######## design 1 ########
==> config.mk <==
export PLATFORM = sky130hd
export DESIGN_NAME = ps2_note_decoder
export DESIGN_NICKNAME = d
export VERILOG_FILES = /design/src/rtl/ps2_note_decoder.sv
export SDC_FILE = /design/constraint.sdc
export NUM_CORES = 1
export LEC_CHECK = 0
export CORE_UTILIZATION = 49
export CTS_BUF_LIST = sky130_fd_sc_hd__clkbuf_16
export CTS_CLUSTER_SIZE = 40
export DETAILED_ROUTE_END_ITERATION = 7
export PLACE_DENSITY = 0.77
export SYNTH_ARGS = -nofsm -noshare
export SYNTH_HDL_FRONTEND = slang
export SYNTH_SLANG_ARGS = --single-unit
==> constraint.sdc <==
create_clock -name CLOCK_50 -period 2.35 [get_ports CLOCK_50]
set_input_delay 0.5875 -clock CLOCK_50 [delete_from_list [all_inputs] [get_ports CLOCK_50]]
set_output_delay 0.5875 -clock CLOCK_50 [all_outputs]
set_load 0.005 [all_outputs]
==> src/rtl/ps2_note_decoder.sv <==
// ps2_note_decoder: PS/2 scan codes -> held note gates, voice limit, octave, panic.
// Optional prefix timeout: define PS2_NOTE_TIMEOUT_EN.
// Ports: CLOCK_50, resetn (async low), received_data[7:0], received_data_en,
//   note_gate[NUM_NOTES], note_on, note_off, note_idx[5], octave[2],
//   voice_count, all_off, voices_full.
module ps2_note_decoder #(
  parameter int NUM_NOTES      = 24,
  parameter int MAX_VOICES     = 4,
  parameter int TIMEOUT_CYCLES = 50000,
  localparam int CW = $clog2(MAX_VOICES + 1)
) (
  input  logic                 CLOCK_50,
  input  logic                 resetn,
  input  logic [7:0]           received_data,
  input  logic                 received_data_en,
  output logic [NUM_NOTES-1:0] note_gate,
  output logic                 note_on,
  output logic                 note_off,
  output logic [4:0]           note_idx,
  output logic [1:0]           octave,
  output logic [CW-1:0]        voice_count,
  output logic                 all_off,
  output logic                 voices_full
);

  typedef enum logic [1:0] {
    S_IDLE,
    S_BRK,
    S_EXT,
    S_EXT_BRK
  } state_t;

  localparam logic [7:0]    BRK_CODE = 8'hF0;
  localparam logic [7:0]    EXT_CODE = 8'hE0;
  localparam logic [5:0]    NN       = 6'(NUM_NOTES);
  localparam logic [CW-1:0] VMAX     = CW'(MAX_VOICES);

  state_t state;

`ifdef PS2_NOTE_TIMEOUT_EN
  localparam int TW = $clog2(TIMEOUT_CYCLES + 1);
  localparam logic [TW-1:0] TLIM = TW'(TIMEOUT_CYCLES - 1);
  logic [TW-1:0] tcnt;
`endif

  // {valid, index}
  function automatic logic [5:0] note_map(input logic [7:0] code);
    case (code)
      8'h15:   note_map = {1'b1, 5'd0};
      8'h1D:   note_map = {1'b1, 5'd1};
      8'h24:   note_map = {1'b1, 5'd2};
      8'h2D:   note_map = {1'b1, 5'd3};
      8'h2C:   note_map = {1'b1, 5'd4};
      8'h35:   note_map = {1'b1, 5'd5};
      8'h3C:   note_map = {1'b1, 5'd6};
      8'h43:   note_map = {1'b1, 5'd7};
      8'h44:   note_map = {1'b1, 5'd8};
      8'h4D:   note_map = {1'b1, 5'd9};
      8'h1C:   note_map = {1'b1, 5'd10};
      8'h1B:   note_map = {1'b1, 5'd11};
      8'h23:   note_map = {1'b1, 5'd12};
      8'h2B:   note_map = {1'b1, 5'd13};
      8'h34:   note_map = {1'b1, 5'd14};
      8'h33:   note_map = {1'b1, 5'd15};
      8'h3B:   note_map = {1'b1, 5'd16};
      8'h42:   note_map = {1'b1, 5'd17};
      8'h4B:   note_map = {1'b1, 5'd18};
      8'h1A:   note_map = {1'b1, 5'd19};
      8'h22:   note_map = {1'b1, 5'd20};
      8'h21:   note_map = {1'b1, 5'd21};
      8'h2A:   note_map = {1'b1, 5'd22};
      8'h32:   note_map = {1'b1, 5'd23};
      default: note_map = 6'd0;
    endcase
  endfunction

  logic [5:0]           map;
  logic [4:0]           nidx;
  logic                 is_note;
  logic [NUM_NOTES-1:0] mask;
  logic                 held;
  logic                 is_brk;
  logic                 is_ext;
  logic                 is_oct0;
  logic                 is_oct1;
  logic                 is_oct2;
  logic                 is_panic;

  always_comb begin
    map     = note_map(received_data);
    nidx    = map[4:0];
    // indices beyond the configured note count behave as unmapped
    is_note = map[5] && ({1'b0, nidx} < NN);
    mask    = '0;
    for (int i = 0; i < NUM_NOTES; i++)
      mask[i] = is_note && (nidx == 5'(i));
    held     = |(note_gate & mask);
    is_brk   = received_data == BRK_CODE;
    is_ext   = received_data == EXT_CODE;
    is_oct0  = received_data == 8'h16;
    is_oct1  = received_data == 8'h1E;
    is_oct2  = received_data == 8'h26;
    is_panic = received_data == 8'h76;
  end

  always_ff @(posedge CLOCK_50 or negedge resetn) begin
    if (!resetn) begin
      state       <= S_IDLE;
      note_gate   <= '0;
      note_on     <= 1'b0;
      note_off    <= 1'b0;
      note_idx    <= 5'd0;
      octave      <= 2'd1;
      voice_count <= '0;
      all_off     <= 1'b0;
      voices_full <= 1'b0;
`ifdef PS2_NOTE_TIMEOUT_EN
      tcnt        <= '0;
`endif
    end else begin
      note_on  <= 1'b0;
      note_off <= 1'b0;
      all_off  <= 1'b0;
      if (received_data_en) begin
`ifdef PS2_NOTE_TIMEOUT_EN
        tcnt <= '0;
`endif
        unique case (state)
          S_IDLE: begin
            unique case (1'b1)
              is_brk: state <= S_BRK;
              is_ext: state <= S_EXT;
              is_note: begin
                // repeats and voice overflow are dropped silently
                if (!held && !voices_full) begin
                  note_gate   <= note_gate | mask;
                  voice_count <= voice_count + CW'(1);
                  voices_full <= (voice_count + CW'(1)) == VMAX;
                  note_on     <= 1'b1;
                  note_idx    <= nidx;
                end
              end
              is_oct0: octave <= 2'd0;
              is_oct1: octave <= 2'd1;
              is_oct2: octave <= 2'd2;
              is_panic: begin
                note_gate   <= '0;
                voice_count <= '0;
                voices_full <= 1'b0;
                all_off     <= 1'b1;
              end
              default: ;
            endcase
          end
          S_BRK: begin
            state <= S_IDLE;
            if (held) begin
              note_gate   <= note_gate & ~mask;
              voice_count <= voice_count - CW'(1);
              voices_full <= 1'b0;
              note_off    <= 1'b1;
              note_idx    <= nidx;
            end
          end
          S_EXT:     state <= is_brk ? S_EXT_BRK : S_IDLE;
          S_EXT_BRK: state <= S_IDLE;
          default:   state <= S_IDLE;
        endcase
      end
`ifdef PS2_NOTE_TIMEOUT_EN
      else if (state != S_IDLE) begin
        // stale prefix: abandon it without touching outputs
        if (tcnt == TLIM) begin
          state <= S_IDLE;
          tcnt  <= '0;
        end else begin
          tcnt <= tcnt + TW'(1);
        end
      end else begin
        tcnt <= '0;
      end
`endif
    end
  end

endmodule

######## design 2 ########
`config.mk`:
```
export PLATFORM = sky130hd
export DESIGN_NAME = owr_reset_presence
export DESIGN_NICKNAME = d
export VERILOG_FILES = /design/src/rtl/owr_reset_presence.sv
export SDC_FILE = /design/constraint.sdc
export NUM_CORES = 1
export LEC_CHECK = 0
export ABC_AREA = 0
export CORE_AREA = 2 2 52 54
export CTS_CLUSTER_SIZE = 12
export DETAILED_ROUTE_END_ITERATION = 6
export DIE_AREA = 0 0 54 56
export HOLD_SLACK_MARGIN = 0.05
export MAX_ROUTING_LAYER = met4
export PLACE_DENSITY = 0.56
export RECOVER_POWER = 50
export SYNTH_ARGS = -nofsm -noshare
export SYNTH_HDL_FRONTEND = slang
export SYNTH_SLANG_ARGS = --single-unit
```
`constraint.sdc`:
```
create_clock -name clk -period 3.2 [get_ports clk]
set_clock_uncertainty 0.2 [all_clocks]
set_input_delay 0.48 -clock clk [delete_from_list [all_inputs] [get_ports clk]]
set_output_delay 0.48 -clock clk [all_outputs]
set_load 0.1 [all_outputs]
```
`src/rtl/owr_reset_presence.sv`:
```
// 1-Wire bus master reset/presence sequencer: drives the reset-low pulse, releases the bus,
// samples the slave presence pulse and flags a shorted line. Optional macro: OWR_OVERDRIVE_EN.
module owr_reset_presence #(
    parameter int CLK_PER_US = 1,
    parameter int T_RSTL_US  = 480,
    parameter int T_MSP_US   = 70,
    parameter int T_RSTH_US  = 480
) (
    input  logic clk,
    input  logic rst,
    input  logic start,
`ifdef OWR_OVERDRIVE_EN
    input  logic od,
`endif
    input  logic bus_in,
    output logic bus_oe,
    output logic busy,
    output logic done,
    output logic presence,
    output logic short_det
);
    localparam int N_RSTL = T_RSTL_US * CLK_PER_US;
    localparam int N_MSP  = T_MSP_US  * CLK_PER_US;
    localparam int N_RSTH = T_RSTH_US * CLK_PER_US;
`ifdef OWR_OVERDRIVE_EN
    localparam int OD_RSTL = 48 * CLK_PER_US;
    localparam int OD_MSP  = 8  * CLK_PER_US;
    localparam int OD_RSTH = 48 * CLK_PER_US;
    localparam int MAX_A   = (N_RSTL > N_RSTH) ? N_RSTL : N_RSTH;
    localparam int MAX_B   = (OD_RSTL > OD_RSTH) ? OD_RSTL : OD_RSTH;
    localparam int MAX_CNT = (MAX_A > MAX_B) ? MAX_A : MAX_B;
`else
    localparam int MAX_CNT = (N_RSTL > N_RSTH) ? N_RSTL : N_RSTH;
`endif
    localparam int CW = $clog2(MAX_CNT + 1);

    typedef logic [CW-1:0] cnt_t;
    typedef enum logic [1:0] {IDLE, LOW, REL, DONE} state_t;

    state_t state, state_n;
    cnt_t   cnt, cnt_n;
    logic   pres_n, short_n;
    logic   sync1, bus_s;
    cnt_t   low_ld, rel_ld, msp_at;

    // Counter runs down from N-1 through REL, so the sample point sits at N_RSTH-1-N_MSP.
`ifdef OWR_OVERDRIVE_EN
    logic od_q;

    always_ff @(posedge clk or posedge rst) begin
        if (rst)
            od_q <= 1'b0;
        else if (state == IDLE && start)
            od_q <= od;
    end

    always_comb begin
        low_ld = od   ? cnt_t'(OD_RSTL - 1) : cnt_t'(N_RSTL - 1);
        rel_ld = od_q ? cnt_t'(OD_RSTH - 1) : cnt_t'(N_RSTH - 1);
        msp_at = od_q ? cnt_t'(OD_RSTH - 1 - OD_MSP) : cnt_t'(N_RSTH - 1 - N_MSP);
    end
`else
    always_comb begin
        low_ld = cnt_t'(N_RSTL - 1);
        rel_ld = cnt_t'(N_RSTH - 1);
        msp_at = cnt_t'(N_RSTH - 1 - N_MSP);
    end
`endif

    // Idle line is high, so the synchroniser resets to 1.
    always_ff @(posedge clk or posedge rst) begin
        if (rst) begin
            sync1 <= 1'b1;
            bus_s <= 1'b1;
        end else begin
            sync1 <= bus_in;
            bus_s <= sync1;
        end
    end

    always_ff @(posedge clk or posedge rst) begin
        if (rst) begin
            state     <= IDLE;
            cnt       <= '0;
            presence  <= 1'b0;
            short_det <= 1'b0;
        end else begin
            state     <= state_n;
            cnt       <= cnt_n;
            presence  <= pres_n;
            short_det <= short_n;
        end
    end

    always_comb begin
        state_n = state;
        cnt_n   = cnt;
        pres_n  = presence;
        short_n = short_det;
        case (state)
            IDLE: if (start) begin
                pres_n  = 1'b0;
                short_n = 1'b0;
                if (bus_s) begin
                    state_n = LOW;
                    cnt_n   = low_ld;
                end else begin
                    state_n = DONE;
                    short_n = 1'b1;
                    cnt_n   = '0;
                end
            end
            LOW: begin
                if (cnt == '0) begin
                    state_n = REL;
                    cnt_n   = rel_ld;
                end else begin
                    cnt_n = cnt - cnt_t'(1);
                end
            end
            REL: begin
                if (cnt == msp_at)
                    pres_n = ~bus_s;
                if (cnt == '0)
                    state_n = DONE;
                else
                    cnt_n = cnt - cnt_t'(1);
            end
            DONE:    state_n = IDLE;
            default: state_n = IDLE;
        endcase
    end

    // Decoded straight from state so an asynchronous reset releases the bus at once.
    assign bus_oe = (state == LOW);
    assign busy   = (state == LOW) || (state == REL);
    assign done   = (state == DONE);
endmodule
```
######## design 3 ########
`src/rtl/reset_sequencer.sv`:
```
// Staged system reset sequencer: hold, ordered per-domain release, grace window,
// and fault counting with lockout after repeated watchdog errors.
module reset_sequencer #(
    parameter int Hold_Cycles        = 16,
    parameter int Stages             = 3,
    parameter int Stage_Delay_Cycles = 8,
    parameter int Grace_Cycles       = 64,
    parameter int Max_Faults         = 3
) (
    input  logic                               ipClk,
    input  logic                               ipReset,
    input  logic                               ipError,
    input  logic                               ipManualReset,
    output logic [Stages-1:0]                  opReset,
    output logic                               opReady,
    output logic                               opLockout,
    output logic [$clog2(Max_Faults+1)-1:0]    opFaults
);

    localparam int HoldSd = (Hold_Cycles > Stage_Delay_Cycles) ?
                            Hold_Cycles : Stage_Delay_Cycles;
    localparam int MaxCnt = (HoldSd > Grace_Cycles) ? HoldSd : Grace_Cycles;
    localparam int CW     = (MaxCnt > 1) ? $clog2(MaxCnt) : 1;
    localparam int FW     = $clog2(Max_Faults + 1);

    localparam logic [CW-1:0] HoldLd  = CW'(Hold_Cycles - 1);
    localparam logic [CW-1:0] DelayLd = CW'(Stage_Delay_Cycles - 1);
    localparam logic [CW-1:0] GraceLd = CW'(Grace_Cycles - 1);
    localparam logic [FW-1:0] FaultMax = FW'(Max_Faults);

    typedef enum logic [2:0] {
        HOLD,
        RELEASE,
        GRACE,
        RUN,
        LOCKOUT
    } state_t;

    state_t            state_q, state_d;
    logic [CW-1:0]     cnt_q, cnt_d;
    logic [Stages-1:0] rst_q, rst_d;
    logic              ready_q, ready_d;
    logic              lock_q, lock_d;
    logic [FW-1:0]     faults_q, faults_d;
    logic [Stages-1:0] rst_shift;
    logic [FW-1:0]     faults_inc;

    // Lowest still-asserted domain is released first, so a left shift
    // clears exactly the next bit in order.
    assign rst_shift  = rst_q << 1;
    assign faults_inc = (faults_q == FaultMax) ? faults_q : faults_q + 1'b1;

    always_comb begin
        state_d  = state_q;
        cnt_d    = cnt_q;
        rst_d    = rst_q;
        ready_d  = ready_q;
        lock_d   = lock_q;
        faults_d = faults_q;
        if (ipManualReset) begin
            state_d  = HOLD;
            cnt_d    = HoldLd;
            rst_d    = '1;
            ready_d  = 1'b0;
            lock_d   = 1'b0;
            faults_d = '0;
        end else begin
            unique case (state_q)
                HOLD, RELEASE: begin
                    if (cnt_q == '0) begin
                        rst_d = rst_shift;
                        if (rst_shift == '0) begin
                            state_d = GRACE;
                            cnt_d   = GraceLd;
                        end else begin
                            state_d = RELEASE;
                            cnt_d   = DelayLd;
                        end
                    end else begin
                        cnt_d = cnt_q - 1'b1;
                    end
                end
                GRACE: begin
                    if (cnt_q == '0) begin
                        state_d = RUN;
                        ready_d = 1'b1;
                    end else begin
                        cnt_d = cnt_q - 1'b1;
                    end
                end
                RUN: begin
                    if (ipError) begin
                        faults_d = faults_inc;
                        rst_d    = '1;
                        ready_d  = 1'b0;
                        if (faults_inc == FaultMax) begin
                            state_d = LOCKOUT;
                            lock_d  = 1'b1;
                        end else begin
                            state_d = HOLD;
                            cnt_d   = HoldLd;
                        end
                    end
                end
                LOCKOUT: begin
                    rst_d = '1;
                end
                default: begin
                    state_d = HOLD;
                    cnt_d   = HoldLd;
                    rst_d   = '1;
                end
            endcase
        end
    end

    always_ff @(posedge ipClk) begin
        if (ipReset) begin
            state_q  <= HOLD;
            cnt_q    <= HoldLd;
            rst_q    <= '1;
            ready_q  <= 1'b0;
            lock_q   <= 1'b0;
            faults_q <= '0;
        end else begin
            state_q  <= state_d;
            cnt_q    <= cnt_d;
            rst_q    <= rst_d;
            ready_q  <= ready_d;
            lock_q   <= lock_d;
            faults_q <= faults_d;
        end
    end

    assign opReset   = rst_q;
    assign opReady   = ready_q;
    assign opLockout = lock_q;
    assign opFaults  = faults_q;

endmodule

```
`config.mk`:
```
export PLATFORM = sky130hd
export DESIGN_NAME = reset_sequencer
export DESIGN_NICKNAME = d
export VERILOG_FILES = /design/src/rtl/reset_sequencer.sv
export SDC_FILE = /design/constraint.sdc
export NUM_CORES = 1
export LEC_CHECK = 0
export CORE_MARGIN = 2
export CORE_UTILIZATION = 25
export CTS_CLUSTER_DIAMETER = 150
export CTS_CLUSTER_SIZE = 25
export DETAILED_ROUTE_END_ITERATION = 7
export GPL_ROUTABILITY_DRIVEN = 0
export HOLD_SLACK_MARGIN = 0.05
export PLACE_DENSITY = 0.47
export SYNTH_ARGS = -nofsm -noshare
export SYNTH_HDL_FRONTEND = slang
export SYNTH_SLANG_ARGS = --single-unit
```
`constraint.sdc`:
```
create_clock -name ipClk -period 2.76 [get_ports ipClk]
set_input_delay 0.69 -clock ipClk [delete_from_list [all_inputs] [get_ports ipClk]]
set_output_delay 0.69 -clock ipClk [all_outputs]
set_load 0.01 [all_outputs]
```
######## design 4 ########
===== config.mk =====
export PLATFORM = sky130hd
export DESIGN_NAME = reorder_buffer_flat
export DESIGN_NICKNAME = d
export VERILOG_FILES = /design/src/rtl/reorder_buffer_if.sv /design/src/rtl/reorder_buffer.sv /design/src/flat_wrapper.sv
export SDC_FILE = /design/constraint.sdc
export NUM_CORES = 2
export LEC_CHECK = 0
export CAP_MARGIN = 10
export CORE_AREA = 3 3 344 346
export DETAILED_ROUTE_END_ITERATION = 7
export DIE_AREA = 0 0 347 349
export PLACE_DENSITY = 0.69
export SYNTH_ARGS = -nofsm -noshare
export SYNTH_HDL_FRONTEND = slang
export SYNTH_SLANG_ARGS = --single-unit

===== constraint.sdc =====
create_clock -name clk -period 7.36 [get_ports clk]
set_input_delay 1.472 -clock clk [delete_from_list [all_inputs] [get_ports clk]]
set_output_delay 1.472 -clock clk [all_outputs]
set_load 0.01 [all_outputs]

===== src/rtl/reorder_buffer_if.sv =====
// Decoder / CDB / commit-port bundle of the reorder buffer.
// Latency: n/a (wires only); outputs are produced by the buffer as documented there.
// Backpressure: rob_full tells the decoder to stall; the buffer drops issues while full.
`default_nettype none

interface reorder_buffer_if #(
    parameter int IDX_W  = 4,
    parameter int REG_W  = 5,
    parameter int DATA_W = 32
);
    // Allocation from the decoder
    logic              issue_valid;
    logic              issue_has_rd;
    logic [REG_W-1:0]  issue_rd;
    logic [IDX_W-1:0]  rob_free_rename;
    logic              rob_full;
    logic              rob_empty;

    // Operand resolution by tag
    logic [IDX_W-1:0]  query_rename1;
    logic [IDX_W-1:0]  query_rename2;
    logic              query_ready1;
    logic              query_ready2;
    logic [DATA_W-1:0] query_value1;
    logic [DATA_W-1:0] query_value2;

    // Common data bus
    logic              cdb_valid;
    logic [IDX_W-1:0]  cdb_rename;
    logic [DATA_W-1:0] cdb_value;
    logic              cdb_mispredict;
    logic [DATA_W-1:0] cdb_target;

    // In-order commit and pipeline flush
    logic              rob_enable;
    logic [REG_W-1:0]  rob_commit_index;
    logic [IDX_W-1:0]  rob_commit_rename;
    logic [DATA_W-1:0] rob_commit_value;
    logic              jump_wrong;
    logic [DATA_W-1:0] jump_target;

    // Pipeline side: decoder, execution units and register file
    modport master (
        output issue_valid, issue_has_rd, issue_rd,
        output query_rename1, query_rename2,
        output cdb_valid, cdb_rename, cdb_value, cdb_mispredict, cdb_target,
        input  rob_free_rename, rob_full, rob_empty,
        input  query_ready1, query_ready2, query_value1, query_value2,
        input  rob_enable, rob_commit_index, rob_commit_rename, rob_commit_value,
        input  jump_wrong, jump_target
    );

    // Reorder buffer side
    modport slave (
        input  issue_valid, issue_has_rd, issue_rd,
        input  query_rename1, query_rename2,
        input  cdb_valid, cdb_rename, cdb_value, cdb_mispredict, cdb_target,
        output rob_free_rename, rob_full, rob_empty,
        output query_ready1, query_ready2, query_value1, query_value2,
        output rob_enable, rob_commit_index, rob_commit_rename, rob_commit_value,
        output jump_wrong, jump_target
    );
endinterface

`default_nettype wire


===== src/rtl/reorder_buffer.sv =====
// Circular reorder buffer: allocates rename tags, captures CDB results, retires in program order.
// Latency: CDB write at edge N commits at edge N+1 earliest; mispredict flush pulse one cycle after the commit pulse.
// Backpressure: issues while full are dropped (decoder stalls on rob_full); rdy=0 freezes all state and outputs.
`default_nettype none

module reorder_buffer #(
    parameter int ROB_DEPTH = 16,
    parameter int IDX_W     = 4,
    parameter int REG_W     = 5,
    parameter int DATA_W    = 32
) (
    input  logic            clk,
    input  logic            rst_n,
    input  logic            rdy,
    reorder_buffer_if.slave rob_if
);
    typedef enum logic {
        ST_RUN   = 1'b0,
        ST_FLUSH = 1'b1
    } state_t;

    localparam logic [IDX_W-1:0] IDX_ONE  = IDX_W'(1);
    localparam logic [IDX_W:0]   CNT_FULL = (IDX_W+1)'(ROB_DEPTH);

    // Global pointers and sequencer
    state_t             state_q;
    logic [IDX_W-1:0]   head_q;
    logic [IDX_W-1:0]   tail_q;
    logic [IDX_W:0]     count_q;
    logic [IDX_W:0]     count_d;

    // Per-entry flags (reset) and payload (not reset, always written before use)
    logic [ROB_DEPTH-1:0] busy_q;
    logic [ROB_DEPTH-1:0] ready_q;
    logic [ROB_DEPTH-1:0] has_rd_q;
    logic [ROB_DEPTH-1:0] mispredict_q;
    logic [REG_W-1:0]     rd_q     [ROB_DEPTH];
    logic [DATA_W-1:0]    value_q  [ROB_DEPTH];
    logic [DATA_W-1:0]    target_q [ROB_DEPTH];

    // Registered outputs
    logic               rob_enable_q;
    logic [REG_W-1:0]   commit_index_q;
    logic [IDX_W-1:0]   commit_rename_q;
    logic [DATA_W-1:0]  commit_value_q;
    logic               jump_wrong_q;
    logic [DATA_W-1:0]  jump_target_q;

    // Per-cycle decisions
    logic               full;
    logic               empty;
    logic               accepting;
    logic               do_issue;
    logic               do_wb;
    logic               do_commit;

    assign full  = (count_q == CNT_FULL);
    assign empty = (count_q == '0);

    // New work is only taken in RUN and not during the jump_wrong cycle, so a
    // redirect squashes everything from the mispredict commit up to the flush.
    assign accepting = (state_q == ST_RUN) && !jump_wrong_q;
    assign do_issue  = accepting && rob_if.issue_valid && !full;
    assign do_wb     = accepting && rob_if.cdb_valid && busy_q[rob_if.cdb_rename];
    assign do_commit = accepting && !empty && busy_q[head_q] && ready_q[head_q];

    // Occupancy: one allocation and one retirement cancel out
    always_comb begin
        count_d = count_q + (IDX_W+1)'(do_issue) - (IDX_W+1)'(do_commit);
    end

    // Control state, commit port and RUN/FLUSH sequencer
    always_ff @(posedge clk or negedge rst_n) begin
        if (!rst_n) begin
            state_q         <= ST_RUN;
            head_q          <= '0;
            tail_q          <= '0;
            count_q         <= '0;
            busy_q          <= '0;
            ready_q         <= '0;
            rob_enable_q    <= 1'b0;
            commit_index_q  <= '0;
            commit_rename_q <= '0;
            commit_value_q  <= '0;
            jump_wrong_q    <= 1'b0;
            jump_target_q   <= '0;
        end else if (rdy) begin
            case (state_q)
                ST_RUN: begin
                    jump_wrong_q <= 1'b0;
                    rob_enable_q <= 1'b0;
                    if (do_issue) begin
                        busy_q[tail_q]  <= 1'b1;
                        ready_q[tail_q] <= 1'b0;
                        tail_q          <= tail_q + IDX_ONE;
                    end
                    if (do_wb) begin
                        ready_q[rob_if.cdb_rename] <= 1'b1;
                    end
                    // Retirement is listed last so it wins over a CDB rewrite of the head
                    if (do_commit) begin
                        busy_q[head_q]  <= 1'b0;
                        ready_q[head_q] <= 1'b0;
                        head_q          <= head_q + IDX_ONE;
                        rob_enable_q    <= has_rd_q[head_q];
                        commit_index_q  <= rd_q[head_q];
                        commit_rename_q <= head_q;
                        commit_value_q  <= value_q[head_q];
                        if (mispredict_q[head_q]) begin
                            jump_target_q <= target_q[head_q];
                            state_q       <= ST_FLUSH;
                        end
                    end
                    count_q <= count_d;
                end
                default: begin
                    // The branch has retired; drop every younger entry and redirect
                    jump_wrong_q <= 1'b1;
                    rob_enable_q <= 1'b0;
                    busy_q       <= '0;
                    ready_q      <= '0;
                    head_q       <= '0;
                    tail_q       <= '0;
                    count_q      <= '0;
                    state_q      <= ST_RUN;
                end
            endcase
        end
    end

    // Entry payload capture on allocation and on CDB writeback
    always_ff @(posedge clk) begin
        if (rdy) begin
            if (do_issue) begin
                has_rd_q[tail_q]     <= rob_if.issue_has_rd;
                rd_q[tail_q]         <= rob_if.issue_rd;
                mispredict_q[tail_q] <= 1'b0;
            end
            if (do_wb) begin
                value_q[rob_if.cdb_rename]      <= rob_if.cdb_value;
                mispredict_q[rob_if.cdb_rename] <= rob_if.cdb_mispredict;
                target_q[rob_if.cdb_rename]     <= rob_if.cdb_target;
            end
        end
    end

    // Operand lookup with same-cycle CDB bypass
    always_comb begin
        rob_if.query_ready1 = busy_q[rob_if.query_rename1] && ready_q[rob_if.query_rename1];
        rob_if.query_value1 = value_q[rob_if.query_rename1];
        rob_if.query_ready2 = busy_q[rob_if.query_rename2] && ready_q[rob_if.query_rename2];
        rob_if.query_value2 = value_q[rob_if.query_rename2];
        if (rob_if.cdb_valid && (rob_if.cdb_rename == rob_if.query_rename1)) begin
            rob_if.query_ready1 = 1'b1;
            rob_if.query_value1 = rob_if.cdb_value;
        end
        if (rob_if.cdb_valid && (rob_if.cdb_rename == rob_if.query_rename2)) begin
            rob_if.query_ready2 = 1'b1;
            rob_if.query_value2 = rob_if.cdb_value;
        end
    end

    assign rob_if.rob_full          = full;
    assign rob_if.rob_empty         = empty;
    assign rob_if.rob_free_rename   = tail_q;
    assign rob_if.rob_enable        = rob_enable_q;
    assign rob_if.rob_commit_index  = commit_index_q;
    assign rob_if.rob_commit_rename = commit_rename_q;
    assign rob_if.rob_commit_value  = commit_value_q;
    assign rob_if.jump_wrong        = jump_wrong_q;
    assign rob_if.jump_target       = jump_target_q;

endmodule

`default_nettype wire

===== src/flat_wrapper.sv =====
// flat-port wrapper written by rule: the top's interface ports become plain ports
module reorder_buffer_flat 
#(
    parameter int ROB_DEPTH = 16,
    parameter int IDX_W     = 4,
    parameter int REG_W     = 5,
    parameter int DATA_W    = 32
)
  (clk, rst_n, rdy, rob_if_issue_valid, rob_if_issue_has_rd, rob_if_issue_rd, rob_if_query_rename1, rob_if_query_rename2, rob_if_cdb_valid, rob_if_cdb_rename, rob_if_cdb_value, rob_if_cdb_mispredict, rob_if_cdb_target, rob_if_rob_free_rename, rob_if_rob_full, rob_if_rob_empty, rob_if_query_ready1, rob_if_query_ready2, rob_if_query_value1, rob_if_query_value2, rob_if_rob_enable, rob_if_rob_commit_index, rob_if_rob_commit_rename, rob_if_rob_commit_value, rob_if_jump_wrong, rob_if_jump_target);
  reorder_buffer_if #(.IDX_W(IDX_W), .REG_W(REG_W), .DATA_W(DATA_W)) rob_if_i ();
  input  logic clk;
  input  logic rst_n;
  input  logic rdy;
  input wire logic [$bits(rob_if_i.issue_valid)-1:0] rob_if_issue_valid;
  input wire logic [$bits(rob_if_i.issue_has_rd)-1:0] rob_if_issue_has_rd;
  input wire logic [$bits(rob_if_i.issue_rd)-1:0] rob_if_issue_rd;
  input wire logic [$bits(rob_if_i.query_rename1)-1:0] rob_if_query_rename1;
  input wire logic [$bits(rob_if_i.query_rename2)-1:0] rob_if_query_rename2;
  input wire logic [$bits(rob_if_i.cdb_valid)-1:0] rob_if_cdb_valid;
  input wire logic [$bits(rob_if_i.cdb_rename)-1:0] rob_if_cdb_rename;
  input wire logic [$bits(rob_if_i.cdb_value)-1:0] rob_if_cdb_value;
  input wire logic [$bits(rob_if_i.cdb_mispredict)-1:0] rob_if_cdb_mispredict;
  input wire logic [$bits(rob_if_i.cdb_target)-1:0] rob_if_cdb_target;
  output wire logic [$bits(rob_if_i.rob_free_rename)-1:0] rob_if_rob_free_rename;
  output wire logic [$bits(rob_if_i.rob_full)-1:0] rob_if_rob_full;
  output wire logic [$bits(rob_if_i.rob_empty)-1:0] rob_if_rob_empty;
  output wire logic [$bits(rob_if_i.query_ready1)-1:0] rob_if_query_ready1;
  output wire logic [$bits(rob_if_i.query_ready2)-1:0] rob_if_query_ready2;
  output wire logic [$bits(rob_if_i.query_value1)-1:0] rob_if_query_value1;
  output wire logic [$bits(rob_if_i.query_value2)-1:0] rob_if_query_value2;
  output wire logic [$bits(rob_if_i.rob_enable)-1:0] rob_if_rob_enable;
  output wire logic [$bits(rob_if_i.rob_commit_index)-1:0] rob_if_rob_commit_index;
  output wire logic [$bits(rob_if_i.rob_commit_rename)-1:0] rob_if_rob_commit_rename;
  output wire logic [$bits(rob_if_i.rob_commit_value)-1:0] rob_if_rob_commit_value;
  output wire logic [$bits(rob_if_i.jump_wrong)-1:0] rob_if_jump_wrong;
  output wire logic [$bits(rob_if_i.jump_target)-1:0] rob_if_jump_target;
  assign rob_if_i.issue_valid = rob_if_issue_valid;
  assign rob_if_i.issue_has_rd = rob_if_issue_has_rd;
  assign rob_if_i.issue_rd = rob_if_issue_rd;
  assign rob_if_i.query_rename1 = rob_if_query_rename1;
  assign rob_if_i.query_rename2 = rob_if_query_rename2;
  assign rob_if_i.cdb_valid = rob_if_cdb_valid;
  assign rob_if_i.cdb_rename = rob_if_cdb_rename;
  assign rob_if_i.cdb_value = rob_if_cdb_value;
  assign rob_if_i.cdb_mispredict = rob_if_cdb_mispredict;
  assign rob_if_i.cdb_target = rob_if_cdb_target;
  assign rob_if_rob_free_rename = rob_if_i.rob_free_rename;
  assign rob_if_rob_full = rob_if_i.rob_full;
  assign rob_if_rob_empty = rob_if_i.rob_empty;
  assign rob_if_query_ready1 = rob_if_i.query_ready1;
  assign rob_if_query_ready2 = rob_if_i.query_ready2;
  assign rob_if_query_value1 = rob_if_i.query_value1;
  assign rob_if_query_value2 = rob_if_i.query_value2;
  assign rob_if_rob_enable = rob_if_i.rob_enable;
  assign rob_if_rob_commit_index = rob_if_i.rob_commit_index;
  assign rob_if_rob_commit_rename = rob_if_i.rob_commit_rename;
  assign rob_if_rob_commit_value = rob_if_i.rob_commit_value;
  assign rob_if_jump_wrong = rob_if_i.jump_wrong;
  assign rob_if_jump_target = rob_if_i.jump_target;
  reorder_buffer #(.ROB_DEPTH(ROB_DEPTH), .IDX_W(IDX_W), .REG_W(REG_W), .DATA_W(DATA_W)) u_core (.clk(clk), .rst_n(rst_n), .rdy(rdy), .rob_if(rob_if_i));
endmodule

### The metal 4 layer, design 4

Supply wires on this layer in gray.
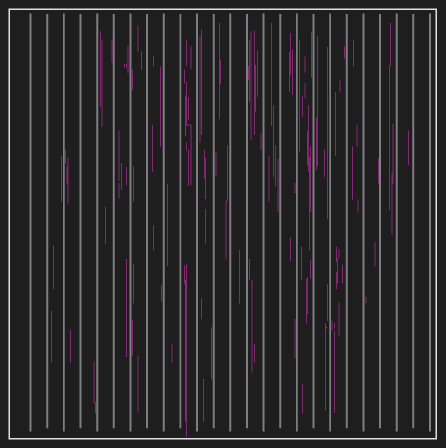
- main direction: vertical
- share of all routed wire: 3.0%
- wire length on this layer: 4570 µm
- nets with wire on the layer: 83
- longest straight run: 141 µm
Post-Route WL: 152000 µm
DR vias: 30800

### The metal 1 layer, design 4

Supply wires on this layer in gray.
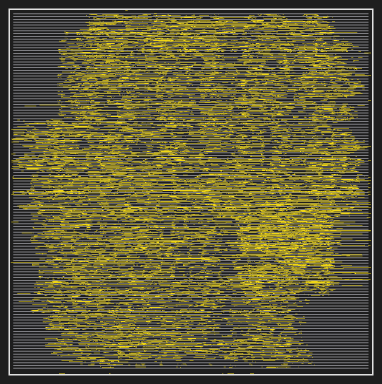
- wire length on this layer: 58.7 mm
- main direction: horizontal
- share of all routed wire: 39%

==> impl_metrics.yaml, design 4 <==
# flow metrics
routing:
  drt_iter0_markers: 3612
  ant_nets: 0
  firstDrtPassIters: 7
  viasPerCell: 6.75
finish:
  buf_share: 0.0471
  lay_top_count: "edfxtp_1"
  largestRegisters: "u_core.target_q x512, u_core.value_q x512, u_core.rd_q x80"
  syn_to_final_growth_pct: 14.9
clocking:
  cts.clk_slew.worst_paths_ns: 0.06
  cts_root_buffer: "clkbuf_16"
  clk_path_buf_depth: 3
floorplan:
  die_w_um: 347
  tap_cells: 1524
  chip_area_um2: 121000
final_timing:
  relSlewSlack: 0.214
  period_needed_ns: 5.97
yosys:
  ys_types: 57
  top_area_cell: "edfxtp_1"
  yosysSeqAreaShare: 0.644
  simple_gate_area_frac: 0.0189
  most_common_cell: "edfxtp_1"
  netlist_area_um2: 57600
setup_path:
  path_class: "input pin to primary output"
  critPathRequiredTime_ns: 5.89
  ff2ff_path_depth: 16
  worst-path-buf-inv: 3
  start_kind: "input pin"
  endpoint_kind: "primary output"
  critPathMaxFanout: 33
grt:
  grt_max_degree: 141
  antenna_found_initial: 5
placed_design:
  dp.cells: 4320
  place_ws_ns: 1.44
run_status:
  status: "complete, no violations"
design 4: worst reg2reg max path: stages, from the launching register on:
cell and delay, ns:
dfrtp_4 0.89, buf_4 0.72, mux2i_1 0.20, a32oi_1 0.17, o311ai_1 0.23, nor4_1 0.67, ha_1 0.36, inv_1 0.06
ha_1 0.16, inv_1 0.06, fa_1 0.41, nor2b_1 0.15, nor2_1 0.06, o21bai_1 0.15, xnor2_1 0.15, mux2i_1 0.20
o2bb2ai_1 0.08
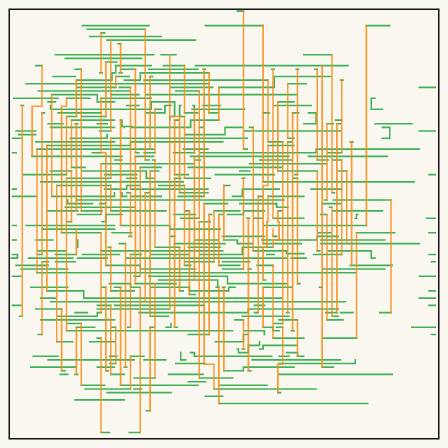
*Metal layers overlaid, design 1*
Two of the layers only.
- green: met3 (wire length 2470 µm)
- orange: met4 (wire length 2080 µm)

==> impl_metrics.yaml, design 1 <==
# flow metrics
run_status:
  status: "finished, violations left"
  violations: "DRC, setup timing"
grt:
  grt_pass1_vias: 4004
  met3_usage: 0.110
  use_met2: 0.704
floorplan:
  tap_cells: 75
  die_y_um: 80.1
  fp_util: 0.508
yosys:
  netlist_top_cells_area: "dfrtp_1 33%, o21ai_0 5.9%, a21oi_1 5.0%"
  ys_types: 69
  ys_warn_count: 0
  postSynthAreaPerCell_um2: 8.64
  synth-edff-count: 0
  async_flop_share: 1.00
setup_path:
  start_kind: "input pin"
  rr_endpoint: "note_gate[9]$_DFFE_PN0P_"
  startpoint: "received_data[3]"
finish:
  syn_to_final_growth_pct: 82.0
  sh_seq_area: 0.184
  comb_share: 0.425
  final_cell_mix: "127 x buf_4, 39 x dfrtp_1, 39 x clkdlybuf4s50_1"
  buf_share: 0.337
  lay_top_count: "buf_4"
routing:
  wl_um: 17900
  drcViolationCount: 61
  routed.top_layer: "met5"
  drt_iter0_markers: 663
  firstDrtPassIters: 8
final_timing:
  fin_crit_sh: 1.60
  setup_viol: 35
  finalWorstSetupSlack_ns: -1.42
job:
  tool_warnings: 31
clocking:
  cts.clk_slew.worst_paths_ns: 0.06
  numClockSinks: 40
-- design 1: stage by stage --
stage	setup slack (ns)	instance area [µm²]	hold slack, ns
after global routing	-1.53	5440	0.244
after CTS	-0.923	4930	0.234
after global placement	-1.65	4330	0.492
after floorplan	-1.05	3100	0.292
final	-1.42	5440	0.218
after detailed placement	-1.75	4330	0.502
-- design 1: registers in the layout, summed over array words and instances (netlist names) --
register / flops
note_gate: 24
voice_count: 3
voices_full: 1
all_off: 1
note_idx: 5
note_off: 1
state: 2
note_on: 1
octave: 2
### Wires at chosen ports, followed through buffers, design 2

The bar under the picture is 20 µm long.
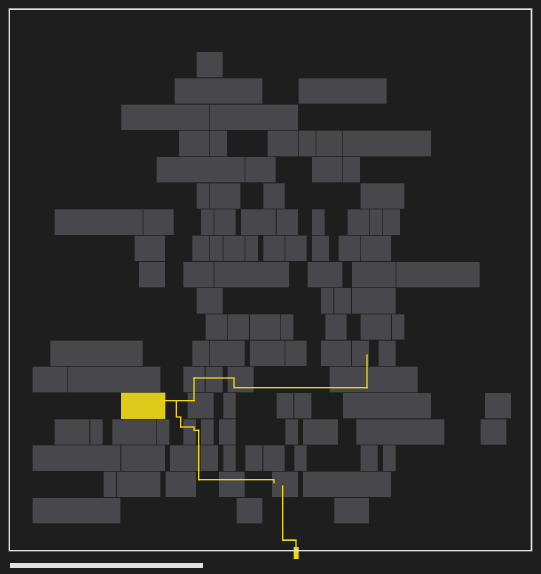
- yellow: bus_oe (bits 1; direction output; end cells 1; buffers 1; wire 54.2 µm)

==> impl_metrics.yaml, design 2 <==
# flow metrics
run_status:
  status: "complete, no violations"
clocking:
  cts_root_buffer: "clkbuf_4"
  cts_hold_buf: 0
  ctsResizeCount: 0
  numClockSinks: 15
routing:
  wl_met2_um: 894
  wl_um: 1960
setup_path:
  path_class: "flop to flop"
  r2r_start: "state[0]$_DFFE_PP0P_"
  endpoint_kind: "flop"
  ff2ff_path_depth: 6
  rr_endpoint: "cnt[7]$_DFFE_PP0P_"
final_timing:
  relSlewSlack: 0.530
  hold_viol: 0
  worst_pin_slew_ns: 0.703
floorplan:
  rows: 18
  fp_util: 0.394
yosys:
  netlist_area_um2: 957
  simple_gate_area_frac: 0.212
  netlist_instances: 96
  syn_nets: 107
  aoi_share: 0.252
  yosysSeqAreaShare: 0.395
  ys_sh_xor: 0
placed_design:
  place_ws_ns: 0.894
grt:
  track_usage: 0.160
  antenna_found_initial: 0
  grt_use_met1: 0.231
  grt_max_degree: 16
finish:
  syn_to_final_growth_pct: 12.5
  area.combinational_um2: 542
  final.fill_count: 236
hold_path:
  min_to: "bus_s$_DFF_PP1_"
-- design 2: state kept, by name (all words and copies together) (netlist names) --
register	flops
bus_s	1
cnt	9
presence	1
state	2
short_det	1
sync1	1
-- design 2: worst max-delay path, stage by stage, from the launching register on --
cell     delay [ns]
dfrtp_1        0.42
inv_1          0.09
ha_1           0.22
nor2b_1        0.39
a311o_1        0.42
a31oi_1        0.10
o22a_1         0.20
-- design 2: area by class of cell --
class,instances,share of cell area
clock buffers,4,0.0244
inverters,7,0.0244
multi-input cells,73,0.503
flip-flops and latches,15,0.351
well taps,30,0.0348
repair buffers,8,0.0627
### The metal 1 layer, design 3

Supply wires on this layer in gray.
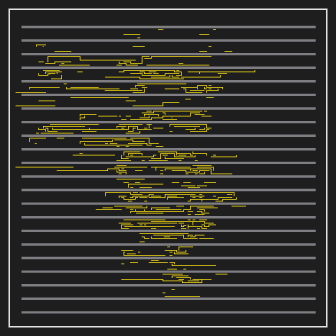
- wire length on this layer: 1010 µm
- main direction: horizontal

==> impl_metrics.yaml, design 3 <==
# flow metrics
finish:
  buffers: 11
  inverters_excl_clock: 4
  comb_share: 0.489
  buf_share: 0.102
  flop-count: 16
  final.fill_count: 392
  drive_above_1_share: 0.0756
  postLayoutCellArea_um2: 1050
  regMostFlops: "cnt_q"
  sh_seq_area: 0.305
  area.combinational_um2: 514
placed_design:
  port_buffers: 10
  dpl_cell_area_um2: 1010
  place_ws_ns: 0.421
yosys:
  netlist_instances: 109
  ys_types: 38
  postSynthAreaPerCell_um2: 8.05
  ys.flops: 16
  topCombFamilyByArea: "AND-OR/OR-AND gates"
  ys_cells: 109
  synthAdderAreaFrac: 0.0143
  syn_nets: 114
final_timing:
  max_freq_mhz: 484
  drv_slew: 0
  setup-tns-final_ns: 0
  fin_crit_sh: 0.749
  period_needed_ns: 2.07
setup_path:
  worst_path_dominant_cell_family: "simple AND/OR/NAND/NOR gates"
  ff2ff_path_depth: 6
  cp_cell_sequence: "clkdlybuf4s50_1 > nand2b_1 > a31o_1 > or4_1 > a21boi_1"
  rr_endpoint: "cnt_q[3]$_SDFFE_PP1P_"
floorplan:
  pin_count: 11
run_status:
  status: "complete, no violations"
clocking:
  insertion_delay_ns: 0.28
  htree_levels: 1
  cts_tree: "yes"
  ctsResizeCount: 0
hold_path:
  worst_hold_path_type: "flop to flop"
routing:
  wl_per_cell_um: 12.3
grt:
  grt_max_degree: 16
  grt_pass1_vias: 771
## design 3: tightest hold or removal path, delay by kind of cell, from the launching register on
family,cells,cell delay [ns]
DFF,1,0.34
AOI/OAI and AO/OA,1,0.04
and+or+nand+nor,1,0.07
## design 3: stage by stage
step	cells	hold slack, ns
after global placement	161	0.452
final	165	0.477
after CTS	165	0.482
after detailed placement	161	0.459
after floorplan	109	0.485
after global routing	165	0.512
## design 3: layer usage
metal / GRT usage / routed length, µm
met2: 0.174 / 974
met5: 0 / 0
met3: 0.0161 / 42
met1: 0.138 / 1010
met4: 0.0245 / 0

==> gallery <==
Clock nets.
(a)
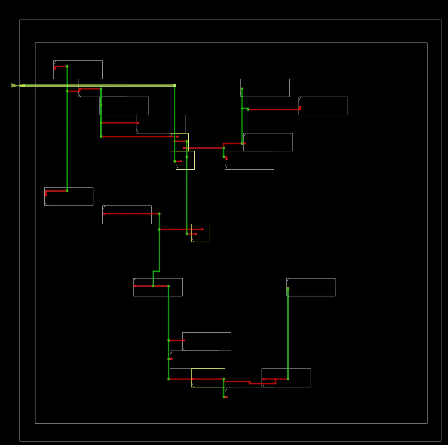
(b)
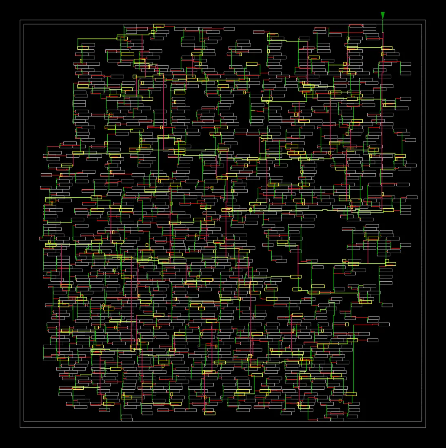
(c)
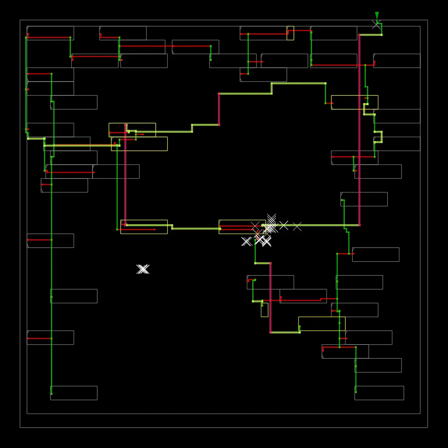
(b): design 4
(c): design 1
(a): design 3
Of these, fewest sequential cells: (a)
Of these, most sequential cells: (b)


######## design 5 ########
### Close-up of the layout, design 5

The bar under the picture is 10 µm long. Region (51, 51) to (81, 81) µm. Cells in gray, sequential cells in the stronger gray; small squares are vias.
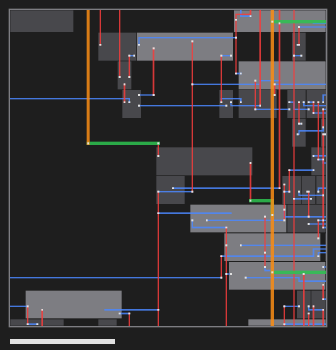

`config.mk`:
```
export PLATFORM = sky130hd
export DESIGN_NAME = dmem_arbiter
export DESIGN_NICKNAME = d
export VERILOG_FILES = /design/src/rtl/dmem_arbiter.sv
export SDC_FILE = /design/constraint.sdc
export NUM_CORES = 1
export LEC_CHECK = 0
export ABC_AREA = 1
export ABC_CLOCK_PERIOD_IN_PS = 6300
export CORE_MARGIN = 1.5
export CORE_UTILIZATION = 40
export CTS_BUF_LIST = sky130_fd_sc_hd__clkbuf_8 sky130_fd_sc_hd__clkbuf_16
export DETAILED_ROUTE_END_ITERATION = 7
export PLACE_DENSITY = 0.81
export SYNTH_ARGS = -nofsm -noshare
export SYNTH_HDL_FRONTEND = slang
export SYNTH_SLANG_ARGS = --single-unit
```
`constraint.sdc`:
```
create_clock -name clk -period 6.3 [get_ports clk]
set_input_delay 0.63 -clock clk [delete_from_list [all_inputs] [get_ports clk]]
set_output_delay 0.63 -clock clk [all_outputs]
set_load 0.02 [all_outputs]
```
`src/rtl/dmem_arbiter.sv`:
```
// dmem_arbiter: shares one data-memory port between the core load/store
// path (c_*) and a debug/DMA master (d_*). Round-robin grant, one access in
// flight, variable memory latency with a timeout that aborts a stuck access
// with an error response instead of stalling the requester forever.
module dmem_arbiter #(
    parameter int ADDR_W  = 32,
    parameter int DATA_W  = 32,
    parameter int TIMEOUT = 15
) (
    input  logic              clk,
    input  logic              rst,
    input  logic              c_req,
    input  logic              c_we,
    input  logic [ADDR_W-1:0] c_addr,
    input  logic [DATA_W-1:0] c_wdata,
    output logic              c_done,
    output logic              c_err,
    output logic [DATA_W-1:0] c_rdata,
    input  logic              d_req,
    input  logic              d_we,
    input  logic [ADDR_W-1:0] d_addr,
    input  logic [DATA_W-1:0] d_wdata,
    output logic              d_done,
    output logic              d_err,
    output logic [DATA_W-1:0] d_rdata,
    output logic              m_req,
    output logic              m_we,
    output logic [ADDR_W-1:0] m_addr,
    output logic [DATA_W-1:0] m_wdata,
    input  logic              m_ready,
    input  logic [DATA_W-1:0] m_rdata,
    output logic              busy
);

    typedef enum logic [1:0] {
        IDLE   = 2'd0,
        ACCESS = 2'd1,
        DONE   = 2'd2
    } state_t;

    // Owner / last-grant encoding: 0 = core, 1 = debug
    localparam logic OWN_CORE = 1'b0;
    localparam logic OWN_DBG  = 1'b1;
    // Last counter value before the access is abandoned
    localparam logic [7:0] CNT_LAST = 8'(TIMEOUT - 1);

    state_t             state_r, state_s;
    logic               owner_r, owner_s;
    logic               last_grant_r, last_grant_s;
    logic [7:0]         cnt_r, cnt_s;
    logic               m_req_r, m_req_s;
    logic               m_we_r, m_we_s;
    logic [ADDR_W-1:0]  m_addr_r, m_addr_s;
    logic [DATA_W-1:0]  m_wdata_r, m_wdata_s;
    logic               c_done_r, c_done_s;
    logic               d_done_r, d_done_s;
    logic               c_err_r, c_err_s;
    logic               d_err_r, d_err_s;
    logic [DATA_W-1:0]  c_rdata_r, c_rdata_s;
    logic [DATA_W-1:0]  d_rdata_r, d_rdata_s;
    logic               busy_r;
    logic               pick_s;
    logic               fin_s;
    logic               fin_err_s;
    logic [DATA_W-1:0]  fin_data_s;

    // Next-state and next-output computation for every registered signal
    always_comb begin
        state_s      = state_r;
        owner_s      = owner_r;
        last_grant_s = last_grant_r;
        cnt_s        = cnt_r;
        m_req_s      = 1'b0;
        m_we_s       = m_we_r;
        m_addr_s     = m_addr_r;
        m_wdata_s    = m_wdata_r;
        c_done_s     = 1'b0;
        d_done_s     = 1'b0;
        c_err_s      = c_err_r;
        d_err_s      = d_err_r;
        c_rdata_s    = c_rdata_r;
        d_rdata_s    = d_rdata_r;
        pick_s       = OWN_CORE;
        fin_s        = 1'b0;
        fin_err_s    = 1'b0;
        fin_data_s   = {DATA_W{1'b0}};

        case (state_r)
            IDLE: begin
                // Tie goes to whoever was not served last
                if (c_req && d_req) begin
                    pick_s = (last_grant_r == OWN_CORE) ? OWN_DBG : OWN_CORE;
                end else if (d_req) begin
                    pick_s = OWN_DBG;
                end else begin
                    pick_s = OWN_CORE;
                end
                if (c_req || d_req) begin
                    owner_s      = pick_s;
                    last_grant_s = pick_s;
                    cnt_s        = 8'd0;
                    m_req_s      = 1'b1;
                    m_we_s       = (pick_s == OWN_DBG) ? d_we    : c_we;
                    m_addr_s     = (pick_s == OWN_DBG) ? d_addr  : c_addr;
                    m_wdata_s    = (pick_s == OWN_DBG) ? d_wdata : c_wdata;
                    state_s      = ACCESS;
                end else begin
                    state_s = IDLE;
                end
            end
            ACCESS: begin
                // m_ready has priority over the timeout in the same cycle
                if (m_ready) begin
                    fin_s      = 1'b1;
                    fin_err_s  = 1'b0;
                    fin_data_s = m_rdata;
                end else if (cnt_r == CNT_LAST) begin
                    fin_s      = 1'b1;
                    fin_err_s  = 1'b1;
                    fin_data_s = {DATA_W{1'b0}};
                end else begin
                    cnt_s   = cnt_r + 8'd1;
                    m_req_s = 1'b1;
                end
                if (fin_s) begin
                    state_s = DONE;
                    if (owner_r == OWN_DBG) begin
                        d_done_s = 1'b1;
                        d_err_s  = fin_err_s;
                        // Stores leave the owner's read data untouched
                        if (fin_err_s || !m_we_r) begin
                            d_rdata_s = fin_data_s;
                        end else begin
                            d_rdata_s = d_rdata_r;
                        end
                    end else begin
                        c_done_s = 1'b1;
                        c_err_s  = fin_err_s;
                        if (fin_err_s || !m_we_r) begin
                            c_rdata_s = fin_data_s;
                        end else begin
                            c_rdata_s = c_rdata_r;
                        end
                    end
                end else begin
                    state_s = ACCESS;
                end
            end
            DONE: begin
                state_s = IDLE;
            end
            default: begin
                state_s = IDLE;
            end
        endcase
    end

    // State and output registers; reset aborts any access in flight
    always_ff @(posedge clk or posedge rst) begin
        if (rst) begin
            state_r      <= IDLE;
            owner_r      <= OWN_CORE;
            last_grant_r <= OWN_DBG;
            cnt_r        <= 8'd0;
            m_req_r      <= 1'b0;
            m_we_r       <= 1'b0;
            m_addr_r     <= {ADDR_W{1'b0}};
            m_wdata_r    <= {DATA_W{1'b0}};
            c_done_r     <= 1'b0;
            d_done_r     <= 1'b0;
            c_err_r      <= 1'b0;
            d_err_r      <= 1'b0;
            c_rdata_r    <= {DATA_W{1'b0}};
            d_rdata_r    <= {DATA_W{1'b0}};
            busy_r       <= 1'b0;
        end else begin
            state_r      <= state_s;
            owner_r      <= owner_s;
            last_grant_r <= last_grant_s;
            cnt_r        <= cnt_s;
            m_req_r      <= m_req_s;
            m_we_r       <= m_we_s;
            m_addr_r     <= m_addr_s;
            m_wdata_r    <= m_wdata_s;
            c_done_r     <= c_done_s;
            d_done_r     <= d_done_s;
            c_err_r      <= c_err_s;
            d_err_r      <= d_err_s;
            c_rdata_r    <= c_rdata_s;
            d_rdata_r    <= d_rdata_s;
            busy_r       <= (state_s != IDLE);
        end
    end

    assign m_req   = m_req_r;
    assign m_we    = m_we_r;
    assign m_addr  = m_addr_r;
    assign m_wdata = m_wdata_r;
    assign c_done  = c_done_r;
    assign d_done  = d_done_r;
    assign c_err   = c_err_r;
    assign d_err   = d_err_r;
    assign c_rdata = c_rdata_r;
    assign d_rdata = d_rdata_r;
    assign busy    = busy_r;

endmodule

```
######## design 6 ########
[src/rtl/alarm_set_controller.sv]
// alarm_set_controller
//   Front-panel mode/edit sequencer for the alarm clock. MODE walks the user
//   through RUN -> T_HOUR -> T_MIN -> A_HOUR -> A_MIN -> RUN. UP/DOWN adjust
//   the field being edited, with wrap-around. Leaving T_MIN with MODE commits
//   the edited time to the timekeeper via time_load. The block also owns the
//   alarm time/enable registers and the blink signal for the edited digit.
//
// Ports
//   clk, reset          system clock; synchronous active-high reset
//   mode_pulse          1-cycle MODE button pulse
//   up_pulse            1-cycle UP button pulse (auto-repeat)
//   down_pulse          1-cycle DOWN button pulse (auto-repeat)
//   cur_hour, cur_min   live time from the timekeeper
//   set_hour, set_min   edited time, meaningful only while time_load=1
//   time_load           1-cycle strobe: timekeeper loads set_hour/set_min
//   alarm_hour/min/en   alarm registers
//   mode                0=RUN 1=T_HOUR 2=T_MIN 3=A_HOUR 4=A_MIN
//   blink               1 = edited field visible, 0 = blanked
//
// state   | meaning
// RUN     | normal display; UP toggles alarm_en
// T_HOUR  | editing set_hour (captured from cur_hour on entry)
// T_MIN   | editing set_min; MODE commits with time_load
// A_HOUR  | editing alarm_hour in place
// A_MIN   | editing alarm_min in place
module alarm_set_controller #(
    parameter int unsigned BLINK_CYCLES   = 25_000_000,
    parameter int unsigned TIMEOUT_CYCLES = 1_000_000_000
) (
    input  logic       clk,
    input  logic       reset,
    input  logic       mode_pulse,
    input  logic       up_pulse,
    input  logic       down_pulse,
    input  logic [4:0] cur_hour,
    input  logic [5:0] cur_min,
    output logic [4:0] set_hour,
    output logic [5:0] set_min,
    output logic       time_load,
    output logic [4:0] alarm_hour,
    output logic [5:0] alarm_min,
    output logic       alarm_en,
    output logic [2:0] mode,
    output logic       blink
);

    localparam int TW = (TIMEOUT_CYCLES > 2) ? $clog2(TIMEOUT_CYCLES) : 1;
    localparam int BW = (BLINK_CYCLES > 2) ? $clog2(BLINK_CYCLES) : 1;

    typedef enum logic [2:0] {
        ST_RUN    = 3'd0,
        ST_T_HOUR = 3'd1,
        ST_T_MIN  = 3'd2,
        ST_A_HOUR = 3'd3,
        ST_A_MIN  = 3'd4
    } state_t;

    state_t        state_q, state_d;
    logic [4:0]    set_hour_q, set_hour_d, alarm_hour_q, alarm_hour_d;
    logic [5:0]    set_min_q, set_min_d, alarm_min_q, alarm_min_d;
    logic          alarm_en_q, alarm_en_d;
    logic          time_load_q, time_load_d;
    logic          blink_q, blink_d;
    logic [TW-1:0] timeout_q, timeout_d;
    logic [BW-1:0] blink_cnt_q, blink_cnt_d;

    logic any_pulse;
    logic step;
    logic step_up;

    function automatic logic [4:0] hour_step(input logic [4:0] h, input logic up);
        if (up) return (h == 5'd23) ? 5'd0 : h + 5'd1;
        else    return (h == 5'd0) ? 5'd23 : h - 5'd1;
    endfunction

    function automatic logic [5:0] min_step(input logic [5:0] m, input logic up);
        if (up) return (m == 6'd59) ? 6'd0 : m + 6'd1;
        else    return (m == 6'd0) ? 6'd59 : m - 6'd1;
    endfunction

    // UP and DOWN in the same cycle cancel each other out.
    assign any_pulse = mode_pulse | up_pulse | down_pulse;
    assign step      = up_pulse ^ down_pulse;
    assign step_up   = up_pulse;

    always_comb begin
        state_d      = state_q;
        set_hour_d   = set_hour_q;
        set_min_d    = set_min_q;
        alarm_hour_d = alarm_hour_q;
        alarm_min_d  = alarm_min_q;
        alarm_en_d   = alarm_en_q;
        time_load_d  = 1'b0;
        timeout_d    = timeout_q;
        blink_cnt_d  = blink_cnt_q;
        blink_d      = blink_q;

        if (mode_pulse) begin
            case (state_q)
                ST_RUN: begin
                    state_d    = ST_T_HOUR;
                    set_hour_d = cur_hour;
                    set_min_d  = cur_min;
                end
                ST_T_HOUR: state_d = ST_T_MIN;
                ST_T_MIN: begin
                    state_d     = ST_A_HOUR;
                    time_load_d = 1'b1;
                end
                ST_A_HOUR: state_d = ST_A_MIN;
                default:   state_d = ST_RUN;
            endcase
        end else if (step) begin
            case (state_q)
                ST_RUN:    alarm_en_d   = alarm_en_q ^ step_up;
                ST_T_HOUR: set_hour_d   = hour_step(set_hour_q, step_up);
                ST_T_MIN:  set_min_d    = min_step(set_min_q, step_up);
                ST_A_HOUR: alarm_hour_d = hour_step(alarm_hour_q, step_up);
                default:   alarm_min_d  = min_step(alarm_min_q, step_up);
            endcase
        end else if (state_q != ST_RUN && timeout_q == TW'(TIMEOUT_CYCLES - 1)) begin
            // Inactivity exit: a pending time edit is simply dropped.
            state_d = ST_RUN;
        end

        // Any user activity restarts both the timeout and the blink phase,
        // so the field stays visible while it is being adjusted.
        if (state_d == ST_RUN || any_pulse || state_d != state_q) begin
            timeout_d   = '0;
            blink_cnt_d = '0;
            blink_d     = 1'b1;
        end else begin
            timeout_d = timeout_q + TW'(1);
            if (blink_cnt_q == BW'(BLINK_CYCLES - 1)) begin
                blink_cnt_d = '0;
                blink_d     = ~blink_q;
            end else begin
                blink_cnt_d = blink_cnt_q + BW'(1);
            end
        end
    end

    always_ff @(posedge clk) begin
        if (reset) begin
            state_q      <= ST_RUN;
            set_hour_q   <= '0;
            set_min_q    <= '0;
            alarm_hour_q <= '0;
            alarm_min_q  <= '0;
            alarm_en_q   <= 1'b0;
            time_load_q  <= 1'b0;
            timeout_q    <= '0;
            blink_cnt_q  <= '0;
            blink_q      <= 1'b1;
        end else begin
            state_q      <= state_d;
            set_hour_q   <= set_hour_d;
            set_min_q    <= set_min_d;
            alarm_hour_q <= alarm_hour_d;
            alarm_min_q  <= alarm_min_d;
            alarm_en_q   <= alarm_en_d;
            time_load_q  <= time_load_d;
            timeout_q    <= timeout_d;
            blink_cnt_q  <= blink_cnt_d;
            blink_q      <= blink_d;
        end
    end

    assign mode       = state_q;
    assign set_hour   = set_hour_q;
    assign set_min    = set_min_q;
    assign alarm_hour = alarm_hour_q;
    assign alarm_min  = alarm_min_q;
    assign alarm_en   = alarm_en_q;
    assign time_load  = time_load_q;
    assign blink      = blink_q;

endmodule

[config.mk]
export PLATFORM = sky130hd
export DESIGN_NAME = alarm_set_controller
export DESIGN_NICKNAME = d
export VERILOG_FILES = /design/src/rtl/alarm_set_controller.sv
export SDC_FILE = /design/constraint.sdc
export NUM_CORES = 1
export LEC_CHECK = 0
export CAP_MARGIN = 20
export CELL_PAD_IN_SITES_DETAIL_PLACEMENT = 1
export CELL_PAD_IN_SITES_GLOBAL_PLACEMENT = 1
export CORE_AREA = 2 2 107 109
export DETAILED_ROUTE_END_ITERATION = 6
export DIE_AREA = 0 0 109 111
export HOLD_SLACK_MARGIN = 0.05
export PLACE_DENSITY = 0.79
export SLEW_MARGIN = 25
export SYNTH_ARGS = -nofsm -noshare
export SYNTH_HDL_FRONTEND = slang
export SYNTH_SLANG_ARGS = --single-unit
[constraint.sdc]
create_clock -name clk -period 3.1 [get_ports clk]
set_input_delay 0.775 -clock clk [delete_from_list [all_inputs] [get_ports clk]]
set_output_delay 0.775 -clock clk [all_outputs]
set_load 0.02 [all_outputs]
######## design 7 ########
## config.mk

```make
export PLATFORM = sky130hd
export DESIGN_NAME = pc_sequencer_flat
export DESIGN_NICKNAME = d
export VERILOG_FILES = /design/src/rtl/pc_sequencer_if.sv /design/src/rtl/pc_sequencer.sv /design/src/flat_wrapper.sv
export SDC_FILE = /design/constraint.sdc
export NUM_CORES = 1
export LEC_CHECK = 0
export ABC_AREA = 1
export CORE_AREA = 3 3 88 90
export CTS_BUF_LIST = sky130_fd_sc_hd__clkbuf_2
export DETAILED_ROUTE_END_ITERATION = 8
export DIE_AREA = 0 0 91 93
export PLACE_DENSITY = 0.92
export SYNTH_ARGS = -nofsm -noshare
export SYNTH_HDL_FRONTEND = slang
export SYNTH_SLANG_ARGS = --single-unit
```

## constraint.sdc

```tcl
create_clock -name clk -period 1.7 [get_ports clk]
set_input_delay 0.17 -clock clk [delete_from_list [all_inputs] [get_ports clk]]
set_output_delay 0.17 -clock clk [all_outputs]
set_load 0.01 [all_outputs]
```

## src/rtl/pc_sequencer_if.sv

```systemverilog
// Fetch-PC sequencer bus: redirect/stall requests in, fetch PC and status out.
// The master side is the pipeline control (hazard unit, CP0, NPC mux); the slave is the sequencer.
interface pc_sequencer_if;
    logic        stall_i;
    logic [31:0] npc_i;
    logic        exc_req_i;
    logic        eret_req_i;
    logic [31:0] epc_i;
    logic [31:0] pc_o;
    logic [31:0] pc4_o;
    logic        fetch_valid_o;
    logic        flush_o;
    logic        adel_o;
    logic        hang_o;
    logic [1:0]  state_o;

    modport master (
        output stall_i, npc_i, exc_req_i, eret_req_i, epc_i,
        input  pc_o, pc4_o, fetch_valid_o, flush_o, adel_o, hang_o, state_o
    );

    modport slave (
        input  stall_i, npc_i, exc_req_i, eret_req_i, epc_i,
        output pc_o, pc4_o, fetch_valid_o, flush_o, adel_o, hang_o, state_o
    );
endinterface

```

## src/rtl/pc_sequencer.sv

```systemverilog
// Fetch PC register and next-PC selection: boot cycle, exception/eret redirect with a
// one-cycle bubble, stall hold with a sticky watchdog, and fetch-address checking.
module pc_sequencer #(
    parameter logic [31:0] RESET_PC  = 32'h0000_3000,
    parameter logic [31:0] EXC_VEC   = 32'h0000_4180,
    parameter logic [31:0] IM_BASE   = 32'h0000_3000,
    parameter logic [31:0] IM_LIMIT  = 32'h0000_6FFC,
    parameter logic [7:0]  MAX_STALL = 8'd64
) (
    input  logic           clk,
    input  logic           reset,
    pc_sequencer_if.slave  bus
);

    typedef enum logic [1:0] {
        BOOT  = 2'd0,
        RUN   = 2'd1,
        STALL = 2'd2,
        REDIR = 2'd3
    } state_t;

    state_t      state_q, state_d;
    logic [31:0] pc_q, pc_d;
    logic        flush_q, flush_d;
    logic        hang_q, hang_d;
    logic [7:0]  stall_cnt_q, stall_cnt_d;
    logic        adel;

    always_ff @(posedge clk) begin
        if (reset) begin
            state_q     <= BOOT;
            pc_q        <= RESET_PC;
            flush_q     <= 1'b0;
            hang_q      <= 1'b0;
            stall_cnt_q <= '0;
        end else begin
            state_q     <= state_d;
            pc_q        <= pc_d;
            flush_q     <= flush_d;
            hang_q      <= hang_d;
            stall_cnt_q <= stall_cnt_d;
        end
    end

    always_comb begin
        state_d     = state_q;
        pc_d        = pc_q;
        flush_d     = 1'b0;
        stall_cnt_d = '0;
        hang_d      = hang_q;
        if (state_q == BOOT) begin
            state_d = RUN;
        end else if (bus.exc_req_i) begin
            pc_d    = EXC_VEC;
            flush_d = 1'b1;
            state_d = REDIR;
        end else if (bus.eret_req_i) begin
            pc_d    = bus.epc_i;
            flush_d = 1'b1;
            state_d = REDIR;
        end else if (state_q == REDIR) begin
            // bubble cycle: the target is already in pc_q, stall is not honoured here
            state_d = RUN;
        end else if (bus.stall_i) begin
            state_d     = STALL;
            stall_cnt_d = (stall_cnt_q == 8'hFF) ? stall_cnt_q : stall_cnt_q + 8'd1;
        end else begin
            pc_d    = bus.npc_i;
            state_d = RUN;
        end
        // flag rises on the same edge the count reaches the limit
        if (stall_cnt_d == MAX_STALL) begin
            hang_d = 1'b1;
        end
    end

    assign adel = (pc_q[1:0] != 2'b00) || (pc_q < IM_BASE) || (pc_q > IM_LIMIT);

    assign bus.pc_o          = pc_q;
    assign bus.pc4_o         = pc_q + 32'd4;
    assign bus.adel_o        = adel;
    assign bus.fetch_valid_o = ((state_q == RUN) || (state_q == STALL)) && !adel;
    assign bus.flush_o       = flush_q;
    assign bus.hang_o        = hang_q;
    assign bus.state_o       = state_q;

endmodule
```

## src/flat_wrapper.sv

```systemverilog
// flat-port wrapper written by rule: the top's interface ports become plain ports
module pc_sequencer_flat 
#(
    parameter logic [31:0] RESET_PC  = 32'h0000_3000,
    parameter logic [31:0] EXC_VEC   = 32'h0000_4180,
    parameter logic [31:0] IM_BASE   = 32'h0000_3000,
    parameter logic [31:0] IM_LIMIT  = 32'h0000_6FFC,
    parameter logic [7:0]  MAX_STALL = 8'd64
)
  (clk, reset, bus_stall_i, bus_npc_i, bus_exc_req_i, bus_eret_req_i, bus_epc_i, bus_pc_o, bus_pc4_o, bus_fetch_valid_o, bus_flush_o, bus_adel_o, bus_hang_o, bus_state_o);
  pc_sequencer_if bus_i ();
  input  logic clk;
  input  logic reset;
  input wire logic [$bits(bus_i.stall_i)-1:0] bus_stall_i;
  input wire logic [$bits(bus_i.npc_i)-1:0] bus_npc_i;
  input wire logic [$bits(bus_i.exc_req_i)-1:0] bus_exc_req_i;
  input wire logic [$bits(bus_i.eret_req_i)-1:0] bus_eret_req_i;
  input wire logic [$bits(bus_i.epc_i)-1:0] bus_epc_i;
  output wire logic [$bits(bus_i.pc_o)-1:0] bus_pc_o;
  output wire logic [$bits(bus_i.pc4_o)-1:0] bus_pc4_o;
  output wire logic [$bits(bus_i.fetch_valid_o)-1:0] bus_fetch_valid_o;
  output wire logic [$bits(bus_i.flush_o)-1:0] bus_flush_o;
  output wire logic [$bits(bus_i.adel_o)-1:0] bus_adel_o;
  output wire logic [$bits(bus_i.hang_o)-1:0] bus_hang_o;
  output wire logic [$bits(bus_i.state_o)-1:0] bus_state_o;
  assign bus_i.stall_i = bus_stall_i;
  assign bus_i.npc_i = bus_npc_i;
  assign bus_i.exc_req_i = bus_exc_req_i;
  assign bus_i.eret_req_i = bus_eret_req_i;
  assign bus_i.epc_i = bus_epc_i;
  assign bus_pc_o = bus_i.pc_o;
  assign bus_pc4_o = bus_i.pc4_o;
  assign bus_fetch_valid_o = bus_i.fetch_valid_o;
  assign bus_flush_o = bus_i.flush_o;
  assign bus_adel_o = bus_i.adel_o;
  assign bus_hang_o = bus_i.hang_o;
  assign bus_state_o = bus_i.state_o;
  pc_sequencer #(.RESET_PC(RESET_PC), .EXC_VEC(EXC_VEC), .IM_BASE(IM_BASE), .IM_LIMIT(IM_LIMIT), .MAX_STALL(MAX_STALL)) u_core (.clk(clk), .reset(reset), .bus(bus_i));
endmodule
```

### Clock nets, design 5

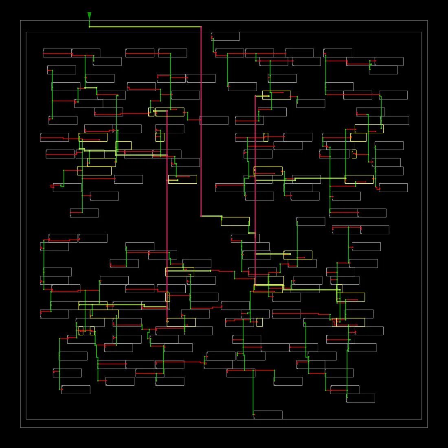
num sequential: 146
clock skew: 0.0108 ns
later-pin clock latency in the skew report: 0.42 ns
CTS sink count: 146

Notes on 'Close-up of the layout' of design 5 above:
- green: met3
- orange: met4
- blue: met1
- red: met2
- most frequent: dfrtp_1 (7), a21oi_1 (4)
- netlist names of flops here include: cnt_r (4)
- sequential cells in the window: 7
- cells with their middle in the window: 26

==> impl_metrics.yaml, design 5 <==
# flow metrics
clocking:
  cts_tree: "yes"
  ctsResizeCount: 0
  cts.clk_slew.worst_paths_ns: 0.06
  clk_path_buf_depth: 2
  cts_made_buffers: 17
setup_path:
  ff2ff_path_depth: 8
  worst_path_dominant_cell_family: "buffers and inverters"
  arrival_ns: 2.79
  path_class: "input pin to flop"
  critPathMaxFanout: 66
run_status:
  status: "complete, no violations"
grt:
  track_usage: 0.259
  grt_use_met1: 0.319
  top_usage_layer: "met2"
  met3_usage: 0.0640
  use_met2: 0.434
finish:
  fin_nets: 1243
  num_antenna_cells: 0
  area.combinational_um2: 2520
  postLayoutCellArea_um2: 10200
  seq_area_um2: 3650
  drive_above_1_share: 0.0451
routing:
  drcViolationCount: 0
  wl_met2_um: 11200
  wl_met3_um: 1470
  viasPerCell: 5.02
yosys:
  netlist_instances: 799
  synthTopCellsByCount: "253 x nand2_1, 178 x o21ai_0, 145 x dfrtp_1, 71 x nor2_1, 48 x inv_1"
  simple_gate_area_frac: 0.209
  netlist_area_um2: 6620
final_timing:
  period_needed_ns: 2.49
  fin_crit_sh: 0.395
  rsz0062_at_grt: "false"
floorplan:
  rows: 46
  core_area_um2: 16000
  pin_count: 302
pwr:
  power_frac_clock: 0.188
  power_leader: "combinational cells"
  p_int_mw: 2.97
  p_per_area_nw_per_um2: 489
placed_design:
  port_buffers: 301
job:
  tool_warnings: 27
design 5: flip-flops by register name, summed over array words and instances (netlist names):
name	count
c_err	1
m_wdata	32
cnt_r	8
d_rdata	32
state_r	2
m_we	1
owner_r	1
c_rdata	32
d_err	1
c_done	1
last_grant_r	1
d_done	1
busy	1
m_addr	32
design 5: area by class of cell:
class,count,share of cell area
clock buffers,20,0.0456
clock inverters,11,0.00734
inverters,49,0.0185
multi-input cells,553,0.246
flip-flops and latches,146,0.357
well taps,216,0.0264
repair buffers,307,0.299
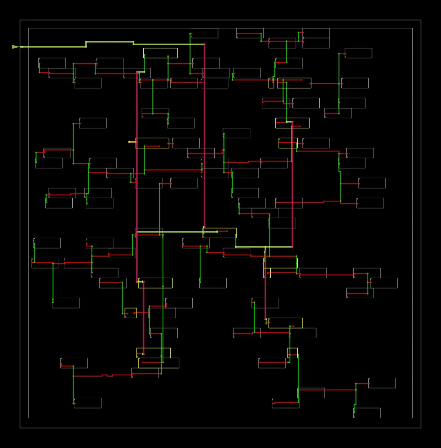
*Clock nets, design 6*
later-pin clock latency in the skew report: 0.34 ns
Power Clock: 1.09 mW
clock skew: 0.00478 ns

### Metal layers overlaid, design 6

Two of the layers only.
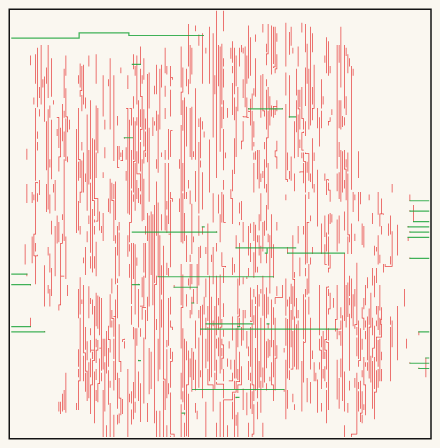
- green: met3 (wire length 298 µm)
- red: met2 (wire length 6360 µm)
total track usage: 0.222
WL per Instance: 16.7 µm
Post-Route WL: 12800 µm

==> impl_metrics.yaml, design 6 <==
# flow metrics
grt:
  met3_usage: 0.0288
  grt_use_met1: 0.282
final_timing:
  rsz0062_at_grt: "false"
  setup_viol: 0
finish:
  largestRegisters: "timeout_q x30, blink_cnt_q x25"
  largestClassByArea: "combinational gates"
  largest_register_ffs: 30
  syn_to_final_growth_pct: 19.6
  fin_util: 0.496
pwr:
  comb_power_mw: 0.282
yosys:
  netlist_top_cells_area: "dfxtp_1 36%, nor2_1 6.5%, xor2_1 5.5%"
  async_flop_share: 0
  netlist_instances: 579
  synthTopCellsByCount: "83 x dfxtp_1, 79 x nor2_1, 47 x nand2_1, 34 x a21oi_1, 32 x nand3_1"
  top_area_cell: "dfxtp_1"
  most_common_cell: "dfxtp_1"
clocking:
  cts_root_buffer: "clkbuf_16"
  cts.clk_slew.worst_paths_ns: 0.06
run_status:
  status: "complete, no violations"
routing:
  drcViolationCount: 0
floorplan:
  fp_util: 0.415
placed_design:
  port_buffers: 43
setup_path:
  rrSetupSlack_ns: 0.72
[design 6: logic make-up after synthesis]
| group | synth area share |
|---|---|
| simple gates | 0.302 |
| compound gates | 0.142 |
| flops | 0.362 |
| xor+xnor | 0.109 |
| buf+inv | 0.0452 |
| fa+ha+maj | 0.0327 |
| mux | 0.00681 |
[design 6: through the flow]
stage	total power, mW	hold slack, ns
global route	2.58	0.462
CTS	2.51	0.452
floorplan	1.31	0.414
finish	2.49	0.449
detailed placement	1.42	0.440
global placement	1.41	0.424
### The metal 4 layer, design 7

Supply wires on this layer in gray.
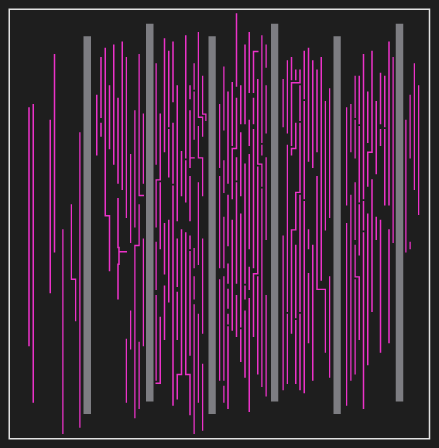
- nets with wire on the layer: 157
- longest straight run: 64.6 µm
- wire length on this layer: 3440 µm
- main direction: vertical

### Clock nets, design 7

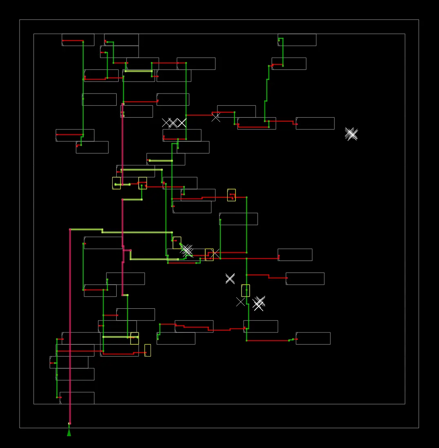
CTS Buf Count: 5
Power Clock: 0.492 mW
clock skew: 0.0556 ns

==> impl_metrics.yaml, design 7 <==
# flow metrics
run_status:
  status: "finished, violations left"
  violations: "DRC, setup timing"
finish:
  final_cell_mix: "107 x buf_4, 88 x nor2_1, 71 x clkdlybuf4s50_1"
hold_path:
  worst_hold_path_type: "input pin to flop"
routing:
  drcViolationCount: 54
  wl_met2_um: 9330
  ant_nets: 0
yosys:
  yosysSeqAreaShare: 0.296
  netlist_instances: 443
  ys_area_um2: 2980
  simple_gate_area_frac: 0.358
  most_common_cell: "nor2_1"
pwr:
  sw_frac_of_total: 0.419
  power_frac_clock: 0.142
  p_leak_nw: 3.13
  p_per_area_nw_per_um2: 550
final_timing:
  setup_viol: 52
  rsz0062_at_grt: "true"
  finalWorstSetupSlack_ns: -0.937
  period_needed_ns: 2.64
clocking:
  cts_hold_buf: 0
setup_path:
  start_kind: "flop"
floorplan:
  chip_area_um2: 8460
-- design 7: layout make-up --
type	count	area, µm²
antenna	3	7.51
clock buffer	5	25.0
clock inverter	3	13.8
fill	281	831
inverter	34	148
multi-input combinational	343	2430
sequential	44	988
tap	99	124
timing repair buffer	282	2570
-- design 7: registers in the layout, summed over array words and instances, names as in the netlist --
register / cells
u_core.bus.hang_o: 1
u_core.bus.flush_o: 1
u_core.bus.pc_o: 32
u_core.stall_cnt_q: 8
u_core.bus.state_o: 2

## Gallery

The metal 1 layer.
Supply wires on this layer in gray.
panel A
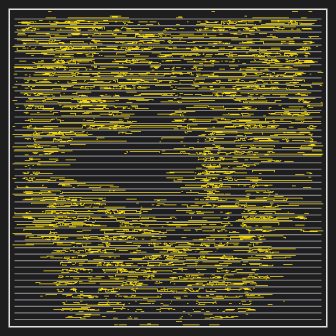
panel B
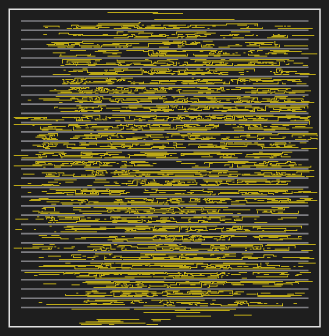
panel C
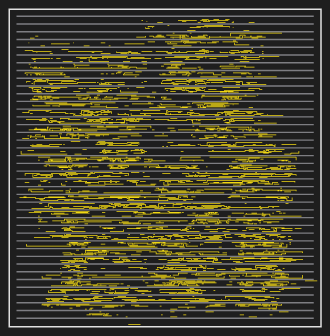
Design 7 is panel B.
Design 5 is panel A.
Design 6 is panel C.

Key to panel C:
- main direction: horizontal
- longest straight run: 40.5 µm


######## design 8 ########
### The metal 1 layer, design 8

Supply wires on this layer in gray.
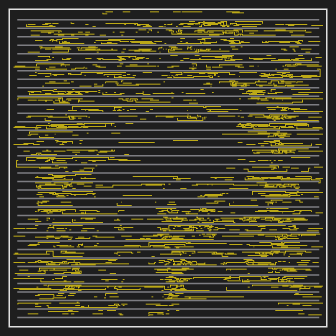

`src/rtl/apb_arb_pkg.sv`:
```
// Shared types and register map for the APB request arbiter and its neighbours.
// Latency: n/a (declarations only).
// Backpressure: n/a.
package apb_arb_pkg;

    typedef enum logic [1:0] {
        IDLE   = 2'd0,
        SETUP  = 2'd1,
        ACCESS = 2'd2,
        RESP   = 2'd3
    } arb_state_t;

    // Register map of the bridge's APB slave, shared with the slave and benches.
    localparam logic [9:0] DATA_REG_ADDR   = 10'd5;
    localparam logic [9:0] CONFIG_REG_ADDR = 10'd6;
    localparam logic [9:0] STATUS_REG_ADDR = 10'd7;

endpackage

```
`src/rtl/rr_arbiter2.sv`:
```
// Two-way round-robin pick: on a tie, grants the requester not served last.
// Latency: combinational.
// Backpressure: none; the caller decides when the pick is consumed.
// Ports: req[1:0] pending requests, last index served last,
//        gnt[1:0] one-hot grant (zero when idle), gnt_idx index of the grant.
module rr_arbiter2 (
    input  logic [1:0] req,
    input  logic       last,
    output logic [1:0] gnt,
    output logic       gnt_idx
);

    always_comb begin
        gnt_idx = 1'b0;
        gnt     = 2'b00;
        case (req)
            2'b01:   gnt_idx = 1'b0;
            2'b10:   gnt_idx = 1'b1;
            2'b11:   gnt_idx = ~last;
            default: gnt_idx = 1'b0;
        endcase
        if (|req) begin
            gnt = gnt_idx ? 2'b10 : 2'b01;
        end
    end

endmodule

```
`src/rtl/apb_req_arbiter.sv`:
```
// Two-requester APB master: round-robin accept, SETUP/ACCESS with pready timeout.
// Latency: accept edge -> req_done 3 cycles later (+1 per wait state); 4-cycle minimum per transfer.
// Backpressure: one transfer in flight; req_ready pulses only from IDLE, slave stalls via pready.
// Ports: pclk/preset_n (sync active-low), per-requester req_* (packed, slice i = requester i),
//        req_done/req_rdata/req_err completion, APB master paddr/psel1/penable/pwrite/pwdata/pstrb,
//        slave response pready/prdata/pslverr. All outputs are registered.
module apb_req_arbiter
    import apb_arb_pkg::*;
#(
    parameter int ADDR_WIDTH     = 10,
    parameter int TIMEOUT_CYCLES = 16
) (
    input  logic                    pclk,
    input  logic                    preset_n,

    input  logic [1:0]              req_valid,
    output logic [1:0]              req_ready,
    input  logic [2*ADDR_WIDTH-1:0] req_addr,
    input  logic [1:0]              req_write,
    input  logic [63:0]             req_wdata,
    input  logic [7:0]              req_strb,
    output logic [1:0]              req_done,
    output logic [31:0]             req_rdata,
    output logic                    req_err,

    output logic [ADDR_WIDTH-1:0]   paddr,
    output logic                    psel1,
    output logic                    penable,
    output logic                    pwrite,
    output logic [31:0]             pwdata,
    output logic [3:0]              pstrb,
    input  logic                    pready,
    input  logic [31:0]             prdata,
    input  logic                    pslverr
);

    localparam int CW = (TIMEOUT_CYCLES > 1) ? $clog2(TIMEOUT_CYCLES) : 1;
    localparam logic [CW-1:0] CNT_LAST = CW'(TIMEOUT_CYCLES - 1);
    localparam logic [CW-1:0] CNT_MAX  = '1;

    arb_state_t    state;
    logic          last_gnt;
    logic          cur_idx;
    logic [CW-1:0] wait_cnt;

    logic [1:0]    gnt;
    logic          gnt_idx;

    // Only consulted in IDLE, so the requester in flight is never re-granted.
    rr_arbiter2 u_rr (
        .req     (req_valid),
        .last    (last_gnt),
        .gnt     (gnt),
        .gnt_idx (gnt_idx)
    );

    logic [ADDR_WIDTH-1:0] sel_addr;
    logic                  sel_write;
    logic [31:0]           sel_wdata;
    logic [3:0]            sel_strb;

    always_comb begin
        sel_addr  = gnt_idx ? req_addr[2*ADDR_WIDTH-1:ADDR_WIDTH] : req_addr[ADDR_WIDTH-1:0];
        sel_write = gnt_idx ? req_write[1] : req_write[0];
        sel_wdata = gnt_idx ? req_wdata[63:32] : req_wdata[31:0];
        sel_strb  = gnt_idx ? req_strb[7:4] : req_strb[3:0];
    end

    always_ff @(posedge pclk) begin
        if (!preset_n) begin
            state     <= IDLE;
            last_gnt  <= 1'b1;   // requester 0 wins the first tie
            cur_idx   <= 1'b0;
            wait_cnt  <= '0;
            req_ready <= 2'b00;
            req_done  <= 2'b00;
            req_rdata <= '0;
            req_err   <= 1'b0;
            paddr     <= '0;
            psel1     <= 1'b0;
            penable   <= 1'b0;
            pwrite    <= 1'b0;
            pwdata    <= '0;
            pstrb     <= '0;
        end else begin
            // Handshake and completion strobes are single-cycle pulses.
            req_ready <= 2'b00;
            req_done  <= 2'b00;

            case (state)
                IDLE: begin
                    if (|gnt) begin
                        req_ready <= gnt;
                        cur_idx   <= gnt_idx;
                        paddr     <= sel_addr;
                        pwrite    <= sel_write;
                        // Reads present zero data and strobes on the bus.
                        pwdata    <= sel_write ? sel_wdata : 32'd0;
                        pstrb     <= sel_write ? sel_strb : 4'd0;
                        psel1     <= 1'b1;
                        penable   <= 1'b0;
                        state     <= SETUP;
                    end
                end

                SETUP: begin
                    penable <= 1'b1;
                    state   <= ACCESS;
                end

                ACCESS: begin
                    // pready on the last allowed cycle beats the timeout.
                    if (pready) begin
                        psel1             <= 1'b0;
                        penable           <= 1'b0;
                        req_done[cur_idx] <= 1'b1;
                        req_rdata         <= (!pwrite && !pslverr) ? prdata : 32'd0;
                        req_err           <= pslverr;
                        state             <= RESP;
                    end else if (wait_cnt == CNT_LAST) begin
                        psel1             <= 1'b0;
                        penable           <= 1'b0;
                        req_done[cur_idx] <= 1'b1;
                        req_rdata         <= 32'd0;
                        req_err           <= 1'b1;
                        state             <= RESP;
                    end else if (wait_cnt != CNT_MAX) begin
                        wait_cnt <= wait_cnt + 1'b1;
                    end
                end

                RESP: begin
                    req_rdata <= 32'd0;
                    req_err   <= 1'b0;
                    last_gnt  <= cur_idx;
                    wait_cnt  <= '0;
                    state     <= IDLE;
                end

                default: state <= IDLE;
            endcase
        end
    end

endmodule

```
`config.mk`:
```
export PLATFORM = sky130hd
export DESIGN_NAME = apb_req_arbiter
export DESIGN_NICKNAME = d
export VERILOG_FILES = /design/src/rtl/apb_arb_pkg.sv /design/src/rtl/rr_arbiter2.sv /design/src/rtl/apb_req_arbiter.sv
export SDC_FILE = /design/constraint.sdc
export NUM_CORES = 1
export LEC_CHECK = 0
export CAP_MARGIN = 20
export CORE_MARGIN = 2
export CORE_UTILIZATION = 41
export DETAILED_ROUTE_END_ITERATION = 16
export GPL_ROUTABILITY_DRIVEN = 0
export HOLD_SLACK_MARGIN = 0.08
export PLACE_DENSITY = 0.85
export SLEW_MARGIN = 20
export SYNTH_ARGS = -nofsm -noshare
export SYNTH_HDL_FRONTEND = slang
export SYNTH_SLANG_ARGS = --single-unit
```
`constraint.sdc`:
```
create_clock -name pclk -period 2.39 [get_ports pclk]
set_input_delay 0.478 -clock pclk [delete_from_list [all_inputs] [get_ports pclk]]
set_output_delay 0.478 -clock pclk [all_outputs]
set_load 0.1 [all_outputs]
```
######## design 9 ########
## config.mk

```make
export PLATFORM = sky130hd
export DESIGN_NAME = gcd_share_arbiter_flat
export DESIGN_NICKNAME = d
export VERILOG_FILES = /design/src/rtl/gcd_share_arbiter_if.sv /design/src/rtl/gcd_share_arbiter.sv /design/src/flat_wrapper.sv
export SDC_FILE = /design/constraint.sdc
export NUM_CORES = 1
export LEC_CHECK = 0
export ABC_CLOCK_PERIOD_IN_PS = 7370
export CORE_ASPECT_RATIO = 1.75
export CORE_MARGIN = 2
export CORE_UTILIZATION = 43
export DETAILED_ROUTE_END_ITERATION = 10
export PLACE_DENSITY_LB_ADDON = 0.08
export SLEW_MARGIN = 20
export SYNTH_ARGS = -nofsm -noshare
export SYNTH_HDL_FRONTEND = slang
export SYNTH_SLANG_ARGS = --single-unit
```

## constraint.sdc

```tcl
create_clock -name clk -period 7.37 [get_ports clk]
set_clock_uncertainty 0.15 [all_clocks]
set_input_delay 1.8425 -clock clk [delete_from_list [all_inputs] [get_ports clk]]
set_output_delay 1.8425 -clock clk [all_outputs]
set_load 0.005 [all_outputs]
```

## src/rtl/gcd_share_arbiter_if.sv

```systemverilog
// Bundle of requester, core and response channels around the shared GCD core.
// slave: arbiter side. master: environment side (requesters, core, consumer).
interface gcd_share_arbiter_if #(
    parameter int NUM_REQ = 4,
    parameter int ID_W    = 2,
    parameter int W       = 16
);
    // Requester channel (one valid/ready pair per requester, flattened operands)
    logic [NUM_REQ-1:0]   req_valid;
    logic [NUM_REQ-1:0]   req_ready;
    logic [NUM_REQ*W-1:0] req_a;
    logic [NUM_REQ*W-1:0] req_b;
    logic [NUM_REQ*W-1:0] req_c;

    // Core channel
    logic                 core_start;
    logic [W-1:0]         core_a;
    logic [W-1:0]         core_b;
    logic [W-1:0]         core_c;
    logic                 core_reset;
    logic [W-1:0]         core_d;
    logic                 core_valid;

    // Shared response channel
    logic                 resp_valid;
    logic                 resp_ready;
    logic [W-1:0]         resp_d;
    logic [ID_W-1:0]      resp_id;
    logic                 resp_err;

    modport slave (
        input  req_valid, req_a, req_b, req_c,
        input  core_d, core_valid,
        input  resp_ready,
        output req_ready,
        output core_start, core_a, core_b, core_c, core_reset,
        output resp_valid, resp_d, resp_id, resp_err
    );

    modport master (
        output req_valid, req_a, req_b, req_c,
        output core_d, core_valid,
        output resp_ready,
        input  req_ready,
        input  core_start, core_a, core_b, core_c, core_reset,
        input  resp_valid, resp_d, resp_id, resp_err
    );
endinterface

```

## src/rtl/gcd_share_arbiter.sv

```systemverilog
// Round-robin scheduler sharing one gcd_top core among NUM_REQ requesters.
// One request in flight at a time; stale core_valid is ignored until the core
// drops it, a wait-cycle budget aborts a hung core, and results return on one
// shared response channel tagged with the requester index.
module gcd_share_arbiter #(
    parameter int NUM_REQ = 4,
    parameter int ID_W    = 2,
    parameter int W       = 16,
    parameter int TIMEOUT = 1024
) (
    input  logic                clk,
    input  logic                reset,   // asynchronous, active-low
    gcd_share_arbiter_if.slave  bus
);

    localparam int PTR_W = $clog2(NUM_REQ);
    localparam int CNT_W = $clog2(TIMEOUT + 1);

    typedef enum logic [2:0] {
        S_IDLE,
        S_START,
        S_WAIT_LOW,
        S_WAIT_HIGH,
        S_RESP,
        S_ABORT
    } state_t;

    state_t             r_state;
    state_t             w_next_state;
    logic [PTR_W-1:0]   r_ptr;
    logic [CNT_W-1:0]   r_cnt;
    logic [ID_W-1:0]    r_id;
    logic [W-1:0]       r_core_a;
    logic [W-1:0]       r_core_b;
    logic [W-1:0]       r_core_c;
    logic [W-1:0]       r_resp_d;
    logic               r_resp_err;
    logic               r_core_rst_init;

    logic               w_grant_found;
    logic [PTR_W-1:0]   w_grant_idx;
    logic [PTR_W-1:0]   w_scan;
    logic [NUM_REQ-1:0] w_req_ready;
    logic [W-1:0]       w_sel_a;
    logic [W-1:0]       w_sel_b;
    logic [W-1:0]       w_sel_c;
    logic               w_accept;
    logic               w_zero_ops;
    logic               w_timeout;

    // Increment a requester index with wrap at NUM_REQ (handles non-power-of-two counts).
    function automatic logic [PTR_W-1:0] wrap_inc(input logic [PTR_W-1:0] v);
        return (int'(v) == NUM_REQ - 1) ? '0 : v + 1'b1;
    endfunction

    // Round-robin search: first valid requester at or after the pointer, with wrap.
    // NOTE: every variable written in a combinational block gets a default at the
    // top, so no path leaves it unassigned and no latch is inferred.
    always_comb begin
        w_grant_found = 1'b0;
        w_grant_idx   = '0;
        w_scan        = r_ptr;
        for (int k = 0; k < NUM_REQ; k++) begin
            if (!w_grant_found && bus.req_valid[w_scan]) begin
                w_grant_found = 1'b1;
                w_grant_idx   = w_scan;
            end
            w_scan = wrap_inc(w_scan);
        end
    end

    // One-hot accept strobe and operand mux for the granted requester.
    always_comb begin
        w_req_ready = '0;
        w_sel_a     = '0;
        w_sel_b     = '0;
        w_sel_c     = '0;
        if (r_state == S_IDLE && w_grant_found) begin
            w_req_ready[w_grant_idx] = 1'b1;
        end
        for (int i = 0; i < NUM_REQ; i++) begin
            if (w_grant_idx == PTR_W'(i)) begin
                w_sel_a = bus.req_a[i*W +: W];
                w_sel_b = bus.req_b[i*W +: W];
                w_sel_c = bus.req_c[i*W +: W];
            end
        end
    end

    assign w_accept   = (r_state == S_IDLE) && w_grant_found;
    assign w_zero_ops = (w_sel_a == '0) && (w_sel_b == '0) && (w_sel_c == '0);
    // Last permitted wait cycle; the abort wins over a same-cycle core_valid.
    assign w_timeout  = (r_cnt == CNT_W'(TIMEOUT - 1));

    // State register.
    // NOTE: clocked state uses non-blocking assignments so every register
    // samples pre-edge values regardless of block evaluation order.
    always_ff @(posedge clk or negedge reset) begin
        if (!reset) r_state <= S_IDLE;
        else        r_state <= w_next_state;
    end

    // Next-state logic.
    always_comb begin
        w_next_state = r_state;
        case (r_state)
            S_IDLE:      if (w_accept) w_next_state = w_zero_ops ? S_RESP : S_START;
            S_START:     w_next_state = S_WAIT_LOW;
            S_WAIT_LOW:  if (w_timeout)            w_next_state = S_ABORT;
                         else if (!bus.core_valid) w_next_state = S_WAIT_HIGH;
            S_WAIT_HIGH: if (w_timeout)            w_next_state = S_ABORT;
                         else if (bus.core_valid)  w_next_state = S_RESP;
            S_ABORT:     w_next_state = S_RESP;
            S_RESP:      if (bus.resp_ready) w_next_state = S_IDLE;
            default:     w_next_state = S_IDLE;
        endcase
    end

    // Datapath: operand/ID capture on accept, wait counter, response registers.
    always_ff @(posedge clk or negedge reset) begin
        if (!reset) begin
            r_ptr      <= '0;
            r_cnt      <= '0;
            r_id       <= '0;
            r_core_a   <= '0;
            r_core_b   <= '0;
            r_core_c   <= '0;
            r_resp_d   <= '0;
            r_resp_err <= 1'b0;
        end else begin
            if (w_accept) begin
                r_core_a <= w_sel_a;
                r_core_b <= w_sel_b;
                r_core_c <= w_sel_c;
                r_id     <= ID_W'(w_grant_idx);
                r_ptr    <= wrap_inc(w_grant_idx);
                if (w_zero_ops) begin
                    r_resp_d   <= '0;
                    r_resp_err <= 1'b0;
                end
            end
            case (r_state)
                S_START: r_cnt <= '0;
                S_WAIT_LOW: r_cnt <= r_cnt + 1'b1;
                S_WAIT_HIGH: begin
                    r_cnt <= r_cnt + 1'b1;
                    if (!w_timeout && bus.core_valid) begin
                        r_resp_d   <= bus.core_d;
                        r_resp_err <= 1'b0;
                    end
                end
                S_ABORT: begin
                    r_resp_d   <= '0;
                    r_resp_err <= 1'b1;
                end
                default: ;
            endcase
        end
    end

    // Core held in reset during system reset and released on the first edge after.
    always_ff @(posedge clk or negedge reset) begin
        if (!reset) r_core_rst_init <= 1'b1;
        else        r_core_rst_init <= 1'b0;
    end

    assign bus.req_ready  = w_req_ready;
    assign bus.core_start = (r_state == S_START);
    assign bus.core_a     = r_core_a;
    assign bus.core_b     = r_core_b;
    assign bus.core_c     = r_core_c;
    assign bus.core_reset = r_core_rst_init | (r_state == S_ABORT);
    assign bus.resp_valid = (r_state == S_RESP);
    assign bus.resp_d     = r_resp_d;
    assign bus.resp_id    = r_id;
    assign bus.resp_err   = r_resp_err;

endmodule

```

## src/flat_wrapper.sv

```systemverilog
// flat-port wrapper written by rule: the top's interface ports become plain ports
module gcd_share_arbiter_flat 
#(
    parameter int NUM_REQ = 4,
    parameter int ID_W    = 2,
    parameter int W       = 16,
    parameter int TIMEOUT = 1024
)
  (clk, reset, bus_req_valid, bus_req_a, bus_req_b, bus_req_c, bus_core_d, bus_core_valid, bus_resp_ready, bus_req_ready, bus_core_start, bus_core_a, bus_core_b, bus_core_c, bus_core_reset, bus_resp_valid, bus_resp_d, bus_resp_id, bus_resp_err);
  gcd_share_arbiter_if #(.NUM_REQ(NUM_REQ), .ID_W(ID_W), .W(W)) bus_i ();
  input  logic clk;
  input  logic reset;
  input wire logic [$bits(bus_i.req_valid)-1:0] bus_req_valid;
  input wire logic [$bits(bus_i.req_a)-1:0] bus_req_a;
  input wire logic [$bits(bus_i.req_b)-1:0] bus_req_b;
  input wire logic [$bits(bus_i.req_c)-1:0] bus_req_c;
  input wire logic [$bits(bus_i.core_d)-1:0] bus_core_d;
  input wire logic [$bits(bus_i.core_valid)-1:0] bus_core_valid;
  input wire logic [$bits(bus_i.resp_ready)-1:0] bus_resp_ready;
  output wire logic [$bits(bus_i.req_ready)-1:0] bus_req_ready;
  output wire logic [$bits(bus_i.core_start)-1:0] bus_core_start;
  output wire logic [$bits(bus_i.core_a)-1:0] bus_core_a;
  output wire logic [$bits(bus_i.core_b)-1:0] bus_core_b;
  output wire logic [$bits(bus_i.core_c)-1:0] bus_core_c;
  output wire logic [$bits(bus_i.core_reset)-1:0] bus_core_reset;
  output wire logic [$bits(bus_i.resp_valid)-1:0] bus_resp_valid;
  output wire logic [$bits(bus_i.resp_d)-1:0] bus_resp_d;
  output wire logic [$bits(bus_i.resp_id)-1:0] bus_resp_id;
  output wire logic [$bits(bus_i.resp_err)-1:0] bus_resp_err;
  assign bus_i.req_valid = bus_req_valid;
  assign bus_i.req_a = bus_req_a;
  assign bus_i.req_b = bus_req_b;
  assign bus_i.req_c = bus_req_c;
  assign bus_i.core_d = bus_core_d;
  assign bus_i.core_valid = bus_core_valid;
  assign bus_i.resp_ready = bus_resp_ready;
  assign bus_req_ready = bus_i.req_ready;
  assign bus_core_start = bus_i.core_start;
  assign bus_core_a = bus_i.core_a;
  assign bus_core_b = bus_i.core_b;
  assign bus_core_c = bus_i.core_c;
  assign bus_core_reset = bus_i.core_reset;
  assign bus_resp_valid = bus_i.resp_valid;
  assign bus_resp_d = bus_i.resp_d;
  assign bus_resp_id = bus_i.resp_id;
  assign bus_resp_err = bus_i.resp_err;
  gcd_share_arbiter #(.NUM_REQ(NUM_REQ), .ID_W(ID_W), .W(W), .TIMEOUT(TIMEOUT)) u_core (.clk(clk), .reset(reset), .bus(bus_i));
endmodule
```

### Metal layers overlaid, design 8

Two of the layers only.
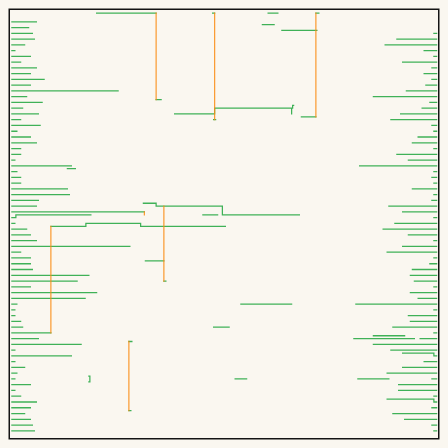
- green: met3 (wire length 1070 µm)
- orange: met4 (wire length 130 µm)

About 'The metal 1 layer' of design 8:
- longest straight run: 41.9 µm
- wire length on this layer: 4530 µm
- share of all routed wire: 39%
- main direction: horizontal
- nets with wire on the layer: 644

==> impl_metrics.yaml, design 8 <==
# flow metrics
floorplan:
  pin_count: 218
  chip_area_um2: 10200
  fp_util: 0.420
yosys:
  ys_sh_xor: 0.00227
  yosysSeqAreaShare: 0.487
  ys_warn_count: 0
  netlist_area_um2: 3860
  netlist_top_cells_area: "dfxtp_1 49%, mux2i_1 9.9%, nand2_1 7.8%"
  simple_gate_area_frac: 0.153
  ys_cells: 414
finish:
  final_cell_mix: "131 x clkdlybuf4s50_1, 94 x dfxtp_1, 94 x buf_4"
  area.combinational_um2: 1760
  sh_seq_area: 0.305
  flop-count: 94
final_timing:
  drv_slew: 0
  max_freq_mhz: 493
  rsz0062_at_grt: "false"
  hold_ws_ns: 0.458
routing:
  wl_per_cell_um: 15.7
  firstDrtPassIters: 4
  ant_nets: 0
pwr:
  p_clk_mw: 1.26
  p_per_area_nw_per_um2: 1030
  total_power_mw: 6.36
  comb_power_mw: 3.13
grt:
  grt_pass1_vias: 3625
  track_usage: 0.211
setup_path:
  start_kind: "flop"
  worstSetupEndpoint: "req_rdata[20]$_SDFFE_PN0P_"
  endpoint_kind: "flop"
run_status:
  status: "complete, no violations"
clocking:
  clk_path_buf_depth: 2
  ctsResizeCount: 0
  numClockSinks: 94
hold_path:
  hold_start: "req_rdata[18]$_SDFFE_PN0P_"
placed_design:
  dp_hpwl_um: 8990
-- design 8: critical path: stages, from the launching register on --
cell	delay, ns
dfxtp_1	0.36
inv_1	0.09
ha_1	0.42
nor2_1	0.18
a21oi_4	0.14
buf_4	0.47
nand3_1	0.15
o21ai_1	0.11
-- design 8: routing by layer --
metal / vias to the layer above / global-route usage / part of all wire
met5: - / 0 / 0.0011
met4: 2 / 0.0551 / 0.011
met3: 15 / 0.0756 / 0.092
met2: 181 / 0.376 / 0.50
met1: 1723 / 0.238 / 0.39
li1: 1855 / - / -
### Clock nets, design 9

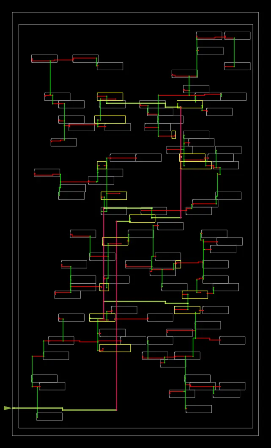
Power Clock: 0.520 mW
CTS Buf Count: 9
num sequential: 84
clock buffers: 10
CTS sink count: 84

==> impl_metrics.yaml, design 9 <==
# flow metrics
finish:
  inverters_excl_clock: 8
  num_antenna_cells: 0
  largestClassByArea: "buffers"
  fin_util: 0.707
  syn_to_final_growth_pct: 60.3
  final_cell_mix: "288 x clkdlybuf4s50_1, 83 x dfrtp_1, 82 x nand2_1"
  lay_top_count: "clkdlybuf4s50_1"
final_timing:
  period_needed_ns: 6.89
  worst_pin_slew_ns: 0.861
  rsz0062_at_grt: "false"
  setup_viol: 0
  finalWorstSetupSlack_ns: 0.476
  relSlewSlack: 0.422
  drv_slew: 0
  hold_ws_ns: 0.327
yosys:
  async_flop_share: 1.00
  postSynthAreaPerCell_um2: 8.82
  synthTopCellsByCount: "83 x dfrtp_1, 82 x nand2_1, 57 x o22ai_1, 47 x a31oi_1, 41 x nand3_1"
  most_common_cell: "dfrtp_1"
hold_path:
  worst_hold_path_type: "flop to flop"
  min_to: "u_core.bus.core_c[13]$_DFFE_PN0P_"
run_status:
  status: "complete, no violations"
setup_path:
  rr_endpoint: "u_core.bus.resp_d[11]$_DFF_PN0_"
  ff2ff_path_depth: 18
grt:
  grt_pass1_vias: 6281
  track_usage: 0.314
  grt_pass1_wl_um: 31700
pwr:
  pwr-share-seq: 0.163
  power_frac_clock: 0.105
  p_leak_nw: 3.46
  irDropWorstVdd_uv: 563
  p_per_area_nw_per_um2: 582
  switching_power_mw: 2.46
floorplan:
  pin_count: 290
  fp_util: 0.441
  die_w_um: 88.1
  tap_cells: 165
  rows: 53
clocking:
  insertion_delay_ns: 0.34
  htree_levels: 3
  cts_root_buffer: "clkbuf_16"
routing:
  wl_per_cell_um: 20.9
  wl_um: 21400
==> design 9: worst max-delay path, cell delays in order <==
cell	delay, ns
clkdlybuf4s50_1	0.51
or3_1	0.37
nor3_1	0.15
nor3_1	0.11
or3b_2	0.45
o311ai_0	0.09
a21oi_1	0.21
inv_1	0.13
ha_2	0.34
inv_2	0.06
nor2_1	0.11
clkdlybuf4s50_1	0.53
==> design 9: metrics by stage <==
stage / area [µm²] / instances
finish: 8530 / 1025
CTS: 8530 / 1025
floorplan: 5320 / 603
global route: 8530 / 1025
global placement: 8180 / 1009
detailed placement: 8180 / 1009

######## design 10 ########
### Close-up of the layout, design 10

The bar under the picture is 10 µm long. Region (33, 37) to (63, 67) µm. Cells in gray, sequential cells in the stronger gray; small squares are vias.
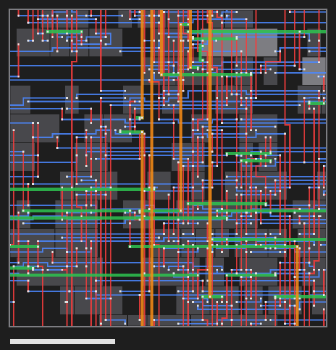

===== src/rtl/exec_pkg.sv =====
// Shared types for the execute stage: ALU op encodings, FSM states, default width.
package exec_pkg;

  localparam int DW_DEFAULT = 8;

  typedef enum logic [2:0] {
    OP_ADD = 3'b000,
    OP_SUB = 3'b001,
    OP_AND = 3'b010,
    OP_OR  = 3'b011,
    OP_XOR = 3'b100,
    OP_SHL = 3'b101,
    OP_SHR = 3'b110,
    OP_MUL = 3'b111
  } op_t;

  typedef enum logic {
    IDLE = 1'b0,
    MUL  = 1'b1
  } state_t;

endpackage


===== src/rtl/exec_unit_mul_iter.sv =====
// Iterative shift-add unsigned multiplier: one multiplier bit consumed per step.
module mul_iter
  import exec_pkg::*;
#(
  parameter int DW = DW_DEFAULT
) (
  input  logic            clk,
  input  logic            i_rst,
  input  logic            i_load,
  input  logic            i_step,
  input  logic [DW-1:0]   i_a,
  input  logic [DW-1:0]   i_b,
  output logic            o_done,
  output logic [2*DW-1:0] o_prod
);

  localparam int CW = $clog2(DW + 1);

  logic [CW-1:0]   r_cnt;
  logic [DW-1:0]   r_mcand;
  logic [2*DW-1:0] r_p;
  logic [DW:0]     w_sum;
  logic [2*DW-1:0] w_next;

  // Upper half accumulates; lower half holds the not-yet-consumed multiplier bits.
  assign w_sum  = {1'b0, r_p[2*DW-1:DW]} + (r_p[0] ? {1'b0, r_mcand} : {(DW+1){1'b0}});
  assign w_next = {w_sum, r_p[DW-1:1]};
  assign o_prod = w_next;
  assign o_done = i_step && (r_cnt == CW'(DW - 1));

  always_ff @(posedge clk) begin
    if (i_rst) begin
      r_cnt <= '0;
    end else if (i_load) begin
      r_cnt <= '0;
    end else if (i_step) begin
      r_cnt <= r_cnt + 1'b1;
    end
  end

  always_ff @(posedge clk) begin
    if (i_load) begin
      r_mcand <= i_a;
      r_p     <= {{DW{1'b0}}, i_b};
    end else if (i_step) begin
      r_p <= w_next;
    end
  end

endmodule


===== src/rtl/exec_unit.sv =====
// Execute stage: single-cycle ALU ops plus an optional iterative MUL (enabled by EXEC_MUL_EN;
// without it op 111 is MOV and busy is tied low). Results leave as a registered write-back pulse.
module exec_unit
  import exec_pkg::*;
#(
  parameter int DW = DW_DEFAULT
) (
  input  logic          clk,
  input  logic          reset,
  input  logic          start,
  input  logic [2:0]    op,
  input  logic [DW-1:0] a_i,
  input  logic [DW-1:0] b_i,
  output logic          busy,
  output logic          done,
  output logic          write_enable,
  output logic          cout_write_enable,
  output logic [DW-1:0] write_data,
  output logic [DW-1:0] cout_data
);

  state_t          r_state;
  logic            r_done;
  logic [DW-1:0]   r_wdata;
  logic [DW-1:0]   r_cdata;
  logic [DW-1:0]   w_res;
  logic [DW-1:0]   w_cout;
  logic [2*DW-1:0] w_wide;
  logic            w_accept;
  logic            w_is_mul;
  logic            w_issue_single;

  assign w_accept       = (r_state == IDLE) && start;
  assign w_issue_single = w_accept && !w_is_mul;

  always_comb begin
    w_res  = '0;
    w_cout = '0;
    w_wide = '0;
    case (op_t'(op))
      OP_ADD: {w_cout[0], w_res} = {1'b0, a_i} + {1'b0, b_i};
      OP_SUB: begin
        w_res     = a_i - b_i;
        w_cout[0] = (a_i < b_i);
      end
      OP_AND: w_res = a_i & b_i;
      OP_OR:  w_res = a_i | b_i;
      OP_XOR: w_res = a_i ^ b_i;
      OP_SHL: begin
        w_wide          = {{DW{1'b0}}, a_i} << b_i[2:0];
        {w_cout, w_res} = w_wide;
      end
      OP_SHR: begin
        w_wide          = {a_i, {DW{1'b0}}} >> b_i[2:0];
        {w_res, w_cout} = w_wide;
      end
`ifndef EXEC_MUL_EN
      OP_MUL: w_res = b_i;
`endif
      default: ;
    endcase
  end

`ifdef EXEC_MUL_EN
  logic            w_mul_load;
  logic            w_mul_step;
  logic            w_mul_done;
  logic [2*DW-1:0] w_prod;

  assign w_is_mul   = (op == OP_MUL);
  assign w_mul_load = w_accept && w_is_mul;
  assign w_mul_step = (r_state == MUL);
  assign busy       = (r_state == MUL);

  mul_iter #(.DW(DW)) u_mul (
    .clk    (clk),
    .i_rst  (reset),
    .i_load (w_mul_load),
    .i_step (w_mul_step),
    .i_a    (a_i),
    .i_b    (b_i),
    .o_done (w_mul_done),
    .o_prod (w_prod)
  );
`else
  assign w_is_mul = 1'b0;
  assign busy     = 1'b0;
`endif

  // Write-back register: done and both strobes pulse for exactly one cycle per completed op.
  always_ff @(posedge clk) begin
    if (reset) begin
      r_state <= IDLE;
      r_done  <= 1'b0;
      r_wdata <= '0;
      r_cdata <= '0;
    end else begin
      r_done <= 1'b0;
      if (w_issue_single) begin
        r_done  <= 1'b1;
        r_wdata <= w_res;
        r_cdata <= w_cout;
      end
`ifdef EXEC_MUL_EN
      else if (w_mul_load) begin
        r_state <= MUL;
      end else if (w_mul_done) begin
        r_state <= IDLE;
        r_done  <= 1'b1;
        r_wdata <= w_prod[DW-1:0];
        r_cdata <= w_prod[2*DW-1:DW];
      end
`endif
    end
  end

  assign done              = r_done;
  assign write_enable      = r_done;
  assign cout_write_enable = r_done;
  assign write_data        = r_wdata;
  assign cout_data         = r_cdata;

endmodule


===== config.mk =====
export PLATFORM = sky130hd
export DESIGN_NAME = exec_unit
export DESIGN_NICKNAME = d
export VERILOG_FILES = /design/src/rtl/exec_pkg.sv /design/src/rtl/exec_unit_mul_iter.sv /design/src/rtl/exec_unit.sv
export SDC_FILE = /design/constraint.sdc
export NUM_CORES = 1
export LEC_CHECK = 0
export CAP_MARGIN = 20
export CORE_ASPECT_RATIO = 1.1
export CORE_MARGIN = 3
export CORE_UTILIZATION = 30
export DETAILED_ROUTE_END_ITERATION = 10
export GPL_ROUTABILITY_DRIVEN = 0
export SLEW_MARGIN = 20
export SYNTH_ARGS = -nofsm -noshare
export SYNTH_HDL_FRONTEND = slang
export SYNTH_SLANG_ARGS = --single-unit

===== constraint.sdc =====
create_clock -name clk -period 3.1 [get_ports clk]
set_input_delay 0.465 -clock clk [delete_from_list [all_inputs] [get_ports clk]]
set_output_delay 0.465 -clock clk [all_outputs]
set_load 0.02 [all_outputs]

######## design 11 ########
**src/rtl/imem_loader.sv**
```systemverilog
// Streams a length-prefixed, XOR-checksummed byte image into instruction memory.
// Holds the CPU off fetch (busy) while the stream is being consumed.
module imem_loader #(
  parameter int A_WIDTH = 12
) (
  input  logic               clk,
  input  logic               rst_n,
  input  logic               start,
  input  logic               in_valid,
  input  logic [7:0]         in_data,
  output logic               in_ready,
  output logic               we,
  output logic [A_WIDTH-1:0] wa,
  output logic [7:0]         wd,
  output logic               busy,
  output logic               done,
  output logic               err,
  output logic [2:0]         dbg_state_o
);

  localparam logic [2:0] S_IDLE   = 3'd0;
  localparam logic [2:0] S_LEN_LO = 3'd1;
  localparam logic [2:0] S_LEN_HI = 3'd2;
  localparam logic [2:0] S_DATA   = 3'd3;
  localparam logic [2:0] S_CHK    = 3'd4;
  localparam logic [2:0] S_DONE   = 3'd5;
  localparam logic [2:0] S_ERR    = 3'd6;

  // Largest image that fits; 17 bits so A_WIDTH=16 still compares correctly.
  localparam logic [16:0] MAX_N = 17'(2 ** A_WIDTH);

  logic [2:0]         state_q, state_d;
  logic [16:0]        cnt_q, cnt_d;
  logic [16:0]        len_q, len_d;
  logic [7:0]         len_lo_q, len_lo_d;
  logic [7:0]         chk_q, chk_d;
  logic               we_q, we_d;
  logic [A_WIDTH-1:0] wa_q, wa_d;
  logic [7:0]         wd_q, wd_d;
  logic               done_q, done_d;
  logic               err_q, err_d;

  logic               loading;
  logic               xfer;
  logic [16:0]        len_n;
  logic [16:0]        cnt_inc;

  // Handshake: a byte moves on a rising edge where in_valid && in_ready.
  // in_ready depends only on state, never on in_valid.
  assign loading = (state_q == S_LEN_LO) || (state_q == S_LEN_HI) ||
                   (state_q == S_DATA)   || (state_q == S_CHK);
  assign xfer    = in_valid && loading;
  assign len_n   = {1'b0, in_data, len_lo_q};
  assign cnt_inc = cnt_q + 17'd1;

  always_comb begin
    state_d  = state_q;
    cnt_d    = cnt_q;
    len_d    = len_q;
    len_lo_d = len_lo_q;
    chk_d    = chk_q;
    we_d     = 1'b0;
    wa_d     = wa_q;
    wd_d     = wd_q;
    done_d   = done_q;
    err_d    = err_q;

    case (state_q)
      S_IDLE, S_DONE, S_ERR: begin
        if (start) begin
          state_d = S_LEN_LO;
          done_d  = 1'b0;
          err_d   = 1'b0;
          cnt_d   = '0;
          chk_d   = '0;
          len_d   = '0;
        end
      end

      S_LEN_LO: begin
        if (xfer) begin
          len_lo_d = in_data;
          state_d  = S_LEN_HI;
        end
      end

      S_LEN_HI: begin
        if (xfer) begin
          len_d = len_n;
          cnt_d = '0;
          if (len_n == 17'd0) begin
            state_d = S_CHK;
          end else if (len_n > MAX_N) begin
            state_d = S_ERR;
            err_d   = 1'b1;
          end else begin
            state_d = S_DATA;
          end
        end
      end

      S_DATA: begin
        if (xfer) begin
          we_d  = 1'b1;
          wa_d  = cnt_q[A_WIDTH-1:0];
          wd_d  = in_data;
          chk_d = chk_q ^ in_data;
          cnt_d = cnt_inc;
          if (cnt_inc == len_q) begin
            state_d = S_CHK;
          end
        end
      end

      S_CHK: begin
        if (xfer) begin
          if (in_data == chk_q) begin
            state_d = S_DONE;
            done_d  = 1'b1;
          end else begin
            state_d = S_ERR;
            err_d   = 1'b1;
          end
        end
      end

      default: begin
        state_d = S_IDLE;
      end
    endcase
  end

  // Reset aborts any load; memory contents already written are left as-is.
  always_ff @(posedge clk) begin
    if (!rst_n) begin
      state_q  <= S_IDLE;
      cnt_q    <= '0;
      len_q    <= '0;
      len_lo_q <= '0;
      chk_q    <= '0;
      we_q     <= 1'b0;
      wa_q     <= '0;
      wd_q     <= '0;
      done_q   <= 1'b0;
      err_q    <= 1'b0;
    end else begin
      state_q  <= state_d;
      cnt_q    <= cnt_d;
      len_q    <= len_d;
      len_lo_q <= len_lo_d;
      chk_q    <= chk_d;
      we_q     <= we_d;
      wa_q     <= wa_d;
      wd_q     <= wd_d;
      done_q   <= done_d;
      err_q    <= err_d;
    end
  end

  assign in_ready    = loading;
  assign busy        = loading;
  assign we          = we_q;
  assign wa          = wa_q;
  assign wd          = wd_q;
  assign done        = done_q;
  assign err         = err_q;
  assign dbg_state_o = state_q;

endmodule

```
**config.mk**
```make
export PLATFORM = sky130hd
export DESIGN_NAME = imem_loader
export DESIGN_NICKNAME = d
export VERILOG_FILES = /design/src/rtl/imem_loader.sv
export SDC_FILE = /design/constraint.sdc
export NUM_CORES = 1
export LEC_CHECK = 0
export CORE_ASPECT_RATIO = 0.6
export CORE_MARGIN = 2
export CORE_UTILIZATION = 25
export CTS_CLUSTER_SIZE = 10
export DETAILED_ROUTE_END_ITERATION = 7
export GPL_ROUTABILITY_DRIVEN = 0
export PLACE_DENSITY = 0.44
export SLEW_MARGIN = 20
export SYNTH_ARGS = -nofsm -noshare
export SYNTH_HDL_FRONTEND = slang
export SYNTH_SLANG_ARGS = --single-unit
```
**constraint.sdc**
```tcl
create_clock -name clk -period 3.49 [get_ports clk]
set_clock_uncertainty 0.1 [all_clocks]
set_input_delay 1.047 -clock clk [delete_from_list [all_inputs] [get_ports clk]]
set_output_delay 1.047 -clock clk [all_outputs]
set_load 0.02 [all_outputs]
```

==> notes/layouts.md <==
Pictures saved along the way, in no particular order.

Clock nets.
Plate I
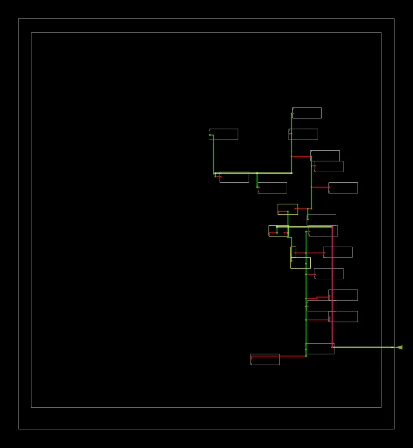
Plate II
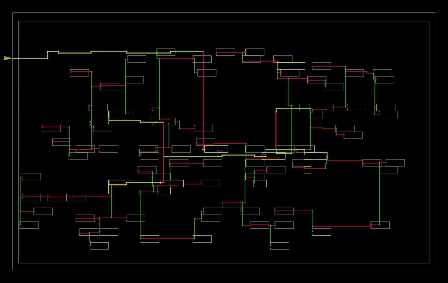
design 10 -> Plate I
design 11 -> Plate II

### The metal 4 layer, design 10

Supply wires on this layer in gray.
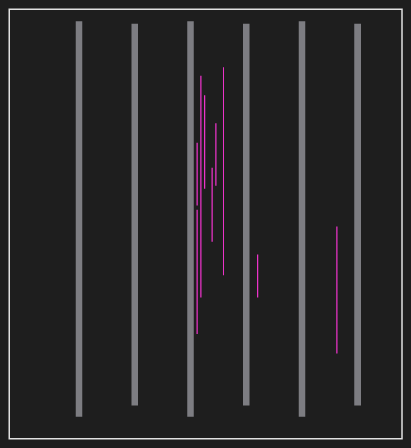
- main direction: vertical
- wire length on this layer: 245 µm

Notes on 'Close-up of the layout' of design 10 above:
- blue: met1
- red: met2
- orange: met4
- green: met3
- sequential cells in the window: 1
- netlist names of flops here include: write_data (1)
- cells with their middle in the window: 70
- most frequent: nand2_1 (9)

==> impl_metrics.yaml, design 10 <==
# flow metrics
setup_path:
  path_class: "input pin to flop"
  worst_path_dominant_cell_family: "AND-OR/OR-AND gates"
  cp_cell_sequence: "clkdlybuf4s50_1 > buf_4 > ha_1 > fa_1 > a21o_1 > a21oi_2 > o221ai_1 > or4_1 > o211ai_1"
pwr:
  comb_power_mw: 0.430
  seq_cell_power_mw: 0.239
  sw_frac_of_total: 0.388
  power_leader: "combinational cells"
  p_clk_mw: 0.163
yosys:
  netlist_area_um2: 2630
  most_common_cell: "nor2_1"
  top_area_cell: "dfxtp_1"
  yosysSeqAreaShare: 0.129
  aoi_share: 0.286
finish:
  multiInputCombCellCount: 271
  fin_util: 0.381
  clkbuf_count: 4
  postLayoutCellArea_um2: 3220
  seq_area_um2: 340
  buf_share: 0.175
  drive_above_1_share: 0.103
  area.combinational_um2: 2040
  comb_share: 0.633
  layout.cells.non_filler: 488
final_timing:
  hold_viol: 0
  setup_viol: 0
clocking:
  ctsResizeCount: 0
floorplan:
  pin_count: 42
  die_y_um: 104
grt:
  antenna_found_initial: 0
  grt_max_degree: 26
  met3_usage: 0.0217
placed_design:
  dp_hpwl_um: 6420
hold_path:
  min_path_cells: 2
routing:
  routed.top_layer: "met4"
  drcViolationCount: 0
run_status:
  status: "complete, no violations"
## design 10: path summary, 6_finish.rpt
path / to / slack [ns] / startpoint
worst min register to register: cout_data[2]$_SDFFE_PP0P_ / 0.46 / cout_data[2]$_SDFFE_PP0P_
worst max-delay path: write_data[6]$_SDFFE_PP0P_ / 0.42 / a_i[0]
worst min-delay path: cout_data[2]$_SDFFE_PP0P_ / 0.46 / cout_data[2]$_SDFFE_PP0P_
worst max register to register: write_data[5]$_SDFFE_PP0P_ / 1.83 / write_data[5]$_SDFFE_PP0P_
### The metal 1 layer, design 11

Supply wires on this layer in gray.
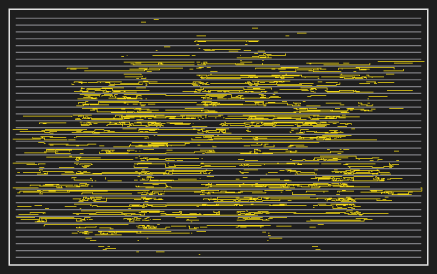
- main direction: horizontal
- wire length on this layer: 6110 µm
- share of all routed wire: 54%
- nets with wire on the layer: 485

==> impl_metrics.yaml, design 11 <==
# flow metrics
finish:
  final_cell_mix: "77 x nand2_1, 75 x dfxtp_1, 45 x a21boi_0"
pwr:
  irDropWorstVdd_uv: 421
  seq_cell_power_mw: 0.964
  p_int_mw: 1.80
  comb_power_mw: 0.781
grt:
  use_met2: 0.205
  met3_usage: 0.0383
  grt_use_met1: 0.207
placed_design:
  dp.cells: 712
setup_path:
  startpoint: "dbg_state_o[1]$_SDFFE_PN0P_"
  critPathRequiredTime_ns: 2.34
  rr_endpoint: "dbg_state_o[0]$_SDFFE_PN0P_"
  path_class: "flop to primary output"
  worstSetupEndpoint: "busy"
floorplan:
  pin_count: 40
  die_y_um: 101
yosys:
  syn_nets: 506
  ys_area_um2: 3940
  netlist_area_um2: 3940
  ys.flops: 75
run_status:
  status: "complete, no violations"
final_timing:
  finalWorstSetupSlack_ns: 0.453
design 11: layer usage:
metal	vias to the layer above	wire, µm
li1	1761	-
met1	1660	6110
met2	83	4440
met3	7	648
met4	0	77
met5	-	0
design 11: final cells by class:
cell class,instances,area (µm²)
Fill cell,1617,10500
Timing Repair Buffer,52,483
Multi-Input combinational cell,377,2270
Tap cell,203,254
Sequential cell,75,1500
Clock buffer,13,270
Clock inverter,3,45.0
Inverter,5,18.8
design 11: worst max-delay path, delay by kind of cell (launching register included):
family	cells	cell delay, ns
DFF	1	0.57
buffers and inverters	1	0.63
and+or+nand+nor	1	0.15
xor gates and xnor gates	1	0.21

######## design 12 ########
### The metal 1 layer, design 12

Supply wires on this layer in gray.
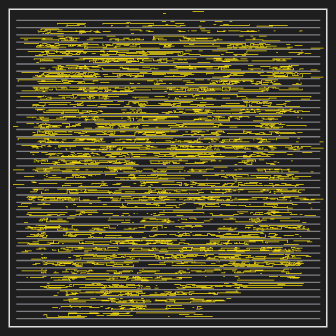

File: src/rtl/seq_div_pkg.sv
// Shared types and helpers for the sequential restoring divider.
// Operand helpers work on a fixed wide container; callers extend and truncate.
package seq_div_pkg;

  localparam int DIV_MAX_W = 64;

  typedef enum logic [1:0] {
    IDLE = 2'd0,
    CALC = 2'd1,
    FIX  = 2'd2
  } div_state_t;

  // Caller sign-extends the operand in signed mode so the MSB of the container is its sign.
  function automatic logic [DIV_MAX_W-1:0] abs_if_signed(input logic [DIV_MAX_W-1:0] value,
                                                         input logic               signed_mode);
    logic [DIV_MAX_W-1:0] res;
    res = value;
    if (signed_mode && value[DIV_MAX_W-1]) res = -value;
    return res;
  endfunction

endpackage

File: src/rtl/div_step.sv
// One combinational restoring-division iteration: shift {P,A} left, trial-subtract |M|.
// Zero latency; no flow control.
module div_step #(
  parameter int WIDTH = 16
) (
  input  logic [WIDTH-1:0] p,
  input  logic [WIDTH-1:0] a,
  input  logic [WIDTH-1:0] m,
  output logic [WIDTH-1:0] p_nxt,
  output logic [WIDTH-1:0] a_nxt
);

  logic [WIDTH:0] shifted;
  logic [WIDTH:0] trial;

  // P < |M| always holds, so the shifted value fits WIDTH+1 bits and trial[WIDTH] is its sign.
  always_comb begin
    shifted = {p, a[WIDTH-1]};
    trial   = shifted - {1'b0, m};
    if (!trial[WIDTH]) begin
      p_nxt = trial[WIDTH-1:0];
      a_nxt = {a[WIDTH-2:0], 1'b1};
    end else begin
      p_nxt = shifted[WIDTH-1:0];
      a_nxt = {a[WIDTH-2:0], 1'b0};
    end
  end

endmodule

File: src/rtl/seq_div.sv
// WIDTH-bit signed/unsigned restoring divider, one quotient bit per clock.
// Latency WIDTH+1 cycles accept-to-done (1 on divide-by-zero); start ignored unless ready.
module seq_div
  import seq_div_pkg::*;
#(
  parameter int WIDTH = 16,
  parameter int CNT_W = $clog2(WIDTH+1)
) (
  input  logic             clk,
  input  logic             rst_n,
  input  logic             start,
  input  logic             signed_mode,
  input  logic [WIDTH-1:0] dividend,
  input  logic [WIDTH-1:0] divisor,
  output logic             ready,
  output logic             done,
  output logic [WIDTH-1:0] quotient,
  output logic [WIDTH-1:0] remainder,
  output logic             div_by_zero,
  output logic             overflow
);

  localparam logic [WIDTH-1:0] MOST_NEG = {1'b1, {(WIDTH-1){1'b0}}};

  div_state_t       state;
  logic [CNT_W-1:0] cnt;
  logic [WIDTH-1:0] p, a, m_abs, dvd;
  logic             neg_q, neg_r, dbz_sel, ovf_sel;

  logic [DIV_MAX_W-1:0] q_ext, m_ext;
  logic [WIDTH-1:0]     q_mag, m_mag;
  logic [WIDTH-1:0]     p_nxt, a_nxt;

  always_comb begin
    q_ext = DIV_MAX_W'(dividend);
    m_ext = DIV_MAX_W'(divisor);
    if (signed_mode) begin
      q_ext = DIV_MAX_W'($signed(dividend));
      m_ext = DIV_MAX_W'($signed(divisor));
    end
    q_mag = WIDTH'(abs_if_signed(q_ext, signed_mode));
    m_mag = WIDTH'(abs_if_signed(m_ext, signed_mode));
  end

  div_step #(.WIDTH(WIDTH)) u_step (
    .p     (p),
    .a     (a),
    .m     (m_abs),
    .p_nxt (p_nxt),
    .a_nxt (a_nxt)
  );

  assign ready = (state == IDLE);

  always_ff @(posedge clk or negedge rst_n) begin
    if (!rst_n) begin
      state       <= IDLE;
      cnt         <= '0;
      p           <= '0;
      a           <= '0;
      m_abs       <= '0;
      dvd         <= '0;
      neg_q       <= 1'b0;
      neg_r       <= 1'b0;
      dbz_sel     <= 1'b0;
      ovf_sel     <= 1'b0;
      done        <= 1'b0;
      quotient    <= '0;
      remainder   <= '0;
      div_by_zero <= 1'b0;
      overflow    <= 1'b0;
    end else begin
      done <= 1'b0;
      case (state)
        IDLE: begin
          if (start) begin
            dvd     <= dividend;
            a       <= q_mag;
            m_abs   <= m_mag;
            p       <= '0;
            cnt     <= CNT_W'(WIDTH);
            neg_q   <= signed_mode & (dividend[WIDTH-1] ^ divisor[WIDTH-1]);
            neg_r   <= signed_mode & dividend[WIDTH-1];
            dbz_sel <= (divisor == '0);
            ovf_sel <= signed_mode && (dividend == MOST_NEG) && (divisor == '1);
            state   <= (divisor == '0) ? FIX : CALC;
          end
        end
        CALC: begin
          p   <= p_nxt;
          a   <= a_nxt;
          cnt <= cnt - 1'b1;
          if (cnt == CNT_W'(1)) state <= FIX;
        end
        FIX: begin
          done        <= 1'b1;
          div_by_zero <= dbz_sel;
          overflow    <= ovf_sel;
          if (dbz_sel) begin
            quotient  <= '1;
            remainder <= dvd;
          end else if (ovf_sel) begin
            // Most-negative / -1 wraps back to the dividend.
            quotient  <= dvd;
            remainder <= '0;
          end else begin
            quotient  <= neg_q ? -a : a;
            remainder <= neg_r ? -p : p;
          end
          state <= IDLE;
        end
        default: state <= IDLE;
      endcase
    end
  end

endmodule
File: config.mk
export PLATFORM = sky130hd
export DESIGN_NAME = seq_div
export DESIGN_NICKNAME = d
export VERILOG_FILES = /design/src/rtl/seq_div_pkg.sv /design/src/rtl/div_step.sv /design/src/rtl/seq_div.sv
export SDC_FILE = /design/constraint.sdc
export NUM_CORES = 1
export LEC_CHECK = 0
export CAP_MARGIN = 40
export CORE_MARGIN = 2
export CORE_UTILIZATION = 52
export CTS_CLUSTER_DIAMETER = 200
export DETAILED_ROUTE_END_ITERATION = 12
export PLACE_DENSITY_LB_ADDON = 0.12
export SKIP_CTS_REPAIR_TIMING = 1
export SYNTH_ARGS = -nofsm -noshare
export SYNTH_HDL_FRONTEND = slang
export SYNTH_SLANG_ARGS = --single-unit
File: constraint.sdc
create_clock -name clk -period 2.4 [get_ports clk]
set_clock_uncertainty 0.05 [all_clocks]
set_input_delay 0.48 -clock clk [delete_from_list [all_inputs] [get_ports clk]]
set_output_delay 0.48 -clock clk [all_outputs]
set_load 0.02 [all_outputs]
######## design 13 ########
`config.mk`:
```
export PLATFORM = sky130hd
export DESIGN_NAME = text_render_pipe
export DESIGN_NICKNAME = d
export VERILOG_FILES = /design/src/rtl/text_pkg.sv /design/src/rtl/bitmap_rom.sv /design/src/rtl/text_palette.sv /design/src/rtl/text_render_pipe.sv
export SDC_FILE = /design/constraint.sdc
export NUM_CORES = 1
export LEC_CHECK = 0
export CORE_MARGIN = 2
export CORE_UTILIZATION = 50
export CTS_BUF_LIST = sky130_fd_sc_hd__clkbuf_8
export DETAILED_ROUTE_END_ITERATION = 10
export GPL_TIMING_DRIVEN = 0
export HOLD_SLACK_MARGIN = 0.05
export PLACE_DENSITY = 0.77
export SYNTH_ARGS = -nofsm -noshare
export SYNTH_HDL_FRONTEND = slang
export SYNTH_SLANG_ARGS = --single-unit
```
`constraint.sdc`:
```
create_clock -name i_clk -period 2.1 [get_ports i_clk]
set_clock_uncertainty 0.05 [all_clocks]
set_input_delay 0.42 -clock i_clk [delete_from_list [all_inputs] [get_ports i_clk]]
set_output_delay 0.42 -clock i_clk [all_outputs]
set_load 0.01 [all_outputs]
```
`src/rtl/text_pkg.sv`:
```
// Shared types and constants for the character-cell text renderer.
// Holds the colour/palette types and the power-up palette contents.
package text_pkg;

    localparam int unsigned GLYPH_W = 8;
    localparam int unsigned GLYPH_H = 8;

    typedef logic [5:0] rgb_t;

    typedef struct packed {
        rgb_t fg;
        rgb_t bg;
    } pal_entry_t;

    // Power-up palette; entries past the first four behave like white-on-black.
    function automatic pal_entry_t default_pal(input int unsigned idx);
        pal_entry_t e;
        case (idx)
            0:       e = '{fg: 6'h3F, bg: 6'h00};
            1:       e = '{fg: 6'h00, bg: 6'h1D};
            2:       e = '{fg: 6'h00, bg: 6'h31};
            3:       e = '{fg: 6'h00, bg: 6'h00};
            default: e = '{fg: 6'h3F, bg: 6'h00};
        endcase
        return e;
    endfunction

endpackage

```
`src/rtl/bitmap_rom.sv`:
```
// 64-glyph 8x8 character generator; one dot per lookup, MSB is the leftmost column.
// Glyph 0 is blank, 1 is a solid block, 2 is a box outline.
module bitmap_rom (
    input  logic [5:0] i_char,
    input  logic [2:0] i_row,
    input  logic [2:0] i_col,
    output logic       o_dot
);

    logic [7:0] row_bits;

    always_comb begin
        row_bits = 8'h00;
        case (i_char)
            6'd0: row_bits = 8'h00;
            6'd1: row_bits = 8'hFF;
            6'd2: row_bits = (i_row == 3'd0 || i_row == 3'd7) ? 8'hFF : 8'h81;
            default: row_bits = {i_char, i_row[1:0]} ^ {8{i_row[2]}};
        endcase
    end

    assign o_dot = row_bits[3'd7 - i_col];

endmodule

```
`src/rtl/text_palette.sv`:
```
// Writable fg/bg colour palette: one synchronous write port, one combinational read port.
// A write becomes visible on the read port from the clock after the strobe.
module text_palette
    import text_pkg::*;
#(
    parameter int unsigned PAL_W = 2
) (
    input  logic             i_clk,
    input  logic             i_rst_n,
    input  logic             i_we,
    input  logic [PAL_W-1:0] i_wr_idx,
    input  rgb_t             i_wr_fg,
    input  rgb_t             i_wr_bg,
    input  logic [PAL_W-1:0] i_rd_idx,
    output pal_entry_t       o_rd
);

    localparam int unsigned N = 2 ** PAL_W;

    pal_entry_t pal_q [N];
    pal_entry_t pal_d [N];

    always_comb begin
        for (int unsigned i = 0; i < N; i++) begin
            pal_d[i] = pal_q[i];
        end
        if (i_we) begin
            pal_d[i_wr_idx] = '{fg: i_wr_fg, bg: i_wr_bg};
        end
    end

    always_ff @(posedge i_clk or negedge i_rst_n) begin
        if (!i_rst_n) begin
            for (int unsigned i = 0; i < N; i++) begin
                pal_q[i] <= default_pal(i);
            end
        end else begin
            for (int unsigned i = 0; i < N; i++) begin
                pal_q[i] <= pal_d[i];
            end
        end
    end

    assign o_rd = pal_q[i_rd_idx];

endmodule

```
`src/rtl/text_render_pipe.sv`:
```
// Three-stage character-cell renderer: cell address -> glyph dot -> palette colour.
// One pixel per clock, fixed 3-clock latency from x/y/de to o_video/o_de.
module text_render_pipe
    import text_pkg::*;
#(
    parameter int unsigned COLS      = 80,
    parameter int unsigned ROWS      = 60,
    parameter int unsigned COORD_W   = 11,
    parameter int unsigned PAL_W     = 2,
    parameter int unsigned BLINK_LOG = 5,
    localparam int unsigned ADDR_W   = $clog2(COLS * ROWS)
) (
    input  logic               i_clk,
    input  logic               i_rst_n,
    input  logic [COORD_W-1:0] i_x,
    input  logic [COORD_W-1:0] i_y,
    input  logic               i_de,
    input  logic               i_frame,
    input  logic [5:0]         i_rgb,
    input  logic               i_sel,
    output logic [ADDR_W-1:0]  o_cell_addr,
    input  logic [5:0]         i_cell_char,
    input  logic [PAL_W:0]     i_cell_attr,
    input  logic               i_pal_we,
    input  logic [PAL_W-1:0]   i_pal_idx,
    input  logic [5:0]         i_pal_fg,
    input  logic [5:0]         i_pal_bg,
    input  logic               i_cur_en,
    input  logic [6:0]         i_cur_col,
    input  logic [5:0]         i_cur_row,
    output logic [5:0]         o_video,
    output logic               o_de
);

    localparam int unsigned CW = COORD_W - 3;

    // Stage 1
    logic [2:0]        cx1_q, cx1_d, cy1_q, cy1_d;
    logic [CW-1:0]     col1_q, col1_d, row1_q, row1_d;
    logic              de1_q, de1_d, sel1_q, sel1_d, inr1_q, inr1_d;
    rgb_t              rgb1_q, rgb1_d;
    logic [ADDR_W-1:0] addr_q, addr_d;
    // Stage 2
    logic              dot2_q, dot2_d, blink2_q, blink2_d, hit2_q, hit2_d;
    logic [PAL_W-1:0]  idx2_q, idx2_d;
    logic              de2_q, de2_d, sel2_q, sel2_d, inr2_q, inr2_d;
    rgb_t              rgb2_q, rgb2_d;
    // Stage 3
    rgb_t              video_q, video_d;
    logic              de3_q, de3_d;
    logic [BLINK_LOG-1:0] frame_q, frame_d;

    logic [CW-1:0] col_in, row_in;
    logic          dot_w, phase, d;
    pal_entry_t    pal_rd;

    assign col_in = i_x[COORD_W-1:3];
    assign row_in = i_y[COORD_W-1:3];
    assign phase  = frame_q[BLINK_LOG-1];

    bitmap_rom u_bitmap_rom (
        .i_char (i_cell_char),
        .i_row  (cy1_q),
        .i_col  (cx1_q),
        .o_dot  (dot_w)
    );

    text_palette #(
        .PAL_W (PAL_W)
    ) u_text_palette (
        .i_clk    (i_clk),
        .i_rst_n  (i_rst_n),
        .i_we     (i_pal_we),
        .i_wr_idx (i_pal_idx),
        .i_wr_fg  (i_pal_fg),
        .i_wr_bg  (i_pal_bg),
        .i_rd_idx (idx2_q),
        .o_rd     (pal_rd)
    );

    always_comb begin
        // S1: cell coordinates and RAM address
        cx1_d  = i_x[2:0];
        cy1_d  = i_y[2:0];
        col1_d = col_in;
        row1_d = row_in;
        de1_d  = i_de;
        sel1_d = i_sel;
        rgb1_d = i_rgb;
        inr1_d = (col_in < CW'(COLS)) && (row_in < CW'(ROWS));
        addr_d = inr1_d ? (ADDR_W'(row_in) * ADDR_W'(COLS) + ADDR_W'(col_in)) : '0;

        // S2: RAM data returns this cycle, aligned with the S1 registers
        dot2_d   = dot_w;
        blink2_d = i_cell_attr[PAL_W];
        idx2_d   = i_cell_attr[PAL_W-1:0];
        hit2_d   = i_cur_en && (col1_q == CW'(i_cur_col)) && (row1_q == CW'(i_cur_row))
                   && (cy1_q == 3'd7);
        de2_d    = de1_q;
        sel2_d   = sel1_q;
        rgb2_d   = rgb1_q;
        inr2_d   = inr1_q;

        // S3: blink suppresses the glyph in phase 1, the cursor inverts it in phase 0
        d = dot2_q;
        if (blink2_q && phase) begin
            d = 1'b0;
        end
        if (hit2_q && !phase) begin
            d = ~d;
        end
        if (!de2_q) begin
            video_d = 6'h00;
        end else if (sel2_q) begin
            video_d = rgb2_q;
        end else if (!inr2_q) begin
            video_d = 6'h00;
        end else begin
            video_d = d ? pal_rd.fg : pal_rd.bg;
        end
        de3_d = de2_q;

        frame_d = i_frame ? frame_q + 1'b1 : frame_q;
    end

    always_ff @(posedge i_clk or negedge i_rst_n) begin
        if (!i_rst_n) begin
            cx1_q    <= '0;
            cy1_q    <= '0;
            col1_q   <= '0;
            row1_q   <= '0;
            de1_q    <= 1'b0;
            sel1_q   <= 1'b0;
            inr1_q   <= 1'b0;
            rgb1_q   <= '0;
            addr_q   <= '0;
            dot2_q   <= 1'b0;
            blink2_q <= 1'b0;
            hit2_q   <= 1'b0;
            idx2_q   <= '0;
            de2_q    <= 1'b0;
            sel2_q   <= 1'b0;
            inr2_q   <= 1'b0;
            rgb2_q   <= '0;
            video_q  <= '0;
            de3_q    <= 1'b0;
            frame_q  <= '0;
        end else begin
            cx1_q    <= cx1_d;
            cy1_q    <= cy1_d;
            col1_q   <= col1_d;
            row1_q   <= row1_d;
            de1_q    <= de1_d;
            sel1_q   <= sel1_d;
            inr1_q   <= inr1_d;
            rgb1_q   <= rgb1_d;
            addr_q   <= addr_d;
            dot2_q   <= dot2_d;
            blink2_q <= blink2_d;
            hit2_q   <= hit2_d;
            idx2_q   <= idx2_d;
            de2_q    <= de2_d;
            sel2_q   <= sel2_d;
            inr2_q   <= inr2_d;
            rgb2_q   <= rgb2_d;
            video_q  <= video_d;
            de3_q    <= de3_d;
            frame_q  <= frame_d;
        end
    end

    assign o_cell_addr = addr_q;
    assign o_video     = video_q;
    assign o_de        = de3_q;

endmodule
```
######## design 14 ########
[config.mk]
export PLATFORM = sky130hd
export DESIGN_NAME = pc_sequencer
export DESIGN_NICKNAME = d
export VERILOG_FILES = /design/src/rtl/seq_pkg.sv /design/src/rtl/pc_sequencer_next_pc_calc.sv /design/src/rtl/pc_sequencer.sv
export SDC_FILE = /design/constraint.sdc
export NUM_CORES = 1
export LEC_CHECK = 0
export ABC_CLOCK_PERIOD_IN_PS = 5230
export CORE_MARGIN = 8
export CORE_UTILIZATION = 45
export DETAILED_ROUTE_END_ITERATION = 8
export PLACE_DENSITY = 0.81
export SKIP_CTS_REPAIR_TIMING = 1
export SYNTH_ARGS = -nofsm -noshare
export SYNTH_HDL_FRONTEND = slang
export SYNTH_SLANG_ARGS = --single-unit
export TNS_END_PERCENT = 10
[constraint.sdc]
create_clock -name Clk -period 5.23 [get_ports Clk]
set_input_delay 1.046 -clock Clk [delete_from_list [all_inputs] [get_ports Clk]]
set_output_delay 1.046 -clock Clk [all_outputs]
set_load 0.01 [all_outputs]
[src/rtl/seq_pkg.sv]
// Shared types and default widths for the program-counter sequencer.
// The sequencer FSM states and the branch-condition encoding seen on br_cond.
package seq_pkg;

    localparam int unsigned PC_W_DEF  = 10;
    localparam int unsigned CYC_W_DEF = 16;

    typedef enum logic [1:0] {
        IDLE  = 2'b00,
        ARMED = 2'b01,
        RUN   = 2'b10,
        HALT  = 2'b11
    } state_e;

    typedef enum logic [1:0] {
        BR_ALWAYS = 2'b00,
        BR_ZERO   = 2'b01,
        BR_NZERO  = 2'b10,
        BR_NEVER  = 2'b11
    } br_cond_e;

endpackage

[src/rtl/pc_sequencer_next_pc_calc.sv]
// Combinational branch resolver: decides whether the branch is taken against Zero
// and produces the following pc (branch target or pc + 1, both modulo 2^PC_W).
module next_pc_calc
    import seq_pkg::*;
#(
    parameter int unsigned PC_W = PC_W_DEF
) (
    input  logic [PC_W-1:0] pc,
    input  logic            br_en,
    input  br_cond_e        br_cond,
    input  logic            br_rel,
    input  logic [PC_W-1:0] br_offset,
    input  logic [PC_W-1:0] br_target,
    input  logic            zero,
    output logic            taken,
    output logic [PC_W-1:0] next_pc
);

    localparam logic [PC_W-1:0] PC_ONE = {{(PC_W-1){1'b0}}, 1'b1};

    logic            cond_ok;
    logic [PC_W-1:0] target;

    always_comb begin
        cond_ok = 1'b0;
        unique case (br_cond)
            BR_ALWAYS: cond_ok = 1'b1;
            BR_ZERO:   cond_ok = zero;
            BR_NZERO:  cond_ok = !zero;
            default:   cond_ok = 1'b0;
        endcase
        taken = br_en && cond_ok;
        // Two's-complement add at PC_W bits gives the wrapping signed offset for free.
        target  = br_rel ? (pc + br_offset) : br_target;
        next_pc = taken ? target : (pc + PC_ONE);
    end

endmodule

[src/rtl/pc_sequencer.sv]
// Program counter and run/halt control: arms on start, runs until Done_in,
// resolves branches against Zero_in and counts RUN cycles with saturation.
module pc_sequencer
    import seq_pkg::*;
#(
    parameter int unsigned     PC_W     = PC_W_DEF,
    parameter int unsigned     CYC_W    = CYC_W_DEF,
    parameter logic [PC_W-1:0] RESET_PC = '0
) (
    input  logic              Clk,
    input  logic              Reset,
    input  logic              start,
    input  logic              Zero_in,
    input  logic              Done_in,
    input  logic              br_en,
    input  logic [1:0]        br_cond,
    input  logic              br_rel,
    input  logic [PC_W-1:0]   br_offset,
    input  logic [PC_W-1:0]   br_target,
    output logic [PC_W-1:0]   pc,
    output logic              fetch_en,
    output logic              done,
    output logic [CYC_W-1:0]  cycle_count
);

    localparam logic [CYC_W-1:0] CYC_ONE = {{(CYC_W-1){1'b0}}, 1'b1};

    state_e           state_q, state_d;
    logic [PC_W-1:0]  pc_q, pc_d;
    logic [CYC_W-1:0] cyc_q, cyc_d;
    logic             br_taken;
    logic [PC_W-1:0]  next_pc;

    next_pc_calc #(
        .PC_W(PC_W)
    ) u_next_pc (
        .pc        (pc_q),
        .br_en     (br_en),
        .br_cond   (br_cond_e'(br_cond)),
        .br_rel    (br_rel),
        .br_offset (br_offset),
        .br_target (br_target),
        .zero      (Zero_in),
        .taken     (br_taken),
        .next_pc   (next_pc)
    );

    always_ff @(posedge Clk or posedge Reset) begin
        if (Reset) begin
            state_q <= IDLE;
            pc_q    <= RESET_PC;
            cyc_q   <= '0;
        end else begin
            state_q <= state_d;
            pc_q    <= pc_d;
            cyc_q   <= cyc_d;
        end
    end

    always_comb begin
        state_d = state_q;
        pc_d    = pc_q;
        cyc_d   = cyc_q;
        unique case (state_q)
            IDLE: begin
                if (start) state_d = ARMED;
            end
            ARMED: begin
                pc_d  = RESET_PC;
                cyc_d = '0;
                if (!start) state_d = RUN;
            end
            RUN: begin
                if (cyc_q != '1) cyc_d = cyc_q + CYC_ONE;
                // Restart outranks Done; a halting cycle keeps pc and ignores the branch.
                if (start)        state_d = ARMED;
                else if (Done_in) state_d = HALT;
                else              pc_d    = next_pc;
            end
            HALT: begin
                if (start) state_d = ARMED;
            end
            default: state_d = IDLE;
        endcase
    end

    // br_taken only matters through next_pc; kept as a named net for visibility.
    logic unused_taken;
    assign unused_taken = br_taken;

    assign pc          = pc_q;
    assign cycle_count = cyc_q;
    assign fetch_en    = (state_q == RUN);
    assign done        = (state_q == IDLE) || (state_q == HALT);

endmodule

######## design 15 ########
**config.mk**
```make
export PLATFORM = sky130hd
export DESIGN_NAME = histogram_extent_finder
export DESIGN_NICKNAME = d
export VERILOG_FILES = /design/src/rtl/histogram_extent_finder_pkg.sv /design/src/rtl/histogram_extent_finder_axis_scan_accum.sv /design/src/rtl/histogram_extent_finder.sv
export SDC_FILE = /design/constraint.sdc
export NUM_CORES = 1
export LEC_CHECK = 0
export CAP_MARGIN = 25
export CELL_PAD_IN_SITES_DETAIL_PLACEMENT = 2
export CELL_PAD_IN_SITES_GLOBAL_PLACEMENT = 2
export CORE_ASPECT_RATIO = 1.75
export CORE_MARGIN = 4
export CORE_UTILIZATION = 29
export CTS_CLUSTER_DIAMETER = 200
export CTS_CLUSTER_SIZE = 28
export DETAILED_ROUTE_END_ITERATION = 12
export GPL_ROUTABILITY_DRIVEN = 0
export PLACE_DENSITY = 0.77
export SETUP_SLACK_MARGIN = 0.4
export SLEW_MARGIN = 20
export SYNTH_ARGS = -nofsm -noshare
export SYNTH_HDL_FRONTEND = slang
export SYNTH_HIERARCHICAL = 1
export SYNTH_SLANG_ARGS = --single-unit
```
**constraint.sdc**
```tcl
create_clock -name clk -period 1.79 [get_ports clk]
set_input_delay 0.179 -clock clk [delete_from_list [all_inputs] [get_ports clk]]
set_output_delay 0.179 -clock clk [all_outputs]
set_load 0.01 [all_outputs]
```
**src/rtl/histogram_extent_finder_pkg.sv**
```systemverilog
// -----------------------------------------------------------------------------
// histogram_extent_finder_pkg
// Shared definitions for the histogram extent finder and its per-axis scanner:
// default bin geometry (common with the median-filter/histogram stage), the
// CLEAR timeout default and the controller state encoding.
// -----------------------------------------------------------------------------
package histogram_extent_finder_pkg;

    localparam int unsigned HIST_NUM_BINS    = 256;
    localparam int unsigned HIST_IDX_W       = 8;
    localparam int unsigned HIST_CNT_W       = 8;
    localparam int unsigned HIST_TIMEOUT_CYC = 1024;

    typedef enum logic [2:0] {
        IDLE   = 3'd0,
        REQ    = 3'd1,
        STREAM = 3'd2,
        CLEAR  = 3'd3,
        DONE   = 3'd4
    } state_t;

endpackage

```
**src/rtl/histogram_extent_finder_axis_scan_accum.sv**
```systemverilog
// -----------------------------------------------------------------------------
// axis_scan_accum
// Scans one axis histogram stream (bins arrive in index order) and tracks the
// peak bin plus the first/last bin whose count reaches the threshold.
// Ports:
//   clk, reset      system clock, synchronous active-high reset
//   i_clear         zero the accumulator before a new scan
//   i_enable        accept bins only while the controller is streaming
//   i_valid/i_count bin strobe and bin count
//   i_threshold     extent qualification level
//   o_binIndex      bins accepted so far (0..NUM_BINS)
//   o_peakIndex/o_peakCount  max-count bin (lowest index wins ties)
//   o_min/o_max/o_found      extent of qualifying bins
//   o_axisDone      all NUM_BINS bins have been accepted
// -----------------------------------------------------------------------------
module axis_scan_accum
    import histogram_extent_finder_pkg::*;
#(
    parameter int unsigned NUM_BINS = HIST_NUM_BINS,
    parameter int unsigned IDX_W    = HIST_IDX_W,
    parameter int unsigned CNT_W    = HIST_CNT_W
) (
    input  logic             clk,
    input  logic             reset,
    input  logic             i_clear,
    input  logic             i_enable,
    input  logic             i_valid,
    input  logic [CNT_W-1:0] i_count,
    input  logic [CNT_W-1:0] i_threshold,
    output logic [IDX_W:0]   o_binIndex,
    output logic [IDX_W-1:0] o_peakIndex,
    output logic [CNT_W-1:0] o_peakCount,
    output logic [IDX_W-1:0] o_min,
    output logic [IDX_W-1:0] o_max,
    output logic             o_found,
    output logic             o_axisDone
);

    logic [IDX_W:0]   r_binIdx;
    logic [IDX_W-1:0] r_peakIdx;
    logic [CNT_W-1:0] r_peakCnt;
    logic [IDX_W-1:0] r_min;
    logic [IDX_W-1:0] r_max;
    logic             r_found;

    logic             w_done;
    logic             w_accept;
    logic [IDX_W-1:0] w_idx;

    assign w_done   = (r_binIdx == (IDX_W+1)'(NUM_BINS));
    // Bins beyond the last index are dropped so a stray strobe cannot corrupt
    // results while the other axis is still streaming.
    assign w_accept = i_enable && i_valid && !w_done;
    assign w_idx    = r_binIdx[IDX_W-1:0];

    always_ff @(posedge clk) begin
        if (reset || i_clear) begin
            r_binIdx  <= '0;
            r_peakIdx <= '0;
            r_peakCnt <= '0;
            r_min     <= '0;
            r_max     <= '0;
            r_found   <= 1'b0;
        end else if (w_accept) begin
            r_binIdx <= r_binIdx + 1'b1;
            if (i_count > r_peakCnt) begin
                r_peakIdx <= w_idx;
                r_peakCnt <= i_count;
            end
            if (i_count >= i_threshold) begin
                if (!r_found) begin
                    r_min <= w_idx;
                end
                r_max   <= w_idx;
                r_found <= 1'b1;
            end
        end
    end

    assign o_binIndex  = r_binIdx;
    assign o_peakIndex = r_peakIdx;
    assign o_peakCount = r_peakCnt;
    assign o_min       = r_min;
    assign o_max       = r_max;
    assign o_found     = r_found;
    assign o_axisDone  = w_done;

endmodule

```
**src/rtl/histogram_extent_finder.sv**
```systemverilog
// -----------------------------------------------------------------------------
// histogram_extent_finder
// After a frame completes, requests the X/Y projection histograms, scans both
// streams for peak bin and object extent, clears the histograms and publishes
// the results with a one-cycle resultValid strobe.
// Ports:
//   clk, reset                 system clock, synchronous active-high reset
//   startAnalysis              start pulse (ignored unless idle)
//   binThreshold               extent threshold, latched on start
//   readHistogram              one-cycle histogram stream request
//   clearHistogram             clear request, held until histogramCleared
//   xHistogramIn/xValid        X bin stream;  yHistogramIn/yValid  Y bin stream
//   histogramCleared           clear acknowledge
//   busy                       controller not idle
//   resultValid                one-cycle result strobe
//   x/yPeakIndex, x/yPeakCount peak bin per axis
//   x/yMin, x/yMax, x/yFound   extent per axis
//   timeoutErr                 CLEAR timed out
// Build option: define HIST_EXTENT_TIMEOUT_EN to abort CLEAR after TIMEOUT_CYC
// cycles without acknowledge; otherwise CLEAR waits forever, timeoutErr = 0.
// -----------------------------------------------------------------------------
module histogram_extent_finder
    import histogram_extent_finder_pkg::*;
#(
    parameter int unsigned NUM_BINS    = HIST_NUM_BINS,
    parameter int unsigned IDX_W       = HIST_IDX_W,
    parameter int unsigned CNT_W       = HIST_CNT_W,
    parameter int unsigned TIMEOUT_CYC = HIST_TIMEOUT_CYC
) (
    input  logic             clk,
    input  logic             reset,
    input  logic             startAnalysis,
    input  logic [CNT_W-1:0] binThreshold,
    output logic             readHistogram,
    output logic             clearHistogram,
    input  logic [CNT_W-1:0] xHistogramIn,
    input  logic             xValid,
    input  logic [CNT_W-1:0] yHistogramIn,
    input  logic             yValid,
    input  logic             histogramCleared,
    output logic             busy,
    output logic             resultValid,
    output logic [IDX_W-1:0] xPeakIndex,
    output logic [IDX_W-1:0] yPeakIndex,
    output logic [CNT_W-1:0] xPeakCount,
    output logic [CNT_W-1:0] yPeakCount,
    output logic [IDX_W-1:0] xMin,
    output logic [IDX_W-1:0] xMax,
    output logic [IDX_W-1:0] yMin,
    output logic [IDX_W-1:0] yMax,
    output logic             xFound,
    output logic             yFound,
    output logic             timeoutErr
);

    state_t           r_state;
    logic [CNT_W-1:0] r_thr;
    logic             r_readHistogram;
    logic             r_clearHistogram;
    logic             r_resultValid;
    logic [IDX_W-1:0] r_xPeakIndex, r_yPeakIndex, r_xMin, r_xMax, r_yMin, r_yMax;
    logic [CNT_W-1:0] r_xPeakCount, r_yPeakCount;
    logic             r_xFound, r_yFound;

    logic             w_start;
    logic             w_stream;
    logic             w_timeout;
    logic [IDX_W:0]   w_xBinIdx_unused, w_yBinIdx_unused;
    logic [IDX_W-1:0] w_xPeakIdx, w_yPeakIdx, w_xMin, w_xMax, w_yMin, w_yMax;
    logic [CNT_W-1:0] w_xPeakCnt, w_yPeakCnt;
    logic             w_xFound, w_yFound, w_xDone, w_yDone;

    assign w_start  = (r_state == IDLE) && startAnalysis;
    assign w_stream = (r_state == STREAM);

    axis_scan_accum #(.NUM_BINS(NUM_BINS), .IDX_W(IDX_W), .CNT_W(CNT_W)) u_xScan (
        .clk(clk), .reset(reset), .i_clear(w_start), .i_enable(w_stream),
        .i_valid(xValid), .i_count(xHistogramIn), .i_threshold(r_thr),
        .o_binIndex(w_xBinIdx_unused), .o_peakIndex(w_xPeakIdx), .o_peakCount(w_xPeakCnt),
        .o_min(w_xMin), .o_max(w_xMax), .o_found(w_xFound), .o_axisDone(w_xDone)
    );

    axis_scan_accum #(.NUM_BINS(NUM_BINS), .IDX_W(IDX_W), .CNT_W(CNT_W)) u_yScan (
        .clk(clk), .reset(reset), .i_clear(w_start), .i_enable(w_stream),
        .i_valid(yValid), .i_count(yHistogramIn), .i_threshold(r_thr),
        .o_binIndex(w_yBinIdx_unused), .o_peakIndex(w_yPeakIdx), .o_peakCount(w_yPeakCnt),
        .o_min(w_yMin), .o_max(w_yMax), .o_found(w_yFound), .o_axisDone(w_yDone)
    );

`ifdef HIST_EXTENT_TIMEOUT_EN
    localparam int unsigned TO_W = $clog2(TIMEOUT_CYC + 1);
    logic [TO_W-1:0] r_toCnt;
    logic            r_timeoutErr;

    // Counter is 0 on the first CLEAR cycle, so the abort lands on cycle TIMEOUT_CYC.
    assign w_timeout = (r_state == CLEAR) && (r_toCnt == TO_W'(TIMEOUT_CYC - 1));

    always_ff @(posedge clk) begin
        if (reset) begin
            r_toCnt      <= '0;
            r_timeoutErr <= 1'b0;
        end else begin
            r_toCnt <= (r_state == CLEAR) ? r_toCnt + 1'b1 : '0;
            if (w_start) begin
                r_timeoutErr <= 1'b0;
            end else if (w_timeout && !histogramCleared) begin
                r_timeoutErr <= 1'b1;
            end
        end
    end

    assign timeoutErr = r_timeoutErr;
`else
    logic w_unused_timeoutCyc;
    assign w_unused_timeoutCyc = (TIMEOUT_CYC == 0);
    assign w_timeout           = 1'b0;
    assign timeoutErr          = 1'b0;
`endif

    always_ff @(posedge clk) begin
        if (reset) begin
            r_state          <= IDLE;
            r_thr            <= '0;
            r_readHistogram  <= 1'b0;
            r_clearHistogram <= 1'b0;
            r_resultValid    <= 1'b0;
            r_xPeakIndex     <= '0;
            r_yPeakIndex     <= '0;
            r_xPeakCount     <= '0;
            r_yPeakCount     <= '0;
            r_xMin           <= '0;
            r_xMax           <= '0;
            r_yMin           <= '0;
            r_yMax           <= '0;
            r_xFound         <= 1'b0;
            r_yFound         <= 1'b0;
        end else begin
            r_readHistogram <= 1'b0;
            r_resultValid   <= 1'b0;
            case (r_state)
                IDLE: begin
                    if (startAnalysis) begin
                        r_thr           <= binThreshold;
                        r_readHistogram <= 1'b1;
                        r_state         <= REQ;
                    end
                end
                REQ: r_state <= STREAM;
                STREAM: begin
                    if (w_xDone && w_yDone) begin
                        r_clearHistogram <= 1'b1;
                        r_state          <= CLEAR;
                    end
                end
                CLEAR: begin
                    // Results are published together with the strobe so they
                    // are valid during the DONE cycle.
                    if (histogramCleared || w_timeout) begin
                        r_clearHistogram <= 1'b0;
                        r_resultValid    <= 1'b1;
                        r_xPeakIndex     <= w_xPeakIdx;
                        r_yPeakIndex     <= w_yPeakIdx;
                        r_xPeakCount     <= w_xPeakCnt;
                        r_yPeakCount     <= w_yPeakCnt;
                        r_xMin           <= w_xMin;
                        r_xMax           <= w_xMax;
                        r_yMin           <= w_yMin;
                        r_yMax           <= w_yMax;
                        r_xFound         <= w_xFound;
                        r_yFound         <= w_yFound;
                        r_state          <= DONE;
                    end
                end
                DONE:    r_state <= IDLE;
                default: r_state <= IDLE;
            endcase
        end
    end

    assign busy           = (r_state != IDLE);
    assign readHistogram  = r_readHistogram;
    assign clearHistogram = r_clearHistogram;
    assign resultValid    = r_resultValid;
    assign xPeakIndex     = r_xPeakIndex;
    assign yPeakIndex     = r_yPeakIndex;
    assign xPeakCount     = r_xPeakCount;
    assign yPeakCount     = r_yPeakCount;
    assign xMin           = r_xMin;
    assign xMax           = r_xMax;
    assign yMin           = r_yMin;
    assign yMax           = r_yMax;
    assign xFound         = r_xFound;
    assign yFound         = r_yFound;

endmodule

```
### The metal 4 layer, design 15

Supply wires on this layer in gray.
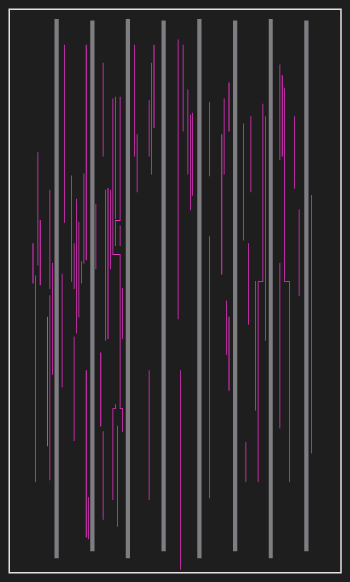
- wire length on this layer: 3090 µm
- nets with wire on the layer: 55
Post-Route WL: 42700 µm
DR vias: 7409

==> impl_metrics.yaml, design 15 <==
# flow metrics
pwr:
  sw_frac_of_total: 0.303
  switching_power_mw: 2.84
  power_leader: "the clock network"
  irDropWorstVdd_uv: 755
  total_power_mw: 9.36
finish:
  area.combinational_um2: 5310
  drive_above_1_share: 0.506
  buf_share: 0.223
run_status:
  status: "finished, violations left"
  violations: "setup timing"
grt:
  grt_pass1_wl_um: 46300
  track_usage: 0.229
yosys:
  postSynthAreaPerCell_um2: 8.48
  topCombFamilyByArea: "simple AND/OR/NAND/NOR gates"
  netlist_top_cells_area: "dfxtp_1 47%, nand2_1 13%, a21oi_1 6.9%"
  simple_gate_area_frac: 0.202
routing:
  firstDrtPassIters: 6
clocking:
  cts_made_buffers: 17
  cts_setup_buffers: 29
setup_path:
  path_class: "flop to flop"
  start_kind: "flop"
  critPathRequiredTime_ns: 2.17
hold_path:
  worst_hold_path_type: "input pin to flop"
floorplan:
  chip_area_um2: 26800
final_timing:
  fin_skew_ns: 0.0164
  relSlewSlack: 0.563
  finalWorstSetupSlack_ns: -0.210
  setup_viol: 81
[design 15: worst paths after layout]
check	from	end	slack (ns)
min reg2reg	u_yScan/o_min[2]$_SDFFE_PP0P_	yMin[2]$_SDFFE_PP0P_	0.45
max	u_yScan/o_binIndex[1]$_SDFFE_PP0P_	u_yScan/o_min[6]$_SDFFE_PP0P_	-0.21
max reg2reg	u_yScan/o_binIndex[1]$_SDFFE_PP0P_	u_yScan/o_min[6]$_SDFFE_PP0P_	-0.21
min	reset	r_state[2]$_SDFFE_PP0P_	0.18
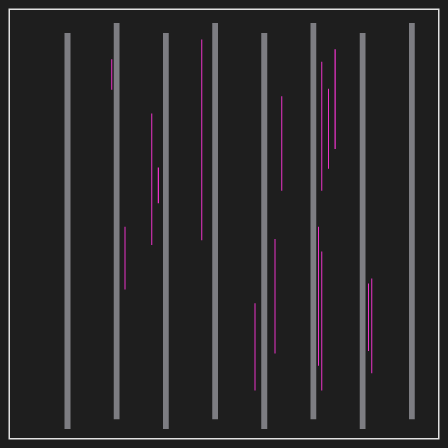
*The metal 4 layer, design 12*
Supply wires on this layer in gray.
- wire length on this layer: 411 µm
- main direction: vertical
- longest straight run: 55.1 µm
- share of all routed wire: 2.1%
Post-Route WL: 19200 µm
DR vias: 6399

### Close-up of the layout, design 12

The bar under the picture is 10 µm long. Region (44, 44) to (74, 74) µm. Cells in gray, sequential cells in the stronger gray; small squares are vias.
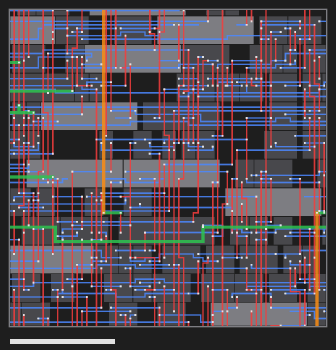
- blue: met1
- green: met3
- orange: met4
- red: met2
- most frequent: nand2_1 (11), buf_4 (11), dfrtp_1 (8)
- cells with their middle in the window: 75
- netlist names of flops here include: p (5), dvd (2)
- sequential cells in the window: 8

About 'The metal 1 layer' of design 12:
- main direction: horizontal
- share of all routed wire: 45%
- wire length on this layer: 8750 µm
- longest straight run: 53.8 µm
met1 Use GR: 0.390

==> impl_metrics.yaml, design 12 <==
# flow metrics
run_status:
  status: "finished, violations left"
  violations: "setup timing"
hold_path:
  worst_hold_path_type: "input pin to async pin"
final_timing:
  period_needed_ns: 2.48
  finalWorstSetupSlack_ns: -0.0784
  setup_viol: 14
setup_path:
  ff2ff_path_depth: 11
  r2r_start: "a[15]$_DFFE_PN0P_"
finish:
  postLayoutCellArea_um2: 8850
  layout.cells.non_filler: 1113
yosys:
  netlist_area_um2: 6770
  most_common_cell: "nand2_1"
  top_area_frac: 0.407
pwr:
  p_clk_mw: 1.45
  p_int_mw: 7.44
  p_leak_nw: 3.91
routing:
  drt_iter0_markers: 516
placed_design:
  port_buffers: 71
floorplan:
  die_y_um: 118
==> design 12: cell type report <==
type	count	area share
multi-input combinational	600	0.440
sequential	110	0.311
timing repair buffer	182	0.179
clock buffer	10	0.0259
tap	172	0.0243
inverter	33	0.0140
clock inverter	6	0.00580
==> design 12: per-stage QoR <==
stage	hold WS, ns	setup TNS, ns
floorplan	0.134	0
global placement	0.410	-4.30
detailed placement	0.420	-5.30
CTS	0.0699	-3.39
global route	0.102	-2.37
finish	0.0618	-0.501
### The metal 1 layer, design 13

Supply wires on this layer in gray.
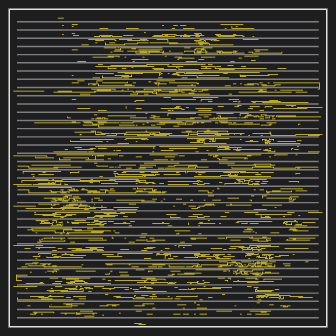
- share of all routed wire: 41%
- longest straight run: 30.8 µm
- main direction: horizontal
DR vias: 3121
Post-Route WL: 10200 µm
met1 Use GR: 0.241

==> impl_metrics.yaml, design 13 <==
# flow metrics
routing:
  routed.top_layer: "met4"
  ant_nets: 0
  firstDrtPassIters: 4
floorplan:
  rows: 36
yosys:
  aoi_share: 0.0379
  netlist_instances: 347
  yosysSeqAreaShare: 0.588
  async_flop_share: 1.00
run_status:
  status: "complete, no violations"
finish:
  syn_to_final_growth_pct: 32.5
grt:
  track_usage: 0.203
placed_design:
  dp_hpwl_um: 7040
  place_ws_ns: -0.792
final_timing:
  setup-tns-final_ns: 0
  relSlewSlack: 0.398
  fin_crit_sh: 0.988
  setup_viol: 0
  drv_slew: 0
hold_path:
  worst_hold_path_type: "input pin to async pin"
[design 13: final timing paths]
kind	from	endpoint	slack (ns)
worst min register to register	rgb1_q[0]$_DFF_PN0_	rgb2_q[0]$_DFF_PN0_	0.30
worst max register to register	idx2_q[1]$_DFF_PN0_	o_video[5]$_DFF_PN0_	0.13
max in group asynchronous	i_rst_n	u_text_palette.pal_q[42]$_DFFE_PN1P_	1.11
min in group i_clk	i_y[3]	row1_q[0]$_DFF_PN0_	0.11
worst min-delay path	i_rst_n	o_cell_addr[11]$_DFF_PN0_	0.08
worst max-delay path	i_y[7]	o_cell_addr[12]$_DFF_PN0_	0.03
### Close-up of the layout, design 14

The bar under the picture is 10 µm long. Region (27, 27) to (57, 57) µm. Cells in gray, sequential cells in the stronger gray; small squares are vias.
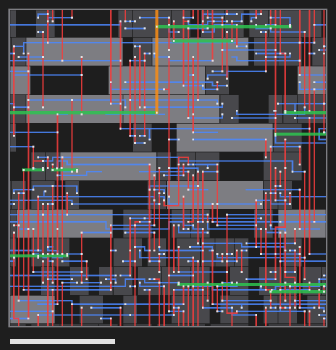
- green: met3
- orange: met4
- blue: met1
- red: met2
- cells with their middle in the window: 72
- netlist names of flops here include: cycle_count (5), pc (4)
- sequential cells in the window: 9
- most frequent: o21ai_0 (13), nand2_1 (11), dfrtp_1 (9)

==> impl_metrics.yaml, design 14 <==
# flow metrics
clocking:
  cts_root_buffer: "clkbuf_8"
  cts_made_buffers: 3
finish:
  comb_share: 0.489
  fin_util: 0.599
  lay_top_count: "clkdlybuf4s50_1"
  syn_to_final_growth_pct: 30.5
  final.fill_count: 440
  multiInputCombCellCount: 203
  drive_above_1_share: 0.0565
  largest_register_ffs: 16
  fin_nets: 347
floorplan:
  rows: 25
  pin_count: 57
yosys:
  ys_warn_count: 0
  yosys_most_used_dff: "dfrtp_1"
  simple_gate_area_frac: 0.227
  netlist_top_cells_area: "dfrtp_1 33%, ha_1 8.2%, o21ai_0 5.9%"
  syn_nets: 292
  postSynthAreaPerCell_um2: 8.56
  ys.flops: 28
  async_flop_share: 1.00
routing:
  ant_nets: 0
  viasPerCell: 5.88
placed_design:
  dpl_cell_area_um2: 2730
  place_congestion: 0.840
setup_path:
  critPathRequiredTime_ns: 5.42
final_timing:
  finalWorstSetupSlack_ns: 2.30
  setup_viol: 0
  max_freq_mhz: 342
  hold_viol: 0
  rsz0062_at_grt: "false"
  worst_pin_slew_ns: 1.07
  fin_crit_sh: 0.560
  relSlewSlack: 0.288
grt:
  grt_max_degree: 29
  use_met2: 0.276
  grt_pass1_wl_um: 9500
  antenna_found_initial: 0
pwr:
  irDropWorstVdd_uv: 206
run_status:
  status: "complete, no violations"
[design 14: final timing paths]
path	cells after the start	start	slack, ns	to
max	10	br_offset[0]	2.30	pc[6]$_DFFE_PP0P_
min	1	cycle_count[5]$_DFFE_PP0P_	0.54	cycle_count[5]$_DFFE_PP0P_
max reg2reg	7	state_q[0]$_DFFE_PP0P_	2.68	pc[8]$_DFFE_PP0P_
min reg2reg	1	cycle_count[5]$_DFFE_PP0P_	0.54	cycle_count[5]$_DFFE_PP0P_
max in group asynchronous	2	Reset	3.26	pc[5]$_DFFE_PP0P_
min in group asynchronous	2	Reset	1.33	cycle_count[6]$_DFFE_PP0P_

######## design 16 ########
### config.mk
export PLATFORM = sky130hd
export DESIGN_NAME = delta_irq_ctrl
export DESIGN_NICKNAME = d
export VERILOG_FILES = /design/src/rtl/delta_irq_pkg.sv /design/src/rtl/delta_irq_ctrl_rr_arbiter.sv /design/src/rtl/delta_irq_ctrl.sv
export SDC_FILE = /design/constraint.sdc
export NUM_CORES = 1
export LEC_CHECK = 0
export ABC_AREA = 1
export CAP_MARGIN = 20
export CORE_MARGIN = 2
export CORE_UTILIZATION = 54
export CTS_BUF_LIST = sky130_fd_sc_hd__clkbuf_16
export DETAILED_ROUTE_END_ITERATION = 6
export PLACE_DENSITY_LB_ADDON = 0.08
export SLEW_MARGIN = 0
export SYNTH_ARGS = -nofsm -noshare
export SYNTH_HDL_FRONTEND = slang
export SYNTH_SLANG_ARGS = --single-unit
### constraint.sdc
create_clock -name CLK -period 5.1 [get_ports CLK]
set_clock_uncertainty 0.05 [all_clocks]
set_input_delay 0.51 -clock CLK [delete_from_list [all_inputs] [get_ports CLK]]
set_output_delay 0.51 -clock CLK [all_outputs]
set_load 0.1 [all_outputs]
### src/rtl/delta_irq_pkg.sv
// Shared types and constants for the delta-register interrupt controller.
package delta_irq_pkg;

  typedef enum logic [1:0] {
    IDLE    = 2'd0,
    ASSERT  = 2'd1,
    CLEAR   = 2'd2,
    HOLDOFF = 2'd3
  } irq_state_e;

  localparam int unsigned HOLDOFF_W = 8;

endpackage

### src/rtl/delta_irq_ctrl_rr_arbiter.sv
// Combinational round-robin arbiter: first set request at or above the
// pointer, wrapping to index 0 when nothing is set in the upper segment.
module rr_arbiter #(
  parameter int unsigned N = 8,
  parameter int unsigned W = 3
) (
  input  logic [N-1:0] i_req,
  input  logic [W-1:0] i_ptr,
  output logic [W-1:0] o_grant_idx,
  output logic         o_grant_vld
);

  // Scan [ptr..N-1] first, then [0..ptr-1]; the first hit wins.
  always_comb begin
    o_grant_idx = '0;
    o_grant_vld = 1'b0;
    for (int unsigned j = 0; j < N; j++) begin
      if (!o_grant_vld && i_req[j] && (W'(j) >= i_ptr)) begin
        o_grant_idx = W'(j);
        o_grant_vld = 1'b1;
      end
    end
    for (int unsigned j = 0; j < N; j++) begin
      if (!o_grant_vld && i_req[j] && (W'(j) < i_ptr)) begin
        o_grant_idx = W'(j);
        o_grant_vld = 1'b1;
      end
    end
  end

endmodule

### src/rtl/delta_irq_ctrl.sv
// Interrupt controller for a bank of delta registers: round-robin selection
// among unmasked change flags, one IRQ at a time, READ_EVENT clear pulse on
// host acknowledge, and a hold-off gap before the next arbitration.
module delta_irq_ctrl
  import delta_irq_pkg::*;
#(
  parameter int unsigned NUM_SOURCES = 8,
  parameter int unsigned IDX_WIDTH   = $clog2(NUM_SOURCES),
  parameter int unsigned IRQ_HOLDOFF = 4
) (
  input  logic                   CLK,
  input  logic                   RSTN,
  input  logic [NUM_SOURCES-1:0] VALUE_CHANGE_IN,
  input  logic [NUM_SOURCES-1:0] IRQ_MASK,
  output logic [NUM_SOURCES-1:0] READ_EVENT_OUT,
  output logic                   IRQ,
  output logic [IDX_WIDTH-1:0]   IRQ_ID,
  input  logic                   IRQ_ACK,
  output logic [NUM_SOURCES-1:0] PENDING
);

  irq_state_e             r_state;
  logic                   r_irq;
  logic [IDX_WIDTH-1:0]   r_irq_id;
  logic [NUM_SOURCES-1:0] r_read_event;
  logic [NUM_SOURCES-1:0] r_pending;
  logic [IDX_WIDTH-1:0]   r_rr_ptr;
  logic [HOLDOFF_W-1:0]   r_holdoff_cnt;

  logic [NUM_SOURCES-1:0] w_cand;
  logic [IDX_WIDTH-1:0]   w_grant_idx;
  logic                   w_grant_vld;
  logic [IDX_WIDTH-1:0]   w_rr_next;

  assign w_cand = VALUE_CHANGE_IN & ~IRQ_MASK;

  rr_arbiter #(
    .N (NUM_SOURCES),
    .W (IDX_WIDTH)
  ) u_rr_arbiter (
    .i_req       (w_cand),
    .i_ptr       (r_rr_ptr),
    .o_grant_idx (w_grant_idx),
    .o_grant_vld (w_grant_vld)
  );

  // Pointer advances past the serviced source, wrapping at NUM_SOURCES
  // (explicit compare so non-power-of-two counts wrap correctly).
  always_comb begin
    w_rr_next = r_irq_id + 1'b1;
    if (r_irq_id == IDX_WIDTH'(NUM_SOURCES - 1)) begin
      w_rr_next = '0;
    end
  end

  // Service FSM with registered outputs and pending-status register.
  always_ff @(posedge CLK or negedge RSTN) begin
    if (!RSTN) begin
      r_state       <= IDLE;
      r_irq         <= 1'b0;
      r_irq_id      <= '0;
      r_read_event  <= '0;
      r_pending     <= '0;
      r_rr_ptr      <= '0;
      r_holdoff_cnt <= '0;
    end else begin
      r_pending <= w_cand;
      case (r_state)
        IDLE: begin
          if (w_grant_vld) begin
            r_irq_id <= w_grant_idx;
            r_irq    <= 1'b1;
            r_state  <= ASSERT;
          end
        end
        ASSERT: begin
          if (IRQ_ACK) begin
            r_irq        <= 1'b0;
            r_read_event <= NUM_SOURCES'(1) << r_irq_id;
            r_state      <= CLEAR;
          end
        end
        CLEAR: begin
          r_read_event  <= '0;
          r_rr_ptr      <= w_rr_next;
          r_holdoff_cnt <= HOLDOFF_W'(IRQ_HOLDOFF - 1);
          r_state       <= HOLDOFF;
        end
        HOLDOFF: begin
          if (r_holdoff_cnt == '0) begin
            r_state <= IDLE;
          end else begin
            r_holdoff_cnt <= r_holdoff_cnt - 1'b1;
          end
        end
        default: r_state <= IDLE;
      endcase
    end
  end

  assign READ_EVENT_OUT = r_read_event;
  assign IRQ            = r_irq;
  assign IRQ_ID         = r_irq_id;
  assign PENDING        = r_pending;

  a_read_event_onehot0: assert property (@(posedge CLK) disable iff (!RSTN)
    $onehot0(READ_EVENT_OUT));
  a_read_event_in_clear: assert property (@(posedge CLK) disable iff (!RSTN)
    (READ_EVENT_OUT != '0) |-> (r_state == CLEAR));
  a_irq_matches_state: assert property (@(posedge CLK) disable iff (!RSTN)
    IRQ == (r_state == ASSERT));

endmodule

######## design 17 ########
<file path="src/rtl/adsd_risc_pkg.sv">
// adsd_risc_pkg: shared types and instruction-class helpers for the ADSD RISC control sequencer
package adsd_risc_pkg;
  typedef enum logic [3:0] {
    OP_ADD = 4'h0, OP_SUB, OP_AND, OP_OR, OP_XOR, OP_SLL, OP_SRL, OP_ADDI,
    OP_LW, OP_SW, OP_BEQ, OP_BNE, OP_BLT, OP_J, OP_NOP, OP_HALT
  } opcode_e;
  typedef enum logic [3:0] {
    ALU_ADD = 4'h0, ALU_SUB, ALU_AND, ALU_OR, ALU_XOR, ALU_SLL, ALU_SRL
  } aluop_e;
  typedef enum logic [2:0] {
    IDLE = 3'd0, FETCH, DECODE, EXEC, MEM, WB, HALTED
  } state_e;
  typedef enum logic [2:0] {
    CL_ALU = 3'd0, CL_MEM, CL_BRANCH, CL_JUMP, CL_NOP, CL_HALT
  } class_e;
  function automatic logic is_rtype(input logic [3:0] op);
    return op <= 4'h6;
  endfunction
  function automatic logic is_branch(input logic [3:0] op);
    return op == OP_BEQ || op == OP_BNE || op == OP_BLT;
  endfunction
  function automatic logic is_mem(input logic [3:0] op);
    return op == OP_LW || op == OP_SW;
  endfunction
endpackage

</file>
<file path="src/rtl/adsd_risc_decode.sv">
// adsd_risc_decode: combinational opcode decode into ALU controls and instruction class
module adsd_risc_decode
  import adsd_risc_pkg::*;
(
  input  logic [3:0] opcode,
  output aluop_e     aluop,
  output logic       alu_in2_sel,
  output logic       rf_rd_sel,
  output logic       wdata_sel,
  output class_e     op_class
);
  always_comb begin
    aluop       = is_rtype(opcode) ? aluop_e'(opcode) : is_branch(opcode) ? ALU_SUB : ALU_ADD;
    alu_in2_sel = opcode == OP_ADDI || is_mem(opcode);
    rf_rd_sel   = is_rtype(opcode);
    wdata_sel   = opcode != OP_LW;
    op_class    = is_rtype(opcode) || opcode == OP_ADDI ? CL_ALU :
                  is_mem(opcode)    ? CL_MEM    :
                  is_branch(opcode) ? CL_BRANCH :
                  opcode == OP_J    ? CL_JUMP   :
                  opcode == OP_NOP  ? CL_NOP    : CL_HALT;
  end
endmodule

</file>
<file path="src/rtl/adsd_risc_ctrl.sv">
// adsd_risc_ctrl: multi-cycle FETCH/DECODE/EXEC/MEM/WB sequencer with run/step, halt, retire counter and sticky overflow
module adsd_risc_ctrl
  import adsd_risc_pkg::*;
#(
  parameter int CNT_W = 16
) (
  input  logic             clk,
  input  logic             rst,
  input  logic             run,
  input  logic             step,
  input  logic [3:0]       opcode,
  input  logic             zero,
  input  logic             neg,
  input  logic             ovf,
  output logic             pc_ld,
  output logic             ctrl_branch,
  output logic             ctrl_jump,
  output logic             ctrl_i_mem_oe,
  output logic             ctrl_rf_rd_sel,
  output logic             ctrl_rf_write_en,
  output logic             ctrl_alu_in2_sel,
  output logic             ctrl_d_mem_rw_,
  output logic             ctrl_d_mem_cs,
  output logic             ctrl_wdata_sel,
  output logic [3:0]       ctrl_aluop,
  output logic             halted,
  output logic             busy,
  output logic             ovf_sticky,
  output logic [CNT_W-1:0] instr_count,
  output logic [2:0]       state_dbg
);
  state_e state, state_n, end_st;
  aluop_e dec_aluop;
  class_e cls;
  logic   dec_in2, dec_rd, dec_wdata, in_dp;
  adsd_risc_decode u_dec (
    .opcode     (opcode),
    .aluop      (dec_aluop),
    .alu_in2_sel(dec_in2),
    .rf_rd_sel  (dec_rd),
    .wdata_sel  (dec_wdata),
    .op_class   (cls)
  );
  assign end_st = run ? FETCH : IDLE;
  always_ff @(posedge clk)
    state <= rst ? IDLE : state_n;
  always_comb begin
    state_n = state;
    case (state)
      IDLE:    state_n = run || step ? FETCH : IDLE;
      FETCH:   state_n = DECODE;
      DECODE:  state_n = cls == CL_HALT ? HALTED : cls == CL_JUMP || cls == CL_NOP ? end_st : EXEC;
      EXEC:    state_n = cls == CL_BRANCH ? end_st : cls == CL_MEM ? MEM : WB;
      MEM:     state_n = opcode == OP_LW ? WB : end_st;
      WB:      state_n = end_st;
      HALTED:  state_n = HALTED;
      default: state_n = IDLE;
    endcase
  end
  always_comb begin
    in_dp            = state == EXEC || state == MEM || state == WB;
    pc_ld            = (state == DECODE && (cls == CL_JUMP || cls == CL_NOP)) ||
                       (state == EXEC && cls == CL_BRANCH) ||
                       (state == MEM && opcode == OP_SW) || state == WB;
    ctrl_jump        = state == DECODE && cls == CL_JUMP;
    ctrl_branch      = state == EXEC && cls == CL_BRANCH &&
                       (opcode == OP_BEQ ? zero : opcode == OP_BNE ? !zero : neg);
    ctrl_i_mem_oe    = state == FETCH || state == DECODE || in_dp;
    ctrl_aluop       = in_dp ? dec_aluop : ALU_ADD;
    ctrl_alu_in2_sel = in_dp && dec_in2;
    ctrl_rf_rd_sel   = in_dp && dec_rd;
    ctrl_rf_write_en = state == WB;
    ctrl_wdata_sel   = state == WB && dec_wdata;
    ctrl_d_mem_cs    = state == MEM;
    ctrl_d_mem_rw_   = !(state == MEM && opcode == OP_SW);
    halted           = state == HALTED;
    busy             = state != IDLE && state != HALTED;
    state_dbg        = state;
  end
  always_ff @(posedge clk)
    if (rst) begin
      instr_count <= '0;
      ovf_sticky  <= 1'b0;
    end else begin
      if (pc_ld) instr_count <= instr_count + CNT_W'(1);
      if (state == WB && ovf && (opcode == OP_ADD || opcode == OP_SUB || opcode == OP_ADDI)) ovf_sticky <= 1'b1;
    end
endmodule

</file>
<file path="config.mk">
export PLATFORM = sky130hd
export DESIGN_NAME = adsd_risc_ctrl
export DESIGN_NICKNAME = d
export VERILOG_FILES = /design/src/rtl/adsd_risc_pkg.sv /design/src/rtl/adsd_risc_decode.sv /design/src/rtl/adsd_risc_ctrl.sv
export SDC_FILE = /design/constraint.sdc
export NUM_CORES = 1
export LEC_CHECK = 0
export ABC_AREA = 1
export CAP_MARGIN = 20
export CORE_ASPECT_RATIO = 2
export CORE_MARGIN = 4
export CORE_UTILIZATION = 25
export CTS_BUF_LIST = sky130_fd_sc_hd__clkbuf_8
export CTS_CLUSTER_SIZE = 16
export DETAILED_ROUTE_END_ITERATION = 6
export GPL_ROUTABILITY_DRIVEN = 1
export PLACE_DENSITY = 0.58
export REMOVE_ABC_BUFFERS = 1
export SETUP_SLACK_MARGIN = 0.15
export SYNTH_ARGS = -nofsm -noshare
export SYNTH_HDL_FRONTEND = slang
export SYNTH_HIERARCHICAL = 1
export SYNTH_SLANG_ARGS = --single-unit
</file>
<file path="constraint.sdc">
create_clock -name clk -period 2.1 [get_ports clk]
set_input_delay 0.21 -clock clk [delete_from_list [all_inputs] [get_ports clk]]
set_output_delay 0.21 -clock clk [all_outputs]
set_load 0.02 [all_outputs]
</file>
### Metal layers overlaid, design 16

Two of the layers only.
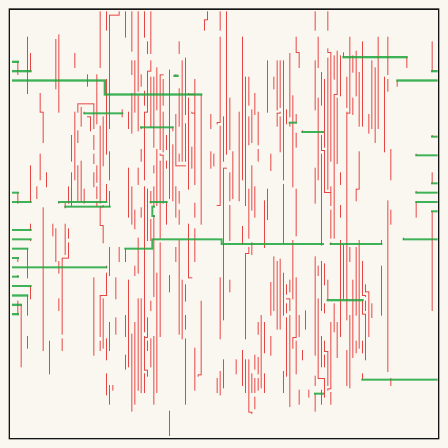
- green: met3 (wire length 183 µm)
- red: met2 (wire length 1980 µm)

### The metal 1 layer, design 16

Supply wires on this layer in gray.
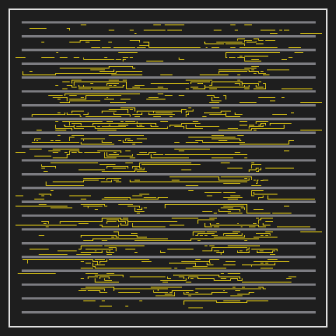
- share of all routed wire: 44%
- main direction: horizontal
- nets with wire on the layer: 260
- longest straight run: 23.0 µm
- wire length on this layer: 1760 µm
DR vias: 1594
Post-Route WL: 3980 µm
met1 Use GR: 0.284

==> impl_metrics.yaml, design 16 <==
# flow metrics
setup_path:
  critPathMaxFanout: 6
  worst-path-buf-inv: 1
  path_class: "flop to primary output"
yosys:
  synthTopCellsByCount: "34 x inv_1, 34 x nand2_1, 33 x dfrtp_1, 20 x nor2_1, 16 x nand3_1"
  postSynthAreaPerCell_um2: 8.45
  ys_warn_count: 0
  ys_cells: 217
  synthAdderAreaFrac: 0.0887
  ys_sh_xor: 0.00477
pwr:
  irDropWorstVdd_uv: 288
  pwr-share-seq: 0.262
  comb_power_mw: 0.912
  sw_frac_of_total: 0.516
  p_per_area_nw_per_um2: 674
finish:
  final.fill_count: 264
  clkCellAreaFrac: 0.0576
  buffers: 39
  area.combinational_um2: 847
routing:
  wl_met3_um: 182
  wl_per_cell_um: 12.9
  drt_iter0_markers: 111
grt:
  track_usage: 0.233
  grt_pass1_wl_um: 7040
run_status:
  status: "complete, no violations"
placed_design:
  place_ws_ns: 2.48
clocking:
  ctsResizeCount: 0
  cts_setup_buffers: 0
  cts_made_buffers: 5
final_timing:
  period_needed_ns: 2.47
floorplan:
  pin_count: 39
job:
  tool_warnings: 35
-- design 16: cell usage in the layout, fill, tap and decap left out, types with 2 or more instances in the layout --
cell type,synthesis,final
nor2_1,20,20
clkbuf_16,0,5
nand4_1,7,7
nand2_2,2,2
o22ai_1,2,2
nand4_2,3,3
nand3_1,16,16
dfrtp_1,33,33
o21ai_2,2,2
nand3_2,2,2
nand2_1,34,34
clkdlybuf4s50_1,0,38
o21ai_0,9,9
ha_1,13,13
clkinv_2,0,2
or2_2,2,2
nand3b_1,2,2
inv_2,6,6
a31oi_1,2,2
nor2_4,2,2
o21ai_1,3,3
a21oi_1,9,9
inv_1,34,35
### The metal 1 layer, design 17

Supply wires on this layer in gray.
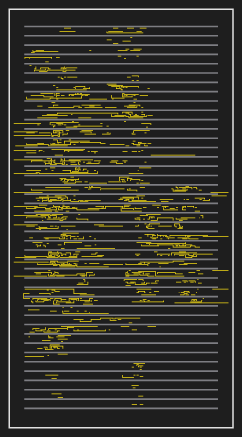
- longest straight run: 17.7 µm
- share of all routed wire: 35%
- wire length on this layer: 1830 µm
- main direction: horizontal
- nets with wire on the layer: 322
DR vias: 1903
Post-Route WL: 5220 µm
met1 Use GR: 0.131

### Metal layers overlaid, design 17

Two of the layers only.
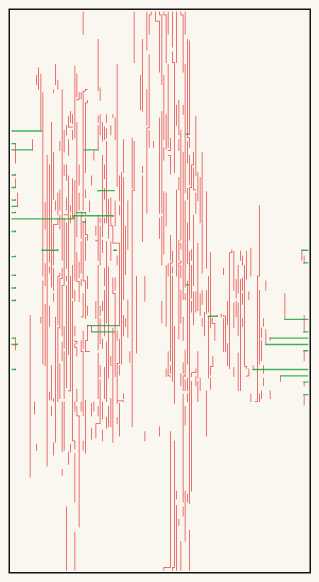
- green: met3 (wire length 115 µm)
- red: met2 (wire length 3170 µm)

==> impl_metrics.yaml, design 17 <==
# flow metrics
yosys:
  ys_sh_xor: 0.00541
  simple_gate_area_frac: 0.524
  most_common_cell: "nand2_1"
  top_area_cell: "dfxtp_1"
  top_area_frac: 0.247
  netlist_area_um2: 1620
  synthAdderAreaFrac: 0.00773
clocking:
  insertion_delay_ns: 0.26
  cts_root_buffer: "clkbuf_8"
  cts_tree: "yes"
  clk_path_buf_depth: 2
finish:
  clkbuf_count: 4
  largestClassByArea: "combinational gates"
  drive_above_1_share: 0.232
  fin_util: 0.388
placed_design:
  port_buffers: 45
floorplan:
  die_y_um: 122
  die_w_um: 64.9
  pin_count: 47
job:
  tool_warnings: 26
hold_path:
  min_path_cells: 2
  hold_start: "ovf_sticky$_SDFFE_PP0P_"
run_status:
  status: "complete, no violations"
pwr:
  total_power_mw: 1.04
  p_leak_nw: 1.03
  pwr-share-seq: 0.392
  sw_frac_of_total: 0.332
  power_frac_clock: 0.290
  switching_power_mw: 0.344
final_timing:
  hold_ws_ns: 0.469
grt:
  track_usage: 0.139
  met3_usage: 0.0138
setup_path:
  rr_endpoint: "instr_count[3]$_SDFFE_PP0P_"
-- design 17: flip-flops by register name (all words and copies together) (netlist names) --
name and flops:
instr_count 16, state_dbg 3, ovf_sticky 1
-- design 17: worst max-delay path, stage by stage, from the launching register on --
cell,delay (ns)
dfxtp_2,0.35
inv_2,0.08
nand2_2,0.10
nor2_8,0.10
buf_4,0.16
clkdlybuf4s50_1,0.61
-- design 17: repair_timing --
item,CTS,global route
setup endpoints to repair,18,21
setup buffers,2,0
pin swaps,2,2
resized,28,8
hold endpoints to repair,0,0
hold buffers,0,0

==> layout pictures side by side <==
Clock nets.
image #1
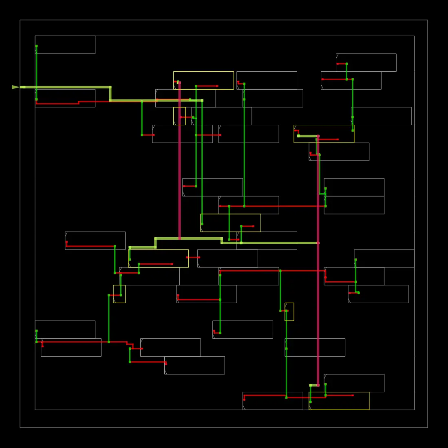
image #2
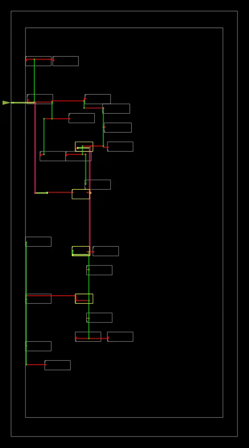
design 17 -> image #2
design 16 -> image #1
Of these, most sequential cells: image #1


######## design 18 ########
### Clock nets, design 18

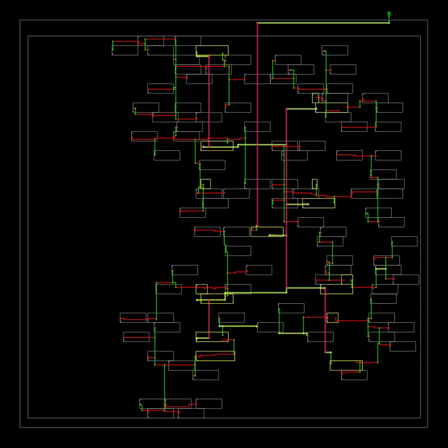

--- config.mk ---
export PLATFORM = sky130hd
export DESIGN_NAME = div32by16_seq
export DESIGN_NICKNAME = d
export VERILOG_FILES = /design/src/rtl/div_pkg.sv /design/src/rtl/div_step.sv /design/src/rtl/div32by16_seq.sv
export SDC_FILE = /design/constraint.sdc
export NUM_CORES = 1
export LEC_CHECK = 0
export CORE_MARGIN = 2
export CORE_UTILIZATION = 58
export DETAILED_ROUTE_END_ITERATION = 7
export PLACE_DENSITY = 0.92
export SYNTH_ARGS = -nofsm -noshare
export SYNTH_HDL_FRONTEND = slang
export SYNTH_SLANG_ARGS = --single-unit
--- constraint.sdc ---
create_clock -name i_clk -period 5.4 [get_ports i_clk]
set_input_delay 0.81 -clock i_clk [delete_from_list [all_inputs] [get_ports i_clk]]
set_output_delay 0.81 -clock i_clk [all_outputs]
set_load 0.005 [all_outputs]
--- src/rtl/div_pkg.sv ---
// Shared types, widths and saturation constants for the sequential 32/16 divider.
package div_pkg;

    typedef enum logic [1:0] {IDLE, CALC, FIX, DONE} div_state_e;

    localparam int DIVIDEND_W = 32;
    localparam int DIVISOR_W  = 16;
    localparam int QUOT_W     = 16;

    localparam logic [QUOT_W-1:0] Q_MAX = 16'h7FFF;
    localparam logic [QUOT_W-1:0] Q_MIN = 16'h8000;

    // 33 bits so that |-2^31| is representable.
    function automatic logic [DIVIDEND_W:0] mag_n(input logic [DIVIDEND_W-1:0] n);
        return n[DIVIDEND_W-1] ? ((DIVIDEND_W+1)'(0) - {1'b1, n}) : {1'b0, n};
    endfunction

    // Unsigned 16-bit result holds |-32768| = 16'h8000 exactly.
    function automatic logic [DIVISOR_W-1:0] mag_d(input logic [DIVISOR_W-1:0] d);
        return d[DIVISOR_W-1] ? (DIVISOR_W'(0) - d) : d;
    endfunction

endpackage

--- src/rtl/div_step.sv ---
// One combinational restoring-division step: shift the next dividend bit into the
// partial remainder, subtract the divisor when it fits, shift the quotient bit in.
module div_step
    import div_pkg::*;
(
    input  logic [DIVISOR_W-1:0] rem_i,
    input  logic [DIVISOR_W-1:0] dsor_i,
    input  logic [QUOT_W-1:0]    q_i,
    output logic [DIVISOR_W-1:0] rem_o,
    output logic [QUOT_W-1:0]    q_o
);

    logic [DIVISOR_W:0] sh;
    logic               ge;

    // q_i carries the not-yet-consumed dividend bits at its top end.
    always_comb begin
        sh    = {rem_i, q_i[QUOT_W-1]};
        ge    = (sh >= {1'b0, dsor_i});
        rem_o = ge ? DIVISOR_W'(sh - {1'b0, dsor_i}) : sh[DIVISOR_W-1:0];
        q_o   = {q_i[QUOT_W-2:0], ge};
    end

endmodule

--- src/rtl/div32by16_seq.sv ---
// Sequential signed 32/16 restoring divider with valid/ready handshakes.
// Define DIV_SAT_EN to saturate the overflow quotient by sign instead of forcing 16'h8000.
module div32by16_seq
    import div_pkg::*;
#(
    parameter int BPC = 1
) (
    input  logic                  i_clk,
    input  logic                  i_rst_n,
    input  logic                  i_valid,
    output logic                  o_ready,
    input  logic [DIVIDEND_W-1:0] i_dividend,
    input  logic [DIVISOR_W-1:0]  i_divisor,
    output logic                  o_valid,
    input  logic                  i_ready,
    output logic [QUOT_W-1:0]     o_quot,
    output logic [DIVISOR_W-1:0]  o_rem,
    output logic                  o_dbz,
    output logic                  o_ovf
);

    localparam int         STEPS    = QUOT_W / BPC;
    localparam logic [4:0] CNT_LAST = 5'(STEPS - 1);

    localparam logic [1:0] S_IDLE = IDLE;
    localparam logic [1:0] S_CALC = CALC;
    localparam logic [1:0] S_FIX  = FIX;
    localparam logic [1:0] S_DONE = DONE;

    logic [1:0]            state_q, state_d;
    logic [4:0]            cnt_q, cnt_d;
    logic [DIVISOR_W-1:0]  rem_q, rem_d;
    logic [QUOT_W-1:0]     q_q, q_d;
    logic [DIVISOR_W-1:0]  dsor_q, dsor_d;
    logic                  sgnq_q, sgnq_d;
    logic                  sgnr_q, sgnr_d;
    logic                  dbz_q, dbz_d;
    logic                  eovf_q, eovf_d;
    logic                  valid_q, valid_d;
    logic [QUOT_W-1:0]     quot_q, quot_d;
    logic [DIVISOR_W-1:0]  remo_q, remo_d;
    logic                  dbzo_q, dbzo_d;
    logic                  ovfo_q, ovfo_d;

    logic [DIVIDEND_W:0]   absn;
    logic [DIVISOR_W-1:0]  absd;
    logic                  in_dbz, in_eovf;
    logic                  late_ovf, ovf;
    logic [QUOT_W-1:0]     ovf_quot;

    logic [BPC:0][DIVISOR_W-1:0] rem_c;
    logic [BPC:0][QUOT_W-1:0]    q_c;

    assign rem_c[0] = rem_q;
    assign q_c[0]   = q_q;

    for (genvar g = 0; g < BPC; g++) begin : g_step
        div_step u_step (
            .rem_i  (rem_c[g]),
            .dsor_i (dsor_q),
            .q_i    (q_c[g]),
            .rem_o  (rem_c[g+1]),
            .q_o    (q_c[g+1])
        );
    end

    assign absn    = mag_n(i_dividend);
    assign absd    = mag_d(i_divisor);
    assign in_dbz  = (i_divisor == '0);
    assign in_eovf = !in_dbz && (absn >= {1'b0, absd, 16'h0000});

    // A negative quotient may reach magnitude 32768; a positive one may not.
    assign late_ovf = sgnq_q ? (q_q > Q_MIN) : q_q[QUOT_W-1];
    assign ovf      = eovf_q || (!dbz_q && late_ovf);

`ifdef DIV_SAT_EN
    assign ovf_quot = sgnq_q ? Q_MIN : Q_MAX;
`else
    assign ovf_quot = Q_MIN;
`endif

    always_comb begin
        state_d = state_q;
        cnt_d   = cnt_q;
        rem_d   = rem_q;
        q_d     = q_q;
        dsor_d  = dsor_q;
        sgnq_d  = sgnq_q;
        sgnr_d  = sgnr_q;
        dbz_d   = dbz_q;
        eovf_d  = eovf_q;
        valid_d = valid_q;
        quot_d  = quot_q;
        remo_d  = remo_q;
        dbzo_d  = dbzo_q;
        ovfo_d  = ovfo_q;
        case (state_q)
            S_IDLE: begin
                if (i_valid) begin
                    dsor_d  = absd;
                    sgnq_d  = i_dividend[DIVIDEND_W-1] ^ i_divisor[DIVISOR_W-1];
                    sgnr_d  = i_dividend[DIVIDEND_W-1];
                    dbz_d   = in_dbz;
                    eovf_d  = in_eovf;
                    // On divide-by-zero the remainder register carries N[15:0] straight out.
                    rem_d   = in_dbz ? i_dividend[15:0] : absn[31:16];
                    q_d     = absn[15:0];
                    cnt_d   = CNT_LAST;
                    state_d = (in_dbz || in_eovf) ? S_FIX : S_CALC;
                end
            end
            S_CALC: begin
                rem_d = rem_c[BPC];
                q_d   = q_c[BPC];
                cnt_d = cnt_q - 5'd1;
                if (cnt_q == '0) state_d = S_FIX;
            end
            S_FIX: begin
                dbzo_d  = dbz_q;
                ovfo_d  = !dbz_q && ovf;
                if (dbz_q) begin
                    quot_d = sgnr_q ? Q_MIN : Q_MAX;
                    remo_d = rem_q;
                end else if (ovf) begin
                    quot_d = ovf_quot;
                    remo_d = '0;
                end else begin
                    quot_d = sgnq_q ? (QUOT_W'(0) - q_q) : q_q;
                    remo_d = sgnr_q ? (DIVISOR_W'(0) - rem_q) : rem_q;
                end
                valid_d = 1'b1;
                state_d = S_DONE;
            end
            S_DONE: begin
                if (i_ready) begin
                    valid_d = 1'b0;
                    state_d = S_IDLE;
                end
            end
            default: state_d = S_IDLE;
        endcase
    end

    always_ff @(posedge i_clk) begin
        if (!i_rst_n) begin
            state_q <= S_IDLE;
            cnt_q   <= '0;
            rem_q   <= '0;
            q_q     <= '0;
            dsor_q  <= '0;
            sgnq_q  <= 1'b0;
            sgnr_q  <= 1'b0;
            dbz_q   <= 1'b0;
            eovf_q  <= 1'b0;
            valid_q <= 1'b0;
            quot_q  <= '0;
            remo_q  <= '0;
            dbzo_q  <= 1'b0;
            ovfo_q  <= 1'b0;
        end else begin
            state_q <= state_d;
            cnt_q   <= cnt_d;
            rem_q   <= rem_d;
            q_q     <= q_d;
            dsor_q  <= dsor_d;
            sgnq_q  <= sgnq_d;
            sgnr_q  <= sgnr_d;
            dbz_q   <= dbz_d;
            eovf_q  <= eovf_d;
            valid_q <= valid_d;
            quot_q  <= quot_d;
            remo_q  <= remo_d;
            dbzo_q  <= dbzo_d;
            ovfo_q  <= ovfo_d;
        end
    end

    assign o_ready = (state_q == S_IDLE);
    assign o_valid = valid_q;
    assign o_quot  = quot_q;
    assign o_rem   = remo_q;
    assign o_dbz   = dbzo_q;
    assign o_ovf   = ovfo_q;

endmodule

######## design 19 ########
**config.mk**
```make
export PLATFORM = sky130hd
export DESIGN_NAME = pkt_readout
export DESIGN_NICKNAME = d
export VERILOG_FILES = /design/src/rtl/pkt_readout_pkg.sv /design/src/rtl/sync_fifo.sv /design/src/rtl/pkt_readout.sv
export SDC_FILE = /design/constraint.sdc
export NUM_CORES = 1
export LEC_CHECK = 0
export CAP_MARGIN = 20
export CORE_ASPECT_RATIO = 0.5
export CORE_MARGIN = 2
export CORE_UTILIZATION = 65
export CTS_BUF_LIST = sky130_fd_sc_hd__clkbuf_8 sky130_fd_sc_hd__clkbuf_16
export CTS_CLUSTER_SIZE = 8
export DETAILED_ROUTE_END_ITERATION = 16
export PLACE_DENSITY = 0.78
export SLEW_MARGIN = 30
export SYNTH_ARGS = -nofsm -noshare
export SYNTH_HDL_FRONTEND = slang
export SYNTH_SLANG_ARGS = --single-unit
```
**constraint.sdc**
```tcl
create_clock -name clk -period 9.6 [get_ports clk]
set_input_delay 1.44 -clock clk [delete_from_list [all_inputs] [get_ports clk]]
set_output_delay 1.44 -clock clk [all_outputs]
set_load 0.03 [all_outputs]
```
**src/rtl/pkt_readout_pkg.sv**
```systemverilog
// Shared definitions for the packet readout block: register map, CTRL bits and the FIFO entry.
package pkt_readout_pkg;

  localparam logic [2:0] REG_STATUS  = 3'd0;
  localparam logic [2:0] REG_CTRL    = 3'd0;
  localparam logic [2:0] REG_DATA    = 3'd1;
  localparam logic [2:0] REG_META    = 3'd2;
  localparam logic [2:0] REG_PKT_CNT = 3'd3;
  localparam logic [2:0] REG_FILL    = 3'd4;

  localparam int unsigned CTRL_IRQ_EN = 0;

  localparam int unsigned EG_PORT_W = 2;

  typedef struct packed {
    logic                 sop;
    logic                 eop;
    logic [EG_PORT_W-1:0] port;
    logic [7:0]           data;
  } eg_entry_t;

  function automatic logic [7:0] sat8(input int unsigned v);
    return (v > 255) ? 8'hFF : v[7:0];
  endfunction

endpackage

```
**src/rtl/sync_fifo.sv**
```systemverilog
// Single-clock circular buffer; full/empty are derived by the user from the fill count.
module sync_fifo #(
  parameter int unsigned WIDTH = 8,
  parameter int unsigned DEPTH = 64,
  localparam int unsigned AW = $clog2(DEPTH),
  localparam int unsigned CW = $clog2(DEPTH + 1)
) (
  input  logic             clk,
  input  logic             reset,
  input  logic             push,
  input  logic             pop,
  input  logic [WIDTH-1:0] wdata,
  output logic [WIDTH-1:0] head,
  output logic [CW-1:0]    fill
);

  logic [WIDTH-1:0] mem_q [DEPTH];
  logic [AW-1:0]    wr_ptr_q, rd_ptr_q;
  logic [CW-1:0]    fill_q, fill_d;

  always_comb begin
    fill_d = fill_q;
    case ({push, pop})
      2'b10:   fill_d = fill_q + 1'b1;
      2'b01:   fill_d = fill_q - 1'b1;
      default: fill_d = fill_q;
    endcase
  end

  always_ff @(posedge clk) begin
    if (reset) begin
      wr_ptr_q <= '0;
      rd_ptr_q <= '0;
      fill_q   <= '0;
    end else begin
      if (push) wr_ptr_q <= wr_ptr_q + 1'b1;
      if (pop)  rd_ptr_q <= rd_ptr_q + 1'b1;
      fill_q <= fill_d;
    end
  end

  always_ff @(posedge clk) begin
    if (push) mem_q[wr_ptr_q] <= wdata;
  end

  assign head = mem_q[rd_ptr_q];
  assign fill = fill_q;

endmodule

```
**src/rtl/pkt_readout.sv**
```systemverilog
// Buffers the switch egress byte stream and lets software read it back over Avalon-MM.
module pkt_readout
  import pkt_readout_pkg::*;
#(
  parameter int unsigned DEPTH  = 64,
  parameter int unsigned PORT_W = EG_PORT_W
) (
  input  logic              clk,
  input  logic              reset,
  input  logic              chipselect,
  input  logic              read,
  input  logic              write,
  input  logic [2:0]        address,
  input  logic [7:0]        writedata,
  output logic [7:0]        readdata,
  output logic              irq,
  input  logic              eg_valid,
  input  logic [7:0]        eg_data,
  input  logic              eg_sop,
  input  logic              eg_eop,
  input  logic [PORT_W-1:0] eg_port,
  output logic              eg_ready
);

  localparam int unsigned CW = $clog2(DEPTH + 1);

  eg_entry_t         wr_entry, head_entry;
  logic [CW-1:0]     fill;
  logic              push, pop, rd, wr, empty, full;
  logic              head_sop, head_eop;
  logic [PORT_W-1:0] head_port;
  logic [7:0]        head_data;

  logic [CW-1:0] pkt_cnt_q, pkt_cnt_d;
  logic          irq_en_q, irq_en_d;
  logic          irq_q, irq_d;
  logic [7:0]    readdata_q, readdata_d;

  assign empty    = (fill == '0);
  assign full     = (fill == CW'(DEPTH));
  assign eg_ready = ~full;
  assign push     = eg_valid & eg_ready;
  assign rd       = chipselect & read;
  assign wr       = chipselect & write;
  assign pop      = rd & (address == REG_DATA) & ~empty;

  assign wr_entry = '{sop: eg_sop, eop: eg_eop, port: eg_port, data: eg_data};

  sync_fifo #(
    .WIDTH ($bits(eg_entry_t)),
    .DEPTH (DEPTH)
  ) u_fifo (
    .clk   (clk),
    .reset (reset),
    .push  (push),
    .pop   (pop),
    .wdata (wr_entry),
    .head  (head_entry),
    .fill  (fill)
  );

  // Head fields read as zero when empty so stale RAM contents never leak out.
  assign head_sop  = head_entry.sop & ~empty;
  assign head_eop  = head_entry.eop & ~empty;
  assign head_port = empty ? '0 : head_entry.port;
  assign head_data = empty ? '0 : head_entry.data;

  always_comb begin
    pkt_cnt_d = pkt_cnt_q;
    if ((push & eg_eop) && !(pop & head_eop)) begin
      pkt_cnt_d = pkt_cnt_q + 1'b1;
    end else if (!(push & eg_eop) && (pop & head_eop)) begin
      pkt_cnt_d = pkt_cnt_q - 1'b1;
    end

    irq_en_d = irq_en_q;
    if (wr && address == REG_CTRL) irq_en_d = writedata[CTRL_IRQ_EN];

    irq_d = irq_en_q & (pkt_cnt_d != '0);

    readdata_d = readdata_q;
    if (rd) begin
      case (address)
        REG_STATUS:  readdata_d = {4'b0, pkt_cnt_q != '0, head_sop, full, empty};
        REG_DATA:    readdata_d = head_data;
        REG_META:    readdata_d = {head_sop, head_eop, {(6 - PORT_W){1'b0}}, head_port};
        REG_PKT_CNT: readdata_d = sat8(32'(pkt_cnt_q));
        REG_FILL:    readdata_d = sat8(32'(fill));
        default:     readdata_d = 8'h00;
      endcase
    end
  end

  always_ff @(posedge clk) begin
    if (reset) begin
      pkt_cnt_q  <= '0;
      irq_en_q   <= 1'b0;
      irq_q      <= 1'b0;
      readdata_q <= 8'h00;
    end else begin
      pkt_cnt_q  <= pkt_cnt_d;
      irq_en_q   <= irq_en_d;
      irq_q      <= irq_d;
      readdata_q <= readdata_d;
    end
  end

  assign readdata = readdata_q;
  assign irq      = irq_q;

endmodule

```
######## design 20 ########
[config.mk]
export PLATFORM = sky130hd
export DESIGN_NAME = tdc_sweep_controller
export DESIGN_NICKNAME = d
export VERILOG_FILES = /design/src/rtl/tdc_sweep_controller.sv
export SDC_FILE = /design/constraint.sdc
export NUM_CORES = 1
export LEC_CHECK = 0
export ABC_AREA = 1
export CAP_MARGIN = 10
export CELL_PAD_IN_SITES_DETAIL_PLACEMENT = 0
export CELL_PAD_IN_SITES_GLOBAL_PLACEMENT = 1
export CORE_ASPECT_RATIO = 0.7
export CORE_MARGIN = 2
export CORE_UTILIZATION = 39
export CTS_CLUSTER_DIAMETER = 40
export DETAILED_ROUTE_END_ITERATION = 8
export GPL_TIMING_DRIVEN = 0
export PLACE_DENSITY = 0.9
export SKIP_CTS_REPAIR_TIMING = 1
export SLEW_MARGIN = 20
export SYNTH_ARGS = -nofsm -noshare
export SYNTH_HDL_FRONTEND = slang
export SYNTH_SLANG_ARGS = --single-unit
[constraint.sdc]
create_clock -name clk -period 5.2 [get_ports clk]
set_clock_uncertainty 0.1 [all_clocks]
set_input_delay 0.78 -clock clk [delete_from_list [all_inputs] [get_ports clk]]
set_output_delay 0.78 -clock clk [all_outputs]
set_load 0.1 [all_outputs]
[src/rtl/tdc_sweep_controller.sv]
// Sweeps a pulse1->pulse2 delay over [n_start, n_end], fires reps pulse pairs per delay and
// streams one TDC record (or a timeout record) per pair through a valid/ready handshake.
module tdc_sweep_controller #(
   parameter int TIMEOUT = 255,
   parameter int GAP     = 16
) (
   input  logic        clk,
   input  logic        reset,
   input  logic        start,
   input  logic        abort,
   input  logic [7:0]  n_start,
   input  logic [7:0]  n_end,
   input  logic [7:0]  n_step,
   input  logic [15:0] reps,
   input  logic        tdc_valid,
   input  logic [31:0] tdc_data,
   output logic        pulse1,
   output logic        pulse2,
   output logic        rec_valid,
   input  logic        rec_ready,
   output logic [7:0]  rec_delay,
   output logic [15:0] rec_rep,
   output logic [31:0] rec_data,
   output logic        rec_timeout,
   output logic        busy,
   output logic        done
);
   // One shared counter serves the delay wait, the result timeout and the inter-pair gap.
   localparam int CMAX = (TIMEOUT > GAP) ? ((TIMEOUT > 255) ? TIMEOUT : 255)
                                         : ((GAP > 255) ? GAP : 255);
   localparam int CW = $clog2(CMAX + 2);
   localparam logic [CW-1:0] TIMEOUT_C = CW'(TIMEOUT);
   localparam logic [CW-1:0] GAP_C     = CW'(GAP);
   localparam logic [CW-1:0] CNT_ONE   = {{(CW-1){1'b0}}, 1'b1};
   localparam logic [CW-1:0] CNT_ZERO  = {CW{1'b0}};

   typedef enum logic [2:0] {
      S_IDLE     = 3'd0,
      S_FIRE     = 3'd1,
      S_WAIT_N   = 3'd2,
      S_WAIT_RES = 3'd3,
      S_EMIT     = 3'd4,
      S_GAP_W    = 3'd5
   } state_t;

   state_t         state_q, state_d;
   logic [CW-1:0]  cnt_q, cnt_d;
   logic [7:0]     delay_q, delay_d, end_q, end_d, step_q, step_d;
   logic [15:0]    rep_q, rep_d, reps_q, reps_d;
   logic           pulse1_q, pulse1_d, pulse2_q, pulse2_d;
   logic           rec_valid_q, rec_valid_d, rec_timeout_q, rec_timeout_d;
   logic [7:0]     rec_delay_q, rec_delay_d;
   logic [15:0]    rec_rep_q, rec_rep_d;
   logic [31:0]    rec_data_q, rec_data_d;
   logic           busy_q, busy_d, done_q, done_d;

   logic [8:0]     delay_sum_s;
   logic [16:0]    rep_inc_s;
   logic           rep_more_s, sweep_end_s;
   logic [7:0]     next_delay_s;
   logic [CW-1:0]  delay_ext_s;

   // The 9-bit sum keeps a step past 255 from wrapping back into range.
   assign delay_sum_s  = {1'b0, delay_q} + {1'b0, step_q};
   assign rep_inc_s    = {1'b0, rep_q} + 17'd1;
   assign rep_more_s   = (rep_inc_s < {1'b0, reps_q});
   assign sweep_end_s  = !rep_more_s && (delay_sum_s > {1'b0, end_q});
   assign next_delay_s = rep_more_s ? delay_q : delay_sum_s[7:0];
   assign delay_ext_s  = CW'(delay_q);

   // Next-state and registered-output logic.
   always_comb begin
      state_d       = state_q;
      cnt_d         = cnt_q;
      delay_d       = delay_q;
      end_d         = end_q;
      step_d        = step_q;
      rep_d         = rep_q;
      reps_d        = reps_q;
      pulse1_d      = 1'b0;
      pulse2_d      = 1'b0;
      rec_valid_d   = rec_valid_q;
      rec_delay_d   = rec_delay_q;
      rec_rep_d     = rec_rep_q;
      rec_data_d    = rec_data_q;
      rec_timeout_d = rec_timeout_q;
      done_d        = 1'b0;
      if (abort && (state_q != S_IDLE)) begin
         state_d       = S_IDLE;
         cnt_d         = CNT_ZERO;
         delay_d       = 8'd0;
         rep_d         = 16'd0;
         rec_valid_d   = 1'b0;
         rec_delay_d   = 8'd0;
         rec_rep_d     = 16'd0;
         rec_data_d    = 32'd0;
         rec_timeout_d = 1'b0;
      end else begin
         case (state_q)
            S_IDLE: begin
               if (start) begin
                  if (n_start > n_end) begin
                     done_d = 1'b1;
                  end else begin
                     state_d  = S_FIRE;
                     delay_d  = n_start;
                     rep_d    = 16'd0;
                     end_d    = n_end;
                     step_d   = (n_step == 8'd0) ? 8'd1 : n_step;
                     reps_d   = (reps == 16'd0) ? 16'd1 : reps;
                     pulse1_d = 1'b1;
                     pulse2_d = (n_start == 8'd0);
                  end
               end else begin
                  state_d = S_IDLE;
               end
            end
            S_FIRE: begin
               cnt_d = CNT_ONE;
               if (delay_q == 8'd0) begin
                  state_d = S_WAIT_RES;
               end else begin
                  state_d  = S_WAIT_N;
                  pulse2_d = (delay_q == 8'd1);
               end
            end
            // cnt_q is the number of cycles elapsed since pulse1.
            S_WAIT_N: begin
               if (pulse2_q) begin
                  state_d = S_WAIT_RES;
                  cnt_d   = CNT_ONE;
               end else begin
                  cnt_d    = cnt_q + CNT_ONE;
                  pulse2_d = ((cnt_q + CNT_ONE) == delay_ext_s);
               end
            end
            S_WAIT_RES: begin
               if (tdc_valid) begin
                  state_d       = S_EMIT;
                  rec_valid_d   = 1'b1;
                  rec_delay_d   = delay_q;
                  rec_rep_d     = rep_q;
                  rec_data_d    = tdc_data;
                  rec_timeout_d = 1'b0;
               end else if (cnt_q >= TIMEOUT_C) begin
                  state_d       = S_EMIT;
                  rec_valid_d   = 1'b1;
                  rec_delay_d   = delay_q;
                  rec_rep_d     = rep_q;
                  rec_data_d    = 32'd0;
                  rec_timeout_d = 1'b1;
               end else begin
                  cnt_d = cnt_q + CNT_ONE;
               end
            end
            S_EMIT: begin
               if (rec_ready) begin
                  rec_valid_d = 1'b0;
                  if (sweep_end_s) begin
                     state_d = S_IDLE;
                     done_d  = 1'b1;
                     delay_d = 8'd0;
                     rep_d   = 16'd0;
                  end else begin
                     delay_d = next_delay_s;
                     rep_d   = rep_more_s ? rep_inc_s[15:0] : 16'd0;
                     if (GAP_C == CNT_ZERO) begin
                        state_d  = S_FIRE;
                        pulse1_d = 1'b1;
                        pulse2_d = (next_delay_s == 8'd0);
                     end else begin
                        state_d = S_GAP_W;
                        cnt_d   = CNT_ONE;
                     end
                  end
               end else begin
                  state_d = S_EMIT;
               end
            end
            S_GAP_W: begin
               if (cnt_q >= GAP_C) begin
                  state_d  = S_FIRE;
                  pulse1_d = 1'b1;
                  pulse2_d = (delay_q == 8'd0);
               end else begin
                  cnt_d = cnt_q + CNT_ONE;
               end
            end
            default: begin
               state_d = S_IDLE;
            end
         endcase
      end
      busy_d = (state_d != S_IDLE);
   end

   // State and output registers.
   always_ff @(posedge clk or posedge reset) begin
      if (reset) begin
         state_q       <= S_IDLE;
         cnt_q         <= CNT_ZERO;
         delay_q       <= 8'd0;
         end_q         <= 8'd0;
         step_q        <= 8'd0;
         rep_q         <= 16'd0;
         reps_q        <= 16'd0;
         pulse1_q      <= 1'b0;
         pulse2_q      <= 1'b0;
         rec_valid_q   <= 1'b0;
         rec_delay_q   <= 8'd0;
         rec_rep_q     <= 16'd0;
         rec_data_q    <= 32'd0;
         rec_timeout_q <= 1'b0;
         busy_q        <= 1'b0;
         done_q        <= 1'b0;
      end else begin
         state_q       <= state_d;
         cnt_q         <= cnt_d;
         delay_q       <= delay_d;
         end_q         <= end_d;
         step_q        <= step_d;
         rep_q         <= rep_d;
         reps_q        <= reps_d;
         pulse1_q      <= pulse1_d;
         pulse2_q      <= pulse2_d;
         rec_valid_q   <= rec_valid_d;
         rec_delay_q   <= rec_delay_d;
         rec_rep_q     <= rec_rep_d;
         rec_data_q    <= rec_data_d;
         rec_timeout_q <= rec_timeout_d;
         busy_q        <= busy_d;
         done_q        <= done_d;
      end
   end

   assign pulse1      = pulse1_q;
   assign pulse2      = pulse2_q;
   assign rec_valid   = rec_valid_q;
   assign rec_delay   = rec_delay_q;
   assign rec_rep     = rec_rep_q;
   assign rec_data    = rec_data_q;
   assign rec_timeout = rec_timeout_q;
   assign busy        = busy_q;
   assign done        = done_q;

endmodule

######## design 21 ########
### src/rtl/kws_pkg.sv
`default_nettype none
// ============================================================================
//  Module   : kws_pkg
//  Purpose  : Shared types and constants for the KWS accelerator PSRAM path.
//             Holds the arbiter state type, the PSRAM data width and the
//             requester index map used to pack requester ports at top level.
//  Ports    : none (package)
//  Revision : 1.0 - initial release
// ============================================================================
package kws_pkg;

    typedef enum logic [1:0] {
        IDLE  = 2'd0,
        GRANT = 2'd1,
        TURN  = 2'd2
    } arb_state_t;

    localparam int PSRAM_DW = 4;

    // Requester slot assignment on the arbiter's packed request ports.
    localparam int REQ_CONV1   = 0;
    localparam int REQ_CONV2   = 1;
    localparam int REQ_FC1     = 2;
    localparam int REQ_FC2     = 3;
    localparam int REQ_MAXPOOL = 4;
    localparam int REQ_SOFTMAX = 5;
    localparam int REQ_HOST    = 6;

endpackage
`default_nettype wire

### src/rtl/rr_picker.sv
`default_nettype none
// ============================================================================
//  Module   : rr_picker
//  Purpose  : Combinational rotate-priority encoder. Returns the first set
//             request bit at or after ptr, wrapping around to bit 0.
//  Ports    : req   - request vector
//             ptr   - highest-priority position (must be < NUM_REQ)
//             valid - at least one request is set
//             idx   - selected requester index
//  Revision : 1.0 - initial release
// ============================================================================
module rr_picker #(
    parameter int NUM_REQ = 7,
    parameter int IDX_W   = 3
) (
    input  logic [NUM_REQ-1:0] req,
    input  logic [IDX_W-1:0]   ptr,
    output logic               valid,
    output logic [IDX_W-1:0]   idx
);

    // Two lowest-index searches: one over bits >= ptr (preferred), one over
    // bits < ptr (the wrapped part). The wrapped winner is used only when
    // nothing at or above ptr is requesting.
    logic             found_hi;
    logic             found_lo;
    logic [IDX_W-1:0] idx_hi;
    logic [IDX_W-1:0] idx_lo;

    always_comb begin
        found_hi = 1'b0;
        found_lo = 1'b0;
        idx_hi   = '0;
        idx_lo   = '0;
        for (int i = 0; i < NUM_REQ; i++) begin
            if (req[i]) begin
                if (IDX_W'(i) >= ptr) begin
                    if (!found_hi) begin
                        found_hi = 1'b1;
                        idx_hi   = IDX_W'(i);
                    end
                end else if (!found_lo) begin
                    found_lo = 1'b1;
                    idx_lo   = IDX_W'(i);
                end
            end
        end
        valid = found_hi | found_lo;
        idx   = found_hi ? idx_hi : idx_lo;
    end

endmodule
`default_nettype wire

### src/rtl/psram_arbiter.sv
`default_nettype none
// ============================================================================
//  Module   : psram_arbiter
//  Purpose  : Round-robin request/grant arbiter sharing one quad-SPI PSRAM
//             between the layer engines and the host loader. Grants are held
//             for whole transactions (until req drops and CE# is high), a
//             turnaround gap with CE# high separates owners, and a watchdog
//             preempts grants longer than MAX_HOLD cycles.
//  Ports    : clk, rst            - clock, synchronous active-high reset
//             req                 - per-requester level request
//             gnt, gnt_idx        - registered one-hot grant / owner index
//             busy                - arbiter in GRANT or TURN
//             timeout_err         - one-cycle pulse after watchdog preemption
//             req_sck/ce_n/dout/douten - per-requester PSRAM pins
//             psram_din, req_din  - PSRAM read data and its broadcast copy
//             psram_sck/ce_n/dout/douten - shared PSRAM pins
//  Revision : 1.0 - initial release
// ============================================================================
module psram_arbiter
    import kws_pkg::*;
#(
    parameter int NUM_REQ    = 7,
    parameter int IDX_W      = 3,
    parameter int TURNAROUND = 2,
    parameter int MAX_HOLD   = 4096
) (
    input  logic                         clk,
    input  logic                         rst,
    input  logic [NUM_REQ-1:0]           req,
    output logic [NUM_REQ-1:0]           gnt,
    output logic [IDX_W-1:0]             gnt_idx,
    output logic                         busy,
    output logic                         timeout_err,
    input  logic [NUM_REQ-1:0]           req_sck,
    input  logic [NUM_REQ-1:0]           req_ce_n,
    input  logic [PSRAM_DW*NUM_REQ-1:0]  req_dout,
    input  logic [PSRAM_DW*NUM_REQ-1:0]  req_douten,
    input  logic [PSRAM_DW-1:0]          psram_din,
    output logic [PSRAM_DW-1:0]          req_din,
    output logic                         psram_sck,
    output logic                         psram_ce_n,
    output logic [PSRAM_DW-1:0]          psram_dout,
    output logic [PSRAM_DW-1:0]          psram_douten
);

    localparam int                 HOLD_W    = (MAX_HOLD > 1) ? $clog2(MAX_HOLD) : 1;
    localparam logic [HOLD_W-1:0]  HOLD_LAST = HOLD_W'((MAX_HOLD > 0) ? MAX_HOLD - 1 : 0);
    localparam int                 TURN_W    = (TURNAROUND > 1) ? $clog2(TURNAROUND) : 1;
    localparam logic [TURN_W-1:0]  TURN_LOAD = TURN_W'(TURNAROUND - 1);
    localparam logic [IDX_W-1:0]   LAST_IDX  = IDX_W'(NUM_REQ - 1);

    arb_state_t        state;
    arb_state_t        state_nxt;
    logic [IDX_W-1:0]  ptr;
    logic [HOLD_W-1:0] hold_cnt;
    logic [TURN_W-1:0] turn_cnt;
    logic              pick_valid;
    logic [IDX_W-1:0]  pick_idx;
    logic              do_grant;
    logic              do_release;
    logic              do_timeout;
    logic              in_grant;

    rr_picker #(
        .NUM_REQ (NUM_REQ),
        .IDX_W   (IDX_W)
    ) u_picker (
        .req   (req),
        .ptr   (ptr),
        .valid (pick_valid),
        .idx   (pick_idx)
    );

    // Next-state and transition strobes. A normal release always wins over
    // the watchdog when both happen in the same cycle.
    always_comb begin
        state_nxt  = state;
        do_grant   = 1'b0;
        do_release = 1'b0;
        do_timeout = 1'b0;
        case (state)
            IDLE: begin
                if (pick_valid) begin
                    do_grant  = 1'b1;
                    state_nxt = GRANT;
                end
            end
            GRANT: begin
                if (!req[gnt_idx] && req_ce_n[gnt_idx]) begin
                    do_release = 1'b1;
                    state_nxt  = TURN;
                end else if ((MAX_HOLD != 0) && (hold_cnt == HOLD_LAST)) begin
                    do_timeout = 1'b1;
                    state_nxt  = TURN;
                end
            end
            TURN: begin
                if (turn_cnt == '0) begin
                    state_nxt = IDLE;
                end
            end
            default: state_nxt = IDLE;
        endcase
    end

    always_ff @(posedge clk) begin
        if (rst) begin
            state       <= IDLE;
            gnt         <= '0;
            gnt_idx     <= '0;
            ptr         <= '0;
            hold_cnt    <= '0;
            turn_cnt    <= '0;
            timeout_err <= 1'b0;
        end else begin
            state       <= state_nxt;
            timeout_err <= do_timeout;

            if (do_grant) begin
                gnt      <= NUM_REQ'(1) << pick_idx;
                gnt_idx  <= pick_idx;
                ptr      <= (pick_idx == LAST_IDX) ? '0 : pick_idx + 1'b1;
                hold_cnt <= '0;
            end else if (state == GRANT) begin
                hold_cnt <= hold_cnt + 1'b1;
            end

            if (do_release || do_timeout) begin
                gnt      <= '0;
                turn_cnt <= TURN_LOAD;
            end else if (state == TURN) begin
                turn_cnt <= turn_cnt - 1'b1;
            end
        end
    end

    assign busy     = (state != IDLE);
    assign in_grant = (state == GRANT);

    // Pin mux is steered by the registered owner index; outside GRANT the
    // bus is parked with CE# deasserted and all drivers off.
    assign psram_ce_n   = in_grant ? req_ce_n[gnt_idx] : 1'b1;
    assign psram_sck    = in_grant ? req_sck[gnt_idx]  : 1'b0;
    assign psram_dout   = in_grant ? req_dout[gnt_idx*PSRAM_DW +: PSRAM_DW]   : '0;
    assign psram_douten = in_grant ? req_douten[gnt_idx*PSRAM_DW +: PSRAM_DW] : '0;
    assign req_din      = psram_din;

endmodule
`default_nettype wire

### config.mk
export PLATFORM = sky130hd
export DESIGN_NAME = psram_arbiter
export DESIGN_NICKNAME = d
export VERILOG_FILES = /design/src/rtl/kws_pkg.sv /design/src/rtl/rr_picker.sv /design/src/rtl/psram_arbiter.sv
export SDC_FILE = /design/constraint.sdc
export NUM_CORES = 1
export LEC_CHECK = 0
export ABC_CLOCK_PERIOD_IN_PS = 2500
export CAP_MARGIN = 20
export CORE_MARGIN = 5
export CORE_UTILIZATION = 42
export DETAILED_ROUTE_END_ITERATION = 12
export PLACE_DENSITY = 0.82
export SLEW_MARGIN = 30
export SYNTH_ARGS = -nofsm -noshare
export SYNTH_HDL_FRONTEND = slang
export SYNTH_HIERARCHICAL = 1
export SYNTH_SLANG_ARGS = --single-unit
### constraint.sdc
create_clock -name clk -period 2.5 [get_ports clk]
set_input_delay 0.5 -clock clk [delete_from_list [all_inputs] [get_ports clk]]
set_output_delay 0.5 -clock clk [all_outputs]
set_load 0.03 [all_outputs]
### The metal 1 layer, design 21

Supply wires on this layer in gray.
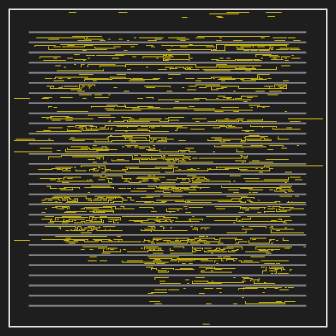
- nets with wire on the layer: 430
- main direction: horizontal
- longest straight run: 32.2 µm

### Metal layers overlaid, design 21

Two of the layers only.
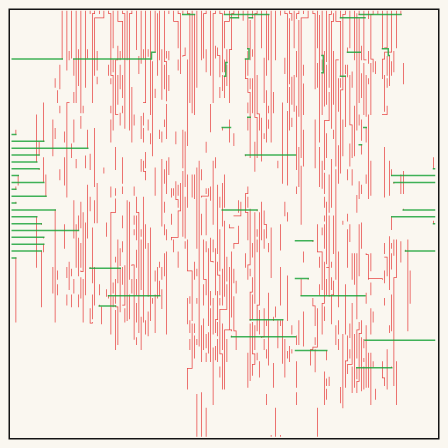
- red: met2 (wire length 3880 µm)
- green: met3 (wire length 314 µm)

==> impl_metrics.yaml, design 21 <==
# flow metrics
finish:
  clkCellAreaFrac: 0.0232
  regMostFlops: "hold_cnt"
  clkbuf_count: 7
  buf_share: 0.325
  fin_nets: 487
  largest_register_ffs: 12
  flop-count: 29
clocking:
  htree_levels: 2
  cts.clk_slew.worst_paths_ns: 0.05
  clk_path_buf_depth: 2
  cts_hold_buf: 0
  cts_made_buffers: 5
yosys:
  ys.flops: 29
  postSynthAreaPerCell_um2: 8.03
  simple_gate_area_frac: 0.270
  async_flop_share: 0
  netlist_top_cells_area: "dfxtp_1 25%, mux4_2 9.6%, mux2i_1 6.8%"
  ys_area_um2: 2350
  mux_share: 0.164
  yosysSeqAreaShare: 0.247
  ys_warn_count: 6
  topCombFamilyByArea: "simple AND/OR/NAND/NOR gates"
routing:
  vias: 2614
  wl_met3_um: 314
  wl_per_cell_um: 15.9
  routed.top_layer: "met4"
hold_path:
  hold_start: "hold_cnt[10]$_SDFFE_PP0N_"
pwr:
  sw_frac_of_total: 0.463
  seq_cell_power_mw: 0.703
  power_frac_clock: 0.116
grt:
  grt_pass1_wl_um: 12200
  grt_max_degree: 19
  met3_usage: 0.0408
final_timing:
  relSlewSlack: 0.626
  drv_slew: 0
  setup_viol: 0
floorplan:
  tap_cells: 72
  chip_area_um2: 7200
  die_w_um: 84.9
run_status:
  status: "complete, no violations"
setup_path:
  critPathRequiredTime_ns: 2.00
  rr_endpoint: "gnt[5]$_SDFFE_PP0P_"
  worstSetupEndpoint: "psram_douten[1]"
## design 21: through the flow
stage | hold WS (ns) | TNS (ns) | instances | area (µm²) | setup WS (ns)
after global placement | 0.458 | -1.21 | 467 | 3600 | -0.181
after floorplan | 0.453 | 0 | 293 | 2470 | 0.0303
final | 0.491 | 0 | 474 | 3710 | 0.174
after detailed placement | 0.483 | -1.95 | 467 | 3600 | -0.240
after CTS | 0.490 | 0 | 474 | 3690 | 0.0589
after global routing | 0.505 | 0 | 474 | 3710 | 0.00650
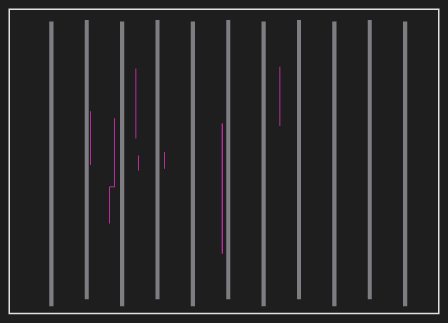
*The metal 4 layer, design 20*
Supply wires on this layer in gray.
- nets with wire on the layer: 5
- longest straight run: 49.6 µm
- main direction: vertical
- wire length on this layer: 173 µm
DR vias: 6185
Post-Route WL: 19600 µm

==> impl_metrics.yaml, design 20 <==
# flow metrics
setup_path:
  critPathMaxStageDelay_ns: 0.43
  arrival_ns: 3.78
  worst_path_dominant_cell_family: "adder cells"
  startpoint: "delay_q[0]$_DFFE_PP0P_"
yosys:
  ys_area_um2: 7000
  syn_nets: 931
  netlist_top_cells_area: "dfrtp_1 46%, nand2_1 8.0%, ha_1 7.7%"
  synth-edff-count: 0
  postSynthAreaPerCell_um2: 8.66
  synthTopCellsByCount: "149 x nand2_1, 130 x dfrtp_1, 121 x inv_1, 66 x nor2_1, 61 x o21ai_0"
floorplan:
  pin_count: 140
  core_area_um2: 17400
finish:
  clkbuf_count: 19
  drive_above_1_share: 0.0684
  area.combinational_um2: 3150
  num_antenna_cells: 0
  buffers: 165
  fin_nets: 1089
  final.fill_count: 1616
  seq_area_um2: 3250
grt:
  grt_max_degree: 81
routing:
  drcViolationCount: 0
  wl_met1_um: 9880
run_status:
  status: "complete, no violations"
clocking:
  insertion_delay_ns: 0.43
final_timing:
  hold_ws_ns: 0.374
pwr:
  power_frac_clock: 0.221
  pwr-share-seq: 0.273
  p_int_mw: 2.88
placed_design:
  dp_hpwl_um: 15100
  place_congestion: 0.905
## design 20: logic make-up (layout without fill, tap and decap cells)
| group | Yosys count | in the layout | share of synthesized area |
|---|---|---|---|
| buf+inv | 152 | 323 | 0.0865 |
| simple gates | 288 | 288 | 0.183 |
| xor+xnor | 24 | 24 | 0.0300 |
| flops | 130 | 130 | 0.464 |
| compound gates | 170 | 170 | 0.155 |
| mux | 1 | 1 | 0.00143 |
| fa+ha+maj | 44 | 44 | 0.0797 |
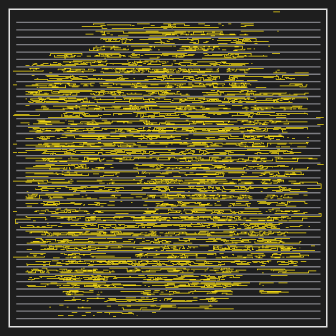
*The metal 1 layer, design 18*
Supply wires on this layer in gray.
- main direction: horizontal
- share of all routed wire: 43%
- nets with wire on the layer: 995
- longest straight run: 33.1 µm
DR vias: 7313
Post-Route WL: 20700 µm
met1 Use GR: 0.418

### The metal 4 layer, design 18

Supply wires on this layer in gray.
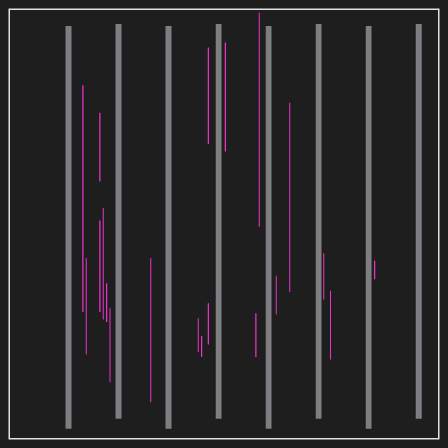
- wire length on this layer: 475 µm
- nets with wire on the layer: 17
- longest straight run: 61.2 µm
- main direction: vertical

About 'Clock nets' of design 18:
later-pin clock latency in the skew report: 0.35 ns
clock buffers: 10
Power Clock: 0.642 mW
CTS Buf Count: 9

==> impl_metrics.yaml, design 18 <==
# flow metrics
final_timing:
  period_needed_ns: 4.35
  drv_slew: 0
  setup_viol: 0
  fin_skew_ns: 0.00783
setup_path:
  critPathMaxStageDelay_ns: 0.57
  r2r_start: "rem_q[7]$_SDFFE_PN0P_"
  startpoint: "i_dividend[12]"
  rrSetupSlack_ns: 2.07
  endpoint_kind: "flop"
  cpMostUsedCell: "nand4_1"
  start_kind: "input pin"
  arrival_ns: 4.64
placed_design:
  place_congestion: 0.936
  dp_hpwl_um: 15500
  dpl_cell_area_um2: 8180
yosys:
  async_flop_share: 0
  syn_nets: 1040
  top_area_cell: "dfxtp_1"
  synthAdderAreaFrac: 0.0748
  topCombFamilyByArea: "AND-OR/OR-AND gates"
  synth-edff-count: 0
  yosys_most_used_dff: "dfxtp_1"
  aoi_share: 0.266
routing:
  wl_met2_um: 9430
  wl_met3_um: 1820
  viasPerCell: 6.28
  drcViolationCount: 0
job:
  tool_warnings: 30
  max_cap_violations: 0
grt:
  met3_usage: 0.0597
  top_usage_layer: "met2"
floorplan:
  die_y_um: 116
  pin_count: 88
  fp_util: 0.599
finish:
  num_antenna_cells: 0
  postLayoutCellArea_um2: 8470
  layout.cells.non_filler: 1165
pwr:
  total_power_mw: 4.48
  p_comb_frac: 0.584
  power_leader: "combinational cells"
  seq_cell_power_mw: 1.22
clocking:
  cts.clk_slew.worst_paths_ns: 0.07
hold_path:
  hold_start: "o_quot[15]$_SDFFE_PN0P_"
run_status:
  status: "complete, no violations"
[design 18: sequential cells by signal (all words and copies together) (netlist names)]
register  flops
dsor_q       16
o_quot       16
o_rem        16
q_q          16
rem_q        16
cnt_q         5
state_q       2
dbz_q         1
eovf_q        1
o_dbz         1
o_ovf         1
o_valid       1
sgnq_q        1
sgnr_q        1
[design 18: cell type report]
type / instances / area, µm²
timing repair buffer: 96 / 938
sequential: 94 / 1880
fill: 966 / 3690
tap: 168 / 210
clock inverter: 6 / 68.8
clock buffer: 10 / 229
multi-input combinational: 750 / 4990
inverter: 41 / 154
### The metal 4 layer, design 19

Supply wires on this layer in gray.
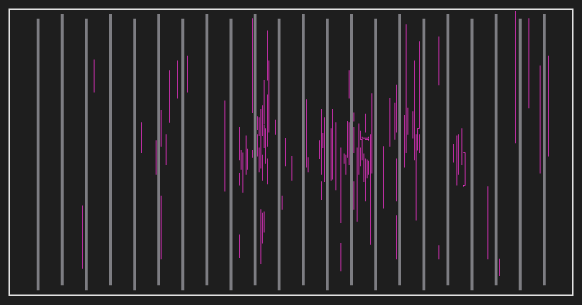
- main direction: vertical
- longest straight run: 74.1 µm
- share of all routed wire: 3.1%
- wire length on this layer: 2420 µm
Post-Route WL: 79500 µm
DR vias: 16400

==> impl_metrics.yaml, design 19 <==
# flow metrics
run_status:
  status: "complete, no violations"
routing:
  drcViolationCount: 0
  ant_nets: 0
  wl_met2_um: 37200
  drt_iter0_markers: 2555
  wl_met1_um: 29300
floorplan:
  core_area_um2: 48400
  die_y_um: 160
pwr:
  seq_cell_power_mw: 3.90
  p_comb_frac: 0.023
  p_per_area_nw_per_um2: 211
final_timing:
  hold_viol: 0
  max_freq_mhz: 196
  fin_skew_ns: 0.0281
  setup_viol: 0
clocking:
  clk_path_buf_depth: 3
  insertion_delay_ns: 0.65
grt:
  grt-ovfl-total: 0
  grt_pass1_wl_um: 117000
yosys:
  synth-edff-count: 768
  yosys_most_used_dff: "edfxtp_1"
  top_area_cell: "edfxtp_1"
  postSynthAreaPerCell_um2: 21.8
  ys_area_um2: 31700
setup_path:
  critPathMaxStageDelay_ns: 0.79
  cpMostUsedCell: "mux2i_1"
  rr_endpoint: "irq$_SDFF_PP0_"
  endpoint_kind: "flop"
  path_class: "flop to flop"
  arrival_ns: 5.63
hold_path:
  min_to: "irq$_SDFF_PP0_"
finish:
  drive_above_1_share: 0.282
  final_cell_mix: "768 x edfxtp_1, 239 x mux4_2, 112 x clkbuf_16"
placed_design:
  dp.cells: 2096
job:
  max_cap_violations: 0
design 19: cell type report:
cell class,instances,area (µm²)
fillers,2375,12400
clock inverters,59,333
repair buffers,69,599
multi-input cells,555,7490
clock buffers,112,2800
flip-flops and latches,810,23900
well taps,649,812
inverters,13,48.8
diodes,1,2.50
design 19: flip-flops by register name, summed over array words and instances, names as in the netlist, named ones only:
register / cells
readdata: 8
u_fifo.wr_ptr_q: 6
irq: 1
pkt_cnt_q: 7
u_fifo.fill: 7
u_fifo.rd_ptr_q: 6
u_fifo.mem_q: 768
irq_en_q: 1

==> notes/layouts.md <==
Pictures saved along the way, in no particular order.

Close-up of the layout.
picture 1
The bar under the picture is 10 µm long. Region (67, 43) to (97, 73) µm. Cells in gray, sequential cells in the stronger gray; small squares are vias.
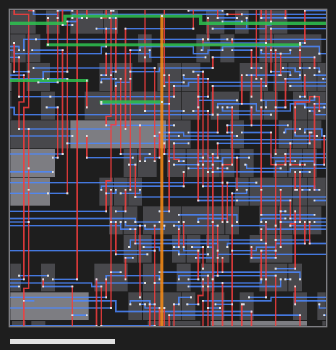
picture 2
The bar under the picture is 10 µm long. Region (143, 65) to (173, 95) µm. Cells in gray, sequential cells in the stronger gray; small squares are vias.
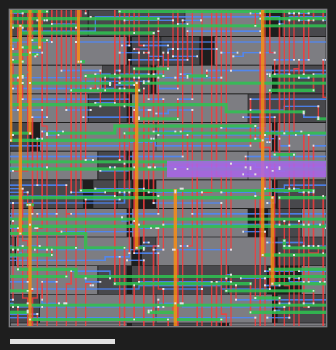
picture 3
The bar under the picture is 10 µm long. Region (43, 43) to (73, 73) µm. Cells in gray, sequential cells in the stronger gray; small squares are vias.
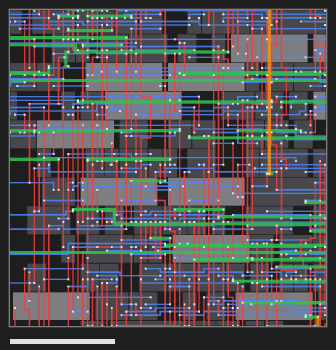
picture 4
The bar under the picture is 10 µm long. Region (27, 27) to (57, 57) µm. Cells in gray, sequential cells in the stronger gray; small squares are vias.
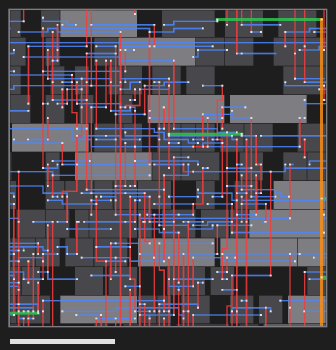
For design 18, see picture 3.
For design 20, see picture 1.
For design 21, see picture 4.
For design 19, see picture 2.


######## design 22 ########
### Clock nets, design 22

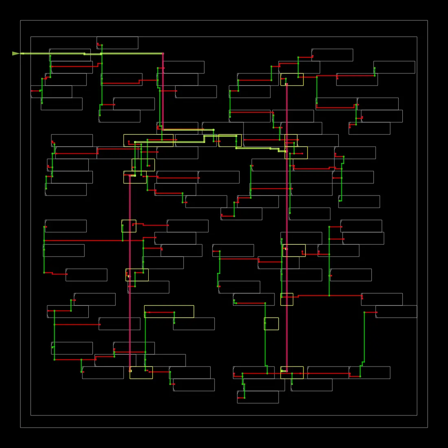

--- src/rtl/led_to_bcd_capture.sv ---
`default_nettype none
// ============================================================================
// Module   : led_to_bcd_capture
// Purpose  : Reads back a multiplexed active-low 7-segment display bus.
//            It waits for a stable one-hot digit sample, decodes the
//            segments to BCD, stores one nibble per digit, and flags
//            illegal patterns and completed frames.
// Revision : 1.0 - initial release
// ============================================================================
module led_to_bcd_capture #(
  parameter int NUM_DIGITS    = 8,
  parameter int STABLE_CYCLES = 4,
  parameter bit DIG_ACT_LOW   = 1'b1
) (
  input  logic                                     clk,
  input  logic                                     rst,
  input  logic [6:0]                               seg,
  input  logic [NUM_DIGITS-1:0]                    dig_en,
  output logic [4*NUM_DIGITS-1:0]                  bcd_out,
  output logic [NUM_DIGITS-1:0]                    digit_valid,
  output logic                                     frame_valid,
  output logic                                     err,
  output logic [((NUM_DIGITS > 1) ? $clog2(NUM_DIGITS) : 1)-1:0] err_digit
);

  localparam int C_IDX_W = (NUM_DIGITS > 1) ? $clog2(NUM_DIGITS) : 1;
  localparam int C_CNT_W = $clog2(STABLE_CYCLES + 1);
  localparam logic [C_CNT_W-1:0] C_CNT_LAST = C_CNT_W'(STABLE_CYCLES - 1);
  localparam logic [C_CNT_W-1:0] C_CNT_SAT  = C_CNT_W'(STABLE_CYCLES);
  localparam logic [C_CNT_W-1:0] C_CNT_ONE  = C_CNT_W'(1);

  typedef enum logic [1:0] {
    S_IDLE     = 2'd0,
    S_DWELL    = 2'd1,
    S_CAPTURED = 2'd2
  } state_t;

  state_t                  r_state, w_nxt_state;
  logic [6:0]              r_seg, r_hold_seg, w_nxt_hold_seg;
  logic [NUM_DIGITS-1:0]   r_en, r_hold_en, w_nxt_hold_en;
  logic [C_CNT_W-1:0]      r_cnt, w_nxt_cnt;
  logic [NUM_DIGITS-1:0]   r_seen;
  logic [NUM_DIGITS-1:0]   w_seen_upd;
  logic                    w_onehot;
  logic                    w_same;
  logic                    w_capture;
  logic [C_IDX_W-1:0]      w_idx;
  logic                    w_legal;
  logic                    w_blank;
  logic [3:0]              w_val;

  // Raw active-low segment pattern to {legal, digit}.
  function automatic logic [4:0] f_decode(input logic [6:0] s);
    case (s)
      7'h40:   f_decode = 5'h10;
      7'h79:   f_decode = 5'h11;
      7'h24:   f_decode = 5'h12;
      7'h30:   f_decode = 5'h13;
      7'h19:   f_decode = 5'h14;
      7'h12:   f_decode = 5'h15;
      7'h02:   f_decode = 5'h16;
      7'h78:   f_decode = 5'h17;
      7'h00:   f_decode = 5'h18;
      7'h10:   f_decode = 5'h19;
      default: f_decode = 5'h00;
    endcase
  endfunction

  assign w_onehot = $onehot(r_en);
  assign w_same   = (r_seg == r_hold_seg) && (r_en == r_hold_en);
  assign {w_legal, w_val} = f_decode(r_seg);
  assign w_blank  = (r_seg == 7'h7F);
  assign w_seen_upd = r_seen | r_en;

  // Position of the active digit; only meaningful when the enable is one-hot.
  always_comb begin
    w_idx = '0;
    for (int i = 0; i < NUM_DIGITS; i++) begin
      if (r_en[i]) w_idx = C_IDX_W'(i);
    end
  end

  // Register the bus once, with enables normalised to active-high.
  always_ff @(posedge clk or posedge rst) begin
    if (rst) begin
      r_seg <= '0;
      r_en  <= '0;
    end else begin
      r_seg <= seg;
      r_en  <= DIG_ACT_LOW ? ~dig_en : dig_en;
    end
  end

  // FSM state, dwell counter and the sample being dwelled on.
  always_ff @(posedge clk or posedge rst) begin
    if (rst) begin
      r_state    <= S_IDLE;
      r_cnt      <= '0;
      r_hold_seg <= '0;
      r_hold_en  <= '0;
    end else begin
      r_state    <= w_nxt_state;
      r_cnt      <= w_nxt_cnt;
      r_hold_seg <= w_nxt_hold_seg;
      r_hold_en  <= w_nxt_hold_en;
    end
  end

  // Next-state logic: restart the dwell on any change, capture once per dwell.
  always_comb begin
    w_nxt_state    = r_state;
    w_nxt_cnt      = r_cnt;
    w_nxt_hold_seg = r_hold_seg;
    w_nxt_hold_en  = r_hold_en;
    w_capture      = 1'b0;
    case (r_state)
      S_IDLE: begin
        w_nxt_cnt = '0;
        if (w_onehot) begin
          w_nxt_state    = S_DWELL;
          w_nxt_cnt      = C_CNT_ONE;
          w_nxt_hold_seg = r_seg;
          w_nxt_hold_en  = r_en;
        end
      end
      S_DWELL: begin
        if (w_same) begin
          if (r_cnt >= C_CNT_LAST) begin
            w_capture   = 1'b1;
            w_nxt_state = S_CAPTURED;
            w_nxt_cnt   = C_CNT_SAT;
          end else begin
            w_nxt_cnt = r_cnt + C_CNT_ONE;
          end
        end else if (w_onehot) begin
          w_nxt_cnt      = C_CNT_ONE;
          w_nxt_hold_seg = r_seg;
          w_nxt_hold_en  = r_en;
        end else begin
          w_nxt_state = S_IDLE;
          w_nxt_cnt   = '0;
        end
      end
      S_CAPTURED: begin
        if (!w_same) begin
          if (w_onehot) begin
            w_nxt_state    = S_DWELL;
            w_nxt_cnt      = C_CNT_ONE;
            w_nxt_hold_seg = r_seg;
            w_nxt_hold_en  = r_en;
          end else begin
            w_nxt_state = S_IDLE;
            w_nxt_cnt   = '0;
          end
        end
      end
      default: begin
        w_nxt_state = S_IDLE;
        w_nxt_cnt   = '0;
      end
    endcase
  end

  // Capture datapath: nibble store, validity, error and frame tracking.
  always_ff @(posedge clk or posedge rst) begin
    if (rst) begin
      bcd_out     <= '0;
      digit_valid <= '0;
      frame_valid <= 1'b0;
      err         <= 1'b0;
      err_digit   <= '0;
      r_seen      <= '0;
    end else begin
      err         <= 1'b0;
      frame_valid <= 1'b0;
      if (w_capture) begin
        for (int i = 0; i < NUM_DIGITS; i++) begin
          if (r_en[i]) begin
            if (w_legal) begin
              bcd_out[4*i +: 4] <= w_val;
              digit_valid[i]    <= 1'b1;
            end else if (w_blank) begin
              bcd_out[4*i +: 4] <= 4'hF;
              digit_valid[i]    <= 1'b0;
            end else begin
              digit_valid[i]    <= 1'b0;
            end
          end
        end
        if (!w_legal && !w_blank) begin
          err       <= 1'b1;
          err_digit <= w_idx;
        end
        if (&w_seen_upd) begin
          frame_valid <= 1'b1;
          r_seen      <= '0;
        end else begin
          r_seen      <= w_seen_upd;
        end
      end
    end
  end

endmodule
`default_nettype wire

--- config.mk ---
export PLATFORM = sky130hd
export DESIGN_NAME = led_to_bcd_capture
export DESIGN_NICKNAME = d
export VERILOG_FILES = /design/src/rtl/led_to_bcd_capture.sv
export SDC_FILE = /design/constraint.sdc
export NUM_CORES = 1
export LEC_CHECK = 0
export CORE_MARGIN = 2
export CORE_UTILIZATION = 56
export CTS_BUF_LIST = sky130_fd_sc_hd__clkbuf_8
export DETAILED_ROUTE_END_ITERATION = 12
export PLACE_DENSITY = 0.82
export SLEW_MARGIN = 20
export SYNTH_ARGS = -nofsm -noshare
export SYNTH_HDL_FRONTEND = slang
export SYNTH_SLANG_ARGS = --single-unit
--- constraint.sdc ---
create_clock -name clk -period 5.3 [get_ports clk]
set_input_delay 1.06 -clock clk [delete_from_list [all_inputs] [get_ports clk]]
set_output_delay 1.06 -clock clk [all_outputs]
set_load 0.02 [all_outputs]
######## design 23 ########
**src/rtl/clock_pkg.sv**
```systemverilog
// Shared encodings for the 12-hour clock set controller: FSM states,
// counter field selects and BCD field limits.
package clock_pkg;

  typedef enum logic [2:0] {
    ST_RUN,
    ST_SET_HH,
    ST_SET_MM,
    ST_SET_PM,
    ST_WR1,
    ST_WR2
  } state_e;

  localparam logic [1:0] SEL_SS = 2'd0;
  localparam logic [1:0] SEL_MM = 2'd1;
  localparam logic [1:0] SEL_HH = 2'd2;
  localparam logic [1:0] SEL_PM = 2'd3;

  localparam logic [7:0] HH_MIN = 8'h01;
  localparam logic [7:0] HH_MAX = 8'h12;
  localparam logic [7:0] MM_MIN = 8'h00;
  localparam logic [7:0] MM_MAX = 8'h59;

  // Display blink code for a (non-write) state.
  function automatic logic [1:0] mode_code(input state_e s);
    case (s)
      ST_SET_HH: mode_code = 2'd1;
      ST_SET_MM: mode_code = 2'd2;
      ST_SET_PM: mode_code = 2'd3;
      default:   mode_code = 2'd0;
    endcase
  endfunction

endpackage

```
**src/rtl/clock_set_ctrl_bcd_step.sv**
```systemverilog
// Combinational two-digit BCD step (i_dir=1 up, 0 down) with wrap between
// i_min and i_max; any out-of-range or non-BCD value clamps to i_min.
module bcd_step (
  input  logic [7:0] i_value,
  input  logic [7:0] i_min,
  input  logic [7:0] i_max,
  input  logic       i_dir,
  output logic [7:0] o_next
);

  logic [3:0] lo;
  logic [3:0] hi;
  logic       in_range;

  assign lo = i_value[3:0];
  assign hi = i_value[7:4];
  assign in_range = (lo <= 4'd9) && (hi <= 4'd9) &&
                    (i_value >= i_min) && (i_value <= i_max);

  always_comb begin
    o_next = i_min;
    if (in_range) begin
      if (i_dir) begin
        if (i_value == i_max)  o_next = i_min;
        else if (lo == 4'd9)   o_next = {hi + 4'd1, 4'd0};
        else                   o_next = {hi, lo + 4'd1};
      end else begin
        if (i_value == i_min)  o_next = i_max;
        else if (lo == 4'd0)   o_next = {hi - 4'd1, 4'd9};
        else                   o_next = {hi, lo - 4'd1};
      end
    end
  end

endmodule

```
**src/rtl/clock_set_ctrl.sv**
```systemverilog
// Run/set sequencer for the 12-hour BCD clock counter: 1 Hz tick in RUN,
// button-driven field writes in set mode. Define DOWN_BTN_EN for i_btn_down.
module clock_set_ctrl
  import clock_pkg::*;
#(
  parameter int unsigned CLK_DIV = 100000000,
  parameter int unsigned DIV_W   = 27
) (
  input  logic       i_clk,
  input  logic       i_reset,
  input  logic       i_btn_mode,
  input  logic       i_btn_up,
`ifdef DOWN_BTN_EN
  input  logic       i_btn_down,
`endif
  input  logic [7:0] i_hh,
  input  logic [7:0] i_mm,
  input  logic       i_pm,
  output logic       o_ena,
  output logic       o_wr,
  output logic [1:0] o_sel,
  output logic [7:0] o_in,
  output logic [1:0] o_mode,
  output logic       o_busy
);

  localparam logic [DIV_W-1:0] PRE_LAST = DIV_W'(CLK_DIV - 1);

  state_e           state_q, state_d;
  state_e           ret_q, ret_d;
  logic [DIV_W-1:0] pre_q, pre_d;
  logic [1:0]       sel_q, sel_d;
  logic [7:0]       din_q, din_d;

  logic       btn_step;
  logic       step_dir;
  logic [7:0] step_val;
  logic [7:0] step_min;
  logic [7:0] step_max;
  logic [7:0] step_next;

`ifdef DOWN_BTN_EN
  assign btn_step = i_btn_up | i_btn_down;
  assign step_dir = i_btn_up;
`else
  assign btn_step = i_btn_up;
  assign step_dir = 1'b1;
`endif

  assign step_val = (state_q == ST_SET_HH) ? i_hh   : i_mm;
  assign step_min = (state_q == ST_SET_HH) ? HH_MIN : MM_MIN;
  assign step_max = (state_q == ST_SET_HH) ? HH_MAX : MM_MAX;

  bcd_step u_step (
    .i_value (step_val),
    .i_min   (step_min),
    .i_max   (step_max),
    .i_dir   (step_dir),
    .o_next  (step_next)
  );

  always_comb begin
    state_d = state_q;
    ret_d   = ret_q;
    pre_d   = pre_q;
    sel_d   = sel_q;
    din_d   = din_q;
    o_ena   = 1'b0;
    o_wr    = 1'b0;
    o_busy  = 1'b0;

    case (state_q)
      ST_RUN: begin
        o_ena = (pre_q == PRE_LAST);
        pre_d = o_ena ? '0 : pre_q + DIV_W'(1);
        if (i_btn_mode) begin
          state_d = ST_SET_HH;
          pre_d   = '0;
        end
      end

      ST_SET_HH, ST_SET_MM, ST_SET_PM: begin
        if (i_btn_mode) begin
          case (state_q)
            ST_SET_HH: state_d = ST_SET_MM;
            ST_SET_MM: state_d = ST_SET_PM;
            default: begin
              // Leaving set mode zeroes seconds so the minute starts cleanly.
              sel_d   = SEL_SS;
              din_d   = '0;
              ret_d   = ST_RUN;
              pre_d   = '0;
              state_d = ST_WR1;
            end
          endcase
        end else if (btn_step) begin
          ret_d   = state_q;
          state_d = ST_WR1;
          case (state_q)
            ST_SET_HH: begin sel_d = SEL_HH; din_d = step_next; end
            ST_SET_MM: begin sel_d = SEL_MM; din_d = step_next; end
            default:   begin sel_d = SEL_PM; din_d = {7'b0, ~i_pm}; end
          endcase
        end
      end

      ST_WR1: begin
        o_ena   = 1'b1;
        o_wr    = 1'b1;
        o_busy  = 1'b1;
        state_d = ST_WR2;
      end

      ST_WR2: begin
        o_ena   = 1'b1;
        o_wr    = 1'b1;
        o_busy  = 1'b1;
        state_d = ret_q;
      end

      default: state_d = ST_RUN;
    endcase
  end

  always_ff @(posedge i_clk) begin
    if (i_reset) begin
      state_q <= ST_RUN;
      ret_q   <= ST_RUN;
      pre_q   <= '0;
      sel_q   <= '0;
      din_q   <= '0;
    end else begin
      state_q <= state_d;
      ret_q   <= ret_d;
      pre_q   <= pre_d;
      sel_q   <= sel_d;
      din_q   <= din_d;
    end
  end

  assign o_sel  = sel_q;
  assign o_in   = din_q;
  assign o_mode = ((state_q == ST_WR1) || (state_q == ST_WR2)) ? mode_code(ret_q)
                                                                 : mode_code(state_q);

endmodule

```
**config.mk**
```make
export PLATFORM = sky130hd
export DESIGN_NAME = clock_set_ctrl
export DESIGN_NICKNAME = d
export VERILOG_FILES = /design/src/rtl/clock_pkg.sv /design/src/rtl/clock_set_ctrl_bcd_step.sv /design/src/rtl/clock_set_ctrl.sv
export SDC_FILE = /design/constraint.sdc
export NUM_CORES = 1
export LEC_CHECK = 0
export CAP_MARGIN = 20
export CORE_AREA = 2 2 74 76
export CTS_CLUSTER_DIAMETER = 80
export DETAILED_ROUTE_END_ITERATION = 10
export DIE_AREA = 0 0 76 78
export PLACE_DENSITY = 0.79
export SETUP_SLACK_MARGIN = 0.2
export SKIP_LAST_GASP = 1
export SLEW_MARGIN = 40
export SYNTH_ARGS = -nofsm -noshare
export SYNTH_HDL_FRONTEND = slang
export SYNTH_SLANG_ARGS = --single-unit
```
**constraint.sdc**
```tcl
create_clock -name i_clk -period 7 [get_ports i_clk]
set_clock_uncertainty 0.2 [all_clocks]
set_input_delay 1.4 -clock i_clk [delete_from_list [all_inputs] [get_ports i_clk]]
set_output_delay 1.4 -clock i_clk [all_outputs]
set_load 0.05 [all_outputs]
```
### The metal 1 layer, design 22

Supply wires on this layer in gray.
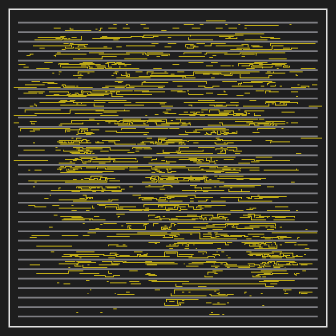
- longest straight run: 28.5 µm
- main direction: horizontal
- share of all routed wire: 44%
- wire length on this layer: 3690 µm
- nets with wire on the layer: 399
DR vias: 2927
met1 Use GR: 0.293
Post-Route WL: 8420 µm

## Picture notes: 'Clock nets' of design 22
later-pin clock latency in the skew report: 0.36 ns
Power Clock: 0.505 mW

==> impl_metrics.yaml, design 22 <==
# flow metrics
yosys:
  netlist_top_cells_area: "dfrtp_1 52%, mux2_2 4.5%, o22a_1 3.5%"
  mux_share: 0.0812
  synthAdderAreaFrac: 0.0458
  yosys_most_used_dff: "dfrtp_1"
  aoi_share: 0.137
  top_area_cell: "dfrtp_1"
  async_flop_share: 1.00
finish:
  buf_share: 0.124
  regMostFlops: "bcd_out"
  flop-count: 88
  lay_top_count: "dfrtp_1"
  inverters_excl_clock: 33
  area.combinational_um2: 1770
  final_cell_mix: "88 x dfrtp_1, 61 x clkdlybuf4s50_1, 32 x inv_1"
routing:
  viasPerCell: 5.67
run_status:
  status: "complete, no violations"
pwr:
  p_comb_frac: 0.178
  pwr-share-seq: 0.503
  p_per_area_nw_per_um2: 313
setup_path:
  worst_path_dominant_cell_family: "adder cells"
  ff2ff_path_depth: 12
  critPathMaxStageDelay_ns: 0.59
  critPathRequiredTime_ns: 5.54
floorplan:
  rows: 31
  core_area_um2: 7250
  die_w_um: 90.7
final_timing:
  relSlewSlack: 0.350
  period_needed_ns: 4.38
  fin_skew_ns: 0.00892
  rsz0062_at_grt: "false"
  hold_viol: 0
clocking:
  numClockSinks: 88
  cts_tree: "yes"
  cts_hold_buf: 0
hold_path:
  worst_hold_path_type: "flop to flop"
placed_design:
  place_ws_ns: 0.915
grt:
  track_usage: 0.219
job:
  max_cap_violations: 0
[design 22: power by group through the flow]
stage          clock network (mW)  logic, mW  registers (mW)
5_1_grt                     0.543      0.318           0.808
4_1_cts                     0.512      0.286           0.798
2_1_floorplan                   0      0.237           0.791
3_3_place_gp                    0      0.268           0.806
6_report                    0.505      0.283           0.798
3_5_place_dp                    0      0.284           0.812
[design 22: per-layer routing]
metal  up-vias  GRT usage
li1       1359          -
met2        77      0.361
met3        11     0.0334
met5         -          0
met1      1480      0.293
met4         0     0.0859
### Wires at chosen ports, followed through buffers, design 23

The bar under the picture is 20 µm long.
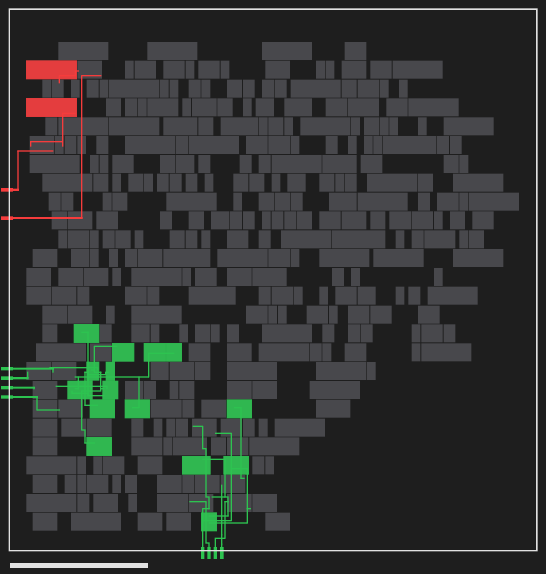
- green: i_hh (bits 8; direction input; end cells 15; buffers 8; wire 222 µm)
- red: o_sel (bits 2; direction output; end cells 2; buffers 2; wire 60.9 µm)

==> impl_metrics.yaml, design 23 <==
# flow metrics
run_status:
  status: "complete, no violations"
routing:
  drt_iter0_markers: 126
  viasPerCell: 5.70
floorplan:
  pin_count: 36
  rows: 26
yosys:
  ys_cells: 304
  top_area_cell: "dfxtp_1"
  ys.flops: 43
  ys_types: 55
placed_design:
  place_ws_ns: 3.16
  dp.cells: 397
final_timing:
  hold_ws_ns: 0.268
  hold_viol: 0
  setup-tns-final_ns: 0
  relSlewSlack: 0.519
finish:
  largestClassByArea: "combinational gates"
  buffers: 35
  layout.cells.non_filler: 405
  seq_area_um2: 861
  clkCellAreaFrac: 0.0287
  multiInputCombCellCount: 234
setup_path:
  cp_cell_sequence: "or4_4 > nor4_4 > nand3_1 > nand2_1 > clkdlybuf4s50_1"
  critical_path_depth: 5
  rr_endpoint: "o_in[6]$_SDFFE_PP0P_"
  startpoint: "pre_q[8]$_SDFFE_PP0P_"
  critPathMaxStageDelay_ns: 0.80
  cp_slowest_cell: "clkdlybuf4s50_1"
pwr:
  seq_cell_power_mw: 0.255
  total_power_mw: 0.498
clocking:
  numClockSinks: 43
  cts.clk_slew.worst_paths_ns: 0.09
hold_path:
  min_to: "o_sel[0]$_SDFFE_PP0P_"
job:
  max_cap_violations: 0
## design 23: registers in the layout (all words and copies together) (netlist names)
signal / flops
o_in: 8
state_q: 3
ret_q: 3
o_sel: 2
pre_q: 27
## design 23: cell families after synthesis
family	synth area share
AOI/OAI and AO/OA	0.137
xor gates and xnor gates	0.0908
adders and majority gates	0.0200
buffers and inverters	0.0554
DFF	0.343
muxes	0.0404
and+or+nand+nor	0.314
## design 23: routing by layer
layer	global-route usage	up-vias	routed length, µm
met5	0	-	0
met4	0.0836	0	88
met3	0.0500	9	270
met2	0.368	60	2830
met1	0.243	1093	2560
li1	-	1146	-


## Gallery

Wires at chosen ports, followed through buffers.
shot_01.png
The bar under the picture is 20 µm long.
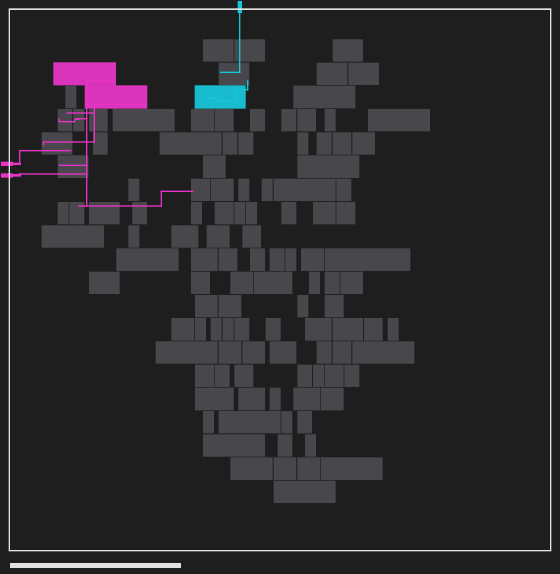
shot_02.png
The bar under the picture is 20 µm long.
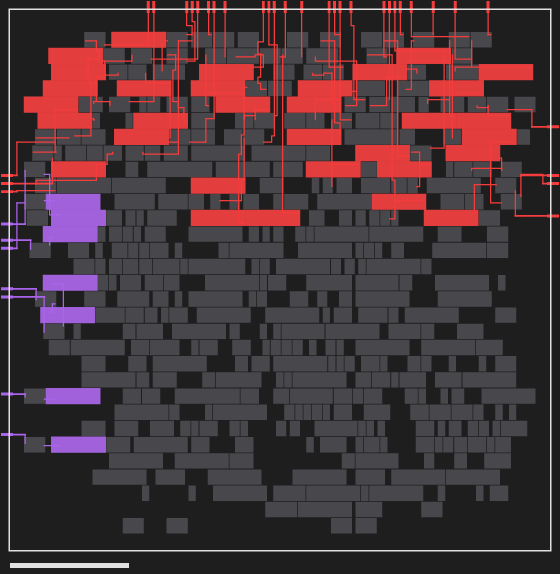
shot_03.png
The bar under the picture is 20 µm long.
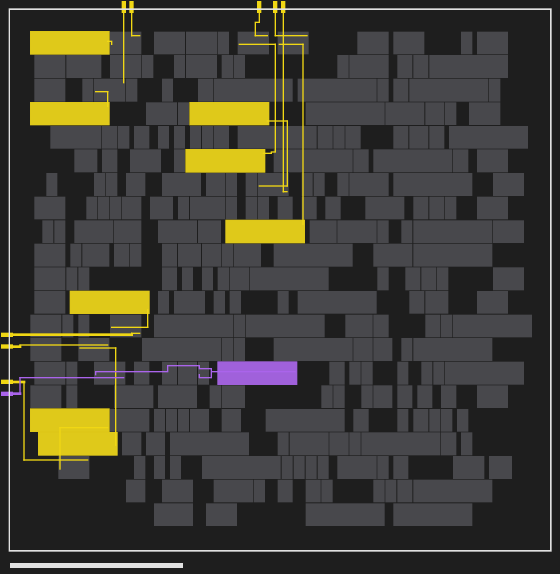
shot_04.png
The bar under the picture is 20 µm long.
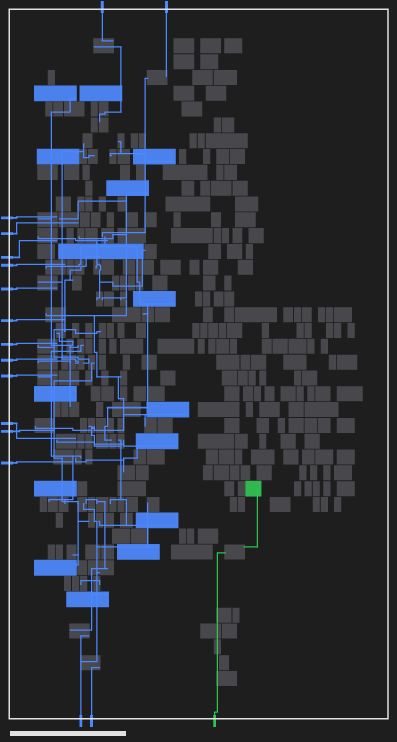
shot_05.png
The bar under the picture is 50 µm long.
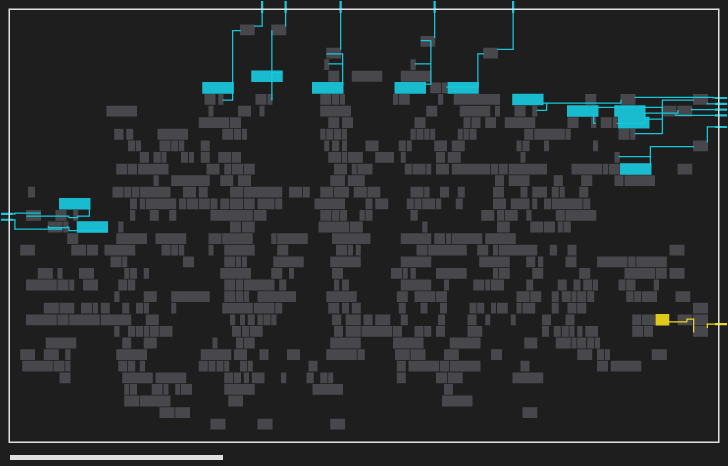
shot_06.png
The bar under the picture is 20 µm long.
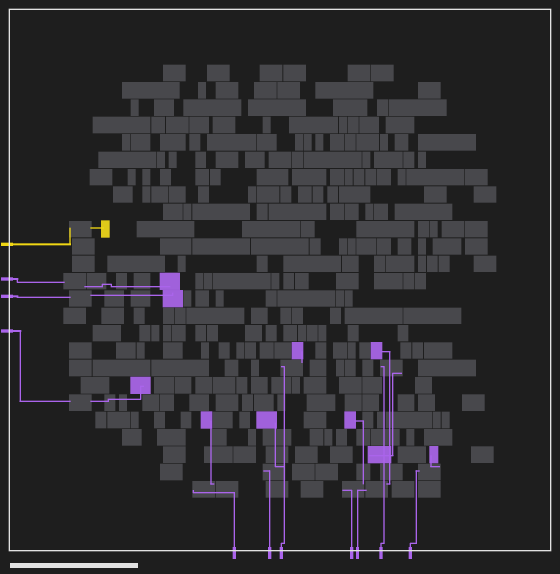
shot_06.png is design 14.
shot_03.png is design 16.
shot_04.png is design 17.
shot_02.png is design 22.
shot_01.png is design 3.
shot_05.png is design 11.
- most cells: shot_05.png
- largest die: shot_05.png


==> layout pictures side by side <==
Clock nets.
shot_01.png
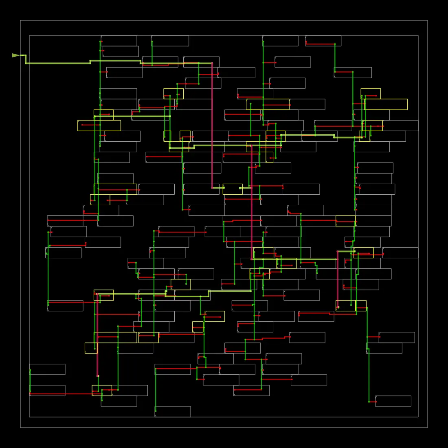
shot_02.png
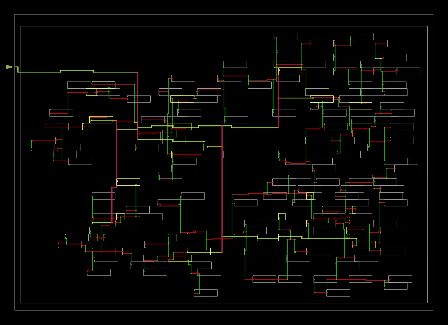
shot_03.png
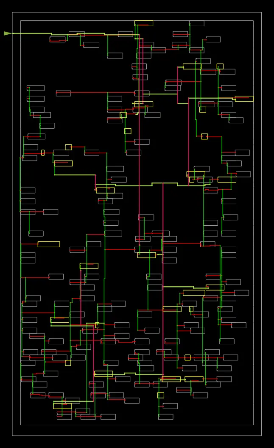
shot_04.png
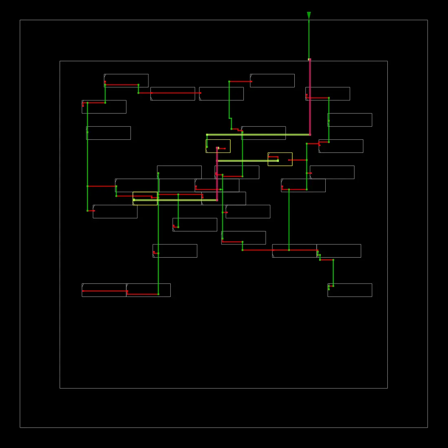
shot_05.png
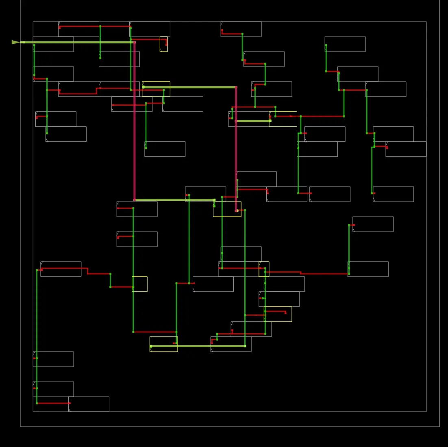
shot_06.png
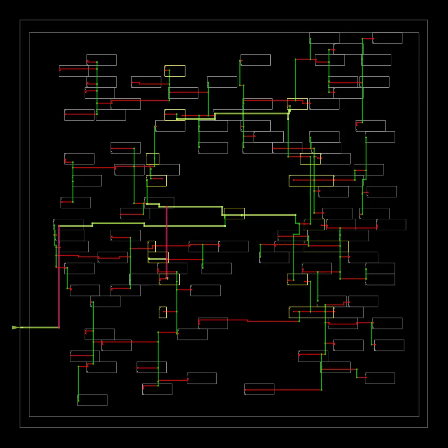
- fewest clock buffers: shot_04.png
shot_04.png is design 14.
shot_05.png is design 23.
shot_02.png is design 20.
shot_06.png is design 8.
shot_03.png is design 15.
shot_01.png is design 13.

Power is estimated from default activity; no workload was simulated.
